# sseg_scan_ctrl_flat

sseg_scan_ctrl_flat, metal layers overlaid:
The bar under the picture is 20 um long.
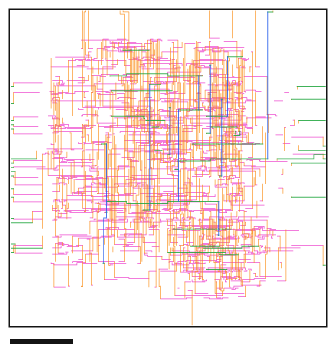

## config.mk

```make
export PLATFORM = sky130hd
export DESIGN_NAME = sseg_scan_ctrl_flat
export DESIGN_NICKNAME = d
export VERILOG_FILES = /design/src/rtl/sseg_pkg.sv /design/src/rtl/sseg_scan_ctrl_if.sv /design/src/rtl/sseg_decode.sv /design/src/rtl/sseg_scan_ctrl.sv /design/src/flat_wrapper.sv
export SDC_FILE = /design/constraint.sdc
export NUM_CORES = 1
export LEC_CHECK = 0
export ABC_AREA = 1
export CAP_MARGIN = 10
export CORE_MARGIN = 8
export CORE_UTILIZATION = 50
export DETAILED_ROUTE_END_ITERATION = 10
export GPL_TIMING_DRIVEN = 1
export PLACE_DENSITY = 0.82
export SLEW_MARGIN = 25
export SYNTH_ARGS = -nofsm -noshare
export SYNTH_HDL_FRONTEND = slang
export SYNTH_SLANG_ARGS = --single-unit
```

## constraint.sdc

```tcl
create_clock -name clk -period 1.6 [get_ports clk]
set_clock_uncertainty 0.05 [all_clocks]
set_input_delay 0.24 -clock clk [delete_from_list [all_inputs] [get_ports clk]]
set_output_delay 0.24 -clock clk [all_outputs]
set_load 0.01 [all_outputs]
```

## src/rtl/sseg_pkg.sv

```systemverilog
// Shared constants for the seven-segment scan controller: the active-high
// hex glyph table and the cathode bit positions (sseg[7] = dp, [6:0] = g..a).
package sseg_pkg;

  localparam int unsigned SEG_A  = 0;
  localparam int unsigned SEG_B  = 1;
  localparam int unsigned SEG_C  = 2;
  localparam int unsigned SEG_D  = 3;
  localparam int unsigned SEG_E  = 4;
  localparam int unsigned SEG_F  = 5;
  localparam int unsigned SEG_G  = 6;
  localparam int unsigned SEG_DP = 7;

  // Entry n is the glyph for nibble n, bit SEG_x set = segment lit.
  localparam logic [15:0][6:0] SEG_TABLE = {
    7'h71, 7'h79, 7'h5E, 7'h39, 7'h7C, 7'h77, 7'h6F, 7'h7F,
    7'h07, 7'h7D, 7'h6D, 7'h66, 7'h4F, 7'h5B, 7'h06, 7'h3F
  };

endpackage

```

## src/rtl/sseg_scan_ctrl_if.sv

```systemverilog
// Display-controller bus: load handshake, display data and the pin-side
// anode/cathode outputs. master = producer/board side, slave = controller.
interface sseg_scan_ctrl_if #(
  parameter int N_DIGITS = 4
) ();

  logic                    load;
  logic [4*N_DIGITS-1:0]   value;
  logic [N_DIGITS-1:0]     dp_in;
  logic                    blank_in;
  logic                    ready;
  logic [N_DIGITS-1:0]     an;
  logic [7:0]              sseg;

  modport master (
    output load, value, dp_in, blank_in,
    input  ready, an, sseg
  );

  modport slave (
    input  load, value, dp_in, blank_in,
    output ready, an, sseg
  );

endinterface

```

## src/rtl/sseg_decode.sv

```systemverilog
// Combinational nibble to active-high 7-segment glyph lookup.
module sseg_decode
  import sseg_pkg::*;
(
  input  logic [3:0] nibble_i,
  output logic [6:0] seg_o
);

  logic [6:0] row_s;

  // Table lookup, mapped bit by bit onto the named segment positions.
  always_comb begin
    row_s        = SEG_TABLE[nibble_i];
    seg_o        = 7'h00;
    seg_o[SEG_A] = row_s[SEG_A];
    seg_o[SEG_B] = row_s[SEG_B];
    seg_o[SEG_C] = row_s[SEG_C];
    seg_o[SEG_D] = row_s[SEG_D];
    seg_o[SEG_E] = row_s[SEG_E];
    seg_o[SEG_F] = row_s[SEG_F];
    seg_o[SEG_G] = row_s[SEG_G];
  end

endmodule

```

## src/rtl/sseg_scan_ctrl.sv

```systemverilog
// Time-multiplexed scan controller for an N-digit common-anode display.
// New values are held in a pending register and only become active at a
// frame boundary, so one scan never mixes old and new digits.
// Optional build macro SSEG_LZB_EN: leading-zero blanking of the active value.
module sseg_scan_ctrl
  import sseg_pkg::*;
#(
  parameter int N_DIGITS    = 4,
  parameter int REFRESH_DIV = 100000,
  parameter int DEAD_CYC    = 4
) (
  input  logic              clk,
  input  logic              reset_n,
  sseg_scan_ctrl_if.slave   bus
);

  localparam int CNT_W = (REFRESH_DIV > 1) ? $clog2(REFRESH_DIV) : 1;
  localparam int DIG_W = (N_DIGITS > 1) ? $clog2(N_DIGITS) : 1;
  localparam logic [CNT_W-1:0] CNT_LAST = CNT_W'(REFRESH_DIV - 1);
  localparam logic [CNT_W-1:0] CNT_DEAD = CNT_W'(DEAD_CYC);
  localparam logic [DIG_W-1:0] DIG_LAST = DIG_W'(N_DIGITS - 1);

  logic [CNT_W-1:0]        cnt_q, cnt_d;
  logic [DIG_W-1:0]        dig_q, dig_d;
  logic                    pend_full_q, pend_full_d;
  logic [4*N_DIGITS-1:0]   pend_val_q, pend_val_d;
  logic [N_DIGITS-1:0]     pend_dp_q, pend_dp_d;
  logic [4*N_DIGITS-1:0]   act_val_q, act_val_d;
  logic [N_DIGITS-1:0]     act_dp_q, act_dp_d;
  logic [N_DIGITS-1:0]     an_q, an_d;
  logic [7:0]              sseg_q, sseg_d;

  logic                    slot_end_s;
  logic                    frame_end_s;
  logic                    accept_s;
  logic [3:0]              nib_s;
  logic [6:0]              seg_s;
  logic                    lzb_dark_s;
  logic                    lit_s;

  // Slot counter and digit index: cnt wraps every REFRESH_DIV, d steps per wrap.
  always_comb begin
    slot_end_s  = (cnt_q == CNT_LAST);
    frame_end_s = slot_end_s && (dig_q == DIG_LAST);
    if (slot_end_s) begin
      cnt_d = '0;
      if (dig_q == DIG_LAST) begin
        dig_d = '0;
      end else begin
        dig_d = dig_q + DIG_W'(1);
      end
    end else begin
      cnt_d = cnt_q + CNT_W'(1);
      dig_d = dig_q;
    end
  end

  // Handshake and commit; accept needs an empty pending slot, so a commit and
  // a capture can never collide in the same cycle.
  always_comb begin
    accept_s    = bus.load && !pend_full_q;
    pend_full_d = pend_full_q;
    pend_val_d  = pend_val_q;
    pend_dp_d   = pend_dp_q;
    act_val_d   = act_val_q;
    act_dp_d    = act_dp_q;
    if (frame_end_s && pend_full_q) begin
      act_val_d   = pend_val_q;
      act_dp_d    = pend_dp_q;
      pend_full_d = 1'b0;
    end else begin
      pend_full_d = pend_full_q;
    end
    if (accept_s) begin
      pend_val_d  = bus.value;
      pend_dp_d   = bus.dp_in;
      pend_full_d = 1'b1;
    end else begin
      pend_val_d  = pend_val_q;
    end
  end

  assign nib_s = act_val_q[{dig_q, 2'b00} +: 4];

  sseg_decode u_decode (
    .nibble_i (nib_s),
    .seg_o    (seg_s)
  );

`ifdef SSEG_LZB_EN
  logic [N_DIGITS-1:0] lz_s;

  // A digit is a leading zero when it and every digit above it are zero.
  always_comb begin
    logic zrun;
    zrun = 1'b1;
    lz_s = '0;
    for (int i = N_DIGITS - 1; i >= 0; i--) begin
      zrun    = zrun && (act_val_q[4*i +: 4] == 4'h0);
      lz_s[i] = zrun;
    end
    lzb_dark_s = (dig_q != '0) && lz_s[dig_q] && !act_dp_q[dig_q];
  end
`else
  assign lzb_dark_s = 1'b0;
`endif

  // Next anode/cathode pattern for the current slot position.
  always_comb begin
    lit_s  = (cnt_q >= CNT_DEAD) && !bus.blank_in && !lzb_dark_s;
    an_d   = '1;
    sseg_d = 8'hFF;
    for (int i = 0; i < N_DIGITS; i++) begin
      an_d[i] = !(lit_s && (dig_q == DIG_W'(i)));
    end
    if (lit_s) begin
      sseg_d[SEG_DP] = ~act_dp_q[dig_q];
      sseg_d[6:0]    = ~seg_s;
    end else begin
      sseg_d = 8'hFF;
    end
  end

  // State and output registers; reset blanks the display and drops pending data.
  always_ff @(posedge clk or negedge reset_n) begin
    if (!reset_n) begin
      cnt_q       <= '0;
      dig_q       <= '0;
      pend_full_q <= 1'b0;
      pend_val_q  <= '0;
      pend_dp_q   <= '0;
      act_val_q   <= '0;
      act_dp_q    <= '0;
      an_q        <= '1;
      sseg_q      <= 8'hFF;
    end else begin
      cnt_q       <= cnt_d;
      dig_q       <= dig_d;
      pend_full_q <= pend_full_d;
      pend_val_q  <= pend_val_d;
      pend_dp_q   <= pend_dp_d;
      act_val_q   <= act_val_d;
      act_dp_q    <= act_dp_d;
      an_q        <= an_d;
      sseg_q      <= sseg_d;
    end
  end

  assign bus.ready = ~pend_full_q;
  assign bus.an    = an_q;
  assign bus.sseg  = sseg_q;

endmodule
```

## src/flat_wrapper.sv

```systemverilog
// flat-port wrapper written by rule: the top's interface ports become plain ports
module sseg_scan_ctrl_flat import sseg_pkg::*;
#(
  parameter int N_DIGITS    = 4,
  parameter int REFRESH_DIV = 100000,
  parameter int DEAD_CYC    = 4
)
  (clk, reset_n, bus_load, bus_value, bus_dp_in, bus_blank_in, bus_ready, bus_an, bus_sseg);
  sseg_scan_ctrl_if #(.N_DIGITS(N_DIGITS)) bus_i ();
  input  logic clk;
  input  logic reset_n;
  input wire logic [$bits(bus_i.load)-1:0] bus_load;
  input wire logic [$bits(bus_i.value)-1:0] bus_value;
  input wire logic [$bits(bus_i.dp_in)-1:0] bus_dp_in;
  input wire logic [$bits(bus_i.blank_in)-1:0] bus_blank_in;
  output wire logic [$bits(bus_i.ready)-1:0] bus_ready;
  output wire logic [$bits(bus_i.an)-1:0] bus_an;
  output wire logic [$bits(bus_i.sseg)-1:0] bus_sseg;
  assign bus_i.load = bus_load;
  assign bus_i.value = bus_value;
  assign bus_i.dp_in = bus_dp_in;
  assign bus_i.blank_in = bus_blank_in;
  assign bus_ready = bus_i.ready;
  assign bus_an = bus_i.an;
  assign bus_sseg = bus_i.sseg;
  sseg_scan_ctrl #(.N_DIGITS(N_DIGITS), .REFRESH_DIV(REFRESH_DIV), .DEAD_CYC(DEAD_CYC)) u_core (.clk(clk), .reset_n(reset_n), .bus(bus_i));
endmodule
```

# cpc_bus_initiator

<file path="config.mk">
export PLATFORM = sky130hd
export DESIGN_NAME = cpc_bus_initiator
export DESIGN_NICKNAME = d
export VERILOG_FILES = /design/src/rtl/cpc_bus_initiator.sv
export SDC_FILE = /design/constraint.sdc
export NUM_CORES = 1
export LEC_CHECK = 0
export ABC_AREA = 0
export CORE_AREA = 3 3 88 90
export CTS_CLUSTER_DIAMETER = 30
export DETAILED_ROUTE_END_ITERATION = 10
export DIE_AREA = 0 0 91 93
export HOLD_SLACK_MARGIN = 0.06
export PLACE_DENSITY_LB_ADDON = 0.2
export SLEW_MARGIN = 5
export SYNTH_ARGS = -nofsm -noshare
export SYNTH_HDL_FRONTEND = slang
export SYNTH_SLANG_ARGS = --single-unit
</file>
<file path="constraint.sdc">
create_clock -name CLK -period 2.4 [get_ports CLK]
set_input_delay 0.72 -clock CLK [delete_from_list [all_inputs] [get_ports CLK]]
set_output_delay 0.72 -clock CLK [all_outputs]
set_load 0.02 [all_outputs]
</file>
<file path="src/rtl/cpc_bus_initiator.sv">
// Z80-style CPC expansion-bus master: turns single commands into memory, I/O
// and opcode-fetch/refresh bus cycles, honouring READY wait states and timeouts.
module cpc_bus_initiator #(
  parameter int unsigned MAX_WAIT = 16,
  parameter logic [7:0]  I_REG    = 8'h00
) (
  input  logic        CLK,
  input  logic        RESET,
  input  logic        cmd_valid,
  output logic        cmd_ready,
  input  logic [2:0]  cmd_type,
  input  logic [15:0] cmd_addr,
  input  logic [7:0]  cmd_wdata,
  output logic        rsp_valid,
  output logic [7:0]  rsp_rdata,
  output logic        rsp_err,
  output logic [15:0] A,
  output logic [7:0]  D_out,
  output logic        D_oe,
  input  logic [7:0]  D_in,
  output logic        MREQ_B,
  output logic        IOREQ_B,
  output logic        RD_B,
  output logic        WR_B,
  output logic        M1_B,
  output logic        RFSH_B,
  input  logic        READY
);

  typedef enum logic [2:0] {S_IDLE, S_T1, S_T2, S_TW, S_T3, S_T4, S_DONE} state_e;
  typedef enum logic [2:0] {
    OP_MRD = 3'd0, OP_MWR = 3'd1, OP_IORD = 3'd2, OP_IOWR = 3'd3, OP_FETCH = 3'd4
  } op_e;

  localparam logic [7:0] WAIT_LIMIT = 8'(MAX_WAIT);

  state_e      state_q, state_d;
  op_e         op_q, op_d;
  logic [15:0] addr_q, addr_d;
  logic [7:0]  wdata_q, wdata_d;
  logic [7:0]  fetch_data_q, fetch_data_d;
  logic [7:0]  r_q, r_d;
  logic [7:0]  wait_q, wait_d;
  logic        ready_sample;

  logic [15:0] a_q, a_d;
  logic [7:0]  d_out_q, d_out_d;
  logic        d_oe_q, d_oe_d;
  logic        mreq_b_q, mreq_b_d, ioreq_b_q, ioreq_b_d, rd_b_q, rd_b_d;
  logic        wr_b_q, wr_b_d, m1_b_q, m1_b_d, rfsh_b_q, rfsh_b_d;
  logic        cmd_ready_q, cmd_ready_d;
  logic        rsp_valid_q, rsp_valid_d, rsp_err_q, rsp_err_d;
  logic [7:0]  rsp_rdata_q, rsp_rdata_d;

  // Sequencing: which T-state comes next and what the response carries.
  always_comb begin
    // NOTE: every combinational output gets a default first so no path infers a latch.
    state_d      = state_q;
    op_d         = op_q;
    addr_d       = addr_q;
    wdata_d      = wdata_q;
    fetch_data_d = fetch_data_q;
    r_d          = r_q;
    wait_d       = wait_q;
    rsp_valid_d  = 1'b0;
    rsp_err_d    = 1'b0;
    rsp_rdata_d  = rsp_rdata_q;
    ready_sample = 1'b0;

    case (state_q)
      S_IDLE, S_DONE: begin
        state_d = S_IDLE;
        if (cmd_valid && cmd_ready_q) begin
          if (cmd_type > 3'd4) begin
            state_d     = S_DONE;
            rsp_valid_d = 1'b1;
            rsp_err_d   = 1'b1;
            rsp_rdata_d = 8'h00;
          end else begin
            state_d = S_T1;
            op_d    = op_e'(cmd_type);
            addr_d  = cmd_addr;
            wdata_d = cmd_wdata;
            wait_d  = 8'h00;
          end
        end
      end
      S_T1: state_d = S_T2;
      S_T2: begin
        if (op_q == OP_IORD || op_q == OP_IOWR) state_d = S_TW;
        else ready_sample = 1'b1;
      end
      S_TW: ready_sample = 1'b1;
      S_T3: begin
        if (op_q == OP_FETCH) begin
          state_d = S_T4;
        end else begin
          state_d     = S_DONE;
          rsp_valid_d = 1'b1;
          rsp_rdata_d = (op_q == OP_MRD || op_q == OP_IORD) ? D_in : 8'h00;
        end
      end
      S_T4: begin
        state_d     = S_DONE;
        rsp_valid_d = 1'b1;
        rsp_rdata_d = fetch_data_q;
        r_d         = {r_q[7], r_q[6:0] + 7'd1};
      end
      default: state_d = S_IDLE;
    endcase

    // The auto-inserted I/O TW is a sample point too, but does not count as a wait.
    if (ready_sample) begin
      if (READY) begin
        state_d = S_T3;
        if (op_q == OP_FETCH) fetch_data_d = D_in;
      end else if (wait_q == WAIT_LIMIT) begin
        state_d     = S_DONE;
        rsp_valid_d = 1'b1;
        rsp_err_d   = 1'b1;
        rsp_rdata_d = 8'h00;
      end else begin
        state_d = S_TW;
        wait_d  = wait_q + 8'd1;
      end
    end
  end

  // Bus pins are decoded from the state being entered so they are all registered.
  always_comb begin
    a_d         = a_q;
    d_out_d     = d_out_q;
    d_oe_d      = 1'b0;
    mreq_b_d    = 1'b1;
    ioreq_b_d   = 1'b1;
    rd_b_d      = 1'b1;
    wr_b_d      = 1'b1;
    m1_b_d      = 1'b1;
    rfsh_b_d    = 1'b1;
    cmd_ready_d = (state_d == S_IDLE) || (state_d == S_DONE);

    case (state_d)
      S_T1: begin
        a_d = addr_d;
        case (op_d)
          OP_MRD:   begin mreq_b_d = 1'b0; rd_b_d = 1'b0; end
          OP_MWR:   begin mreq_b_d = 1'b0; d_oe_d = 1'b1; d_out_d = wdata_d; end
          OP_IOWR:  begin d_oe_d = 1'b1; d_out_d = wdata_d; end
          OP_FETCH: begin m1_b_d = 1'b0; mreq_b_d = 1'b0; rd_b_d = 1'b0; end
          default:  ;
        endcase
      end
      S_T2, S_TW, S_T3: begin
        case (op_d)
          OP_MRD:  begin mreq_b_d = 1'b0; rd_b_d = 1'b0; end
          OP_MWR:  begin mreq_b_d = 1'b0; wr_b_d = 1'b0; d_oe_d = 1'b1; end
          OP_IORD: begin ioreq_b_d = 1'b0; rd_b_d = 1'b0; end
          OP_IOWR: begin ioreq_b_d = 1'b0; wr_b_d = 1'b0; d_oe_d = 1'b1; end
          OP_FETCH: begin
            if (state_d == S_T3) begin
              mreq_b_d = 1'b0;
              rfsh_b_d = 1'b0;
              a_d      = {I_REG, r_q};
            end else begin
              m1_b_d   = 1'b0;
              mreq_b_d = 1'b0;
              rd_b_d   = 1'b0;
            end
          end
          default: ;
        endcase
      end
      S_T4: begin
        rfsh_b_d = 1'b0;
        a_d      = {I_REG, r_q};
      end
      default: ;
    endcase
  end

  // NOTE: sequential state uses non-blocking assignments only, and RESET is sampled on the clock edge.
  always_ff @(posedge CLK) begin
    if (RESET) begin
      state_q      <= S_IDLE;
      op_q         <= OP_MRD;
      addr_q       <= 16'h0000;
      wdata_q      <= 8'h00;
      fetch_data_q <= 8'h00;
      r_q          <= 8'h00;
      wait_q       <= 8'h00;
      a_q          <= 16'h0000;
      d_out_q      <= 8'h00;
      d_oe_q       <= 1'b0;
      mreq_b_q     <= 1'b1;
      ioreq_b_q    <= 1'b1;
      rd_b_q       <= 1'b1;
      wr_b_q       <= 1'b1;
      m1_b_q       <= 1'b1;
      rfsh_b_q     <= 1'b1;
      cmd_ready_q  <= 1'b0;
      rsp_valid_q  <= 1'b0;
      rsp_err_q    <= 1'b0;
      rsp_rdata_q  <= 8'h00;
    end else begin
      state_q      <= state_d;
      op_q         <= op_d;
      addr_q       <= addr_d;
      wdata_q      <= wdata_d;
      fetch_data_q <= fetch_data_d;
      r_q          <= r_d;
      wait_q       <= wait_d;
      a_q          <= a_d;
      d_out_q      <= d_out_d;
      d_oe_q       <= d_oe_d;
      mreq_b_q     <= mreq_b_d;
      ioreq_b_q    <= ioreq_b_d;
      rd_b_q       <= rd_b_d;
      wr_b_q       <= wr_b_d;
      m1_b_q       <= m1_b_d;
      rfsh_b_q     <= rfsh_b_d;
      cmd_ready_q  <= cmd_ready_d;
      rsp_valid_q  <= rsp_valid_d;
      rsp_err_q    <= rsp_err_d;
      rsp_rdata_q  <= rsp_rdata_d;
    end
  end

  assign cmd_ready = cmd_ready_q;
  assign rsp_valid = rsp_valid_q;
  assign rsp_rdata = rsp_rdata_q;
  assign rsp_err   = rsp_err_q;
  assign A         = a_q;
  assign D_out     = d_out_q;
  assign D_oe      = d_oe_q;
  assign MREQ_B    = mreq_b_q;
  assign IOREQ_B   = ioreq_b_q;
  assign RD_B      = rd_b_q;
  assign WR_B      = wr_b_q;
  assign M1_B      = m1_b_q;
  assign RFSH_B    = rfsh_b_q;

endmodule

</file>
# dp_pipe_ctrl_flat

## config.mk

```make
export PLATFORM = sky130hd
export DESIGN_NAME = dp_pipe_ctrl_flat
export DESIGN_NICKNAME = d
export VERILOG_FILES = /design/src/rtl/dp_pipe_ctrl_if.sv /design/src/rtl/dp_pipe_ctrl.sv /design/src/flat_wrapper.sv
export SDC_FILE = /design/constraint.sdc
export NUM_CORES = 1
export LEC_CHECK = 0
export CELL_PAD_IN_SITES_DETAIL_PLACEMENT = 1
export CELL_PAD_IN_SITES_GLOBAL_PLACEMENT = 1
export CORE_MARGIN = 1.5
export CORE_UTILIZATION = 35
export CTS_CLUSTER_SIZE = 25
export DETAILED_ROUTE_END_ITERATION = 10
export GPL_ROUTABILITY_DRIVEN = 0
export GPL_TIMING_DRIVEN = 1
export PLACE_DENSITY = 0.81
export SETUP_SLACK_MARGIN = 0.2
export SYNTH_ARGS = -nofsm -noshare
export SYNTH_HDL_FRONTEND = slang
export SYNTH_SLANG_ARGS = --single-unit
```

## constraint.sdc

```tcl
create_clock -name clk -period 3.5 [get_ports clk]
set_clock_uncertainty 0.2 [all_clocks]
set_input_delay 0.7 -clock clk [delete_from_list [all_inputs] [get_ports clk]]
set_output_delay 0.7 -clock clk [all_outputs]
set_load 0.01 [all_outputs]
```

## src/rtl/dp_pipe_ctrl_if.sv

```systemverilog
// Beat handshake bundle for the dot-product pipeline controller: upstream beat
// input side and the final-stage output side.
interface dp_pipe_ctrl_if #(
    parameter int MODE_W = 2
);
    // A beat moves on either side only in a cycle where valid and ready are
    // both high. Valid never depends on ready, and a valid beat holds its
    // payload until it is taken.
    logic              in_valid;
    logic              in_ready;
    logic              in_last;
    logic [MODE_W-1:0] in_mode;
    logic              out_valid;
    logic              out_ready;
    logic              out_last;
    logic [MODE_W-1:0] out_mode;

    modport master (
        output in_valid, in_last, in_mode, out_ready,
        input  in_ready, out_valid, out_last, out_mode
    );

    modport slave (
        input  in_valid, in_last, in_mode, out_ready,
        output in_ready, out_valid, out_last, out_mode
    );
endinterface

```

## src/rtl/dp_pipe_ctrl.sv

```systemverilog
// Elastic pipeline controller for the dot-product datapath: per-stage valid and
// sideband, bubble-collapsing enables and vector tracking. DP_CTRL_PERF_EN adds a stall counter.
module dp_pipe_ctrl #(
    parameter int STAGES = 4,
    parameter int CNT_W  = 8,
    parameter int MODE_W = 2
) (
    input  logic              clk,
    input  logic              rst,
    dp_pipe_ctrl_if.slave     bus,
    output logic [STAGES-1:0] stage_en,
    output logic [STAGES-1:0] stage_vld,
    output logic              acc_clear,
    output logic              acc_en,
    output logic [CNT_W-1:0]  vec_cnt,
    output logic              mode_err,
    output logic              busy,
    output logic [15:0]       stall_cnt
);

    logic [STAGES-1:0]             vld_q, vld_d;
    logic [STAGES-1:0]             first_q, first_d;
    logic [STAGES-1:0]             last_q, last_d;
    logic [STAGES-1:0][MODE_W-1:0] mode_q, mode_d;
    logic                          vec_open_q, vec_open_d;
    logic [CNT_W-1:0]              vec_cnt_q, vec_cnt_d;
    logic [MODE_W-1:0]             vec_mode_q, vec_mode_d;
    logic                          mode_err_q, mode_err_d;

    logic [STAGES-1:0] rdy;
    logic              accept;
    logic              out_vld;

    // A stage can load when it is empty or its occupant moves on this cycle.
    always_comb begin : ready_chain
        logic carry;
        rdy   = '0;
        carry = ~vld_q[STAGES-1] | bus.out_ready;
        rdy[STAGES-1] = carry;
        for (int i = STAGES - 2; i >= 0; i--) begin
            carry  = ~vld_q[i] | carry;
            rdy[i] = carry;
        end
    end

    assign accept = bus.in_valid & rdy[0];

    always_comb begin : next_state
        vld_d      = vld_q;
        first_d    = first_q;
        last_d     = last_q;
        mode_d     = mode_q;
        vec_open_d = vec_open_q;
        vec_cnt_d  = vec_cnt_q;
        vec_mode_d = vec_mode_q;
        mode_err_d = mode_err_q;

        for (int i = STAGES - 1; i >= 1; i--) begin
            if (rdy[i]) begin
                vld_d[i]   = vld_q[i-1];
                first_d[i] = first_q[i-1];
                last_d[i]  = last_q[i-1];
                mode_d[i]  = mode_q[i-1];
            end
        end
        if (rdy[0]) begin
            vld_d[0]   = bus.in_valid;
            first_d[0] = ~vec_open_q;
            last_d[0]  = bus.in_last;
            mode_d[0]  = bus.in_mode;
        end

        if (accept) begin
            if (vec_open_q && (bus.in_mode != vec_mode_q)) begin
                mode_err_d = 1'b1;
            end
            if (!vec_open_q) begin
                vec_mode_d = bus.in_mode;
            end
            if (bus.in_last) begin
                vec_open_d = 1'b0;
                vec_cnt_d  = '0;
            end else begin
                vec_open_d = 1'b1;
                vec_cnt_d  = (&vec_cnt_q) ? vec_cnt_q : vec_cnt_q + 1'b1;
            end
        end
    end

    always_ff @(posedge clk) begin : state_reg
        if (rst) begin
            vld_q      <= '0;
            first_q    <= '0;
            last_q     <= '0;
            mode_q     <= '0;
            vec_open_q <= 1'b0;
            vec_cnt_q  <= '0;
            vec_mode_q <= '0;
            mode_err_q <= 1'b0;
        end else begin
            vld_q      <= vld_d;
            first_q    <= first_d;
            last_q     <= last_d;
            mode_q     <= mode_d;
            vec_open_q <= vec_open_d;
            vec_cnt_q  <= vec_cnt_d;
            vec_mode_q <= vec_mode_d;
            mode_err_q <= mode_err_d;
        end
    end

    // Outputs are masked during reset so an in-flight beat never transfers.
    always_comb begin : outputs
        out_vld       = vld_q[STAGES-1] & ~rst;
        stage_en      = rdy;
        stage_vld     = vld_q;
        bus.in_ready  = rdy[0] | rst;
        bus.out_valid = out_vld;
        bus.out_last  = last_q[STAGES-1];
        bus.out_mode  = mode_q[STAGES-1];
        acc_en        = out_vld & bus.out_ready;
        acc_clear     = out_vld & first_q[STAGES-1];
        vec_cnt       = vec_cnt_q;
        mode_err      = mode_err_q;
        busy          = ((|vld_q) | vec_open_q) & ~rst;
    end

`ifdef DP_CTRL_PERF_EN
    logic [15:0] stall_q, stall_d;

    always_comb begin : stall_next
        stall_d = stall_q;
        if (out_vld && !bus.out_ready && !(&stall_q)) begin
            stall_d = stall_q + 16'd1;
        end
    end

    always_ff @(posedge clk) begin : stall_reg
        if (rst) begin
            stall_q <= '0;
        end else begin
            stall_q <= stall_d;
        end
    end

    assign stall_cnt = stall_q;
`else
    assign stall_cnt = '0;
`endif

endmodule
```

## src/flat_wrapper.sv

```systemverilog
// flat-port wrapper written by rule: the top's interface ports become plain ports
module dp_pipe_ctrl_flat 
#(
    parameter int STAGES = 4,
    parameter int CNT_W  = 8,
    parameter int MODE_W = 2
)
  (clk, rst, stage_en, stage_vld, acc_clear, acc_en, vec_cnt, mode_err, busy, stall_cnt, bus_in_valid, bus_in_last, bus_in_mode, bus_out_ready, bus_in_ready, bus_out_valid, bus_out_last, bus_out_mode);
  dp_pipe_ctrl_if #(.MODE_W(MODE_W)) bus_i ();
  input  logic clk;
  input  logic rst;
  output logic [STAGES-1:0] stage_en;
  output logic [STAGES-1:0] stage_vld;
  output logic acc_clear;
  output logic acc_en;
  output logic [CNT_W-1:0] vec_cnt;
  output logic mode_err;
  output logic busy;
  output logic [15:0] stall_cnt;
  input wire logic [$bits(bus_i.in_valid)-1:0] bus_in_valid;
  input wire logic [$bits(bus_i.in_last)-1:0] bus_in_last;
  input wire logic [$bits(bus_i.in_mode)-1:0] bus_in_mode;
  input wire logic [$bits(bus_i.out_ready)-1:0] bus_out_ready;
  output wire logic [$bits(bus_i.in_ready)-1:0] bus_in_ready;
  output wire logic [$bits(bus_i.out_valid)-1:0] bus_out_valid;
  output wire logic [$bits(bus_i.out_last)-1:0] bus_out_last;
  output wire logic [$bits(bus_i.out_mode)-1:0] bus_out_mode;
  assign bus_i.in_valid = bus_in_valid;
  assign bus_i.in_last = bus_in_last;
  assign bus_i.in_mode = bus_in_mode;
  assign bus_i.out_ready = bus_out_ready;
  assign bus_in_ready = bus_i.in_ready;
  assign bus_out_valid = bus_i.out_valid;
  assign bus_out_last = bus_i.out_last;
  assign bus_out_mode = bus_i.out_mode;
  dp_pipe_ctrl #(.STAGES(STAGES), .CNT_W(CNT_W), .MODE_W(MODE_W)) u_core (.clk(clk), .rst(rst), .bus(bus_i), .stage_en(stage_en), .stage_vld(stage_vld), .acc_clear(acc_clear), .acc_en(acc_en), .vec_cnt(vec_cnt), .mode_err(mode_err), .busy(busy), .stall_cnt(stall_cnt));
endmodule
```

# wb_stage

## config.mk

```make
export PLATFORM = sky130hd
export DESIGN_NAME = wb_stage
export DESIGN_NICKNAME = d
export VERILOG_FILES = /design/src/rtl/project_pkg.sv /design/src/rtl/wb_fifo.sv /design/src/rtl/wb_stage.sv
export SDC_FILE = /design/constraint.sdc
export NUM_CORES = 1
export LEC_CHECK = 0
export ABC_AREA = 1
export CAP_MARGIN = 20
export CORE_UTILIZATION = 51
export CTS_CLUSTER_DIAMETER = 60
export DETAILED_ROUTE_END_ITERATION = 7
export GPL_TIMING_DRIVEN = 0
export HOLD_SLACK_MARGIN = 0.12
export MAX_ROUTING_LAYER = met4
export PLACE_DENSITY = 0.84
export RECOVER_POWER = 100
export SETUP_SLACK_MARGIN = 0.02
export SLEW_MARGIN = 5
export SYNTH_ARGS = -nofsm -noshare
export SYNTH_HDL_FRONTEND = slang
export SYNTH_SLANG_ARGS = --single-unit
```

## constraint.sdc

```tcl
create_clock -name clk -period 9.02 [get_ports clk]
set_input_delay 1.804 -clock clk [delete_from_list [all_inputs] [get_ports clk]]
set_output_delay 1.804 -clock clk [all_outputs]
set_load 0.005 [all_outputs]
```

## src/rtl/project_pkg.sv

```systemverilog
// Shared core types: machine word, architectural register names, write-back entry.
package project_pkg;

  localparam int word_size = 8;
  localparam int reg_size  = 2;

  typedef logic [word_size-1:0] word;
  typedef enum logic [reg_size-1:0] {R0, R1, R2, R3} e_reg;

  typedef struct packed {
    e_reg rd;
    word  data;
  } wb_entry_t;

  typedef enum logic {GRANT_ALU, GRANT_MEM} e_grant;

endpackage

```

## src/rtl/wb_fifo.sv

```systemverilog
// Dual-push single-pop circular buffer of write-back entries; push0 lands before push1.
// Exposes head pointer and raw storage so the parent can search pending entries.
module wb_fifo
  import project_pkg::*;
#(
  parameter int DEPTH = 4,
  localparam int PW = $clog2(DEPTH),
  localparam int CW = $clog2(DEPTH + 1)
) (
  input  logic      clk,
  input  logic      rst,
  input  logic      push0,
  input  wb_entry_t din0,
  input  logic      push1,
  input  wb_entry_t din1,
  input  logic      pop,
  output wb_entry_t head,
  output wb_entry_t entries [DEPTH],
  output logic [PW-1:0] head_ptr,
  output logic [CW-1:0] count
);

  wb_entry_t     mem [DEPTH];
  logic [PW-1:0] tail_ptr;

  always_ff @(posedge clk) begin
    if (rst) begin
      for (int i = 0; i < DEPTH; i++) mem[i] <= '0;
      head_ptr <= '0;
      tail_ptr <= '0;
      count    <= '0;
    end else begin
      if (push0) mem[tail_ptr] <= din0;
      // a lone push1 takes the tail slot itself
      if (push1) mem[tail_ptr + PW'(push0)] <= din1;
      tail_ptr <= tail_ptr + PW'(push0) + PW'(push1);
      if (pop) head_ptr <= head_ptr + PW'(1);
      count <= count + CW'(push0) + CW'(push1) - CW'(pop);
    end
  end

  assign head = mem[head_ptr];

  always_comb begin
    for (int i = 0; i < DEPTH; i++) entries[i] = mem[i];
  end

endmodule

```

## src/rtl/wb_stage.sv

```systemverilog
// Write-back stage: arbitrates ALU/mem results into an in-order FIFO, retires one per cycle.
// Optional pending-value bypass lookup under WB_BYPASS_EN; stalls a source only when the FIFO is full.
module wb_stage
  import project_pkg::*;
#(
  parameter int DEPTH = 4,
  localparam int PW = $clog2(DEPTH),
  localparam int CW = $clog2(DEPTH + 1)
) (
  input  logic          clk,
  input  logic          rst,
  input  logic          alu_valid,
  output logic          alu_ready,
  input  e_reg          alu_reg,
  input  word           alu_data,
  input  logic          mem_valid,
  output logic          mem_ready,
  input  e_reg          mem_reg,
  input  word           mem_data,
  output logic          rf_wr_en,
  output e_reg          rf_wr_addr,
  output word           rf_wr_data,
  input  e_reg          byp_addr1,
  input  e_reg          byp_addr2,
  output logic          byp_hit1,
  output logic          byp_hit2,
  output word           byp_data1,
  output word           byp_data2,
  output logic [CW-1:0] count
);

  localparam logic [CW:0] FULL = (CW + 1)'(DEPTH);

  wb_entry_t     head;
  wb_entry_t     entries [DEPTH];
  logic [PW-1:0] head_ptr;
  logic          pop;
  logic [CW:0]   free;
  e_grant        last_grant;
  logic          mem_wins;
  logic          contention;
  logic          alu_fire;
  logic          mem_fire;

  assign pop  = (count != '0) && !rst;
  assign free = FULL - {1'b0, count} + (CW + 1)'(pop);

  // With one slot, a lone requester wins; on contention the source not granted last time wins.
  assign mem_wins = alu_valid ? (mem_valid && last_grant == GRANT_ALU)
                              : (mem_valid || last_grant == GRANT_ALU);

  always_comb begin
    alu_ready = 1'b0;
    mem_ready = 1'b0;
    if (!rst) begin
      if (free >= (CW + 1)'(2)) begin
        alu_ready = 1'b1;
        mem_ready = 1'b1;
      end else if (free == (CW + 1)'(1)) begin
        alu_ready = !mem_wins;
        mem_ready = mem_wins;
      end
    end
  end

  assign alu_fire   = alu_valid && alu_ready;
  assign mem_fire   = mem_valid && mem_ready;
  assign contention = !rst && alu_valid && mem_valid && (free == (CW + 1)'(1));

  always_ff @(posedge clk) begin
    if (rst)             last_grant <= GRANT_ALU;
    else if (contention) last_grant <= mem_wins ? GRANT_MEM : GRANT_ALU;
  end

  wb_fifo #(.DEPTH(DEPTH)) u_fifo (
    .clk      (clk),
    .rst      (rst),
    .push0    (mem_fire),
    .din0     ('{rd: mem_reg, data: mem_data}),
    .push1    (alu_fire),
    .din1     ('{rd: alu_reg, data: alu_data}),
    .pop      (pop),
    .head     (head),
    .entries  (entries),
    .head_ptr (head_ptr),
    .count    (count)
  );

  assign rf_wr_en   = pop;
  assign rf_wr_addr = pop ? head.rd : R0;
  assign rf_wr_data = pop ? head.data : '0;

`ifdef WB_BYPASS_EN
  e_reg byp_addr [2];
  logic byp_hit  [2];
  word  byp_data [2];

  assign byp_addr[0] = byp_addr1;
  assign byp_addr[1] = byp_addr2;

  // Walk oldest to youngest so the last match seen is the youngest.
  always_comb begin
    for (int p = 0; p < 2; p++) begin
      byp_hit[p]  = 1'b0;
      byp_data[p] = '0;
      if (!rst) begin
        for (int k = 0; k < DEPTH; k++) begin
          if (CW'(k) < count && entries[head_ptr + PW'(k)].rd == byp_addr[p]) begin
            byp_hit[p]  = 1'b1;
            byp_data[p] = entries[head_ptr + PW'(k)].data;
          end
        end
      end
    end
  end

  assign byp_hit1  = byp_hit[0];
  assign byp_hit2  = byp_hit[1];
  assign byp_data1 = byp_data[0];
  assign byp_data2 = byp_data[1];
`else
  assign byp_hit1  = 1'b0;
  assign byp_hit2  = 1'b0;
  assign byp_data1 = '0;
  assign byp_data2 = '0;
`endif

endmodule

```

wb_stage, congestion heat map:
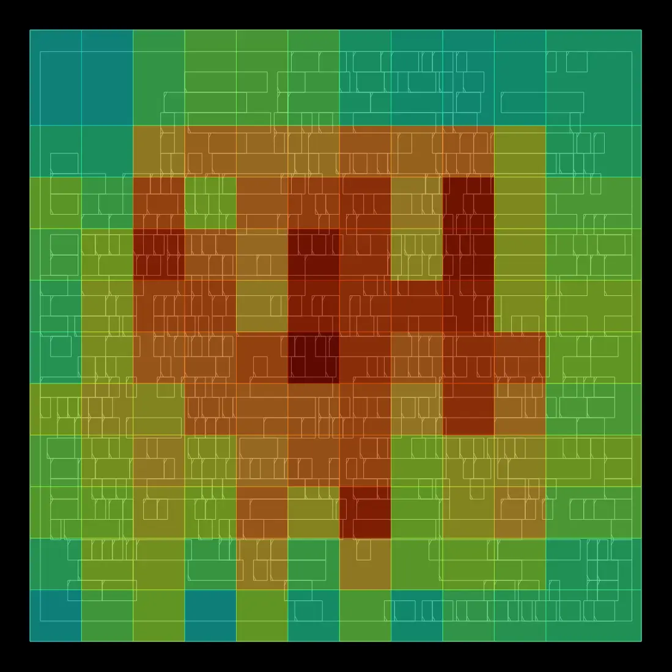
most heavily used metal layer in global routing: met2
gr usage total: 26.4%
met3 Usage GRT: 3.67%
GRT met1 Usage: 30.2%

wb_stage, sequential cells grouped by signal name:
The bar under the picture is 20 um long. Other sequential cells in the stronger grey, the rest of the logic in the fainter grey.
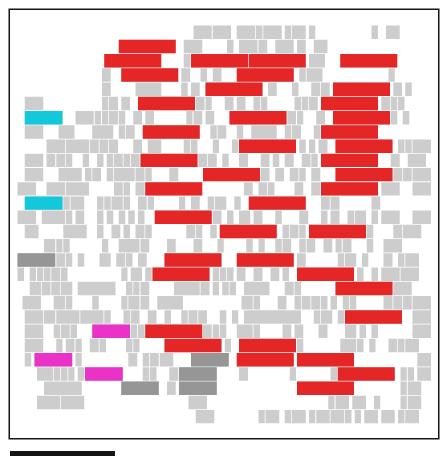
colour	signal	placed flops
magenta	u_fifo.count	3
red	u_fifo.mem	40
cyan	u_fifo.tail_ptr	2

==> run summary, wb_stage <==
State of the implementation.

- The well tap count is 75, for reference.
- The later-pin clock latency in the skew report is 310 ps, for reference.
- From the final report, the count of setup violators was given as 0.
- The endpoint type of the worst setup path is an output port, for reference.
- The leading cell type in the layout, fill and taps excluded is o21ai_0, for reference.
- The run finished with clean final reports.
- The area growth from synthesis to layout is 14.6%.
- The final layout report lists a clock buffer count of 5.
- The number of iterations in the first detailed-routing pass is 5, for reference.
- The relative area of non-clock buffer cells in the final design is 16.7%, for reference.
- Post-route period utilization is reported as 70.8%.
- The number of library cell types mapped by synthesis is 30, for reference.
- The worst min-delay path category is flop to flop, for reference.
- The adder and majority gate portion of the synthesized area is 3.55%, for reference.
- The effective utilization at floorplan is 53.9%, for reference.
- The startpoint of the lowest-slack hold path is u_fifo.head_ptr[1]$_SDFFE_PP0P_, for reference.
- The yosys synthesis chip area is 0.00325 mm2, for reference.
==> wb_stage: critical path: stages <==
cell	delay [ps]
clkbuf_1	380
nor2_1	180
inv_1	100
clkbuf_1	460
ha_1	240
inv_1	60
ha_1	270
a21oi_1	110
nand2_1	70
nand2_1	80
nand2_1	180
dlygate4sd3_1	640
==> wb_stage: through the flow <==
stage	util, %	area [um2]	total power (W)	hold WS, ps	setup slack (ps)
finish	61.8	3720	0.000989	456	2640
global route	61.8	3720	0.00105	466	2420
CTS	64.5	3890	0.00103	454	3100
detailed placement	62.6	3770	0.000865	432	3110
global placement	62.6	3770	0.000844	428	3120
floorplan	-	3310	0.000696	412	3950
==> wb_stage: per-layer routing <==
layer / wire length (um) / part of all wire [%] / global-route usage (%) / vias to the layer above
li1: - / - / - / 1349
met1: 3180 / 39 / 30.2 / 1318
met2: 4130 / 51 / 46.4 / 154
met3: 593 / 7.3 / 3.67 / 16
met4: 199 / 2.5 / 10.2 / 0
met5: 0 / 0 / - / -
cpc_bus_initiator, metal layers overlaid:
The bar under the picture is 20 um long.
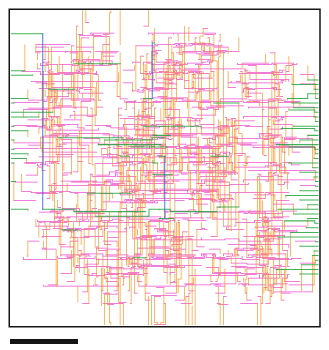
colour	layer	wire length
orange	M2	4,010 um
magenta	M1	3,950 um
blue	M4	86.4 um
green	M3	533 um
gr usage total: 20.9%
average detailed-routed wire length per instance: 14.9 um
detailed-route wire length: 8580 um
total vias in the final route: 3,111

==> run summary, cpc_bus_initiator <==
State of the implementation.

- The maximum operating frequency is 429 MHz, for reference.
- The post-synthesis to final-layout area growth is 38.4%, for reference.
- Cells fill 66.4% of the core in the end.
- The clock network contribution to total cell area is 3.64%, for reference.
- The clock buffer count from CTS is 9, for reference.
- The die outline area is 0.00846 mm2, for reference.
- 0 antenna diodes ended up in the layout.
- The switching component of the power is 0.00156 W, for reference.
- The later pin in the worst-skew pair is clocked with a latency of 340 ps.
- Registers are responsible for 37.2% of the overall power.
- The run finished with clean final reports.
- The setup skew after layout is 9.64 ps, for reference.
- The via count of the first global-routing pass is 3,084, for reference.
- For reference, the clock transition at the flip-flops on the worst setup and hold paths is 80 ps.
- The final layout contains a sequential cell count of 78.
- The layout cell share with drive strength beyond 1 is 17.1%, for reference.
cpc_bus_initiator: metal layers:
metal,share of wire [%],global-route usage (%)
met1,46,26.8
met2,47,34.3
met3,6.2,4.99
met4,1.0,7.41
met5,0,0
cpc_bus_initiator: critical path, stage by stage:
cell and delay, ps:
clkdlybuf4s50_1 470, o21a_1 250, nor3_4 210, buf_4 260, mux2_2 370, mux2i_1 190
o21ai_1 70
cpc_bus_initiator: cells by family after synthesis:
logic type,share of synthesized area (%)
AND/OR/NAND/NOR,22.1
AND-OR/OR-AND,18.2
flip-flops,45.6
buffers and inverters,3.07
multiplexers,7.64
XOR/XNOR,2.27
adder cells (fa/ha/maj),1.10
cpc_bus_initiator: flip-flops by register name, summed over array words and instances (netlist names):
signal and count:
A 16, D_oe 1, D_out 8, IOREQ_B 1, M1_B 1, MREQ_B 1, RD_B 1, RFSH_B 1
WR_B 1, addr_q 7, cmd_ready 1, fetch_data_q 8, op_q 3, r_q 7, rsp_err 1, rsp_rdata 8
rsp_valid 1, state_q 3, wait_q 8
cpc_bus_initiator: what timing repair did:
| action | 4_1_cts | 5_1_grt |
|---|---|---|
| setup buffers | 0 | 1 |
| gates resized | 0 | 14 |
| setup endpoints to repair | 0 | 15 |
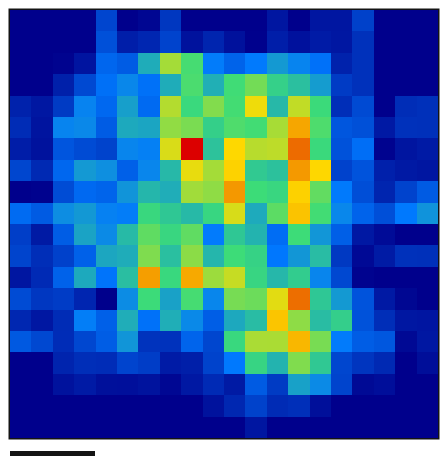
sseg_scan_ctrl_flat: wire density map
The bar under the picture is 20 um long. 20 x 20 tiles, from dark blue (low) to red (high), scaled to the fullest tile. Values are wire area over tile area, all layers added.
mean over tiles	0.13
densest ninth of the die	centre
tiles over half the peak	15%
nearly empty tiles	22%
fullest tile	0.58
emptiest ninth of the die	lower left

sseg_scan_ctrl_flat, congestion heat map:
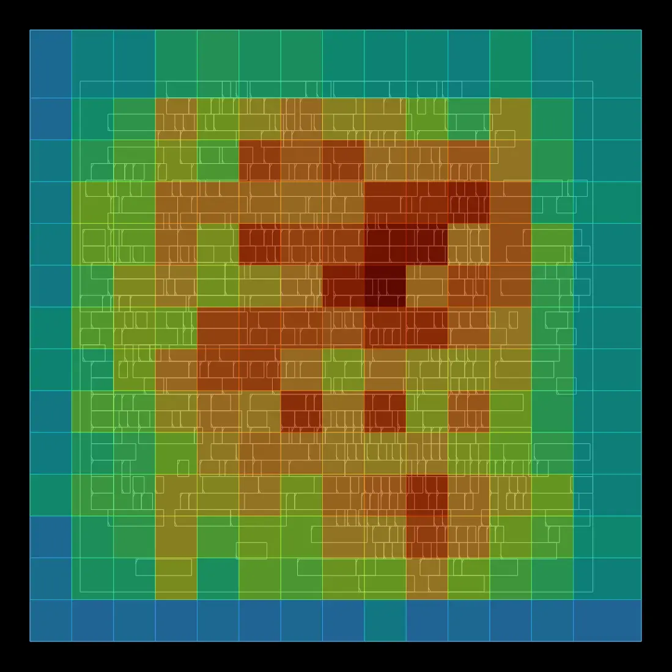
gr usage total: 15.2%
GRT met1 Usage: 19.5%
post-layout util: 66.9%
most heavily used metal layer in global routing: met2
GR Util met2: 23.9%

Notes on 'metal layers overlaid' of sseg_scan_ctrl_flat above:
colour	layer	wire length
blue	M4	257 um
magenta	M1	3,570 um
green	M3	404 um
orange	M2	4,340 um

==> run summary, sseg_scan_ctrl_flat <==
State of the implementation.

- The power density of the placed cells is 733 mW/mm2, for reference.
- Per the OpenROAD power report, switching power amounts to 0.000924 W.
- The relative area of non-clock buffer cells in the final design is 14.4%, for reference.
- Per report_power, the top consumer among the power groups is registers.
- The critical path is of the flop to flop type.
- Counting the fill cells in the layout gives 540.
- Among logic cells in the layout, the one with the most instances is nand2_1.
- Once layout is complete, the cells apart from fillers number 598.
- The number of clock sinks came to 72.
- The well tap count is 99, for reference.
- The run finished, with violations left.
- Looking at the critical path, the single cell with the biggest stage delay is dfrtp_1.
- The checks that failed: setup timing.
- The share of total power dissipated in the clock network is 39.4%.
- The core footprint is 0.00714 mm2, for reference.
- The sequential power is 0.00191 W, for reference.
- The proportion of total power due to net switching is 26.4%, for reference.
- Across all stage logs, warnings added up to 37.
- The per-instance average area after synthesis is 8.45 um2, for reference.
- For this run, the final setup violation count is recorded as 24.
- The number of buffer and inverter instances along the worst setup path is 2, for reference.
- The clock transition time at the flip-flop clock pins of the worst setup and hold paths is 90 ps, for reference.
- The die is 101 um wide.
- The endpoint type of the worst setup path is a flop, for reference.
- In this design, the stage delay of the slowest critical-path cell is 410 ps.
- The final antenna diode tally reported by the flow is 0.
- The tightest hold margin is 361 ps, for reference.
- The DRC violation total left in the routed layout is recorded as 0.
- After synthesis, the design contains 427 cells according to Yosys.
- After detailed routing, the number of vias per cell comes to 5.00.
- The layout report gives the register share of total cell area as 38.1%.
- The warning tally printed by Yosys for this design is 0.
- The critical path in the final layout is reported with a setup slack of -86.1 ps.
- The layout inverter count without the clock tree is 60, for reference.
- The effective utilization at floorplan is 50.5%, for reference.
==> sseg_scan_ctrl_flat: metrics by stage <==
stage | TNS (ps) | total power, W | setup WS (ps)
after floorplan | 0 | 0.00203 | 3.10
after global placement | 0 | 0.00215 | 45.5
after detailed placement | -69.8 | 0.00216 | -33.5
after CTS | 0 | 0.00352 | 0.994
after global routing | -2480 | 0.00363 | -144
final | -1040 | 0.00350 | -86.1
==> sseg_scan_ctrl_flat: registers in the layout, indices dropped and copies added, names as in the netlist <==
name / cells
u_core.dig_q: 2
u_core.bus.an: 4
u_core.act_dp_q: 4
u_core.pend_dp_q: 4
u_core.act_val_q: 16
u_core.cnt_q: 17
u_core.bus.sseg: 8
u_core.pend_val_q: 16
u_core.pend_full_q: 1
==> sseg_scan_ctrl_flat: routing by layer <==
metal / vias to the layer above / share of wire, % / track usage [%]
li1: 1458 / - / -
met1: 1424 / 42 / 19.5
met2: 83 / 51 / 23.9
met3: 23 / 4.7 / 2.76
met4: 0 / 3.0 / 7.79
met5: - / 0 / 0
dp_pipe_ctrl_flat, sequential cells grouped by signal name:
The bar under the picture is 20 um long. Other sequential cells in the stronger grey, the rest of the logic in the fainter grey.
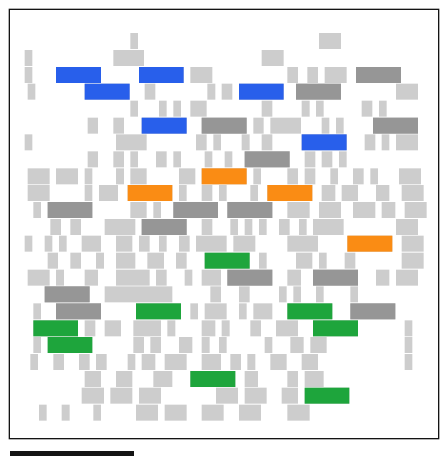
colour	signal	placed flops
green	u_core.vec_cnt	8
orange	u_core.first_q	4
blue	u_core.mode_q	6

==> run summary, dp_pipe_ctrl_flat <==
State of the implementation.

- The master cell of the clock root buffer is clkbuf_8, for reference.
- The core footprint is 0.00409 mm2, for reference.
- After synthesis, the share of cell area in mux cells is 1.32%.
- The floorplan report gives the top-level pin count as 48.
- The count of multi-input combinational gates is 137, for reference.
- Using the TritonRoute via totals, the vias-per-cell ratio works out to 4.97.
- The flow ran to the end, and the final reports show no timing, DRC or antenna violations.
- The final critical-path share of the clock period is 90.0%, for reference.
- The highest net fanout along the worst path is 8, for reference.
- Looking at the group totals, the largest power group turns out to be clock.
- The chip occupies 0.00475 mm2.
- Among the non-sequential cells, simple AND/OR/NAND/NOR gates take the most area.
- The sequential element share of the synthesized area is 42.1%, for reference.
- The power drawn by the combinational cells is 0.0000681 W, for reference.
- The most frequent cell after synthesis is nand2_1, for reference.
- The multi-input gate area in the final layout is 712 um2, for reference.
- After the flow finishes, the layout carries non-filler instances totaling 271.
- The shortest clock period the worst path allows after layout is 3150 ps, for reference.
- Looking at the area split, the leading class of cells is logic gates.
- The width of the die is 68.9 um, for reference.
dp_pipe_ctrl_flat: state kept, by name, summed over array words and instances, names as in the netlist:
register             count
u_core.vec_cnt           8
u_core.mode_q            6
u_core.first_q           4
u_core.last_q            4
u_core.stage_vld         4
u_core.bus.out_mode      2
u_core.vec_mode_q        2
u_core.mode_err          1
u_core.vec_open_q        1
dp_pipe_ctrl_flat: path summary, 6_finish.rpt:
kind / from / to / slack [ps] / cells past startpoint
hold reg to reg: u_core.last_q[3]$_SDFFE_PP0P_ / u_core.last_q[3]$_SDFFE_PP0P_ / 250 / 2
hold / removal: u_core.last_q[3]$_SDFFE_PP0P_ / u_core.last_q[3]$_SDFFE_PP0P_ / 250 / 2
setup / recovery: bus_out_ready / bus_in_ready / 350 / 4
setup reg to reg: u_core.stage_vld[2]$_SDFFE_PP0P_ / u_core.vec_cnt[0]$_SDFFE_PP0P_ / 1400 / 5
dp_pipe_ctrl_flat: worst register-to-register path, stage by stage (launching register included):
cell and delay (ps):
dfxtp_1 410, and4b_1 350, buf_4 210, a21o_4 250
or4_1 470, a21oi_1 130

# mem_burst_reader

mem_burst_reader, wire density map:
The bar under the picture is 20 um long. 22 x 22 tiles, from dark blue (low) to red (high), scaled to the fullest tile. Values are wire area over tile area, all layers added.
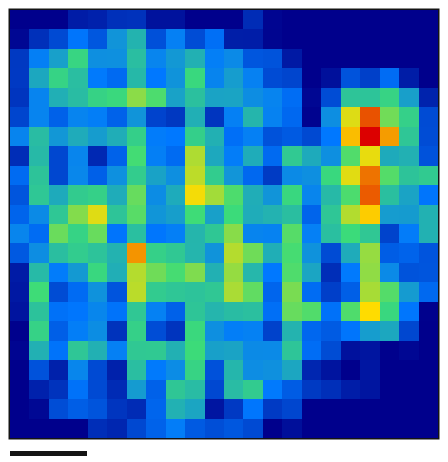

### src/rtl/mem_burst_reader.sv
//==============================================================================
// Module      : mem_burst_reader
// Description : DEPTH-word register storage with a write port and a burst
//               engine that streams a contiguous, wrapping address range out
//               over a valid/ready port. Optional macro MEM_RD_BYPASS_EN
//               selects write-first data on a same-cycle load/write collision.
// Revision    : 1.0 - initial release
//==============================================================================
`default_nettype none

module mem_burst_reader #(
    parameter int DATA_W = 8,
    parameter int ADDR_W = 4
) (
    input  logic              clk,
    input  logic              rst,
    input  logic              wr_en_i,
    input  logic [ADDR_W-1:0] wr_addr_i,
    input  logic [DATA_W-1:0] wr_data_i,
    input  logic              start_i,
    input  logic [ADDR_W-1:0] base_addr_i,
    input  logic [ADDR_W:0]   len_i,
    output logic              busy_o,
    output logic              rd_valid_o,
    input  logic              rd_ready_i,
    output logic [DATA_W-1:0] rd_data_o,
    output logic              rd_last_o,
    output logic              done_o
);

    localparam int DEPTH = 2**ADDR_W;

    localparam logic [1:0] S_IDLE   = 2'd0;
    localparam logic [1:0] S_LOAD   = 2'd1;
    localparam logic [1:0] S_STREAM = 2'd2;

    logic [1:0]        state_q, state_d;
    logic [DATA_W-1:0] mem_q [DEPTH];
    logic [ADDR_W-1:0] addr_q, addr_d;
    logic [ADDR_W:0]   rem_q, rem_d;
    logic [DATA_W-1:0] rd_data_q, rd_data_d;
    logic              rd_valid_q, rd_valid_d;
    logic              rd_last_q, rd_last_d;
    logic              done_q, done_d;

    logic              w_start_ok;
    logic              w_handshake;
    logic [DATA_W-1:0] w_rd_word;

    assign w_start_ok  = start_i && (len_i != '0);
    assign w_handshake = rd_valid_q && rd_ready_i;

`ifdef MEM_RD_BYPASS_EN
    assign w_rd_word = (wr_en_i && (wr_addr_i == addr_q)) ? wr_data_i : mem_q[addr_q];
`else
    assign w_rd_word = mem_q[addr_q];
`endif

    // Storage is deliberately outside the reset domain: contents survive rst.
    always_ff @(posedge clk) begin
        if (wr_en_i) begin
            mem_q[wr_addr_i] <= wr_data_i;
        end
    end

    always_ff @(posedge clk) begin
        if (rst) begin
            state_q    <= S_IDLE;
            addr_q     <= '0;
            rem_q      <= '0;
            rd_data_q  <= '0;
            rd_valid_q <= 1'b0;
            rd_last_q  <= 1'b0;
            done_q     <= 1'b0;
        end else begin
            state_q    <= state_d;
            addr_q     <= addr_d;
            rem_q      <= rem_d;
            rd_data_q  <= rd_data_d;
            rd_valid_q <= rd_valid_d;
            rd_last_q  <= rd_last_d;
            done_q     <= done_d;
        end
    end

    always_comb begin
        state_d = state_q;
        case (state_q)
            S_IDLE:   if (w_start_ok) state_d = S_LOAD;
            S_LOAD:   state_d = S_STREAM;
            S_STREAM: if (w_handshake && rd_last_q) state_d = S_IDLE;
            default:  state_d = S_IDLE;
        endcase
    end

    // rem_q counts words not yet handed to the consumer, including the one on the port.
    always_comb begin
        addr_d     = addr_q;
        rem_d      = rem_q;
        rd_data_d  = rd_data_q;
        rd_valid_d = rd_valid_q;
        rd_last_d  = rd_last_q;
        done_d     = 1'b0;
        case (state_q)
            S_IDLE: begin
                if (w_start_ok) begin
                    addr_d = base_addr_i;
                    rem_d  = len_i;
                end
            end
            S_LOAD: begin
                rd_data_d  = w_rd_word;
                rd_valid_d = 1'b1;
                rd_last_d  = (rem_q == (ADDR_W+1)'(1));
                addr_d     = addr_q + ADDR_W'(1);
            end
            S_STREAM: begin
                if (w_handshake) begin
                    rem_d = rem_q - (ADDR_W+1)'(1);
                    if (rd_last_q) begin
                        rd_valid_d = 1'b0;
                        rd_last_d  = 1'b0;
                        done_d     = 1'b1;
                    end else begin
                        rd_data_d = w_rd_word;
                        rd_last_d = (rem_q == (ADDR_W+1)'(2));
                        addr_d    = addr_q + ADDR_W'(1);
                    end
                end
            end
            default: begin
                rd_valid_d = 1'b0;
                rd_last_d  = 1'b0;
            end
        endcase
    end

    assign busy_o     = (state_q != S_IDLE);
    assign rd_valid_o = rd_valid_q;
    assign rd_data_o  = rd_data_q;
    assign rd_last_o  = rd_last_q;
    assign done_o     = done_q;

endmodule

`default_nettype wire

### config.mk
export PLATFORM = sky130hd
export DESIGN_NAME = mem_burst_reader
export DESIGN_NICKNAME = d
export VERILOG_FILES = /design/src/rtl/mem_burst_reader.sv
export SDC_FILE = /design/constraint.sdc
export NUM_CORES = 1
export LEC_CHECK = 0
export CAP_MARGIN = 20
export CORE_MARGIN = 1.5
export CORE_UTILIZATION = 55
export DETAILED_ROUTE_END_ITERATION = 16
export GPL_ROUTABILITY_DRIVEN = 0
export PLACE_DENSITY = 0.76
export SLEW_MARGIN = 20
export SYNTH_ARGS = -nofsm -noshare
export SYNTH_HDL_FRONTEND = slang
export SYNTH_SLANG_ARGS = --single-unit
### constraint.sdc
create_clock -name clk -period 2.3 [get_ports clk]
set_clock_uncertainty 0.15 [all_clocks]
set_input_delay 0.23 -clock clk [delete_from_list [all_inputs] [get_ports clk]]
set_output_delay 0.23 -clock clk [all_outputs]
set_load 0.03 [all_outputs]
# clk_div_ctrl

<file path="src/rtl/clk_div_ctrl.sv">
// clk_div_ctrl: glitch-free 50% duty divider for any divisor,
// with divisor/enable changes applied only at period boundaries.
module clk_div_ctrl #(
  parameter int CNT_W   = 8,
  parameter int DEF_DIV = 9
) (
  input  logic             clk,
  input  logic             rst_n,
  input  logic             cfg_valid,
  output logic             cfg_ready,
  input  logic [CNT_W-1:0] cfg_div,
  input  logic             cfg_en,
  output logic             clk_out,
  output logic             running,
  output logic             busy,
  output logic [CNT_W-1:0] div_cur,
  output logic             err
);

  typedef enum logic [1:0] {
    IDLE,
    RUN,
    PEND
  } state_t;

  state_t           state;
  logic [CNT_W-1:0] cnt;
  logic [CNT_W-1:0] pend_div;
  logic             pend_en;
  logic             busy_q;
  logic             pos_q;
  logic             neg_q;

  logic             active;
  logic             accept;
  logic             legal;
  logic             wrap;
  logic             apply;
  logic             act_nxt;
  logic [CNT_W-1:0] cnt_nxt;
  logic [CNT_W-1:0] div_nxt;
  logic [CNT_W-1:0] half;

  assign active    = (state != IDLE);
  assign running   = active;
  assign busy      = busy_q;
  assign cfg_ready = !busy_q;
  assign accept    = cfg_valid && !busy_q;
  assign legal     = (cfg_div >= CNT_W'(2));
  assign wrap      = active &&
                     (cnt == div_cur - CNT_W'(1));
  assign apply     = busy_q && (!active || wrap);
  assign half      = div_cur >> 1;

  // Odd divisors stretch the high phase by half a
  // clock through the negedge flop; edges never meet.
  assign clk_out = pos_q | neg_q;

  // Next counter, divisor and run state for this edge
  always_comb begin
    act_nxt = active;
    div_nxt = div_cur;
    cnt_nxt = '0;
    if (apply) begin
      act_nxt = pend_en;
      div_nxt = pend_div;
    end else if (active && !wrap) begin
      cnt_nxt = cnt + CNT_W'(1);
    end
  end

  // Control FSM, counter and posedge half of clk_out
  always_ff @(posedge clk or negedge rst_n) begin
    if (!rst_n) begin
      state    <= IDLE;
      cnt      <= '0;
      div_cur  <= CNT_W'(DEF_DIV);
      pend_div <= '0;
      pend_en  <= 1'b0;
      busy_q   <= 1'b0;
      pos_q    <= 1'b0;
      err      <= 1'b0;
    end else begin
      cnt     <= cnt_nxt;
      div_cur <= div_nxt;
      pos_q   <= act_nxt &&
                 (cnt_nxt < (div_nxt >> 1));
      err     <= accept && !legal;
      unique case (1'b1)
        apply: begin
          busy_q <= 1'b0;
          state  <= pend_en ? RUN : IDLE;
        end
        accept && legal: begin
          busy_q   <= 1'b1;
          pend_div <= cfg_div;
          pend_en  <= cfg_en;
          if (active) state <= PEND;
        end
        default: ;
      endcase
    end
  end

  // Negedge extension covering the extra half cycle
  always_ff @(negedge clk or negedge rst_n) begin
    if (!rst_n) begin
      neg_q <= 1'b0;
    end else begin
      neg_q <= active && div_cur[0] &&
               (cnt == half - CNT_W'(1));
    end
  end

endmodule
</file>
<file path="config.mk">
export PLATFORM = sky130hd
export DESIGN_NAME = clk_div_ctrl
export DESIGN_NICKNAME = d
export VERILOG_FILES = /design/src/rtl/clk_div_ctrl.sv
export SDC_FILE = /design/constraint.sdc
export NUM_CORES = 1
export LEC_CHECK = 0
export CAP_MARGIN = 15
export CORE_MARGIN = 3
export CORE_UTILIZATION = 45
export DETAILED_ROUTE_END_ITERATION = 10
export HOLD_SLACK_MARGIN = 0.08
export PLACE_DENSITY = 0.77
export SETUP_SLACK_MARGIN = 0.4
export SYNTH_ARGS = -nofsm -noshare
export SYNTH_HDL_FRONTEND = slang
export SYNTH_SLANG_ARGS = --single-unit
</file>
<file path="constraint.sdc">
create_clock -name clk -period 9.22 [get_ports clk]
set_input_delay 1.844 -clock clk [delete_from_list [all_inputs] [get_ports clk]]
set_output_delay 1.844 -clock clk [all_outputs]
set_load 0.005 [all_outputs]
</file>
# bsg_wormhole_test_node_client_flat

===== config.mk =====
export PLATFORM = sky130hd
export DESIGN_NAME = bsg_wormhole_test_node_client_flat
export DESIGN_NICKNAME = d
export VERILOG_FILES = /design/src/rtl/bsg_wormhole_test_node_client_if.sv /design/src/rtl/bsg_wormhole_test_node_client.sv /design/src/flat_wrapper.sv
export SDC_FILE = /design/constraint.sdc
export NUM_CORES = 1
export LEC_CHECK = 0
export CAP_MARGIN = 10
export CORE_ASPECT_RATIO = 1.4
export CORE_UTILIZATION = 51
export CTS_CLUSTER_SIZE = 14
export DETAILED_ROUTE_END_ITERATION = 10
export GPL_TIMING_DRIVEN = 0
export PLACE_DENSITY = 0.81
export SLEW_MARGIN = 20
export SYNTH_ARGS = -nofsm -noshare
export SYNTH_HDL_FRONTEND = slang
export SYNTH_SLANG_ARGS = --single-unit

===== constraint.sdc =====
create_clock -name clk_i -period 2.4 [get_ports clk_i]
set_input_delay 0.48 -clock clk_i [delete_from_list [all_inputs] [get_ports clk_i]]
set_output_delay 0.48 -clock clk_i [all_outputs]
set_load 0.02 [all_outputs]

===== src/rtl/bsg_wormhole_test_node_client_if.sv =====
// Wormhole link bundle for num_nets_p parallel ready/valid channels.
//   v             : per-net flit valid
//   data          : per-net flit payload
//   ready_and_rev : per-net ready travelling in the reverse direction
// The sender of v/data is also the sender of ready_and_rev for the opposite
// direction, so a node drives one bundle (master) and listens to one (slave).
interface bsg_wormhole_test_node_client_if #(
    parameter int unsigned flit_width_p = 16,
    parameter int unsigned num_nets_p   = 2
);
    logic [num_nets_p-1:0]                   v;
    logic [num_nets_p-1:0][flit_width_p-1:0] data;
    logic [num_nets_p-1:0]                   ready_and_rev;

    modport master (output v, output data, output ready_and_rev);
    modport slave  (input v, input data, input ready_and_rev);
endinterface


===== src/rtl/bsg_wormhole_test_node_client.sv =====
// Loopback client node for the wormhole test network. Each net buffers
// incoming flits, rewrites the header cord to return_cord_i and sends every
// flit straight back, counting completed packets.
//
// Ports:
//   clk_i, reset_n_i : clock, asynchronous active-low reset
//   en_i             : per-net enable for launching new packets
//   my_cord_i        : own coordinate (header check only)
//   return_cord_i    : cord written into returned headers
//   link_i           : router-to-node bundle (flits in, router ready)
//   link_o           : node-to-router bundle (flits out, our ready)
//   packets_o        : per-net returned packet count (wraps)
//   busy_o           : per-net mid-packet flag
//   error_o          : per-net sticky header cord mismatch
//
// Optional: define BSG_WH_TEST_CLIENT_CORD_CHECK_EN to compare each header
// cord against my_cord_i; otherwise error_o is tied low.
module bsg_wormhole_test_node_client #(
    parameter int unsigned flit_width_p = 16,
    parameter int unsigned cord_width_p = 4,
    parameter int unsigned len_width_p  = 2,
    parameter int unsigned num_nets_p   = 2,
    parameter int unsigned fifo_els_p   = 2
) (
    input  logic                             clk_i,
    input  logic                             reset_n_i,
    input  logic [num_nets_p-1:0]            en_i,
    input  logic [cord_width_p-1:0]          my_cord_i,
    input  logic [cord_width_p-1:0]          return_cord_i,
    bsg_wormhole_test_node_client_if.slave   link_i,
    bsg_wormhole_test_node_client_if.master  link_o,
    output logic [num_nets_p-1:0][31:0]      packets_o,
    output logic [num_nets_p-1:0]            busy_o,
    output logic [num_nets_p-1:0]            error_o
);

    localparam int unsigned PtrW = $clog2(fifo_els_p);
    localparam logic [PtrW:0]          PtrOne = 1;
    localparam logic [len_width_p-1:0] LenOne = 1;

    typedef enum logic {StIdle, StBody} state_e;

    logic [num_nets_p-1:0]                   w_out_v;
    logic [num_nets_p-1:0][flit_width_p-1:0] w_out_data;
    logic [num_nets_p-1:0]                   w_ready;
    logic [num_nets_p-1:0]                   w_error;

    assign link_o.v             = w_out_v;
    assign link_o.data          = w_out_data;
    assign link_o.ready_and_rev = w_ready;
    assign error_o              = w_error;

    for (genvar n = 0; n < num_nets_p; n++) begin : g_net
        state_e                  r_state, w_state_d;
        logic [flit_width_p-1:0] r_mem [fifo_els_p];
        logic [PtrW:0]           r_wptr, r_rptr;
        logic                    w_full, w_empty, w_enq, w_deq, w_out_free;
        logic [flit_width_p-1:0] w_head, w_out_data_d;
        logic                    r_out_v;
        logic [flit_width_p-1:0] r_out_data;
        logic [len_width_p-1:0]  r_rem, w_rem_d;
        logic                    w_pkt_done;
        logic [31:0]             r_pkts;

        // Extra pointer bit distinguishes full from empty.
        assign w_empty = (r_wptr == r_rptr);
        assign w_full  = (r_wptr[PtrW] != r_rptr[PtrW]) &&
                         (r_wptr[PtrW-1:0] == r_rptr[PtrW-1:0]);

        // Gated by reset so the router sees no ready while we are held.
        assign w_ready[n]  = ~w_full & reset_n_i;
        assign w_enq       = link_i.v[n] & w_ready[n];
        assign w_head      = r_mem[r_rptr[PtrW-1:0]];
        // Output register can take a flit if empty or being consumed now.
        assign w_out_free  = ~r_out_v | link_i.ready_and_rev[n];

        always_comb begin
            w_state_d    = r_state;
            w_deq        = 1'b0;
            w_rem_d      = r_rem;
            w_out_data_d = w_head;
            w_pkt_done   = 1'b0;
            unique case (r_state)
                StIdle: begin
                    if (!w_empty && en_i[n] && w_out_free) begin
                        w_deq        = 1'b1;
                        w_out_data_d = {w_head[flit_width_p-1:cord_width_p], return_cord_i};
                        w_rem_d      = w_head[cord_width_p +: len_width_p];
                        if (w_rem_d == '0) begin
                            w_pkt_done = 1'b1;
                        end else begin
                            w_state_d = StBody;
                        end
                    end
                end
                StBody: begin
                    // en_i is ignored so a started packet never blocks the wormhole.
                    if (!w_empty && w_out_free) begin
                        w_deq   = 1'b1;
                        w_rem_d = r_rem - LenOne;
                        if (r_rem == LenOne) begin
                            w_pkt_done = 1'b1;
                            w_state_d  = StIdle;
                        end
                    end
                end
                default: w_state_d = StIdle;
            endcase
        end

        always_ff @(posedge clk_i or negedge reset_n_i) begin
            if (!reset_n_i) begin
                r_state    <= StIdle;
                r_rem      <= '0;
                r_wptr     <= '0;
                r_rptr     <= '0;
                r_out_v    <= 1'b0;
                r_out_data <= '0;
                r_pkts     <= '0;
            end else begin
                r_state <= w_state_d;
                r_rem   <= w_rem_d;
                if (w_enq) begin
                    r_wptr <= r_wptr + PtrOne;
                end
                if (w_deq) begin
                    r_rptr     <= r_rptr + PtrOne;
                    r_out_v    <= 1'b1;
                    r_out_data <= w_out_data_d;
                end else if (link_i.ready_and_rev[n]) begin
                    r_out_v <= 1'b0;
                end
                if (w_pkt_done) begin
                    r_pkts <= r_pkts + 32'd1;
                end
            end
        end

        // Storage needs no reset; pointers define validity.
        always_ff @(posedge clk_i) begin
            if (w_enq) begin
                r_mem[r_wptr[PtrW-1:0]] <= link_i.data[n];
            end
        end

        assign w_out_v[n]    = r_out_v;
        assign w_out_data[n] = r_out_data;
        assign packets_o[n]  = r_pkts;
        assign busy_o[n]     = (r_state == StBody);

`ifdef BSG_WH_TEST_CLIENT_CORD_CHECK_EN
        logic r_err;
        always_ff @(posedge clk_i or negedge reset_n_i) begin
            if (!reset_n_i) begin
                r_err <= 1'b0;
            end else if ((r_state == StIdle) && w_deq &&
                         (w_head[cord_width_p-1:0] != my_cord_i)) begin
                r_err <= 1'b1;
                $error("net %0d: header cord %0d does not match my_cord %0d",
                       n, w_head[cord_width_p-1:0], my_cord_i);
            end
        end
        assign w_error[n] = r_err;
`else
        assign w_error[n] = 1'b0;
`endif
    end

`ifndef BSG_WH_TEST_CLIENT_CORD_CHECK_EN
    logic w_unused_my_cord;
    assign w_unused_my_cord = ^my_cord_i;
`endif

endmodule


===== src/flat_wrapper.sv =====
// flat-port wrapper written by rule: the top's interface ports become plain ports
module bsg_wormhole_test_node_client_flat 
#(
    parameter int unsigned flit_width_p = 16,
    parameter int unsigned cord_width_p = 4,
    parameter int unsigned len_width_p  = 2,
    parameter int unsigned num_nets_p   = 2,
    parameter int unsigned fifo_els_p   = 2
)
  (clk_i, reset_n_i, en_i, my_cord_i, return_cord_i, packets_o, busy_o, error_o, link_i_v, link_i_data, link_i_ready_and_rev, link_o_v, link_o_data, link_o_ready_and_rev);
  bsg_wormhole_test_node_client_if #(.flit_width_p(flit_width_p), .num_nets_p(num_nets_p)) link_i_i ();
  bsg_wormhole_test_node_client_if #(.flit_width_p(flit_width_p), .num_nets_p(num_nets_p)) link_o_i ();
  input  logic clk_i;
  input  logic reset_n_i;
  input  logic [num_nets_p-1:0] en_i;
  input  logic [cord_width_p-1:0] my_cord_i;
  input  logic [cord_width_p-1:0] return_cord_i;
  output logic [num_nets_p-1:0][31:0] packets_o;
  output logic [num_nets_p-1:0] busy_o;
  output logic [num_nets_p-1:0] error_o;
  input wire logic [$bits(link_i_i.v)-1:0] link_i_v;
  input wire logic [$bits(link_i_i.data)-1:0] link_i_data;
  input wire logic [$bits(link_i_i.ready_and_rev)-1:0] link_i_ready_and_rev;
  output wire logic [$bits(link_o_i.v)-1:0] link_o_v;
  output wire logic [$bits(link_o_i.data)-1:0] link_o_data;
  output wire logic [$bits(link_o_i.ready_and_rev)-1:0] link_o_ready_and_rev;
  assign link_i_i.v = link_i_v;
  assign link_i_i.data = link_i_data;
  assign link_i_i.ready_and_rev = link_i_ready_and_rev;
  assign link_o_v = link_o_i.v;
  assign link_o_data = link_o_i.data;
  assign link_o_ready_and_rev = link_o_i.ready_and_rev;
  bsg_wormhole_test_node_client #(.flit_width_p(flit_width_p), .cord_width_p(cord_width_p), .len_width_p(len_width_p), .num_nets_p(num_nets_p), .fifo_els_p(fifo_els_p)) u_core (.clk_i(clk_i), .reset_n_i(reset_n_i), .en_i(en_i), .my_cord_i(my_cord_i), .return_cord_i(return_cord_i), .link_i(link_i_i), .link_o(link_o_i), .packets_o(packets_o), .busy_o(busy_o), .error_o(error_o));
endmodule

# wallace_pipe_mult

### config.mk
export PLATFORM = sky130hd
export DESIGN_NAME = wallace_pipe_mult
export DESIGN_NICKNAME = d
export VERILOG_FILES = /design/src/rtl/wallace_pkg.sv /design/src/rtl/wallace_stage.sv /design/src/rtl/wallace_pipe_mult.sv
export SDC_FILE = /design/constraint.sdc
export NUM_CORES = 2
export LEC_CHECK = 0
export CAP_MARGIN = 15
export CORE_UTILIZATION = 45
export DETAILED_ROUTE_END_ITERATION = 10
export DONT_BUFFER_PORTS = 1
export SKIP_CTS_REPAIR_TIMING = 1
export SLEW_MARGIN = 20
export SYNTH_ARGS = -nofsm -noshare
export SYNTH_HDL_FRONTEND = slang
export SYNTH_SLANG_ARGS = --single-unit
### constraint.sdc
create_clock -name clk -period 7.05 [get_ports clk]
set_input_delay 1.41 -clock clk [delete_from_list [all_inputs] [get_ports clk]]
set_output_delay 1.41 -clock clk [all_outputs]
set_load 0.02 [all_outputs]
### src/rtl/wallace_pkg.sv
// Shared sizing helpers for the Wallace-tree pipelined multiplier: CSA level
// counting, level-to-stage split and parameter legality.
package wallace_pkg;

  // Rows left after applying lvls levels of 3:2 reduction to a tree of rows
  function automatic int rows_after(input int rows, input int lvls);
    int n;
    n = rows;
    for (int i = 0; i < lvls; i++) begin
      if (n > 2) n = 2 * (n / 3) + n % 3;
    end
    return n;
  endfunction

  function automatic int csa_levels(input int rows);
    int n;
    int c;
    n = rows;
    c = 0;
    while (n > 2) begin
      n = 2 * (n / 3) + n % 3;
      c++;
    end
    return c;
  endfunction

  function automatic int lvls_per_stage(input int levels, input int stages);
    return (levels + stages - 1) / stages;
  endfunction

  // Levels owned by stage idx (0-based); trailing stages may own none
  function automatic int stage_levels(input int levels, input int stages, input int idx);
    int lps;
    int rem;
    lps = lvls_per_stage(levels, stages);
    rem = levels - idx * lps;
    if (rem <= 0) return 0;
    return (rem < lps) ? rem : lps;
  endfunction

  function automatic bit params_ok(input int width, input int stages);
    return (width >= 4) && (width <= 64) && (stages >= 1) && (stages <= 6);
  endfunction

endpackage

### src/rtl/wallace_stage.sv
// One pipeline segment: this stage's share of CSA levels, then a register row
// and valid bit. The last stage also does the final carry-propagate add into row 0.
module wallace_stage import wallace_pkg::*; #(
  parameter int WIDTH  = 32,
  parameter int STAGES = 3,
  parameter int IDX    = 0
) (
  input  logic                              clk,
  input  logic                              rst,
  input  logic                              en_i,
  input  logic                              vld_i,
  input  logic [WIDTH:0][2*WIDTH-1:0]       rows_i,
  output logic                              vld_o,
  output logic [WIDTH:0][2*WIDTH-1:0]       rows_o
);
  localparam int NR     = WIDTH + 1;
  localparam int PW     = 2 * WIDTH;
  localparam int LEVELS = csa_levels(NR);
  localparam int FIRST  = IDX * lvls_per_stage(LEVELS, STAGES);
  localparam int NL     = stage_levels(LEVELS, STAGES, IDX);
  localparam bit LAST   = (IDX == STAGES - 1);

  logic [NR-1:0][PW-1:0] lvl [NL+1];
  logic [NR-1:0][PW-1:0] rows_d, rows_q;
  logic                  vld_q;

  assign lvl[0] = rows_i;

  // Each level packs sums first, then carries, then uncompressed leftovers;
  // rows beyond the live count are zero and stay zero.
  for (genvar l = 0; l < NL; l++) begin : g_lvl
    localparam int N = rows_after(NR, FIRST + l);
    localparam int G = N / 3;
    for (genvar k = 0; k < NR; k++) begin : g_row
      if (k < G) begin : g_sum
        assign lvl[l+1][k] = lvl[l][3*k] ^ lvl[l][3*k+1] ^ lvl[l][3*k+2];
      end else if (k < 2 * G) begin : g_cry
        assign lvl[l+1][k] = ((lvl[l][3*(k-G)]   & lvl[l][3*(k-G)+1]) |
                              (lvl[l][3*(k-G)]   & lvl[l][3*(k-G)+2]) |
                              (lvl[l][3*(k-G)+1] & lvl[l][3*(k-G)+2])) << 1;
      end else if (k < N - G) begin : g_pass
        assign lvl[l+1][k] = lvl[l][k+G];
      end else if (k < N) begin : g_zero
        assign lvl[l+1][k] = '0;
      end else begin : g_idle
        assign lvl[l+1][k] = lvl[l][k];
      end
    end
  end

  always_comb begin
    rows_d = lvl[NL];
    if (LAST) rows_d[0] = lvl[NL][0] + lvl[NL][1];
  end

  always_ff @(posedge clk) begin
    if (rst) begin
      vld_q  <= 1'b0;
      rows_q <= '0;
    end else if (en_i) begin
      vld_q  <= vld_i;
      rows_q <= rows_d;
    end
  end

  assign vld_o  = vld_q;
  assign rows_o = rows_q;

endmodule

### src/rtl/wallace_pipe_mult.sv
// Pipelined Wallace-tree multiplier, signed (Baugh-Wooley) or unsigned per op.
// Optional WALLACE_DONE_COUNT_EN builds a 32-bit completed-result counter.
module wallace_pipe_mult import wallace_pkg::*; #(
  parameter int WIDTH  = 32,
  parameter int STAGES = 3
) (
  input  logic                 clk,
  input  logic                 rst,
  input  logic                 in_valid,
  output logic                 in_ready,
  input  logic [WIDTH-1:0]     a,
  input  logic [WIDTH-1:0]     b,
  input  logic                 signed_mode,
  output logic                 out_valid,
  input  logic                 out_ready,
  output logic [2*WIDTH-1:0]   p,
  output logic [31:0]          done_count
);
  localparam int NR = WIDTH + 1;
  localparam int PW = 2 * WIDTH;
  localparam logic [PW-1:0] CORR = (PW'(1) << WIDTH) | (PW'(1) << (PW - 1));

  if (!params_ok(WIDTH, STAGES)) begin : g_bad_params
    $error("wallace_pipe_mult: WIDTH must be 4..64 and STAGES 1..6");
  end

  logic                  en;
  logic [NR-1:0][PW-1:0] pp;
  logic [STAGES:0]       vld_pipe;
  logic [NR-1:0][PW-1:0] rows_pipe [STAGES+1];
  logic                  unused_rows;

  assign en       = !out_valid || out_ready;
  assign in_ready = en;

  // Signed mode inverts the cross terms touching exactly one sign bit and adds
  // the constant 2^W + 2^(2W-1) as the extra row.
  always_comb begin
    pp = '0;
    for (int i = 0; i < WIDTH; i++) begin
      for (int j = 0; j < WIDTH; j++) begin
        pp[i][i+j] = (a[j] & b[i]) ^ (signed_mode & ((i == WIDTH - 1) ^ (j == WIDTH - 1)));
      end
    end
    pp[WIDTH] = signed_mode ? CORR : '0;
  end

  assign vld_pipe[0]  = in_valid && in_ready;
  assign rows_pipe[0] = pp;

  for (genvar s = 0; s < STAGES; s++) begin : g_stage
    wallace_stage #(
      .WIDTH  (WIDTH),
      .STAGES (STAGES),
      .IDX    (s)
    ) u_stage (
      .clk    (clk),
      .rst    (rst),
      .en_i   (en),
      .vld_i  (vld_pipe[s]),
      .rows_i (rows_pipe[s]),
      .vld_o  (vld_pipe[s+1]),
      .rows_o (rows_pipe[s+1])
    );
  end

  assign out_valid   = vld_pipe[STAGES];
  assign p           = rows_pipe[STAGES][0];
  assign unused_rows = ^rows_pipe[STAGES][NR-1:1];

`ifdef WALLACE_DONE_COUNT_EN
  logic [31:0] cnt_q, cnt_d;

  assign cnt_d = cnt_q + 32'd1;

  always_ff @(posedge clk) begin
    if (rst)                         cnt_q <= '0;
    else if (out_valid && out_ready) cnt_q <= cnt_d;
  end

  assign done_count = cnt_q;
`else
  assign done_count = '0;
`endif

endmodule

wallace_pipe_mult, congestion heat map:
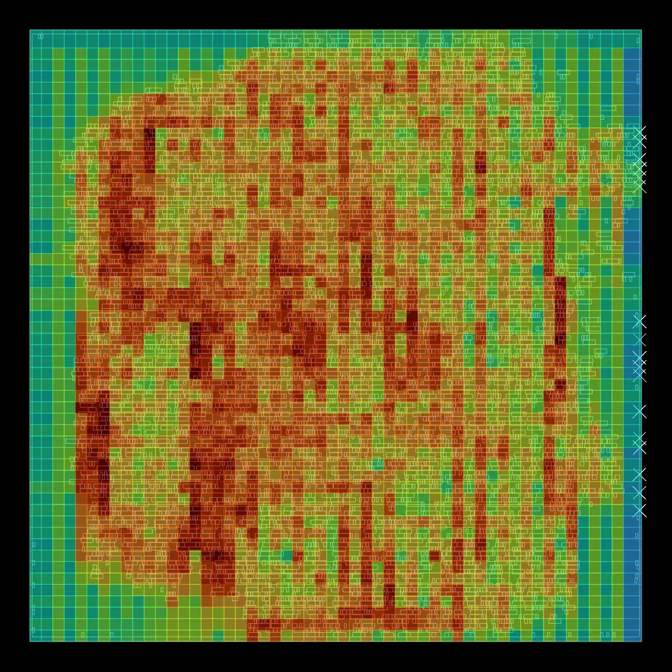
average detailed-routed wire length per instance: 23.0 um
post-layout util: 48.2%
most heavily used metal layer in global routing: met2
GRT met1 Usage: 41.2%

==> run summary, wallace_pipe_mult <==
State of the implementation.

- The flow ran to the end, but the final reports show violations.
- The final reports fail on DRC, slew limit.
- Data arrives at the worst endpoint at 5020 ps.
- The number of buffer and inverter instances along the worst setup path is 2, for reference.
- The width of the die is 370 um, for reference.
- The worst-case max-slew headroom was logged as -43.7%.
- The simple-gate share of the synthesized area is 19.2%, for reference.
- The proportion of total power due to net switching is 40.0%, for reference.
- The layout stage reports a final design area of 0.0645 mm2.
- The group that draws the most power in this run is combinational logic.
- Summed over its instances, the top area cell type makes up 29.7% of the synthesized netlist area.
- The largest stage delay on the critical path is 610 ps, for reference.
- The post-route setup TNS is 0 ps, for reference.
- The number of placement rows is 134, for reference.
- The synthesis run shows the most used standard cells to be nand2_1, inv_1, fa_1.
- In the post-synthesis netlist, the cell with the most instances is nand2_1.
- The DRC violation count after routing is 68, for reference.
- The count of final max-slew check failures is 576, for reference.
- The startpoint-to-endpoint class of the critical path is flop to flop, for reference.
- The number of routed nets with antenna violations is 0, for reference.
- In the power breakdown, the internal column shows 0.0113 W.
- The overall routed net length is 197,000 um, for reference.
- Dividing the synthesized area by the synthesized cell count gives 8.60 um2.
## wallace_pipe_mult: path summary, 6_finish.rpt
check / startpoint / end / slack (ps) / cells after the start
worst max register to register: g_stage[1].u_stage.rows_o[22]$_SDFFE_PP0N_ / g_stage[2].u_stage.rows_o[53]$_SDFFE_PP0N_ / 2660 / 15
worst max-delay path: g_stage[1].u_stage.rows_o[22]$_SDFFE_PP0N_ / g_stage[2].u_stage.rows_o[53]$_SDFFE_PP0N_ / 2660 / 15
worst min register to register: g_stage[0].u_stage.rows_o[621]$_SDFFE_PP0N_ / g_stage[1].u_stage.rows_o[237]$_SDFFE_PP0N_ / 440 / 2
worst min-delay path: g_stage[0].u_stage.rows_o[621]$_SDFFE_PP0N_ / g_stage[1].u_stage.rows_o[237]$_SDFFE_PP0N_ / 440 / 2
## wallace_pipe_mult: worst min-delay path, stage by stage, from the launching register on
cell	delay (ps)
dfxtp_1	310
nand2_1	50
a21oi_1	50
## wallace_pipe_mult: flip-flops by register name, indices dropped and copies added (netlist names)
name                    cells
g_stage.u_stage.rows_o    733
g_stage.u_stage.vld_o       3
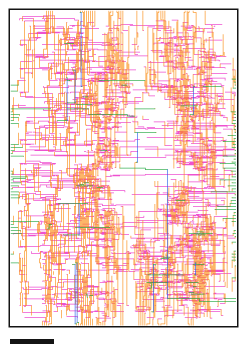
bsg_wormhole_test_node_client_flat: metal layers overlaid
The bar under the picture is 20 um long.
colour	layer	wire length
blue	M4	249 um
orange	M2	8,700 um
magenta	M1	6,950 um
green	M3	561 um

==> run summary, bsg_wormhole_test_node_client_flat <==
State of the implementation.

- The shortest clock period the worst path allows after layout is 2250 ps, for reference.
- The final cell count without fillers is 964, for reference.
- Dividing the detail-routed via count by the number of cells gives 5.56.
- Yosys attributes the largest share of cell area to dfrtp_1, edfxtp_1, xnor2_1.
- Cells fill 69.6% of the core in the end.
- The synthesized netlist contains 45 unique library cells.
- The run finished with clean final reports.
- The core footprint is 0.0141 mm2, for reference.
- The number of setup violations in the final report is 0, for reference.
- The simple-gate share of the synthesized area is 14.0%, for reference.
- In the global route stage, overall resource usage came out at 23.0%.
- After detailed routing, the wire length on met1 is 6950 um.
- Clock tree synthesis found a total of 176 sinks.
- The first TritonRoute pass finished after 4 iterations.
- The worst ir drop on vdd is 0.846 mV, for reference.
- The endpoint type of the worst setup path is a flop, for reference.
- According to the timing report, the critical path is launched from en_i[0].
-- bsg_wormhole_test_node_client_flat: logic make-up (layout without fill, tap and decap cells) --
| family | count (synthesis) | after routing |
|---|---|---|
| compound gates | 64 | 64 |
| xor+xnor | 76 | 76 |
| fa+ha+maj | 4 | 4 |
| buf+inv | 42 | 222 |
| flops | 176 | 176 |
| mux | 36 | 36 |
| other cells | 1 | 2 |
| simple gates | 199 | 199 |
-- bsg_wormhole_test_node_client_flat: area by class of cell --
| class | count | area (um2) |
|---|---|---|
| buffer | 30 | 150 |
| clock buffer | 17 | 425 |
| clock inverter | 15 | 146 |
| fill | 985 | 4290 |
| inverter | 12 | 45.0 |
| multi-input combinational | 381 | 2550 |
| sequential | 176 | 4720 |
| tap | 185 | 231 |
| timing repair buffer | 148 | 1530 |
-- bsg_wormhole_test_node_client_flat: flip-flops by register name (all words and copies together) (netlist names) --
signal / count
u_core.g_net.r_mem: 64
u_core.g_net.r_pkts: 64
u_core.g_net.r_out_data: 32
u_core.g_net.r_rem: 4
u_core.g_net.r_rptr: 4
u_core.g_net.r_wptr: 4
u_core.g_net.r_out_v: 2
u_core.g_net.r_state: 2
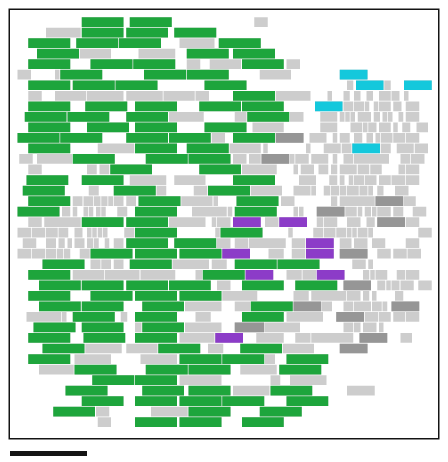
mem_burst_reader: sequential cells grouped by signal name
The bar under the picture is 20 um long. Other sequential cells in the stronger grey, the rest of the logic in the fainter grey.
colour	signal	placed flops
purple	rd_data_o	8
cyan	rem_q	5
green	mem_q	128
post-layout util: 67.0%
FF/Latch Area: 0.00437 mm2
power in sequential cells: 0.00340 W
register fraction of the total cell area: 57.3%

## Picture notes: 'wire density map' of mem_burst_reader
mean over tiles	0.17
tiles over half the peak	11%
fullest tile	0.60
average detailed-routed wire length per instance: 21.6 um
detailed-route wire length: 12,700 um
gr usage total: 22.3%
total vias in the final route: 3,548

==> run summary, mem_burst_reader <==
State of the implementation.

- The total design power is 0.00819 W, for reference.
- The number of I/O pins is 38, for reference.
- The H-tree was split into 4 levels.
- The report lists the power per cell area as 1080 mW/mm2.
- Once routing completed, OpenROAD measured the worst setup slack at 107 ps.
- The number of violations of the max-capacitance limit is 0, for reference.
- The final HPWL from detailed placement is 8100 um, for reference.
- The top cell type's share of synthesized area is 60.4%, for reference.
- From left edge to right edge, the die measures 111 um.
- The total count of hold-check failures in the final report is 0, for reference.
- The signal arrival time at the worst endpoint is 2340 ps, for reference.
- Per the synthesis report, the AND-OR/OR-AND share of the synthesized area is 6.12%.
- The number of inserted filler cells in the final layout is 754, for reference.
- The clock buffer count from CTS is 17, for reference.
- Looking at the power breakdown, sequential logic takes 41.4% of the total.
- The worst setup path is launched from a flop.
- Summed over all combinational cells, the power is 0.00216 W.
- The synthesis log from Yosys contains 0 warnings.
- The clock tree has to reach 154 sinks.
- The number of setup violations in the final report is 0, for reference.
- At the placement stage, the worst setup path has a slack of 44.0 ps.
- The switching component of the power is 0.00235 W, for reference.
- The total cells reported by yosys after synthesis is 364, for reference.
- The number of cells on the worst reg-to-reg path is 6.
- The cell sequence reported for the critical path is inv_1 > ha_1 > nor2b_1 > a21oi_2 > and2_1 > a311oi_1.
- Summing the sequential cell areas from Yosys gives 68.6% of the chip area.
- The flow ran to the end, and the final reports show no timing, DRC or antenna violations.
- The number of antenna violations at the first check in global routing was 0.
- The proportion of synthesized flip-flops having asynchronous set or reset is 0%, for reference.
- The number of nets in the final layout is 469, for reference.
- The worst-case clock buffer depth is 2, for reference.
- The core footprint is 0.0114 mm2, for reference.
## mem_burst_reader: per-layer routing
layer | global-route usage [%] | vias to the layer above | share of wire (%)
li1 | - | 1628 | -
met1 | 31.0 | 1760 | 45
met2 | 34.7 | 138 | 47
met3 | 6.04 | 22 | 5.8
met4 | 7.86 | 0 | 1.9
met5 | 0 | - | 0
## mem_burst_reader: final cells by class
cell class / instances / area, um2 / share of cell area [%]
multi-input cells: 186 / 1870 / 24.5
repair buffers: 66 / 612 / 8.04
inverters: 9 / 33.8 / 0.444
clock buffers: 18 / 429 / 5.64
flip-flops and latches: 154 / 4370 / 57.3
clock inverters: 12 / 126 / 1.66
well taps: 143 / 179 / 2.35
## mem_burst_reader: state kept, by name, summed over array words and instances, names as in the netlist, named ones only
name and flops:
mem_q 128, rd_data_o 8, state_q 2, rem_q 5, rd_last_o 1, addr_q 4
done_o 1, rd_valid_o 1
## mem_burst_reader: through the flow
stage / hold slack (ps) / TNS (ps)
global placement: 338 / 0
finish: 315 / 0
floorplan: 179 / 0
global route: 317 / -14.7
detailed placement: 340 / 0
CTS: 296 / 0
clk_div_ctrl, metal layers overlaid:
The bar under the picture is 20 um long.
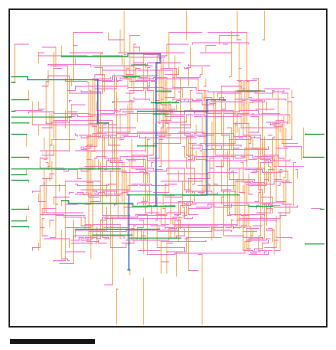
colour	layer	wire length
blue	M4	87.3 um
magenta	M1	2,060 um
orange	M2	2,040 um
green	M3	290 um
total vias in the final route: 1,696
gr usage total: 18.2%
average detailed-routed wire length per instance: 15.4 um
detailed-route wire length: 4480 um

==> run summary, clk_div_ctrl <==
State of the implementation.

- The post-route setup TNS is 0 ps, for reference.
- The length in cells of the worst reg-to-reg path is 8, for reference.
- The first TritonRoute pass finished after 4 iterations.
- The total design power is 0.000367 W, for reference.
- In the routed layout, each cell is associated on average with a via count of 5.83.
- Across all hold checks on the routed design, the worst slack comes to 507 ps.
- Counting flops and latches in the post-synthesis netlist gives 31.
- The report lists the number of standard-cell rows as 24.
- The plain and repair buffers instantiated in the layout total 25.
- TritonCTS built the clock tree.
- The last timing report of the flow puts the setup violation total at 0.
- The total cells reported by yosys after synthesis is 220, for reference.
- The finished cells cover 0.00248 mm2.
- The number of nets at floorplan is 241, for reference.
- For this design the top-level I/O count stands at 25.
- Before CTS, the worst setup slack after placement is 1730 ps.
- The flow ran to the end, and the final reports show no timing, DRC or antenna violations.
- The top cell type's share of synthesized area is 33.1%, for reference.
- Leaving out fill and tap cells, the most frequent cell in the layout is dfrtp_1.
- The worst ir drop on vdd is 0.123 mV, for reference.
- According to the hold report, the worst path is of the flop to flop type.
- The final setup slack of the worst path is 1430 ps, for reference.
- For reference, the critical path is launched at neg_q$_DFF_NN0_.
- The pin slew with the least headroom to its limit is 726 ps, for reference.
- The total count of hold-check failures in the final report is 0, for reference.
- The count of final max-slew check failures is 0, for reference.
- For reference, the post-synthesis area per instance comes to 9.61 um2.
- Across all checked pins, the minimum headroom to the slew limit is 51.4%.
- The number of cells on the worst hold path is listed as 1.
- The power density of the placed cells is 147 mW/mm2, for reference.
- The cell leakage power is 0.990 nW, for reference.
- Together, buffers and inverters on the worst path number 1.
- The number of cells on the critical path is 2, for reference.
- Setup repair after global routing left no endpoint under its margin.
-- clk_div_ctrl: routing by layer --
layer  global-route usage [%]  vias to the layer above  part of all wire (%)  routed length, um
met3                     5.95                       10                   6.4                289
li1                         -                      836                     -                  -
met4                     5.34                        0                   1.9                 87
met2                     29.5                       49                    46               2040
met1                     23.4                      801                    46               2060
met5                        0                        -                     0                  0
-- clk_div_ctrl: flip-flops by register name, indices dropped and copies added, names as in the netlist --
| name | count |
|---|---|
| neg_q | 1 |
| pos_q | 1 |
| cnt | 8 |
| err | 1 |
| pend_en | 1 |
| busy | 1 |
| div_cur | 8 |
| state | 2 |
| pend_div | 8 |
-- clk_div_ctrl: where the power goes --
part	switching, W	internal, W	leakage (nW)
combinational	0.0000187	0.0000226	0.545
clock	0.0000536	0.000108	0.0644
sequential	0.0000110	0.000153	0.381
total	0.0000833	0.000283	0.990
-- clk_div_ctrl: kinds of logic (layout without fill, tap and decap cells) --
group / Yosys count / count (layout) / share of synthesized area [%]
compound gates: 49 / 49 / 18.0
mux: 11 / 11 / 5.74
flops: 31 / 31 / 36.8
xor+xnor: 28 / 28 / 11.6
simple gates: 71 / 71 / 17.6
fa+ha+maj: 9 / 9 / 5.33
buf+inv: 21 / 40 / 4.97

# dmem_arbiter

dmem_arbiter, cells coloured by class:
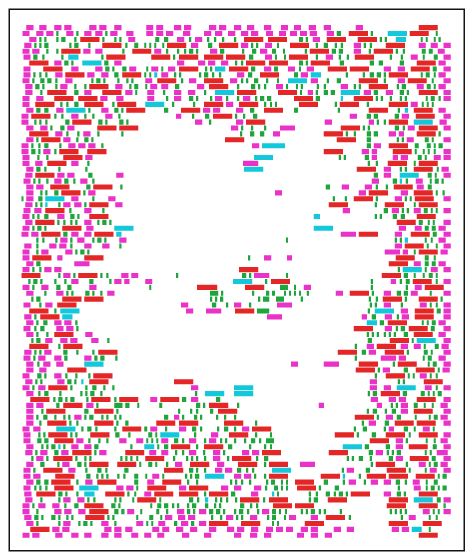

<file path="src/rtl/dmem_arbiter_pkg.sv">
// Shared widths, depth and FSM encoding for the data-memory arbiter.
// Imported by the arbiter top and its round-robin grant unit.
package dmem_arbiter_pkg;

  localparam int DEF_WORD  = 64;
  localparam int DEF_DEPTH = 128;
  localparam int DEF_AW    = 7;

  typedef enum logic [1:0] {
    S_IDLE   = 2'd0,
    S_ACCESS = 2'd1,
    S_RDATA  = 2'd2
  } state_e;

  localparam logic OWN_P = 1'b0;
  localparam logic OWN_D = 1'b1;

endpackage

</file>
<file path="src/rtl/dmem_arbiter_rr_arbiter2.sv">
// Two-way round-robin grant with a last-grant flag.
// Bit 0 is the pipeline port, bit 1 the loader port.
module rr_arbiter2 (
  input  logic       clk,
  input  logic       rst_n,
  input  logic [1:0] req_i,
  input  logic       upd_i,
  output logic [1:0] gnt_o
);

  logic last_q;
  logic last_d;

  // A lone requester wins; on a tie the port not granted last wins.
  always_comb begin
    gnt_o = 2'b00;
    case (req_i)
      2'b01:   gnt_o = 2'b01;
      2'b10:   gnt_o = 2'b10;
      2'b11:   gnt_o = last_q ? 2'b01 : 2'b10;
      default: gnt_o = 2'b00;
    endcase
    last_d = last_q;
    if (upd_i && (gnt_o != 2'b00))
      last_d = gnt_o[1];
  end

  // Reset as if the loader went last so the pipeline takes the first tie.
  always_ff @(posedge clk or negedge rst_n) begin
    if (!rst_n) last_q <= 1'b1;
    else        last_q <= last_d;
  end

endmodule

</file>
<file path="src/rtl/dmem_arbiter.sv">
// Shares one single-port data memory between the pipeline and
// the loader port; one transaction at a time, round-robin on ties.
module dmem_arbiter
  import dmem_arbiter_pkg::*;
#(
  parameter int WORD  = DEF_WORD,
  parameter int DEPTH = DEF_DEPTH,
  parameter int AW    = DEF_AW
) (
  input  logic            clk,
  input  logic            rst_n,
  input  logic            p_req,
  input  logic            p_we,
  input  logic [WORD-1:0] p_addr,
  input  logic [WORD-1:0] p_wdata,
  output logic            p_ready,
  output logic [WORD-1:0] p_rdata,
  output logic            p_err,
  output logic            p_stall,
  input  logic            d_req,
  input  logic            d_we,
  input  logic [WORD-1:0] d_addr,
  input  logic [WORD-1:0] d_wdata,
  output logic            d_ready,
  output logic [WORD-1:0] d_rdata,
  output logic            d_err,
  output logic            mem_en,
  output logic            mem_we,
  output logic [AW-1:0]   mem_addr,
  output logic [WORD-1:0] mem_wdata,
  input  logic [WORD-1:0] mem_rdata
);

  state_e          state_q, state_d;
  logic            owner_q, owner_d;
  logic            we_q, we_d;
  logic [WORD-4:0] idx_q, idx_d;
  logic [WORD-1:0] wdata_q, wdata_d;
  logic [WORD-1:0] p_rdata_q, d_rdata_q;
  logic [1:0]      gnt;
  logic            oor;
  logic            done;
  logic            rd_fin;
  logic [WORD-1:0] rd_val;
  logic            unused_lsb;

  // Byte offset within a doubleword carries no information here.
  assign unused_lsb = ^{p_addr[2:0], d_addr[2:0]};

  rr_arbiter2 u_rr (
    .clk   (clk),
    .rst_n (rst_n),
    .req_i ({d_req, p_req}),
    .upd_i (state_q == S_IDLE),
    .gnt_o (gnt)
  );

  // Next state and winner capture; arbitration only happens in IDLE.
  always_comb begin
    state_d = state_q;
    owner_d = owner_q;
    we_d    = we_q;
    idx_d   = idx_q;
    wdata_d = wdata_q;
    case (state_q)
      S_IDLE: begin
        if (gnt != 2'b00) begin
          state_d = S_ACCESS;
          owner_d = gnt[1];
          we_d    = gnt[1] ? d_we : p_we;
          idx_d   = gnt[1] ? d_addr[WORD-1:3] : p_addr[WORD-1:3];
          wdata_d = gnt[1] ? d_wdata : p_wdata;
        end
      end
      S_ACCESS: state_d = we_q ? S_IDLE : S_RDATA;
      S_RDATA:  state_d = S_IDLE;
      default:  state_d = S_IDLE;
    endcase
  end

  // State, latched request and per-port read-data holding registers.
  always_ff @(posedge clk or negedge rst_n) begin
    if (!rst_n) begin
      state_q   <= S_IDLE;
      owner_q   <= OWN_P;
      we_q      <= 1'b0;
      idx_q     <= '0;
      wdata_q   <= '0;
      p_rdata_q <= '0;
      d_rdata_q <= '0;
    end else begin
      state_q <= state_d;
      owner_q <= owner_d;
      we_q    <= we_d;
      idx_q   <= idx_d;
      wdata_q <= wdata_d;
      if (rd_fin && owner_q == OWN_P) p_rdata_q <= rd_val;
      if (rd_fin && owner_q == OWN_D) d_rdata_q <= rd_val;
    end
  end

  assign oor    = idx_q >= (WORD-3)'(DEPTH);
  assign rd_fin = state_q == S_RDATA;
  assign done   = (state_q == S_ACCESS && we_q) || rd_fin;
  assign rd_val = oor ? '0 : mem_rdata;

  assign mem_en    = state_q == S_ACCESS && !oor;
  assign mem_we    = mem_en && we_q;
  assign mem_addr  = idx_q[AW-1:0];
  assign mem_wdata = wdata_q;

  assign p_ready = done && owner_q == OWN_P;
  assign d_ready = done && owner_q == OWN_D;
  assign p_err   = p_ready && oor;
  assign d_err   = d_ready && oor;
  assign p_stall = p_req && !p_ready;

  // Completing read shows memory data the same cycle, then holds it.
  assign p_rdata = (rd_fin && owner_q == OWN_P) ? rd_val : p_rdata_q;
  assign d_rdata = (rd_fin && owner_q == OWN_D) ? rd_val : d_rdata_q;

endmodule
</file>
<file path="config.mk">
export PLATFORM = sky130hd
export DESIGN_NAME = dmem_arbiter
export DESIGN_NICKNAME = d
export VERILOG_FILES = /design/src/rtl/dmem_arbiter_pkg.sv /design/src/rtl/dmem_arbiter_rr_arbiter2.sv /design/src/rtl/dmem_arbiter.sv
export SDC_FILE = /design/constraint.sdc
export NUM_CORES = 1
export LEC_CHECK = 0
export ABC_AREA = 1
export ABC_CLOCK_PERIOD_IN_PS = 4800
export CELL_PAD_IN_SITES_DETAIL_PLACEMENT = 1
export CELL_PAD_IN_SITES_GLOBAL_PLACEMENT = 2
export CORE_ASPECT_RATIO = 1.2
export CORE_MARGIN = 5
export CORE_UTILIZATION = 24
export CTS_CLUSTER_SIZE = 28
export DETAILED_ROUTE_END_ITERATION = 10
export PLACE_DENSITY = 0.93
export SLEW_MARGIN = 20
export SYNTH_ARGS = -nofsm -noshare
export SYNTH_HDL_FRONTEND = slang
export SYNTH_SLANG_ARGS = --single-unit
</file>
<file path="constraint.sdc">
create_clock -name clk -period 4.8 [get_ports clk]
set_input_delay 1.2 -clock clk [delete_from_list [all_inputs] [get_ports clk]]
set_output_delay 1.2 -clock clk [all_outputs]
set_load 0.01 [all_outputs]
</file>
# pipe_ctrl

### src/rtl/pipe_ctrl.sv
// Multi-stage valid/data pipeline with a counted multi-edge stall and a partial flush.
// All state advances on the falling clock edge; flush always wins over stall.
module pipe_ctrl #(
  parameter int STAGES     = 5,
  parameter int WIDTH      = 32,
  parameter int HOLD_STAGE = 4,
  parameter int LEN_W      = 4
) (
  input  logic                      clk,
  input  logic                      reset,
  input  logic                      in_valid,
  input  logic [WIDTH-1:0]          in_data,
  output logic                      in_ready,
  input  logic                      stall_req,
  input  logic [LEN_W-1:0]          stall_len,
  input  logic                      flush_req,
  input  logic [$clog2(STAGES)-1:0] flush_stage,
  output logic [STAGES-1:0]         stage_valid,
  output logic                      out_valid,
  output logic [WIDTH-1:0]          out_data,
  output logic                      stall_active,
  output logic [7:0]                flush_cnt
);

  localparam int FW = $clog2(STAGES);

  typedef enum logic {RUN, STALL} mode_e;

  mode_e             mode;
  logic [STAGES-1:0] valid_q, valid_d;
  logic [WIDTH-1:0]  data_q [STAGES];
  logic [WIDTH-1:0]  data_d [STAGES];
  logic [LEN_W-1:0]  cnt_q, cnt_d;
  logic [7:0]        flushCnt_q, flushCnt_d;
  logic [FW-1:0]     flushSel;

  // Array index k holds stage k+1, so index 0 is the youngest stage.
  always_comb begin
    mode     = (stall_req || (cnt_q != '0)) ? STALL : RUN;
    in_ready = ~flush_req & (mode == RUN);

    if (flush_stage > FW'(STAGES - 1)) begin
      flushSel = FW'(STAGES - 1);
    end else if (flush_stage == '0) begin
      flushSel = FW'(1);
    end else begin
      flushSel = flush_stage;
    end

    valid_d[0] = in_valid;
    data_d[0]  = in_valid ? in_data : '0;
    for (int k = 1; k < STAGES; k++) begin
      valid_d[k] = valid_q[k-1];
      data_d[k]  = data_q[k-1];
    end

    for (int k = 0; k < STAGES; k++) begin
      if (flush_req) begin
        if (k <= int'(flushSel)) begin
          valid_d[k] = 1'b0;
          data_d[k]  = '0;
        end
      end else if (mode == STALL) begin
        if (k < HOLD_STAGE) begin
          valid_d[k] = valid_q[k];
          data_d[k]  = data_q[k];
        end else if (k == HOLD_STAGE) begin
          valid_d[k] = 1'b0;
          data_d[k]  = '0;
        end
      end
    end

    // A new request only starts from an idle counter; the current edge is the first hold edge.
    if (flush_req) begin
      cnt_d = '0;
    end else if (stall_req && (cnt_q == '0)) begin
      cnt_d = (stall_len == '0) ? '0 : stall_len - LEN_W'(1);
    end else if (cnt_q != '0) begin
      cnt_d = cnt_q - LEN_W'(1);
    end else begin
      cnt_d = cnt_q;
    end

    flushCnt_d = (flush_req && (flushCnt_q != 8'hFF)) ? flushCnt_q + 8'd1 : flushCnt_q;
  end

  always_ff @(negedge clk or negedge reset) begin
    if (!reset) begin
      valid_q    <= '0;
      cnt_q      <= '0;
      flushCnt_q <= '0;
      for (int k = 0; k < STAGES; k++) begin
        data_q[k] <= '0;
      end
    end else begin
      valid_q    <= valid_d;
      cnt_q      <= cnt_d;
      flushCnt_q <= flushCnt_d;
      for (int k = 0; k < STAGES; k++) begin
        data_q[k] <= data_d[k];
      end
    end
  end

  assign stage_valid  = valid_q;
  assign out_valid    = valid_q[STAGES-1];
  assign out_data     = data_q[STAGES-1];
  assign stall_active = (cnt_q != '0);
  assign flush_cnt    = flushCnt_q;

endmodule

### config.mk
export PLATFORM = sky130hd
export DESIGN_NAME = pipe_ctrl
export DESIGN_NICKNAME = d
export VERILOG_FILES = /design/src/rtl/pipe_ctrl.sv
export SDC_FILE = /design/constraint.sdc
export NUM_CORES = 1
export LEC_CHECK = 0
export CAP_MARGIN = 20
export CORE_ASPECT_RATIO = 1.2
export CORE_MARGIN = 5
export CORE_UTILIZATION = 40
export CTS_CLUSTER_SIZE = 25
export DETAILED_ROUTE_END_ITERATION = 8
export PLACE_DENSITY_LB_ADDON = 0.3
export RECOVER_POWER = 100
export SYNTH_ARGS = -nofsm -noshare
export SYNTH_HDL_FRONTEND = slang
export SYNTH_SLANG_ARGS = --single-unit
### constraint.sdc
create_clock -name clk -period 2.2 [get_ports clk]
set_input_delay 0.44 -clock clk [delete_from_list [all_inputs] [get_ports clk]]
set_output_delay 0.44 -clock clk [all_outputs]
set_load 0.05 [all_outputs]
# ahb_dump_sequencer

==> src/rtl/ahb_dump_pkg.sv <==
// Shared types and register map for the AHB dump-slave sequencer.
package ahb_dump_pkg;

    typedef enum logic [1:0] {
        HtransIdle   = 2'b00,
        HtransBusy   = 2'b01,
        HtransNonseq = 2'b10,
        HtransSeq    = 2'b11
    } htrans_e;

    typedef enum logic [3:0] {
        StIdle,
        StName,
        StLen,
        StOpen,
        StStream,
        StClose,
        StStop,
        StDone,
        StErr
    } dump_state_e;

    localparam logic [31:0] OFS_PUTC  = 32'h0000_0000;
    localparam logic [31:0] OFS_STOP  = 32'h0000_0004;
    localparam logic [31:0] OFS_HEX   = 32'h0000_0008;
    localparam logic [31:0] OFS_LEN   = 32'h0000_000C;
    localparam logic [31:0] OFS_OPEN  = 32'h0000_0010;
    localparam logic [31:0] OFS_DATA  = 32'h0000_0014;
    localparam logic [31:0] OFS_CLOSE = 32'h0000_0018;
    localparam logic [31:0] OFS_NAME  = 32'h0000_1000;

    localparam logic [2:0] HSIZE_WORD = 3'b010;
    localparam logic [3:0] HPROT_DATA = 4'b0011;

endpackage

==> src/rtl/ahb_dump_wr_pipe.sv <==
// Single-write AHB-Lite master pipeline: registered address phase, registered data phase,
// HREADY stall and cancellation of the pipelined address on an error response.
module ahb_dump_wr_pipe
    import ahb_dump_pkg::*;
(
    input  logic        clk_i,
    input  logic        rst_ni,
    input  logic        req_valid_i,
    input  logic [31:0] req_addr_i,
    input  logic [31:0] req_data_i,
    output logic        req_ready_o,
    output logic        wr_err_o,
    output logic        drain_o,
    output logic [31:0] haddr_o,
    output logic [1:0]  htrans_o,
    output logic        hwrite_o,
    output logic [31:0] hwdata_o,
    input  logic        hready_i,
    input  logic        hresp_i
);

    logic [31:0] haddr_q, haddr_d;
    htrans_e     htrans_q, htrans_d;
    logic        hwrite_q, hwrite_d;
    logic [31:0] addr_wdata_q, addr_wdata_d;
    logic [31:0] hwdata_q, hwdata_d;
    logic        data_vld_q, data_vld_d;
    logic        err_cyc;

    assign err_cyc     = data_vld_q && hresp_i;
    assign req_ready_o = hready_i && !err_cyc;
    assign wr_err_o    = err_cyc && !hready_i;
    // Last outstanding write finishes this cycle with nothing queued behind it.
    assign drain_o     = data_vld_q && hready_i && !hresp_i && (htrans_q == HtransIdle);

    always_comb begin
        haddr_d      = haddr_q;
        htrans_d     = htrans_q;
        hwrite_d     = hwrite_q;
        addr_wdata_d = addr_wdata_q;
        hwdata_d     = hwdata_q;
        data_vld_d   = data_vld_q;
        if (wr_err_o) begin
            htrans_d = HtransIdle;
            hwrite_d = 1'b0;
        end else if (hready_i) begin
            data_vld_d = (htrans_q == HtransNonseq);
            if (htrans_q == HtransNonseq) begin
                hwdata_d = addr_wdata_q;
            end
            if (req_valid_i && req_ready_o) begin
                htrans_d     = HtransNonseq;
                hwrite_d     = 1'b1;
                haddr_d      = req_addr_i;
                addr_wdata_d = req_data_i;
            end else begin
                htrans_d = HtransIdle;
                hwrite_d = 1'b0;
            end
        end
    end

    always_ff @(posedge clk_i or negedge rst_ni) begin
        if (!rst_ni) begin
            haddr_q      <= '0;
            htrans_q     <= HtransIdle;
            hwrite_q     <= 1'b0;
            addr_wdata_q <= '0;
            hwdata_q     <= '0;
            data_vld_q   <= 1'b0;
        end else begin
            haddr_q      <= haddr_d;
            htrans_q     <= htrans_d;
            hwrite_q     <= hwrite_d;
            addr_wdata_q <= addr_wdata_d;
            hwdata_q     <= hwdata_d;
            data_vld_q   <= data_vld_d;
        end
    end

    assign haddr_o  = haddr_q;
    assign htrans_o = htrans_q;
    assign hwrite_o = hwrite_q;
    assign hwdata_o = hwdata_q;

endmodule

==> src/rtl/ahb_dump_sequencer.sv <==
// Sequences the dump slave's file protocol (name, length, open, stream, close) over AHB-Lite.
// Define AHB_DUMP_STOP_EN to issue a simulation-stop write after the close.
module ahb_dump_sequencer
    import ahb_dump_pkg::*;
#(
    parameter logic [31:0] BASE_ADDR  = 32'h4000_0000,
    parameter int unsigned NAME_WORDS = 4,
    parameter int unsigned CNT_W      = 24
) (
    input  logic                    HCLK,
    input  logic                    HRESETn,
    input  logic                    start,
    input  logic [32*NAME_WORDS-1:0] fname,
    input  logic [31:0]             fname_len,
    input  logic                    abort,
    input  logic                    s_valid,
    output logic                    s_ready,
    input  logic [31:0]             s_data,
    input  logic                    s_last,
    output logic [31:0]             HADDR,
    output logic [1:0]              HTRANS,
    output logic                    HWRITE,
    output logic [2:0]              HSIZE,
    output logic [3:0]              HPROT,
    output logic [31:0]             HWDATA,
    input  logic                    HREADY,
    input  logic                    HRESP,
    output logic                    busy,
    output logic                    done,
    output logic                    err,
    output logic [CNT_W-1:0]        word_cnt
);

    localparam int unsigned IDX_W = (NAME_WORDS > 1) ? $clog2(NAME_WORDS) : 1;
    localparam int unsigned FN_W  = 32 * NAME_WORDS;

    dump_state_e      state_q, state_d;
    logic [IDX_W-1:0] idx_q, idx_d;
    logic [FN_W-1:0]  fname_q, fname_d;
    logic [31:0]      len_q, len_d;
    logic [CNT_W-1:0] cnt_q, cnt_d;
    logic             abort_q, abort_d;
    logic             issued_q, issued_d;
    logic             err_q, err_d;

    logic        req_valid, req_ready, wr_err, drain, s_rdy;
    logic [31:0] req_addr, req_data;

    always_comb begin
        state_d   = state_q;
        idx_d     = idx_q;
        fname_d   = fname_q;
        len_d     = len_q;
        cnt_d     = cnt_q;
        abort_d   = abort_q;
        issued_d  = issued_q;
        err_d     = err_q;
        req_valid = 1'b0;
        req_addr  = BASE_ADDR;
        req_data  = '0;
        s_rdy     = 1'b0;

        unique case (state_q)
            StIdle: begin
                if (start) begin
                    state_d  = StName;
                    err_d    = 1'b0;
                    cnt_d    = '0;
                    fname_d  = fname;
                    len_d    = fname_len;
                    idx_d    = '0;
                    abort_d  = 1'b0;
                    issued_d = 1'b0;
                end
            end
            StName: begin
                req_valid = 1'b1;
                req_addr  = BASE_ADDR + OFS_NAME + {{(30 - IDX_W){1'b0}}, idx_q, 2'b00};
                req_data  = fname_q[FN_W-1 -: 32];
                if (abort) abort_d = 1'b1;
                if (req_ready) begin
                    fname_d = fname_q << 32;
                    idx_d   = idx_q + 1'b1;
                    if (idx_q == IDX_W'(NAME_WORDS - 1)) state_d = StLen;
                end
            end
            StLen: begin
                req_valid = 1'b1;
                req_addr  = BASE_ADDR + OFS_LEN;
                req_data  = len_q;
                if (abort) abort_d = 1'b1;
                if (req_ready) state_d = StOpen;
            end
            StOpen: begin
                req_valid = 1'b1;
                req_addr  = BASE_ADDR + OFS_OPEN;
                if (abort) abort_d = 1'b1;
                if (req_ready) state_d = (abort_q || abort) ? StClose : StStream;
            end
            StStream: begin
                // abort masks s_ready combinationally so a simultaneous last word is refused
                s_rdy = req_ready && !abort;
                if (abort) begin
                    state_d = StClose;
                end else if (s_valid && s_rdy) begin
                    req_valid = 1'b1;
                    req_addr  = BASE_ADDR + OFS_DATA;
                    req_data  = s_data;
                    if (cnt_q != '1) cnt_d = cnt_q + 1'b1;
                    if (s_last) state_d = StClose;
                end
            end
            StClose: begin
                if (!issued_q) begin
                    req_valid = 1'b1;
                    req_addr  = BASE_ADDR + OFS_CLOSE;
                    if (req_ready) issued_d = 1'b1;
                end else if (drain) begin
                    issued_d = 1'b0;
`ifdef AHB_DUMP_STOP_EN
                    state_d  = StStop;
`else
                    state_d  = StDone;
`endif
                end
            end
            StStop: begin
                if (!issued_q) begin
                    req_valid = 1'b1;
                    req_addr  = BASE_ADDR + OFS_STOP;
                    if (req_ready) issued_d = 1'b1;
                end else if (drain) begin
                    issued_d = 1'b0;
                    state_d  = StDone;
                end
            end
            StDone:  state_d = StIdle;
            StErr:   state_d = StIdle;
            default: state_d = StIdle;
        endcase

        if (wr_err && (state_q inside {StName, StLen, StOpen, StStream, StClose, StStop})) begin
            state_d   = StErr;
            err_d     = 1'b1;
            issued_d  = 1'b0;
            req_valid = 1'b0;
            s_rdy     = 1'b0;
        end
    end

    always_ff @(posedge HCLK or negedge HRESETn) begin
        if (!HRESETn) begin
            state_q  <= StIdle;
            idx_q    <= '0;
            fname_q  <= '0;
            len_q    <= '0;
            cnt_q    <= '0;
            abort_q  <= 1'b0;
            issued_q <= 1'b0;
            err_q    <= 1'b0;
        end else begin
            state_q  <= state_d;
            idx_q    <= idx_d;
            fname_q  <= fname_d;
            len_q    <= len_d;
            cnt_q    <= cnt_d;
            abort_q  <= abort_d;
            issued_q <= issued_d;
            err_q    <= err_d;
        end
    end

    ahb_dump_wr_pipe u_wr_pipe (
        .clk_i       (HCLK),
        .rst_ni      (HRESETn),
        .req_valid_i (req_valid),
        .req_addr_i  (req_addr),
        .req_data_i  (req_data),
        .req_ready_o (req_ready),
        .wr_err_o    (wr_err),
        .drain_o     (drain),
        .haddr_o     (HADDR),
        .htrans_o    (HTRANS),
        .hwrite_o    (HWRITE),
        .hwdata_o    (HWDATA),
        .hready_i    (HREADY),
        .hresp_i     (HRESP)
    );

    assign HSIZE    = HSIZE_WORD;
    assign HPROT    = HPROT_DATA;
    assign s_ready  = s_rdy;
    assign busy     = state_q inside {StName, StLen, StOpen, StStream, StClose, StStop};
    assign done     = (state_q == StDone);
    assign err      = err_q;
    assign word_cnt = cnt_q;

endmodule

==> config.mk <==
export PLATFORM = sky130hd
export DESIGN_NAME = ahb_dump_sequencer
export DESIGN_NICKNAME = d
export VERILOG_FILES = /design/src/rtl/ahb_dump_pkg.sv /design/src/rtl/ahb_dump_wr_pipe.sv /design/src/rtl/ahb_dump_sequencer.sv
export SDC_FILE = /design/constraint.sdc
export NUM_CORES = 1
export LEC_CHECK = 0
export CAP_MARGIN = 20
export CORE_AREA = 2 2 184 141
export DETAILED_ROUTE_END_ITERATION = 8
export DIE_AREA = 0 0 186 143
export GPL_TIMING_DRIVEN = 0
export PLACE_DENSITY = 0.88
export SLEW_MARGIN = 20
export SYNTH_ARGS = -nofsm -noshare
export SYNTH_HDL_FRONTEND = slang
export SYNTH_SLANG_ARGS = --single-unit
==> constraint.sdc <==
create_clock -name HCLK -period 2.3 [get_ports HCLK]
set_input_delay 0.46 -clock HCLK [delete_from_list [all_inputs] [get_ports HCLK]]
set_output_delay 0.46 -clock HCLK [all_outputs]
set_load 0.02 [all_outputs]
# ssd1306_spi_rx_flat

==> config.mk <==
export PLATFORM = sky130hd
export DESIGN_NAME = ssd1306_spi_rx_flat
export DESIGN_NICKNAME = d
export VERILOG_FILES = /design/src/rtl/ssd1306_spi_rx_if.sv /design/src/rtl/ssd1306_spi_rx.sv /design/src/flat_wrapper.sv
export SDC_FILE = /design/constraint.sdc
export NUM_CORES = 1
export LEC_CHECK = 0
export CORE_MARGIN = 1.5
export CORE_UTILIZATION = 40
export DETAILED_ROUTE_END_ITERATION = 7
export DONT_BUFFER_PORTS = 1
export SKIP_LAST_GASP = 1
export SYNTH_ARGS = -nofsm -noshare
export SYNTH_HDL_FRONTEND = slang
export SYNTH_SLANG_ARGS = --single-unit
==> constraint.sdc <==
create_clock -name clk_50M -period 2.7 [get_ports clk_50M]
set_input_delay 0.675 -clock clk_50M [delete_from_list [all_inputs] [get_ports clk_50M]]
set_output_delay 0.675 -clock clk_50M [all_outputs]
set_load 0.02 [all_outputs]
==> src/rtl/ssd1306_spi_rx_if.sv <==
// Pin-level 4-wire SPI link from the OLED sequencer (master) to the panel receiver (slave).
// oled_cs_n exists only when SSD1306_RX_CS_EN is defined.
interface ssd1306_spi_rx_if;
   logic oled_sclk;
   logic oled_sdin;
   logic oled_dc;
   logic oled_res;
`ifdef SSD1306_RX_CS_EN
   logic oled_cs_n;

   modport master (output oled_sclk, output oled_sdin, output oled_dc, output oled_res, output oled_cs_n);
   modport slave  (input  oled_sclk, input  oled_sdin, input  oled_dc, input  oled_res, input  oled_cs_n);
`else
   modport master (output oled_sclk, output oled_sdin, output oled_dc, output oled_res);
   modport slave  (input  oled_sclk, input  oled_sdin, input  oled_dc, input  oled_res);
`endif
endinterface

==> src/rtl/ssd1306_spi_rx.sv <==
// SSD1306-compatible SPI receiver: oversamples the link, assembles mode-0 bytes, decodes commands, emits GDDRAM writes.
// Optional chip-select framing is enabled with SSD1306_RX_CS_EN.
module ssd1306_spi_rx #(
   parameter int         SYNC_STAGES  = 2,
   parameter logic [7:0] CONTRAST_RST = 8'h7F
) (
   input  logic                 clk_50M,
   input  logic                 rst_n,
   ssd1306_spi_rx_if.slave      spi,
   output logic                 byte_valid,
   output logic [7:0]           byte_data,
   output logic                 byte_is_data,
   output logic                 disp_on,
   output logic                 all_on,
   output logic                 invert,
   output logic [7:0]           contrast,
   output logic                 charge_pump,
   output logic [1:0]           mem_mode,
   output logic                 ram_we,
   output logic [9:0]           ram_addr,
   output logic [7:0]           ram_wdata,
   output logic                 cmd_err
);
   localparam logic [1:0] S_IDLE = 2'd0;
   localparam logic [1:0] S_ARG1 = 2'd1;
   localparam logic [1:0] S_ARG2 = 2'd2;

   // Synchroniser lanes: 0 sclk, 1 sdin, 2 dc, 3 res, (4 cs_n). res starts low so the panel stays in reset briefly.
`ifdef SSD1306_RX_CS_EN
   localparam int NSIG = 5;
   localparam logic [NSIG-1:0] SYNC_RST = 5'b10000;
   logic [NSIG-1:0] raw_pins;
   assign raw_pins = {spi.oled_cs_n, spi.oled_res, spi.oled_dc, spi.oled_sdin, spi.oled_sclk};
`else
   localparam int NSIG = 4;
   localparam logic [NSIG-1:0] SYNC_RST = 4'b0000;
   logic [NSIG-1:0] raw_pins;
   assign raw_pins = {spi.oled_res, spi.oled_dc, spi.oled_sdin, spi.oled_sclk};
`endif

   logic [NSIG-1:0] synced;

   genvar gi;
   generate
      for (gi = 0; gi < NSIG; gi++) begin : g_sync
         logic [SYNC_STAGES-1:0] sr_reg;
         always_ff @(posedge clk_50M or negedge rst_n) begin
            if (!rst_n) sr_reg <= {SYNC_STAGES{SYNC_RST[gi]}};
            else        sr_reg <= {sr_reg[SYNC_STAGES-2:0], raw_pins[gi]};
         end
         assign synced[gi] = sr_reg[SYNC_STAGES-1];
      end
   endgenerate

   logic sclk_s, sdin_s, dc_s, res_s, sclk_prev_reg, sclk_rise, selected, cs_rise;
   assign sclk_s = synced[0];
   assign sdin_s = synced[1];
   assign dc_s   = synced[2];
   assign res_s  = synced[3];
   assign sclk_rise = sclk_s & ~sclk_prev_reg;

`ifdef SSD1306_RX_CS_EN
   logic cs_prev_reg;
   assign selected = ~synced[4];
   assign cs_rise  = synced[4] & ~cs_prev_reg;
   always_ff @(posedge clk_50M or negedge rst_n) begin
      if (!rst_n) cs_prev_reg <= 1'b1;
      else        cs_prev_reg <= synced[4];
   end
`else
   assign selected = 1'b1;
   assign cs_rise  = 1'b0;
`endif

   // Edge history keeps tracking through panel reset so no false edge appears on release.
   always_ff @(posedge clk_50M or negedge rst_n) begin
      if (!rst_n) sclk_prev_reg <= 1'b0;
      else        sclk_prev_reg <= sclk_s;
   end

   typedef struct packed {
      logic       byte_valid;
      logic [7:0] byte_data;
      logic       byte_is_data;
      logic       disp_on;
      logic       all_on;
      logic       invert;
      logic [7:0] contrast;
      logic       charge_pump;
      logic [1:0] mem_mode;
      logic       ram_we;
      logic [9:0] ram_addr;
      logic [7:0] ram_wdata;
      logic       cmd_err;
      logic [1:0] fsm;
      logic [7:0] opcode;
      logic [6:0] col;
      logic [6:0] col_start;
      logic [6:0] col_end;
      logic [2:0] page;
      logic [2:0] page_start;
      logic [2:0] page_end;
      logic [2:0] bit_cnt;
      logic [6:0] shift;
   } rx_state_t;

   localparam rx_state_t RX_RST = '{contrast: CONTRAST_RST, mem_mode: 2'b10, col_end: 7'd127,
                                    page_end: 3'd7, default: '0};

   rx_state_t st_reg, st_next;
   logic [7:0] rx_byte;

   always_comb begin
      st_next            = st_reg;
      st_next.byte_valid = 1'b0;
      st_next.ram_we     = 1'b0;
      st_next.cmd_err    = 1'b0;
      rx_byte            = {st_reg.shift, sdin_s};
      if (cs_rise) begin
         st_next.bit_cnt = 3'd0;
      end else if (sclk_rise && selected) begin
         st_next.shift   = rx_byte[6:0];
         st_next.bit_cnt = st_reg.bit_cnt + 3'd1;
         if (st_reg.bit_cnt == 3'd7) begin
            st_next.byte_valid   = 1'b1;
            st_next.byte_data    = rx_byte;
            st_next.byte_is_data = dc_s;
            if (dc_s) begin
               // A data byte always lands in RAM, even when it aborts a pending command.
               st_next.ram_we    = 1'b1;
               st_next.ram_addr  = {st_reg.page, st_reg.col};
               st_next.ram_wdata = rx_byte;
               if (st_reg.fsm != S_IDLE) begin
                  st_next.cmd_err = 1'b1;
                  st_next.fsm     = S_IDLE;
               end
               case (st_reg.mem_mode)
                  2'b00: begin
                     if (st_reg.col == st_reg.col_end) begin
                        st_next.col  = st_reg.col_start;
                        st_next.page = (st_reg.page == st_reg.page_end) ? st_reg.page_start
                                                                        : st_reg.page + 3'd1;
                     end else begin
                        st_next.col = st_reg.col + 7'd1;
                     end
                  end
                  2'b01: begin
                     if (st_reg.page == st_reg.page_end) begin
                        st_next.page = st_reg.page_start;
                        st_next.col  = (st_reg.col == st_reg.col_end) ? st_reg.col_start
                                                                      : st_reg.col + 7'd1;
                     end else begin
                        st_next.page = st_reg.page + 3'd1;
                     end
                  end
                  default: begin
                     st_next.col = (st_reg.col == st_reg.col_end) ? st_reg.col_start
                                                                  : st_reg.col + 7'd1;
                  end
               endcase
            end else begin
               case (st_reg.fsm)
                  S_IDLE: begin
                     case (rx_byte) inside
                        8'hAE, 8'hAF: st_next.disp_on = rx_byte[0];
                        8'hA4, 8'hA5: st_next.all_on  = rx_byte[0];
                        8'hA6, 8'hA7: st_next.invert  = rx_byte[0];
                        8'h81, 8'h8D, 8'h20, 8'h21, 8'h22, 8'hA8, 8'hD3, 8'hD5, 8'hD9, 8'hDA, 8'hDB: begin
                           st_next.fsm    = S_ARG1;
                           st_next.opcode = rx_byte;
                        end
                        8'hA0, 8'hA1, 8'hC0, 8'hC8, 8'hE3, [8'h40:8'h7F]: begin
                        end
                        [8'h00:8'h0F]: st_next.col[3:0] = rx_byte[3:0];
                        [8'h10:8'h17]: st_next.col[6:4] = rx_byte[2:0];
                        [8'hB0:8'hB7]: st_next.page     = rx_byte[2:0];
                        default:       st_next.cmd_err  = 1'b1;
                     endcase
                  end
                  S_ARG1: begin
                     st_next.fsm = S_IDLE;
                     case (st_reg.opcode)
                        8'h81: st_next.contrast    = rx_byte;
                        8'h8D: st_next.charge_pump = rx_byte[2];
                        8'h20: if (rx_byte[1:0] != 2'b11) st_next.mem_mode = rx_byte[1:0];
                        8'h21: begin
                           st_next.col_start = rx_byte[6:0];
                           st_next.fsm       = S_ARG2;
                        end
                        8'h22: begin
                           st_next.page_start = rx_byte[2:0];
                           st_next.fsm        = S_ARG2;
                        end
                        default: begin
                        end
                     endcase
                  end
                  S_ARG2: begin
                     st_next.fsm = S_IDLE;
                     if (st_reg.opcode == 8'h21) begin
                        st_next.col_end = rx_byte[6:0];
                        st_next.col     = st_reg.col_start;
                     end else begin
                        st_next.page_end = rx_byte[2:0];
                        st_next.page     = st_reg.page_start;
                     end
                  end
                  default: st_next.fsm = S_IDLE;
               endcase
            end
         end
      end
   end

   // Panel reset (synchronised oled_res low) takes priority over any concurrent sclk edge.
   always_ff @(posedge clk_50M or negedge rst_n) begin
      if (!rst_n)      st_reg <= RX_RST;
      else if (!res_s) st_reg <= RX_RST;
      else             st_reg <= st_next;
   end

   assign byte_valid   = st_reg.byte_valid;
   assign byte_data    = st_reg.byte_data;
   assign byte_is_data = st_reg.byte_is_data;
   assign disp_on      = st_reg.disp_on;
   assign all_on       = st_reg.all_on;
   assign invert       = st_reg.invert;
   assign contrast     = st_reg.contrast;
   assign charge_pump  = st_reg.charge_pump;
   assign mem_mode     = st_reg.mem_mode;
   assign ram_we       = st_reg.ram_we;
   assign ram_addr     = st_reg.ram_addr;
   assign ram_wdata    = st_reg.ram_wdata;
   assign cmd_err      = st_reg.cmd_err;
endmodule

==> src/flat_wrapper.sv <==
// flat-port wrapper written by rule: the top's interface ports become plain ports
module ssd1306_spi_rx_flat 
#(
   parameter int         SYNC_STAGES  = 2,
   parameter logic [7:0] CONTRAST_RST = 8'h7F
)
  (clk_50M, rst_n, byte_valid, byte_data, byte_is_data, disp_on, all_on, invert, contrast, charge_pump, mem_mode, ram_we, ram_addr, ram_wdata, cmd_err, spi_oled_sclk, spi_oled_sdin, spi_oled_dc, spi_oled_res);
  ssd1306_spi_rx_if spi_i ();
  input  logic clk_50M;
  input  logic rst_n;
  output logic byte_valid;
  output logic [7:0] byte_data;
  output logic byte_is_data;
  output logic disp_on;
  output logic all_on;
  output logic invert;
  output logic [7:0] contrast;
  output logic charge_pump;
  output logic [1:0] mem_mode;
  output logic ram_we;
  output logic [9:0] ram_addr;
  output logic [7:0] ram_wdata;
  output logic cmd_err;
  input wire logic [$bits(spi_i.oled_sclk)-1:0] spi_oled_sclk;
  input wire logic [$bits(spi_i.oled_sdin)-1:0] spi_oled_sdin;
  input wire logic [$bits(spi_i.oled_dc)-1:0] spi_oled_dc;
  input wire logic [$bits(spi_i.oled_res)-1:0] spi_oled_res;
  assign spi_i.oled_sclk = spi_oled_sclk;
  assign spi_i.oled_sdin = spi_oled_sdin;
  assign spi_i.oled_dc = spi_oled_dc;
  assign spi_i.oled_res = spi_oled_res;
  ssd1306_spi_rx #(.SYNC_STAGES(SYNC_STAGES), .CONTRAST_RST(CONTRAST_RST)) u_core (.clk_50M(clk_50M), .rst_n(rst_n), .spi(spi_i), .byte_valid(byte_valid), .byte_data(byte_data), .byte_is_data(byte_is_data), .disp_on(disp_on), .all_on(all_on), .invert(invert), .contrast(contrast), .charge_pump(charge_pump), .mem_mode(mem_mode), .ram_we(ram_we), .ram_addr(ram_addr), .ram_wdata(ram_wdata), .cmd_err(cmd_err));
endmodule
ahb_dump_sequencer, congestion heat map:
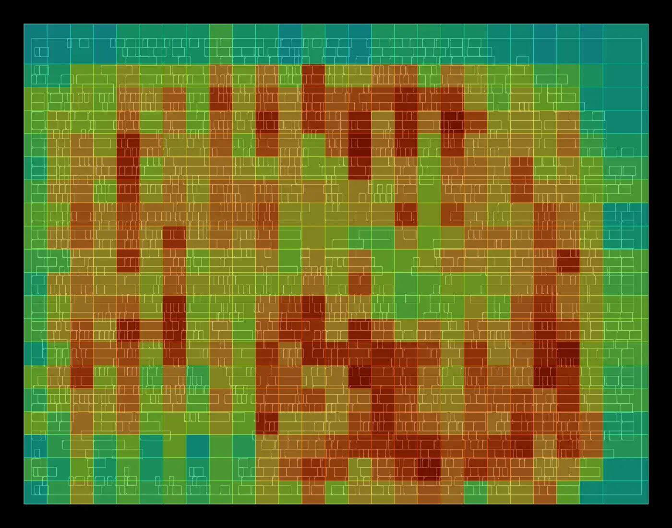
GR Util met2: 45.6%
average detailed-routed wire length per instance: 19.4 um
met3 Usage GRT: 5.74%

==> run summary, ahb_dump_sequencer <==
State of the implementation.

- The synthesis report lists the most area-consuming cells as dfrtp_1, nand2_1, a31oi_1.
- Yosys reports that the leading cell type by area covers 54.2% of the netlist area.
- The post-synthesis to final-layout area growth is 38.4%, for reference.
- The critical path goes through buf_6 > buf_8 > nor4b_4 > nand2b_1 > nor2_2 > buf_6.
- The launch point of the worst register-to-register path is recorded as state_q[1]$_DFFE_PN0P_.
- Summed over all failing endpoints, the final setup total negative slack is -616 ps.
- After synthesis, the share of flip-flops with an asynchronous set or reset is 100%.
- The number of inserted filler cells in the final layout is 1,923, for reference.
- The number of buffer and inverter instances along the worst setup path is 3, for reference.
- The endpoint type of the worst setup path is an output port, for reference.
- The cell class contributing the biggest share of worst-path delay is simple AND/OR/NAND/NOR gates, for reference.
- The critical path startpoint category is a flop, for reference.
- The critical path starts at state_q[1]$_DFFE_PN0P_.
- According to the finish report, the design has a final net count of 1,877.
- The die outline area is 0.0266 mm2, for reference.
- The signal arrival time at the worst endpoint is 1940 ps, for reference.
- The checks that failed: setup timing.
- The final max-slew violation count recorded for this run is 0.
- The synthesized netlist was found by Yosys to have 1,320 cells.
- After layout, the worst setup slack is -96.9 ps.
- Clock tree synthesis selected as its root buffer the cell clkbuf_16.
- The clock tree from TritonCTS is yes, for reference.
- The share of the core filled with cells in the final layout is 68.2%, for reference.
- The startpoint-to-endpoint class of the critical path is flop to output port, for reference.
- The cell with the largest stage delay on the worst path is dfrtp_1, for reference.
- The report shows a maximum critical-path fanout of 5.
- The register with the most flip-flops in the layout has 128 of them.
- For this run, the final setup violation count is recorded as 23.
- The endpoint required time on the critical path is 1840 ps, for reference.
- The flow ran to the end, but the final reports show violations.
- The cell area reported after detailed placement is 0.0155 mm2, for reference.
## ahb_dump_sequencer: layer usage
layer  global-route usage [%]  wire length [um]  up-vias
li1                         -                 -     5189
met1                     39.6             16400     5397
met2                     45.6             18500      551
met3                     5.74              3260       94
met4                     8.33              1230        0
met5                        0                 0        -
## ahb_dump_sequencer: report_power, final
group	switching, W	internal [W]	total (W)
Sequential	0.00124	0.00651	0.00775
Combinational	0.00564	0.00369	0.00932
Clock	0.00185	0.00233	0.00418
Total	0.00873	0.0125	0.0213
## ahb_dump_sequencer: area by class of cell
type                            instances  area (um2)  area share, %
Buffer                                129         831           4.93
Tap cell                              338         423           2.51
Clock buffer                           37         763           4.53
Timing Repair Buffer                  294        3010           17.8
Antenna cell                            1        2.50         0.0149
Multi-Input combinational cell        950        5110           30.4
Sequential cell                       264        6610           39.2
Inverter                                9        33.8          0.200
Clock inverter                         11        68.8          0.408
## ahb_dump_sequencer: kinds of logic after synthesis
kind of cell,after synthesis,share of synthesized area (%)
flops,264,54.2
fa+ha+maj,2,0.205
compound gates,231,13.7
xor+xnor,8,0.575
mux,36,3.30
other cells,2,0.0617
buf+inv,139,5.99
simple gates,638,21.9
pipe_ctrl, metal layers overlaid:
The bar under the picture is 50 um long.
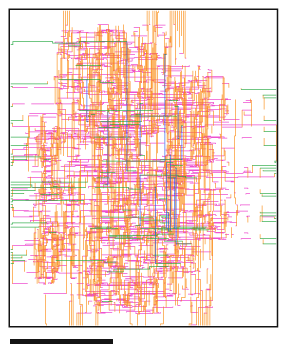
colour	layer	wire length
orange	M2	10,400 um
magenta	M1	7,570 um
blue	M4	426 um
green	M3	1,080 um

==> run summary, pipe_ctrl <==
State of the implementation.

- The count of final max-slew check failures is 0, for reference.
- The number of clock sinks seen by CTS is 177, for reference.
- In the power breakdown, the internal column shows 0.00716 W.
- The count of inserted antenna diode cells is 0, for reference.
- STA lists the maximum fanout along the critical path as 2.
- The yosys synthesis chip area is 0.00682 mm2, for reference.
- Looking at hold timing, the worst path starts from data_q[61]$_DFFE_NN0P_.
- The final setup slack of the worst path is -1020 ps, for reference.
- The report gives the cell count of the worst hold path as 1.
- The run finished, with violations left.
- Before antenna repair, the detailed router went through 4 iterations.
- The final reports fail on setup timing.
- Measured against the total synthesized area, the mux share comes to 0.330%.
- The sequential element share of the synthesized area is 64.9%, for reference.
- Looking at the worst setup and hold paths, the clock pins of their registers show a slew of 50 ps.
- The clock tree from TritonCTS is yes, for reference.
- The total cells reported by yosys after synthesis is 546, for reference.
- The end-of-flow timing check tallies setup violations at 220.
- For this design the total switching power over the nets is 0.00317 W.
- The master cell of the clock root buffer is clkbuf_16, for reference.
==> pipe_ctrl: metrics by stage <==
stage	total power (W)	TNS [ps]	area, um2	cells	utilization (%)
after floorplan	0.00485	-53170	6930	546	-
after global placement	0.00589	-158630	8600	826	51.0
after detailed placement	0.00595	-166590	8600	826	51.0
after CTS	0.0103	-52270	10600	908	62.7
after global routing	0.0107	-80560	10600	909	62.7
final	0.0103	-55380	10600	909	62.7
==> pipe_ctrl: sequential cells by signal, summed over array words and instances, names as in the netlist <==
signal / count
stage_valid: 5
data_q: 128
out_data: 32
cnt_q: 4
flush_cnt: 8
==> pipe_ctrl: cell usage in the layout, fill, tap and decap left out, drive strengths merged, types with 4 or more instances in the layout <==
master,Yosys,final
a21oi,37,37
a22o,98,98
and2,34,34
buf,57,142
bufbuf,0,4
clkbuf,12,23
clkdlybuf4s50,0,33
clkinv,0,4
dfrtn,177,177
ha,4,4
inv,7,11
nand2,72,72
nor2,5,5
==> pipe_ctrl: cell type report <==
class                   instances  area (um2)
fillers                      1173        6280
flip-flops and latches        177        4430
repair buffers                186        2880
multi-input cells             293        2370
clock buffers                  19         443
well taps                     216         270
clock inverters                11         130
inverters                       7        43.8
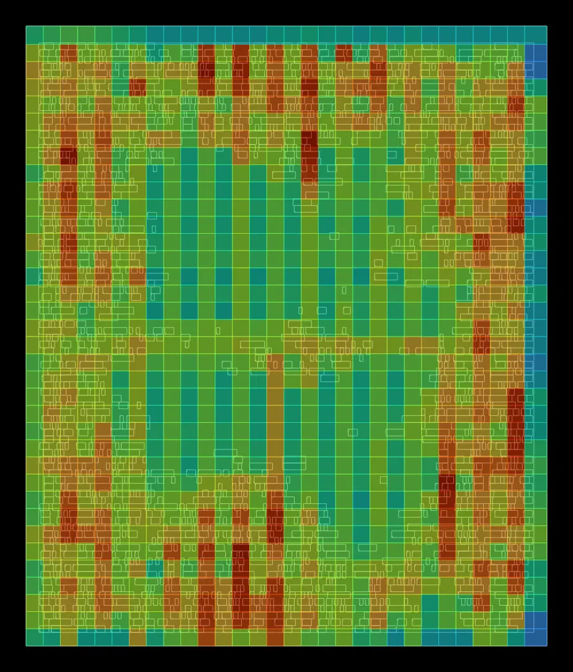
dmem_arbiter: congestion heat map
average detailed-routed wire length per instance: 20.4 um
gr usage total: 18.2%
post-layout util: 38.7%
most heavily used metal layer in global routing: met2

dmem_arbiter, metal layers overlaid:
The bar under the picture is 50 um long.
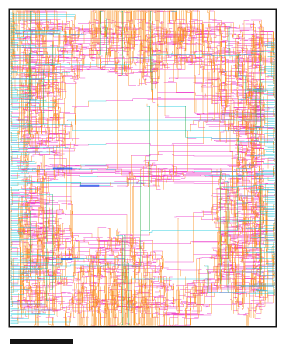
colour	layer	wire length
magenta	M1	20.7 mm
green	M4	1,400 um
orange	M2	23.3 mm
blue	M5	35.0 um
cyan	M3	4,870 um

## Picture notes: 'cells coloured by class' of dmem_arbiter
colour	class	cells	share of their area
red	registers	258	37%
magenta	remaining buffers and delay cells	554	32%
cyan	clock drivers and dummy loads	54	5.7%
green	remaining logic cells	967	25%
Rows: 87
register fraction of the total cell area: 35.4%
core region area: 0.0470 mm2
post-route cell area: 0.0182 mm2

==> run summary, dmem_arbiter <==
State of the implementation.

- The via count of the first global-routing pass is 12,400, for reference.
- The number of cells on the worst reg-to-reg path is 8.
- The clock network contribution to total cell area is 5.45%, for reference.
- The fraction of standard cell area in multi-input logic is 23.4%, for reference.
- Summing the sequential cell areas from Yosys gives 56.6% of the chip area.
- In the final design, more cell area goes to sequential cells than to any other class.
- The remaining global-route overflow is 0, for reference.
- Note that the worst hold path type here is flop to flop.
- The die is 249 um tall.
- The final layout report lists a non-clock inverter count of 21.
- The final setup slack of the worst path is 421 ps, for reference.
- The run finished with clean final reports.
- The post-synth register bit count is 258.
- For this design, Yosys synthesis ends with a cell count of 1,340.
- The first routing iteration left 618 violations.
- The startpoint of the lowest-slack hold path is we_q$_DFFE_PN0P_, for reference.
[dmem_arbiter: power breakdown]
part           internal, W  switching [W]  total [W]
Sequential         0.00319       0.000430    0.00362
Clock              0.00137       0.000957    0.00232
Combinational      0.00225        0.00249    0.00474
Total              0.00681        0.00388     0.0107
[dmem_arbiter: synth_stat cells, drive strengths merged]
cell type	number	share of area [%]
nand2	505	17
dfrtp	257	56
nor2	167	5.6
nand4	129	7.1
a31oi	116	6.4
buf	81	4.4
clkbuf	34	1.1
inv	20	0.66
o21ai	12	0.53
o22ai	10	0.55
nand3	5	0.22
clkinv	1	0.044
dfstp	1	0.23
nor3	1	0.088
or2	1	0.077
[dmem_arbiter: worst max-delay path: cells and delay by family (launching register included)]
kind	cells	cell delay, ps
simple gates	7	1260
buf+inv	2	940
flops	1	390
[dmem_arbiter: layer usage]
layer	up-vias	global-route usage [%]	wire length [um]
met2	473	30.0	23300
met5	-	0	34
met1	5665	22.7	20700
met4	6	5.32	1400
li1	5421	-	-
met3	72	6.20	4870
[dmem_arbiter: cell families after synthesis]
logic type	Yosys count	synth area share [%]
buf+inv	136	6.23
compound gates	138	7.44
simple gates	808	29.7
flops	258	56.6
ssd1306_spi_rx_flat, wire density map:
The bar under the picture is 20 um long. 24 x 24 tiles, from dark blue (low) to red (high), scaled to the fullest tile. Values are wire area over tile area, all layers added.
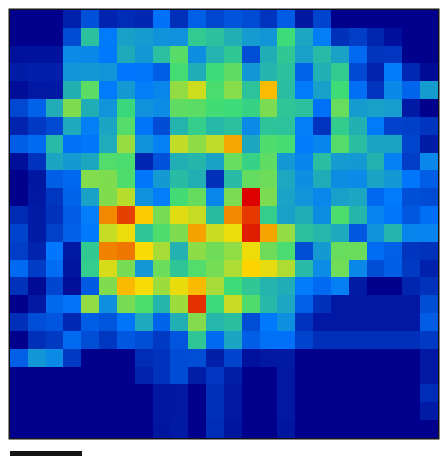
fullest tile	0.58
nearly empty tiles	18%
emptiest ninth of the die	lower right
densest ninth of the die	centre
tiles over half the peak	17%
mean over tiles	0.15

ssd1306_spi_rx_flat, metal layers overlaid:
The bar under the picture is 20 um long.
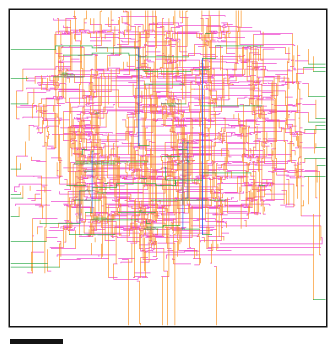
colour	layer	wire length
orange	M2	6,410 um
green	M3	662 um
blue	M4	192 um
magenta	M1	6,080 um
average detailed-routed wire length per instance: 18.5 um
total vias in the final route: 3,951

==> run summary, ssd1306_spi_rx_flat <==
State of the implementation.

- The well tap count is 176, for reference.
- The detailed route wirelength on metal3 is 661 um, for reference.
- Per STA, the startpoint of the critical path is u_core.st_reg[41]$_DFFE_PN0P_.
- By area, sequential cells come first.
- In the final layout, multi-input gates take up 40.5% of the cell area.
- Looking at the max-slew report, the worst-margin pin has a slew of 892 ps.
- The floorplan step defined a die boundary enclosing 0.0141 mm2.
- Setup violations remaining at the end of the flow were counted as 0.
- The clock net in this run drives a total of 103 sinks.
- The run finished with clean final reports.
- The number of iterations in the first detailed-routing pass is 5, for reference.
- The vertical die size is 119 um, for reference.
- At the worst endpoint, the arrival time is 2710 ps.
- The cell area that synthesis handed to floorplanning was 0.00534 mm2.
- The top cell type's share of synthesized area is 39.8%, for reference.
- Post-synthesis, Yosys gives the total cell area as 0.00534 mm2.
- The dominant kind of combinational cell is simple AND/OR/NAND/NOR gates, for reference.
## ssd1306_spi_rx_flat: logic make-up (layout without fill, tap and decap cells)
kind of cell,Yosys count,after routing
AOI/OAI and AO/OA,118,118
xor gates and xnor gates,18,18
adders and majority gates,4,4
buffers and inverters,84,54
DFF,103,103
muxes,28,28
and+or+nand+nor,221,221
## ssd1306_spi_rx_flat: critical path, delay by kind of cell, from the launching register on
kind                   cells  cell delay, ps
AND-OR/OR-AND              1              90
AND/OR/NAND/NOR            4            1580
flip-flops                 1             440
buffers and inverters      1             240
## ssd1306_spi_rx_flat: stage by stage
| stage | setup WS, ps | area, um2 | utilization [%] |
|---|---|---|---|
| after CTS | 286 | 5570 | 42.4 |
| after global routing | 229 | 5620 | 42.8 |
| after floorplan | 441 | 5340 | - |
| after global placement | 363 | 5300 | 40.3 |
| final | 273 | 5620 | 42.8 |
| after detailed placement | 314 | 5300 | 40.3 |
## ssd1306_spi_rx_flat: power breakdown
group | switching, W | total, W | internal [W]
clock | 0.000571 | 0.00125 | 0.000680
combinational | 0.0000799 | 0.000115 | 0.0000353
sequential | 0.0000182 | 0.00157 | 0.00156
total | 0.000669 | 0.00294 | 0.00227


==> gallery <==
Metal layers overlaid.
Plate I
The bar under the picture is 20 um long.
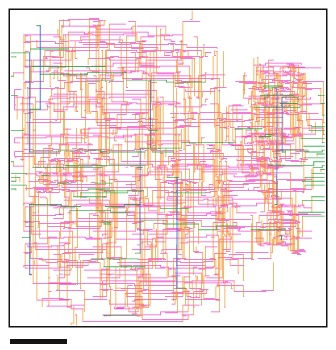
Plate II
The bar under the picture is 50 um long.
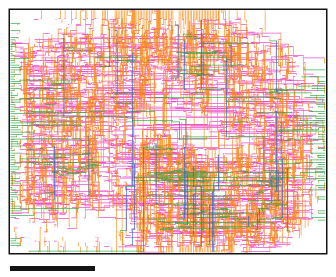
Plate III
The bar under the picture is 20 um long.
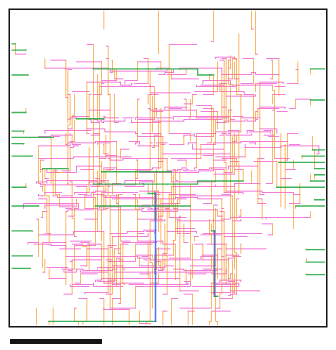
Plate IV
The bar under the picture is 20 um long.
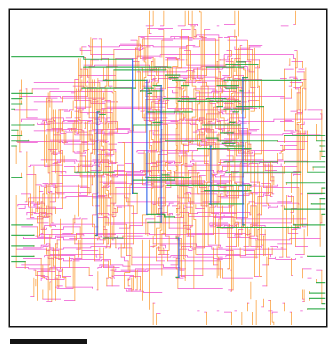
Plate V
The bar under the picture is 100 um long.
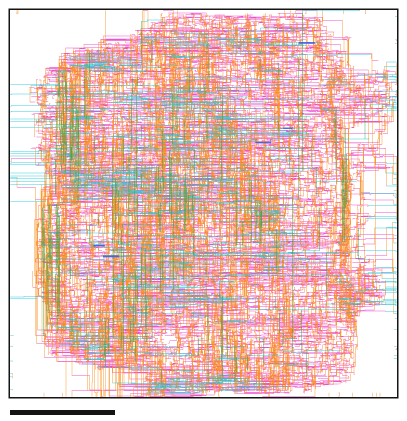
Plate II: ahb_dump_sequencer
Plate III: dp_pipe_ctrl_flat
Plate I: mem_burst_reader
Plate V: wallace_pipe_mult
Plate IV: wb_stage


==> layout pictures side by side <==
Wire density map.
picture 1
The bar under the picture is 50 um long. 26 x 31 tiles, from dark blue (low) to red (high), scaled to the fullest tile. Values are wire area over tile area, all layers added.
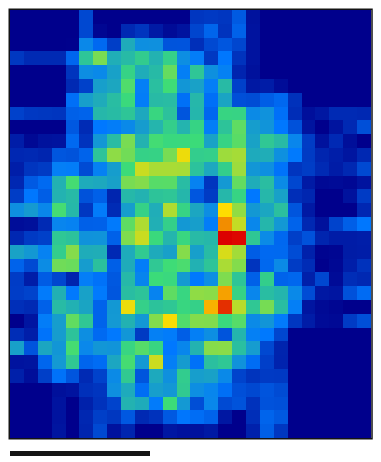
picture 2
The bar under the picture is 50 um long. 21 x 25 tiles, from dark blue (low) to red (high), scaled to the fullest tile. Values are wire area over tile area, all layers added.
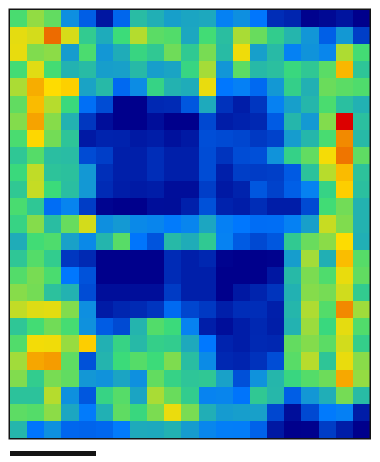
picture 3
The bar under the picture is 20 um long. 15 x 15 tiles, from dark blue (low) to red (high), scaled to the fullest tile. Values are wire area over tile area, all layers added.
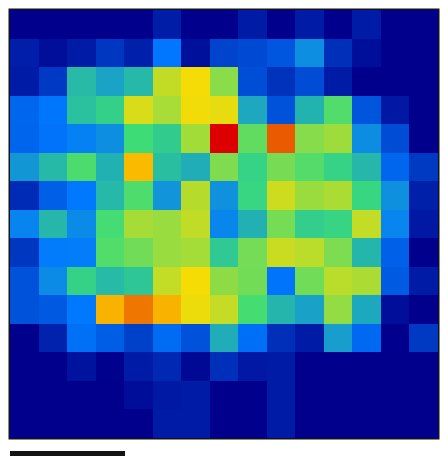
picture 4
The bar under the picture is 20 um long. 21 x 29 tiles, from dark blue (low) to red (high), scaled to the fullest tile. Values are wire area over tile area, all layers added.
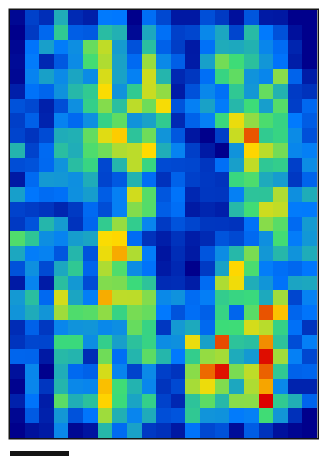
picture 5
The bar under the picture is 100 um long. 37 x 37 tiles, from dark blue (low) to red (high), scaled to the fullest tile. Values are wire area over tile area, all layers added.
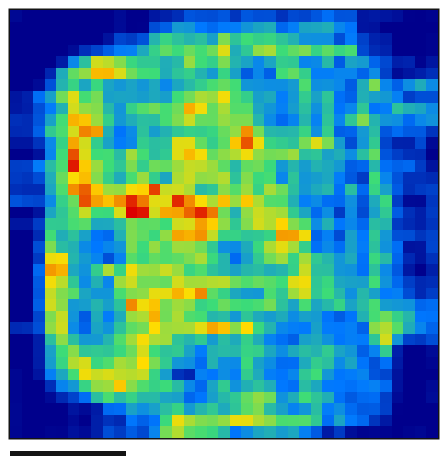
picture 6
The bar under the picture is 20 um long. 14 x 14 tiles, from dark blue (low) to red (high), scaled to the fullest tile. Values are wire area over tile area, all layers added.
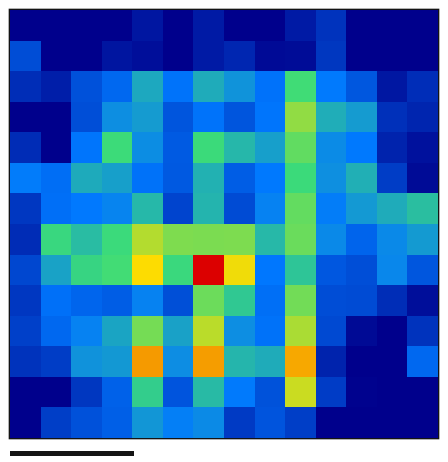
bsg_wormhole_test_node_client_flat -> picture 4
dp_pipe_ctrl_flat -> picture 6
dmem_arbiter -> picture 2
wallace_pipe_mult -> picture 5
pipe_ctrl -> picture 1
clk_div_ctrl -> picture 3

Power and IR drop assume default switching activity.
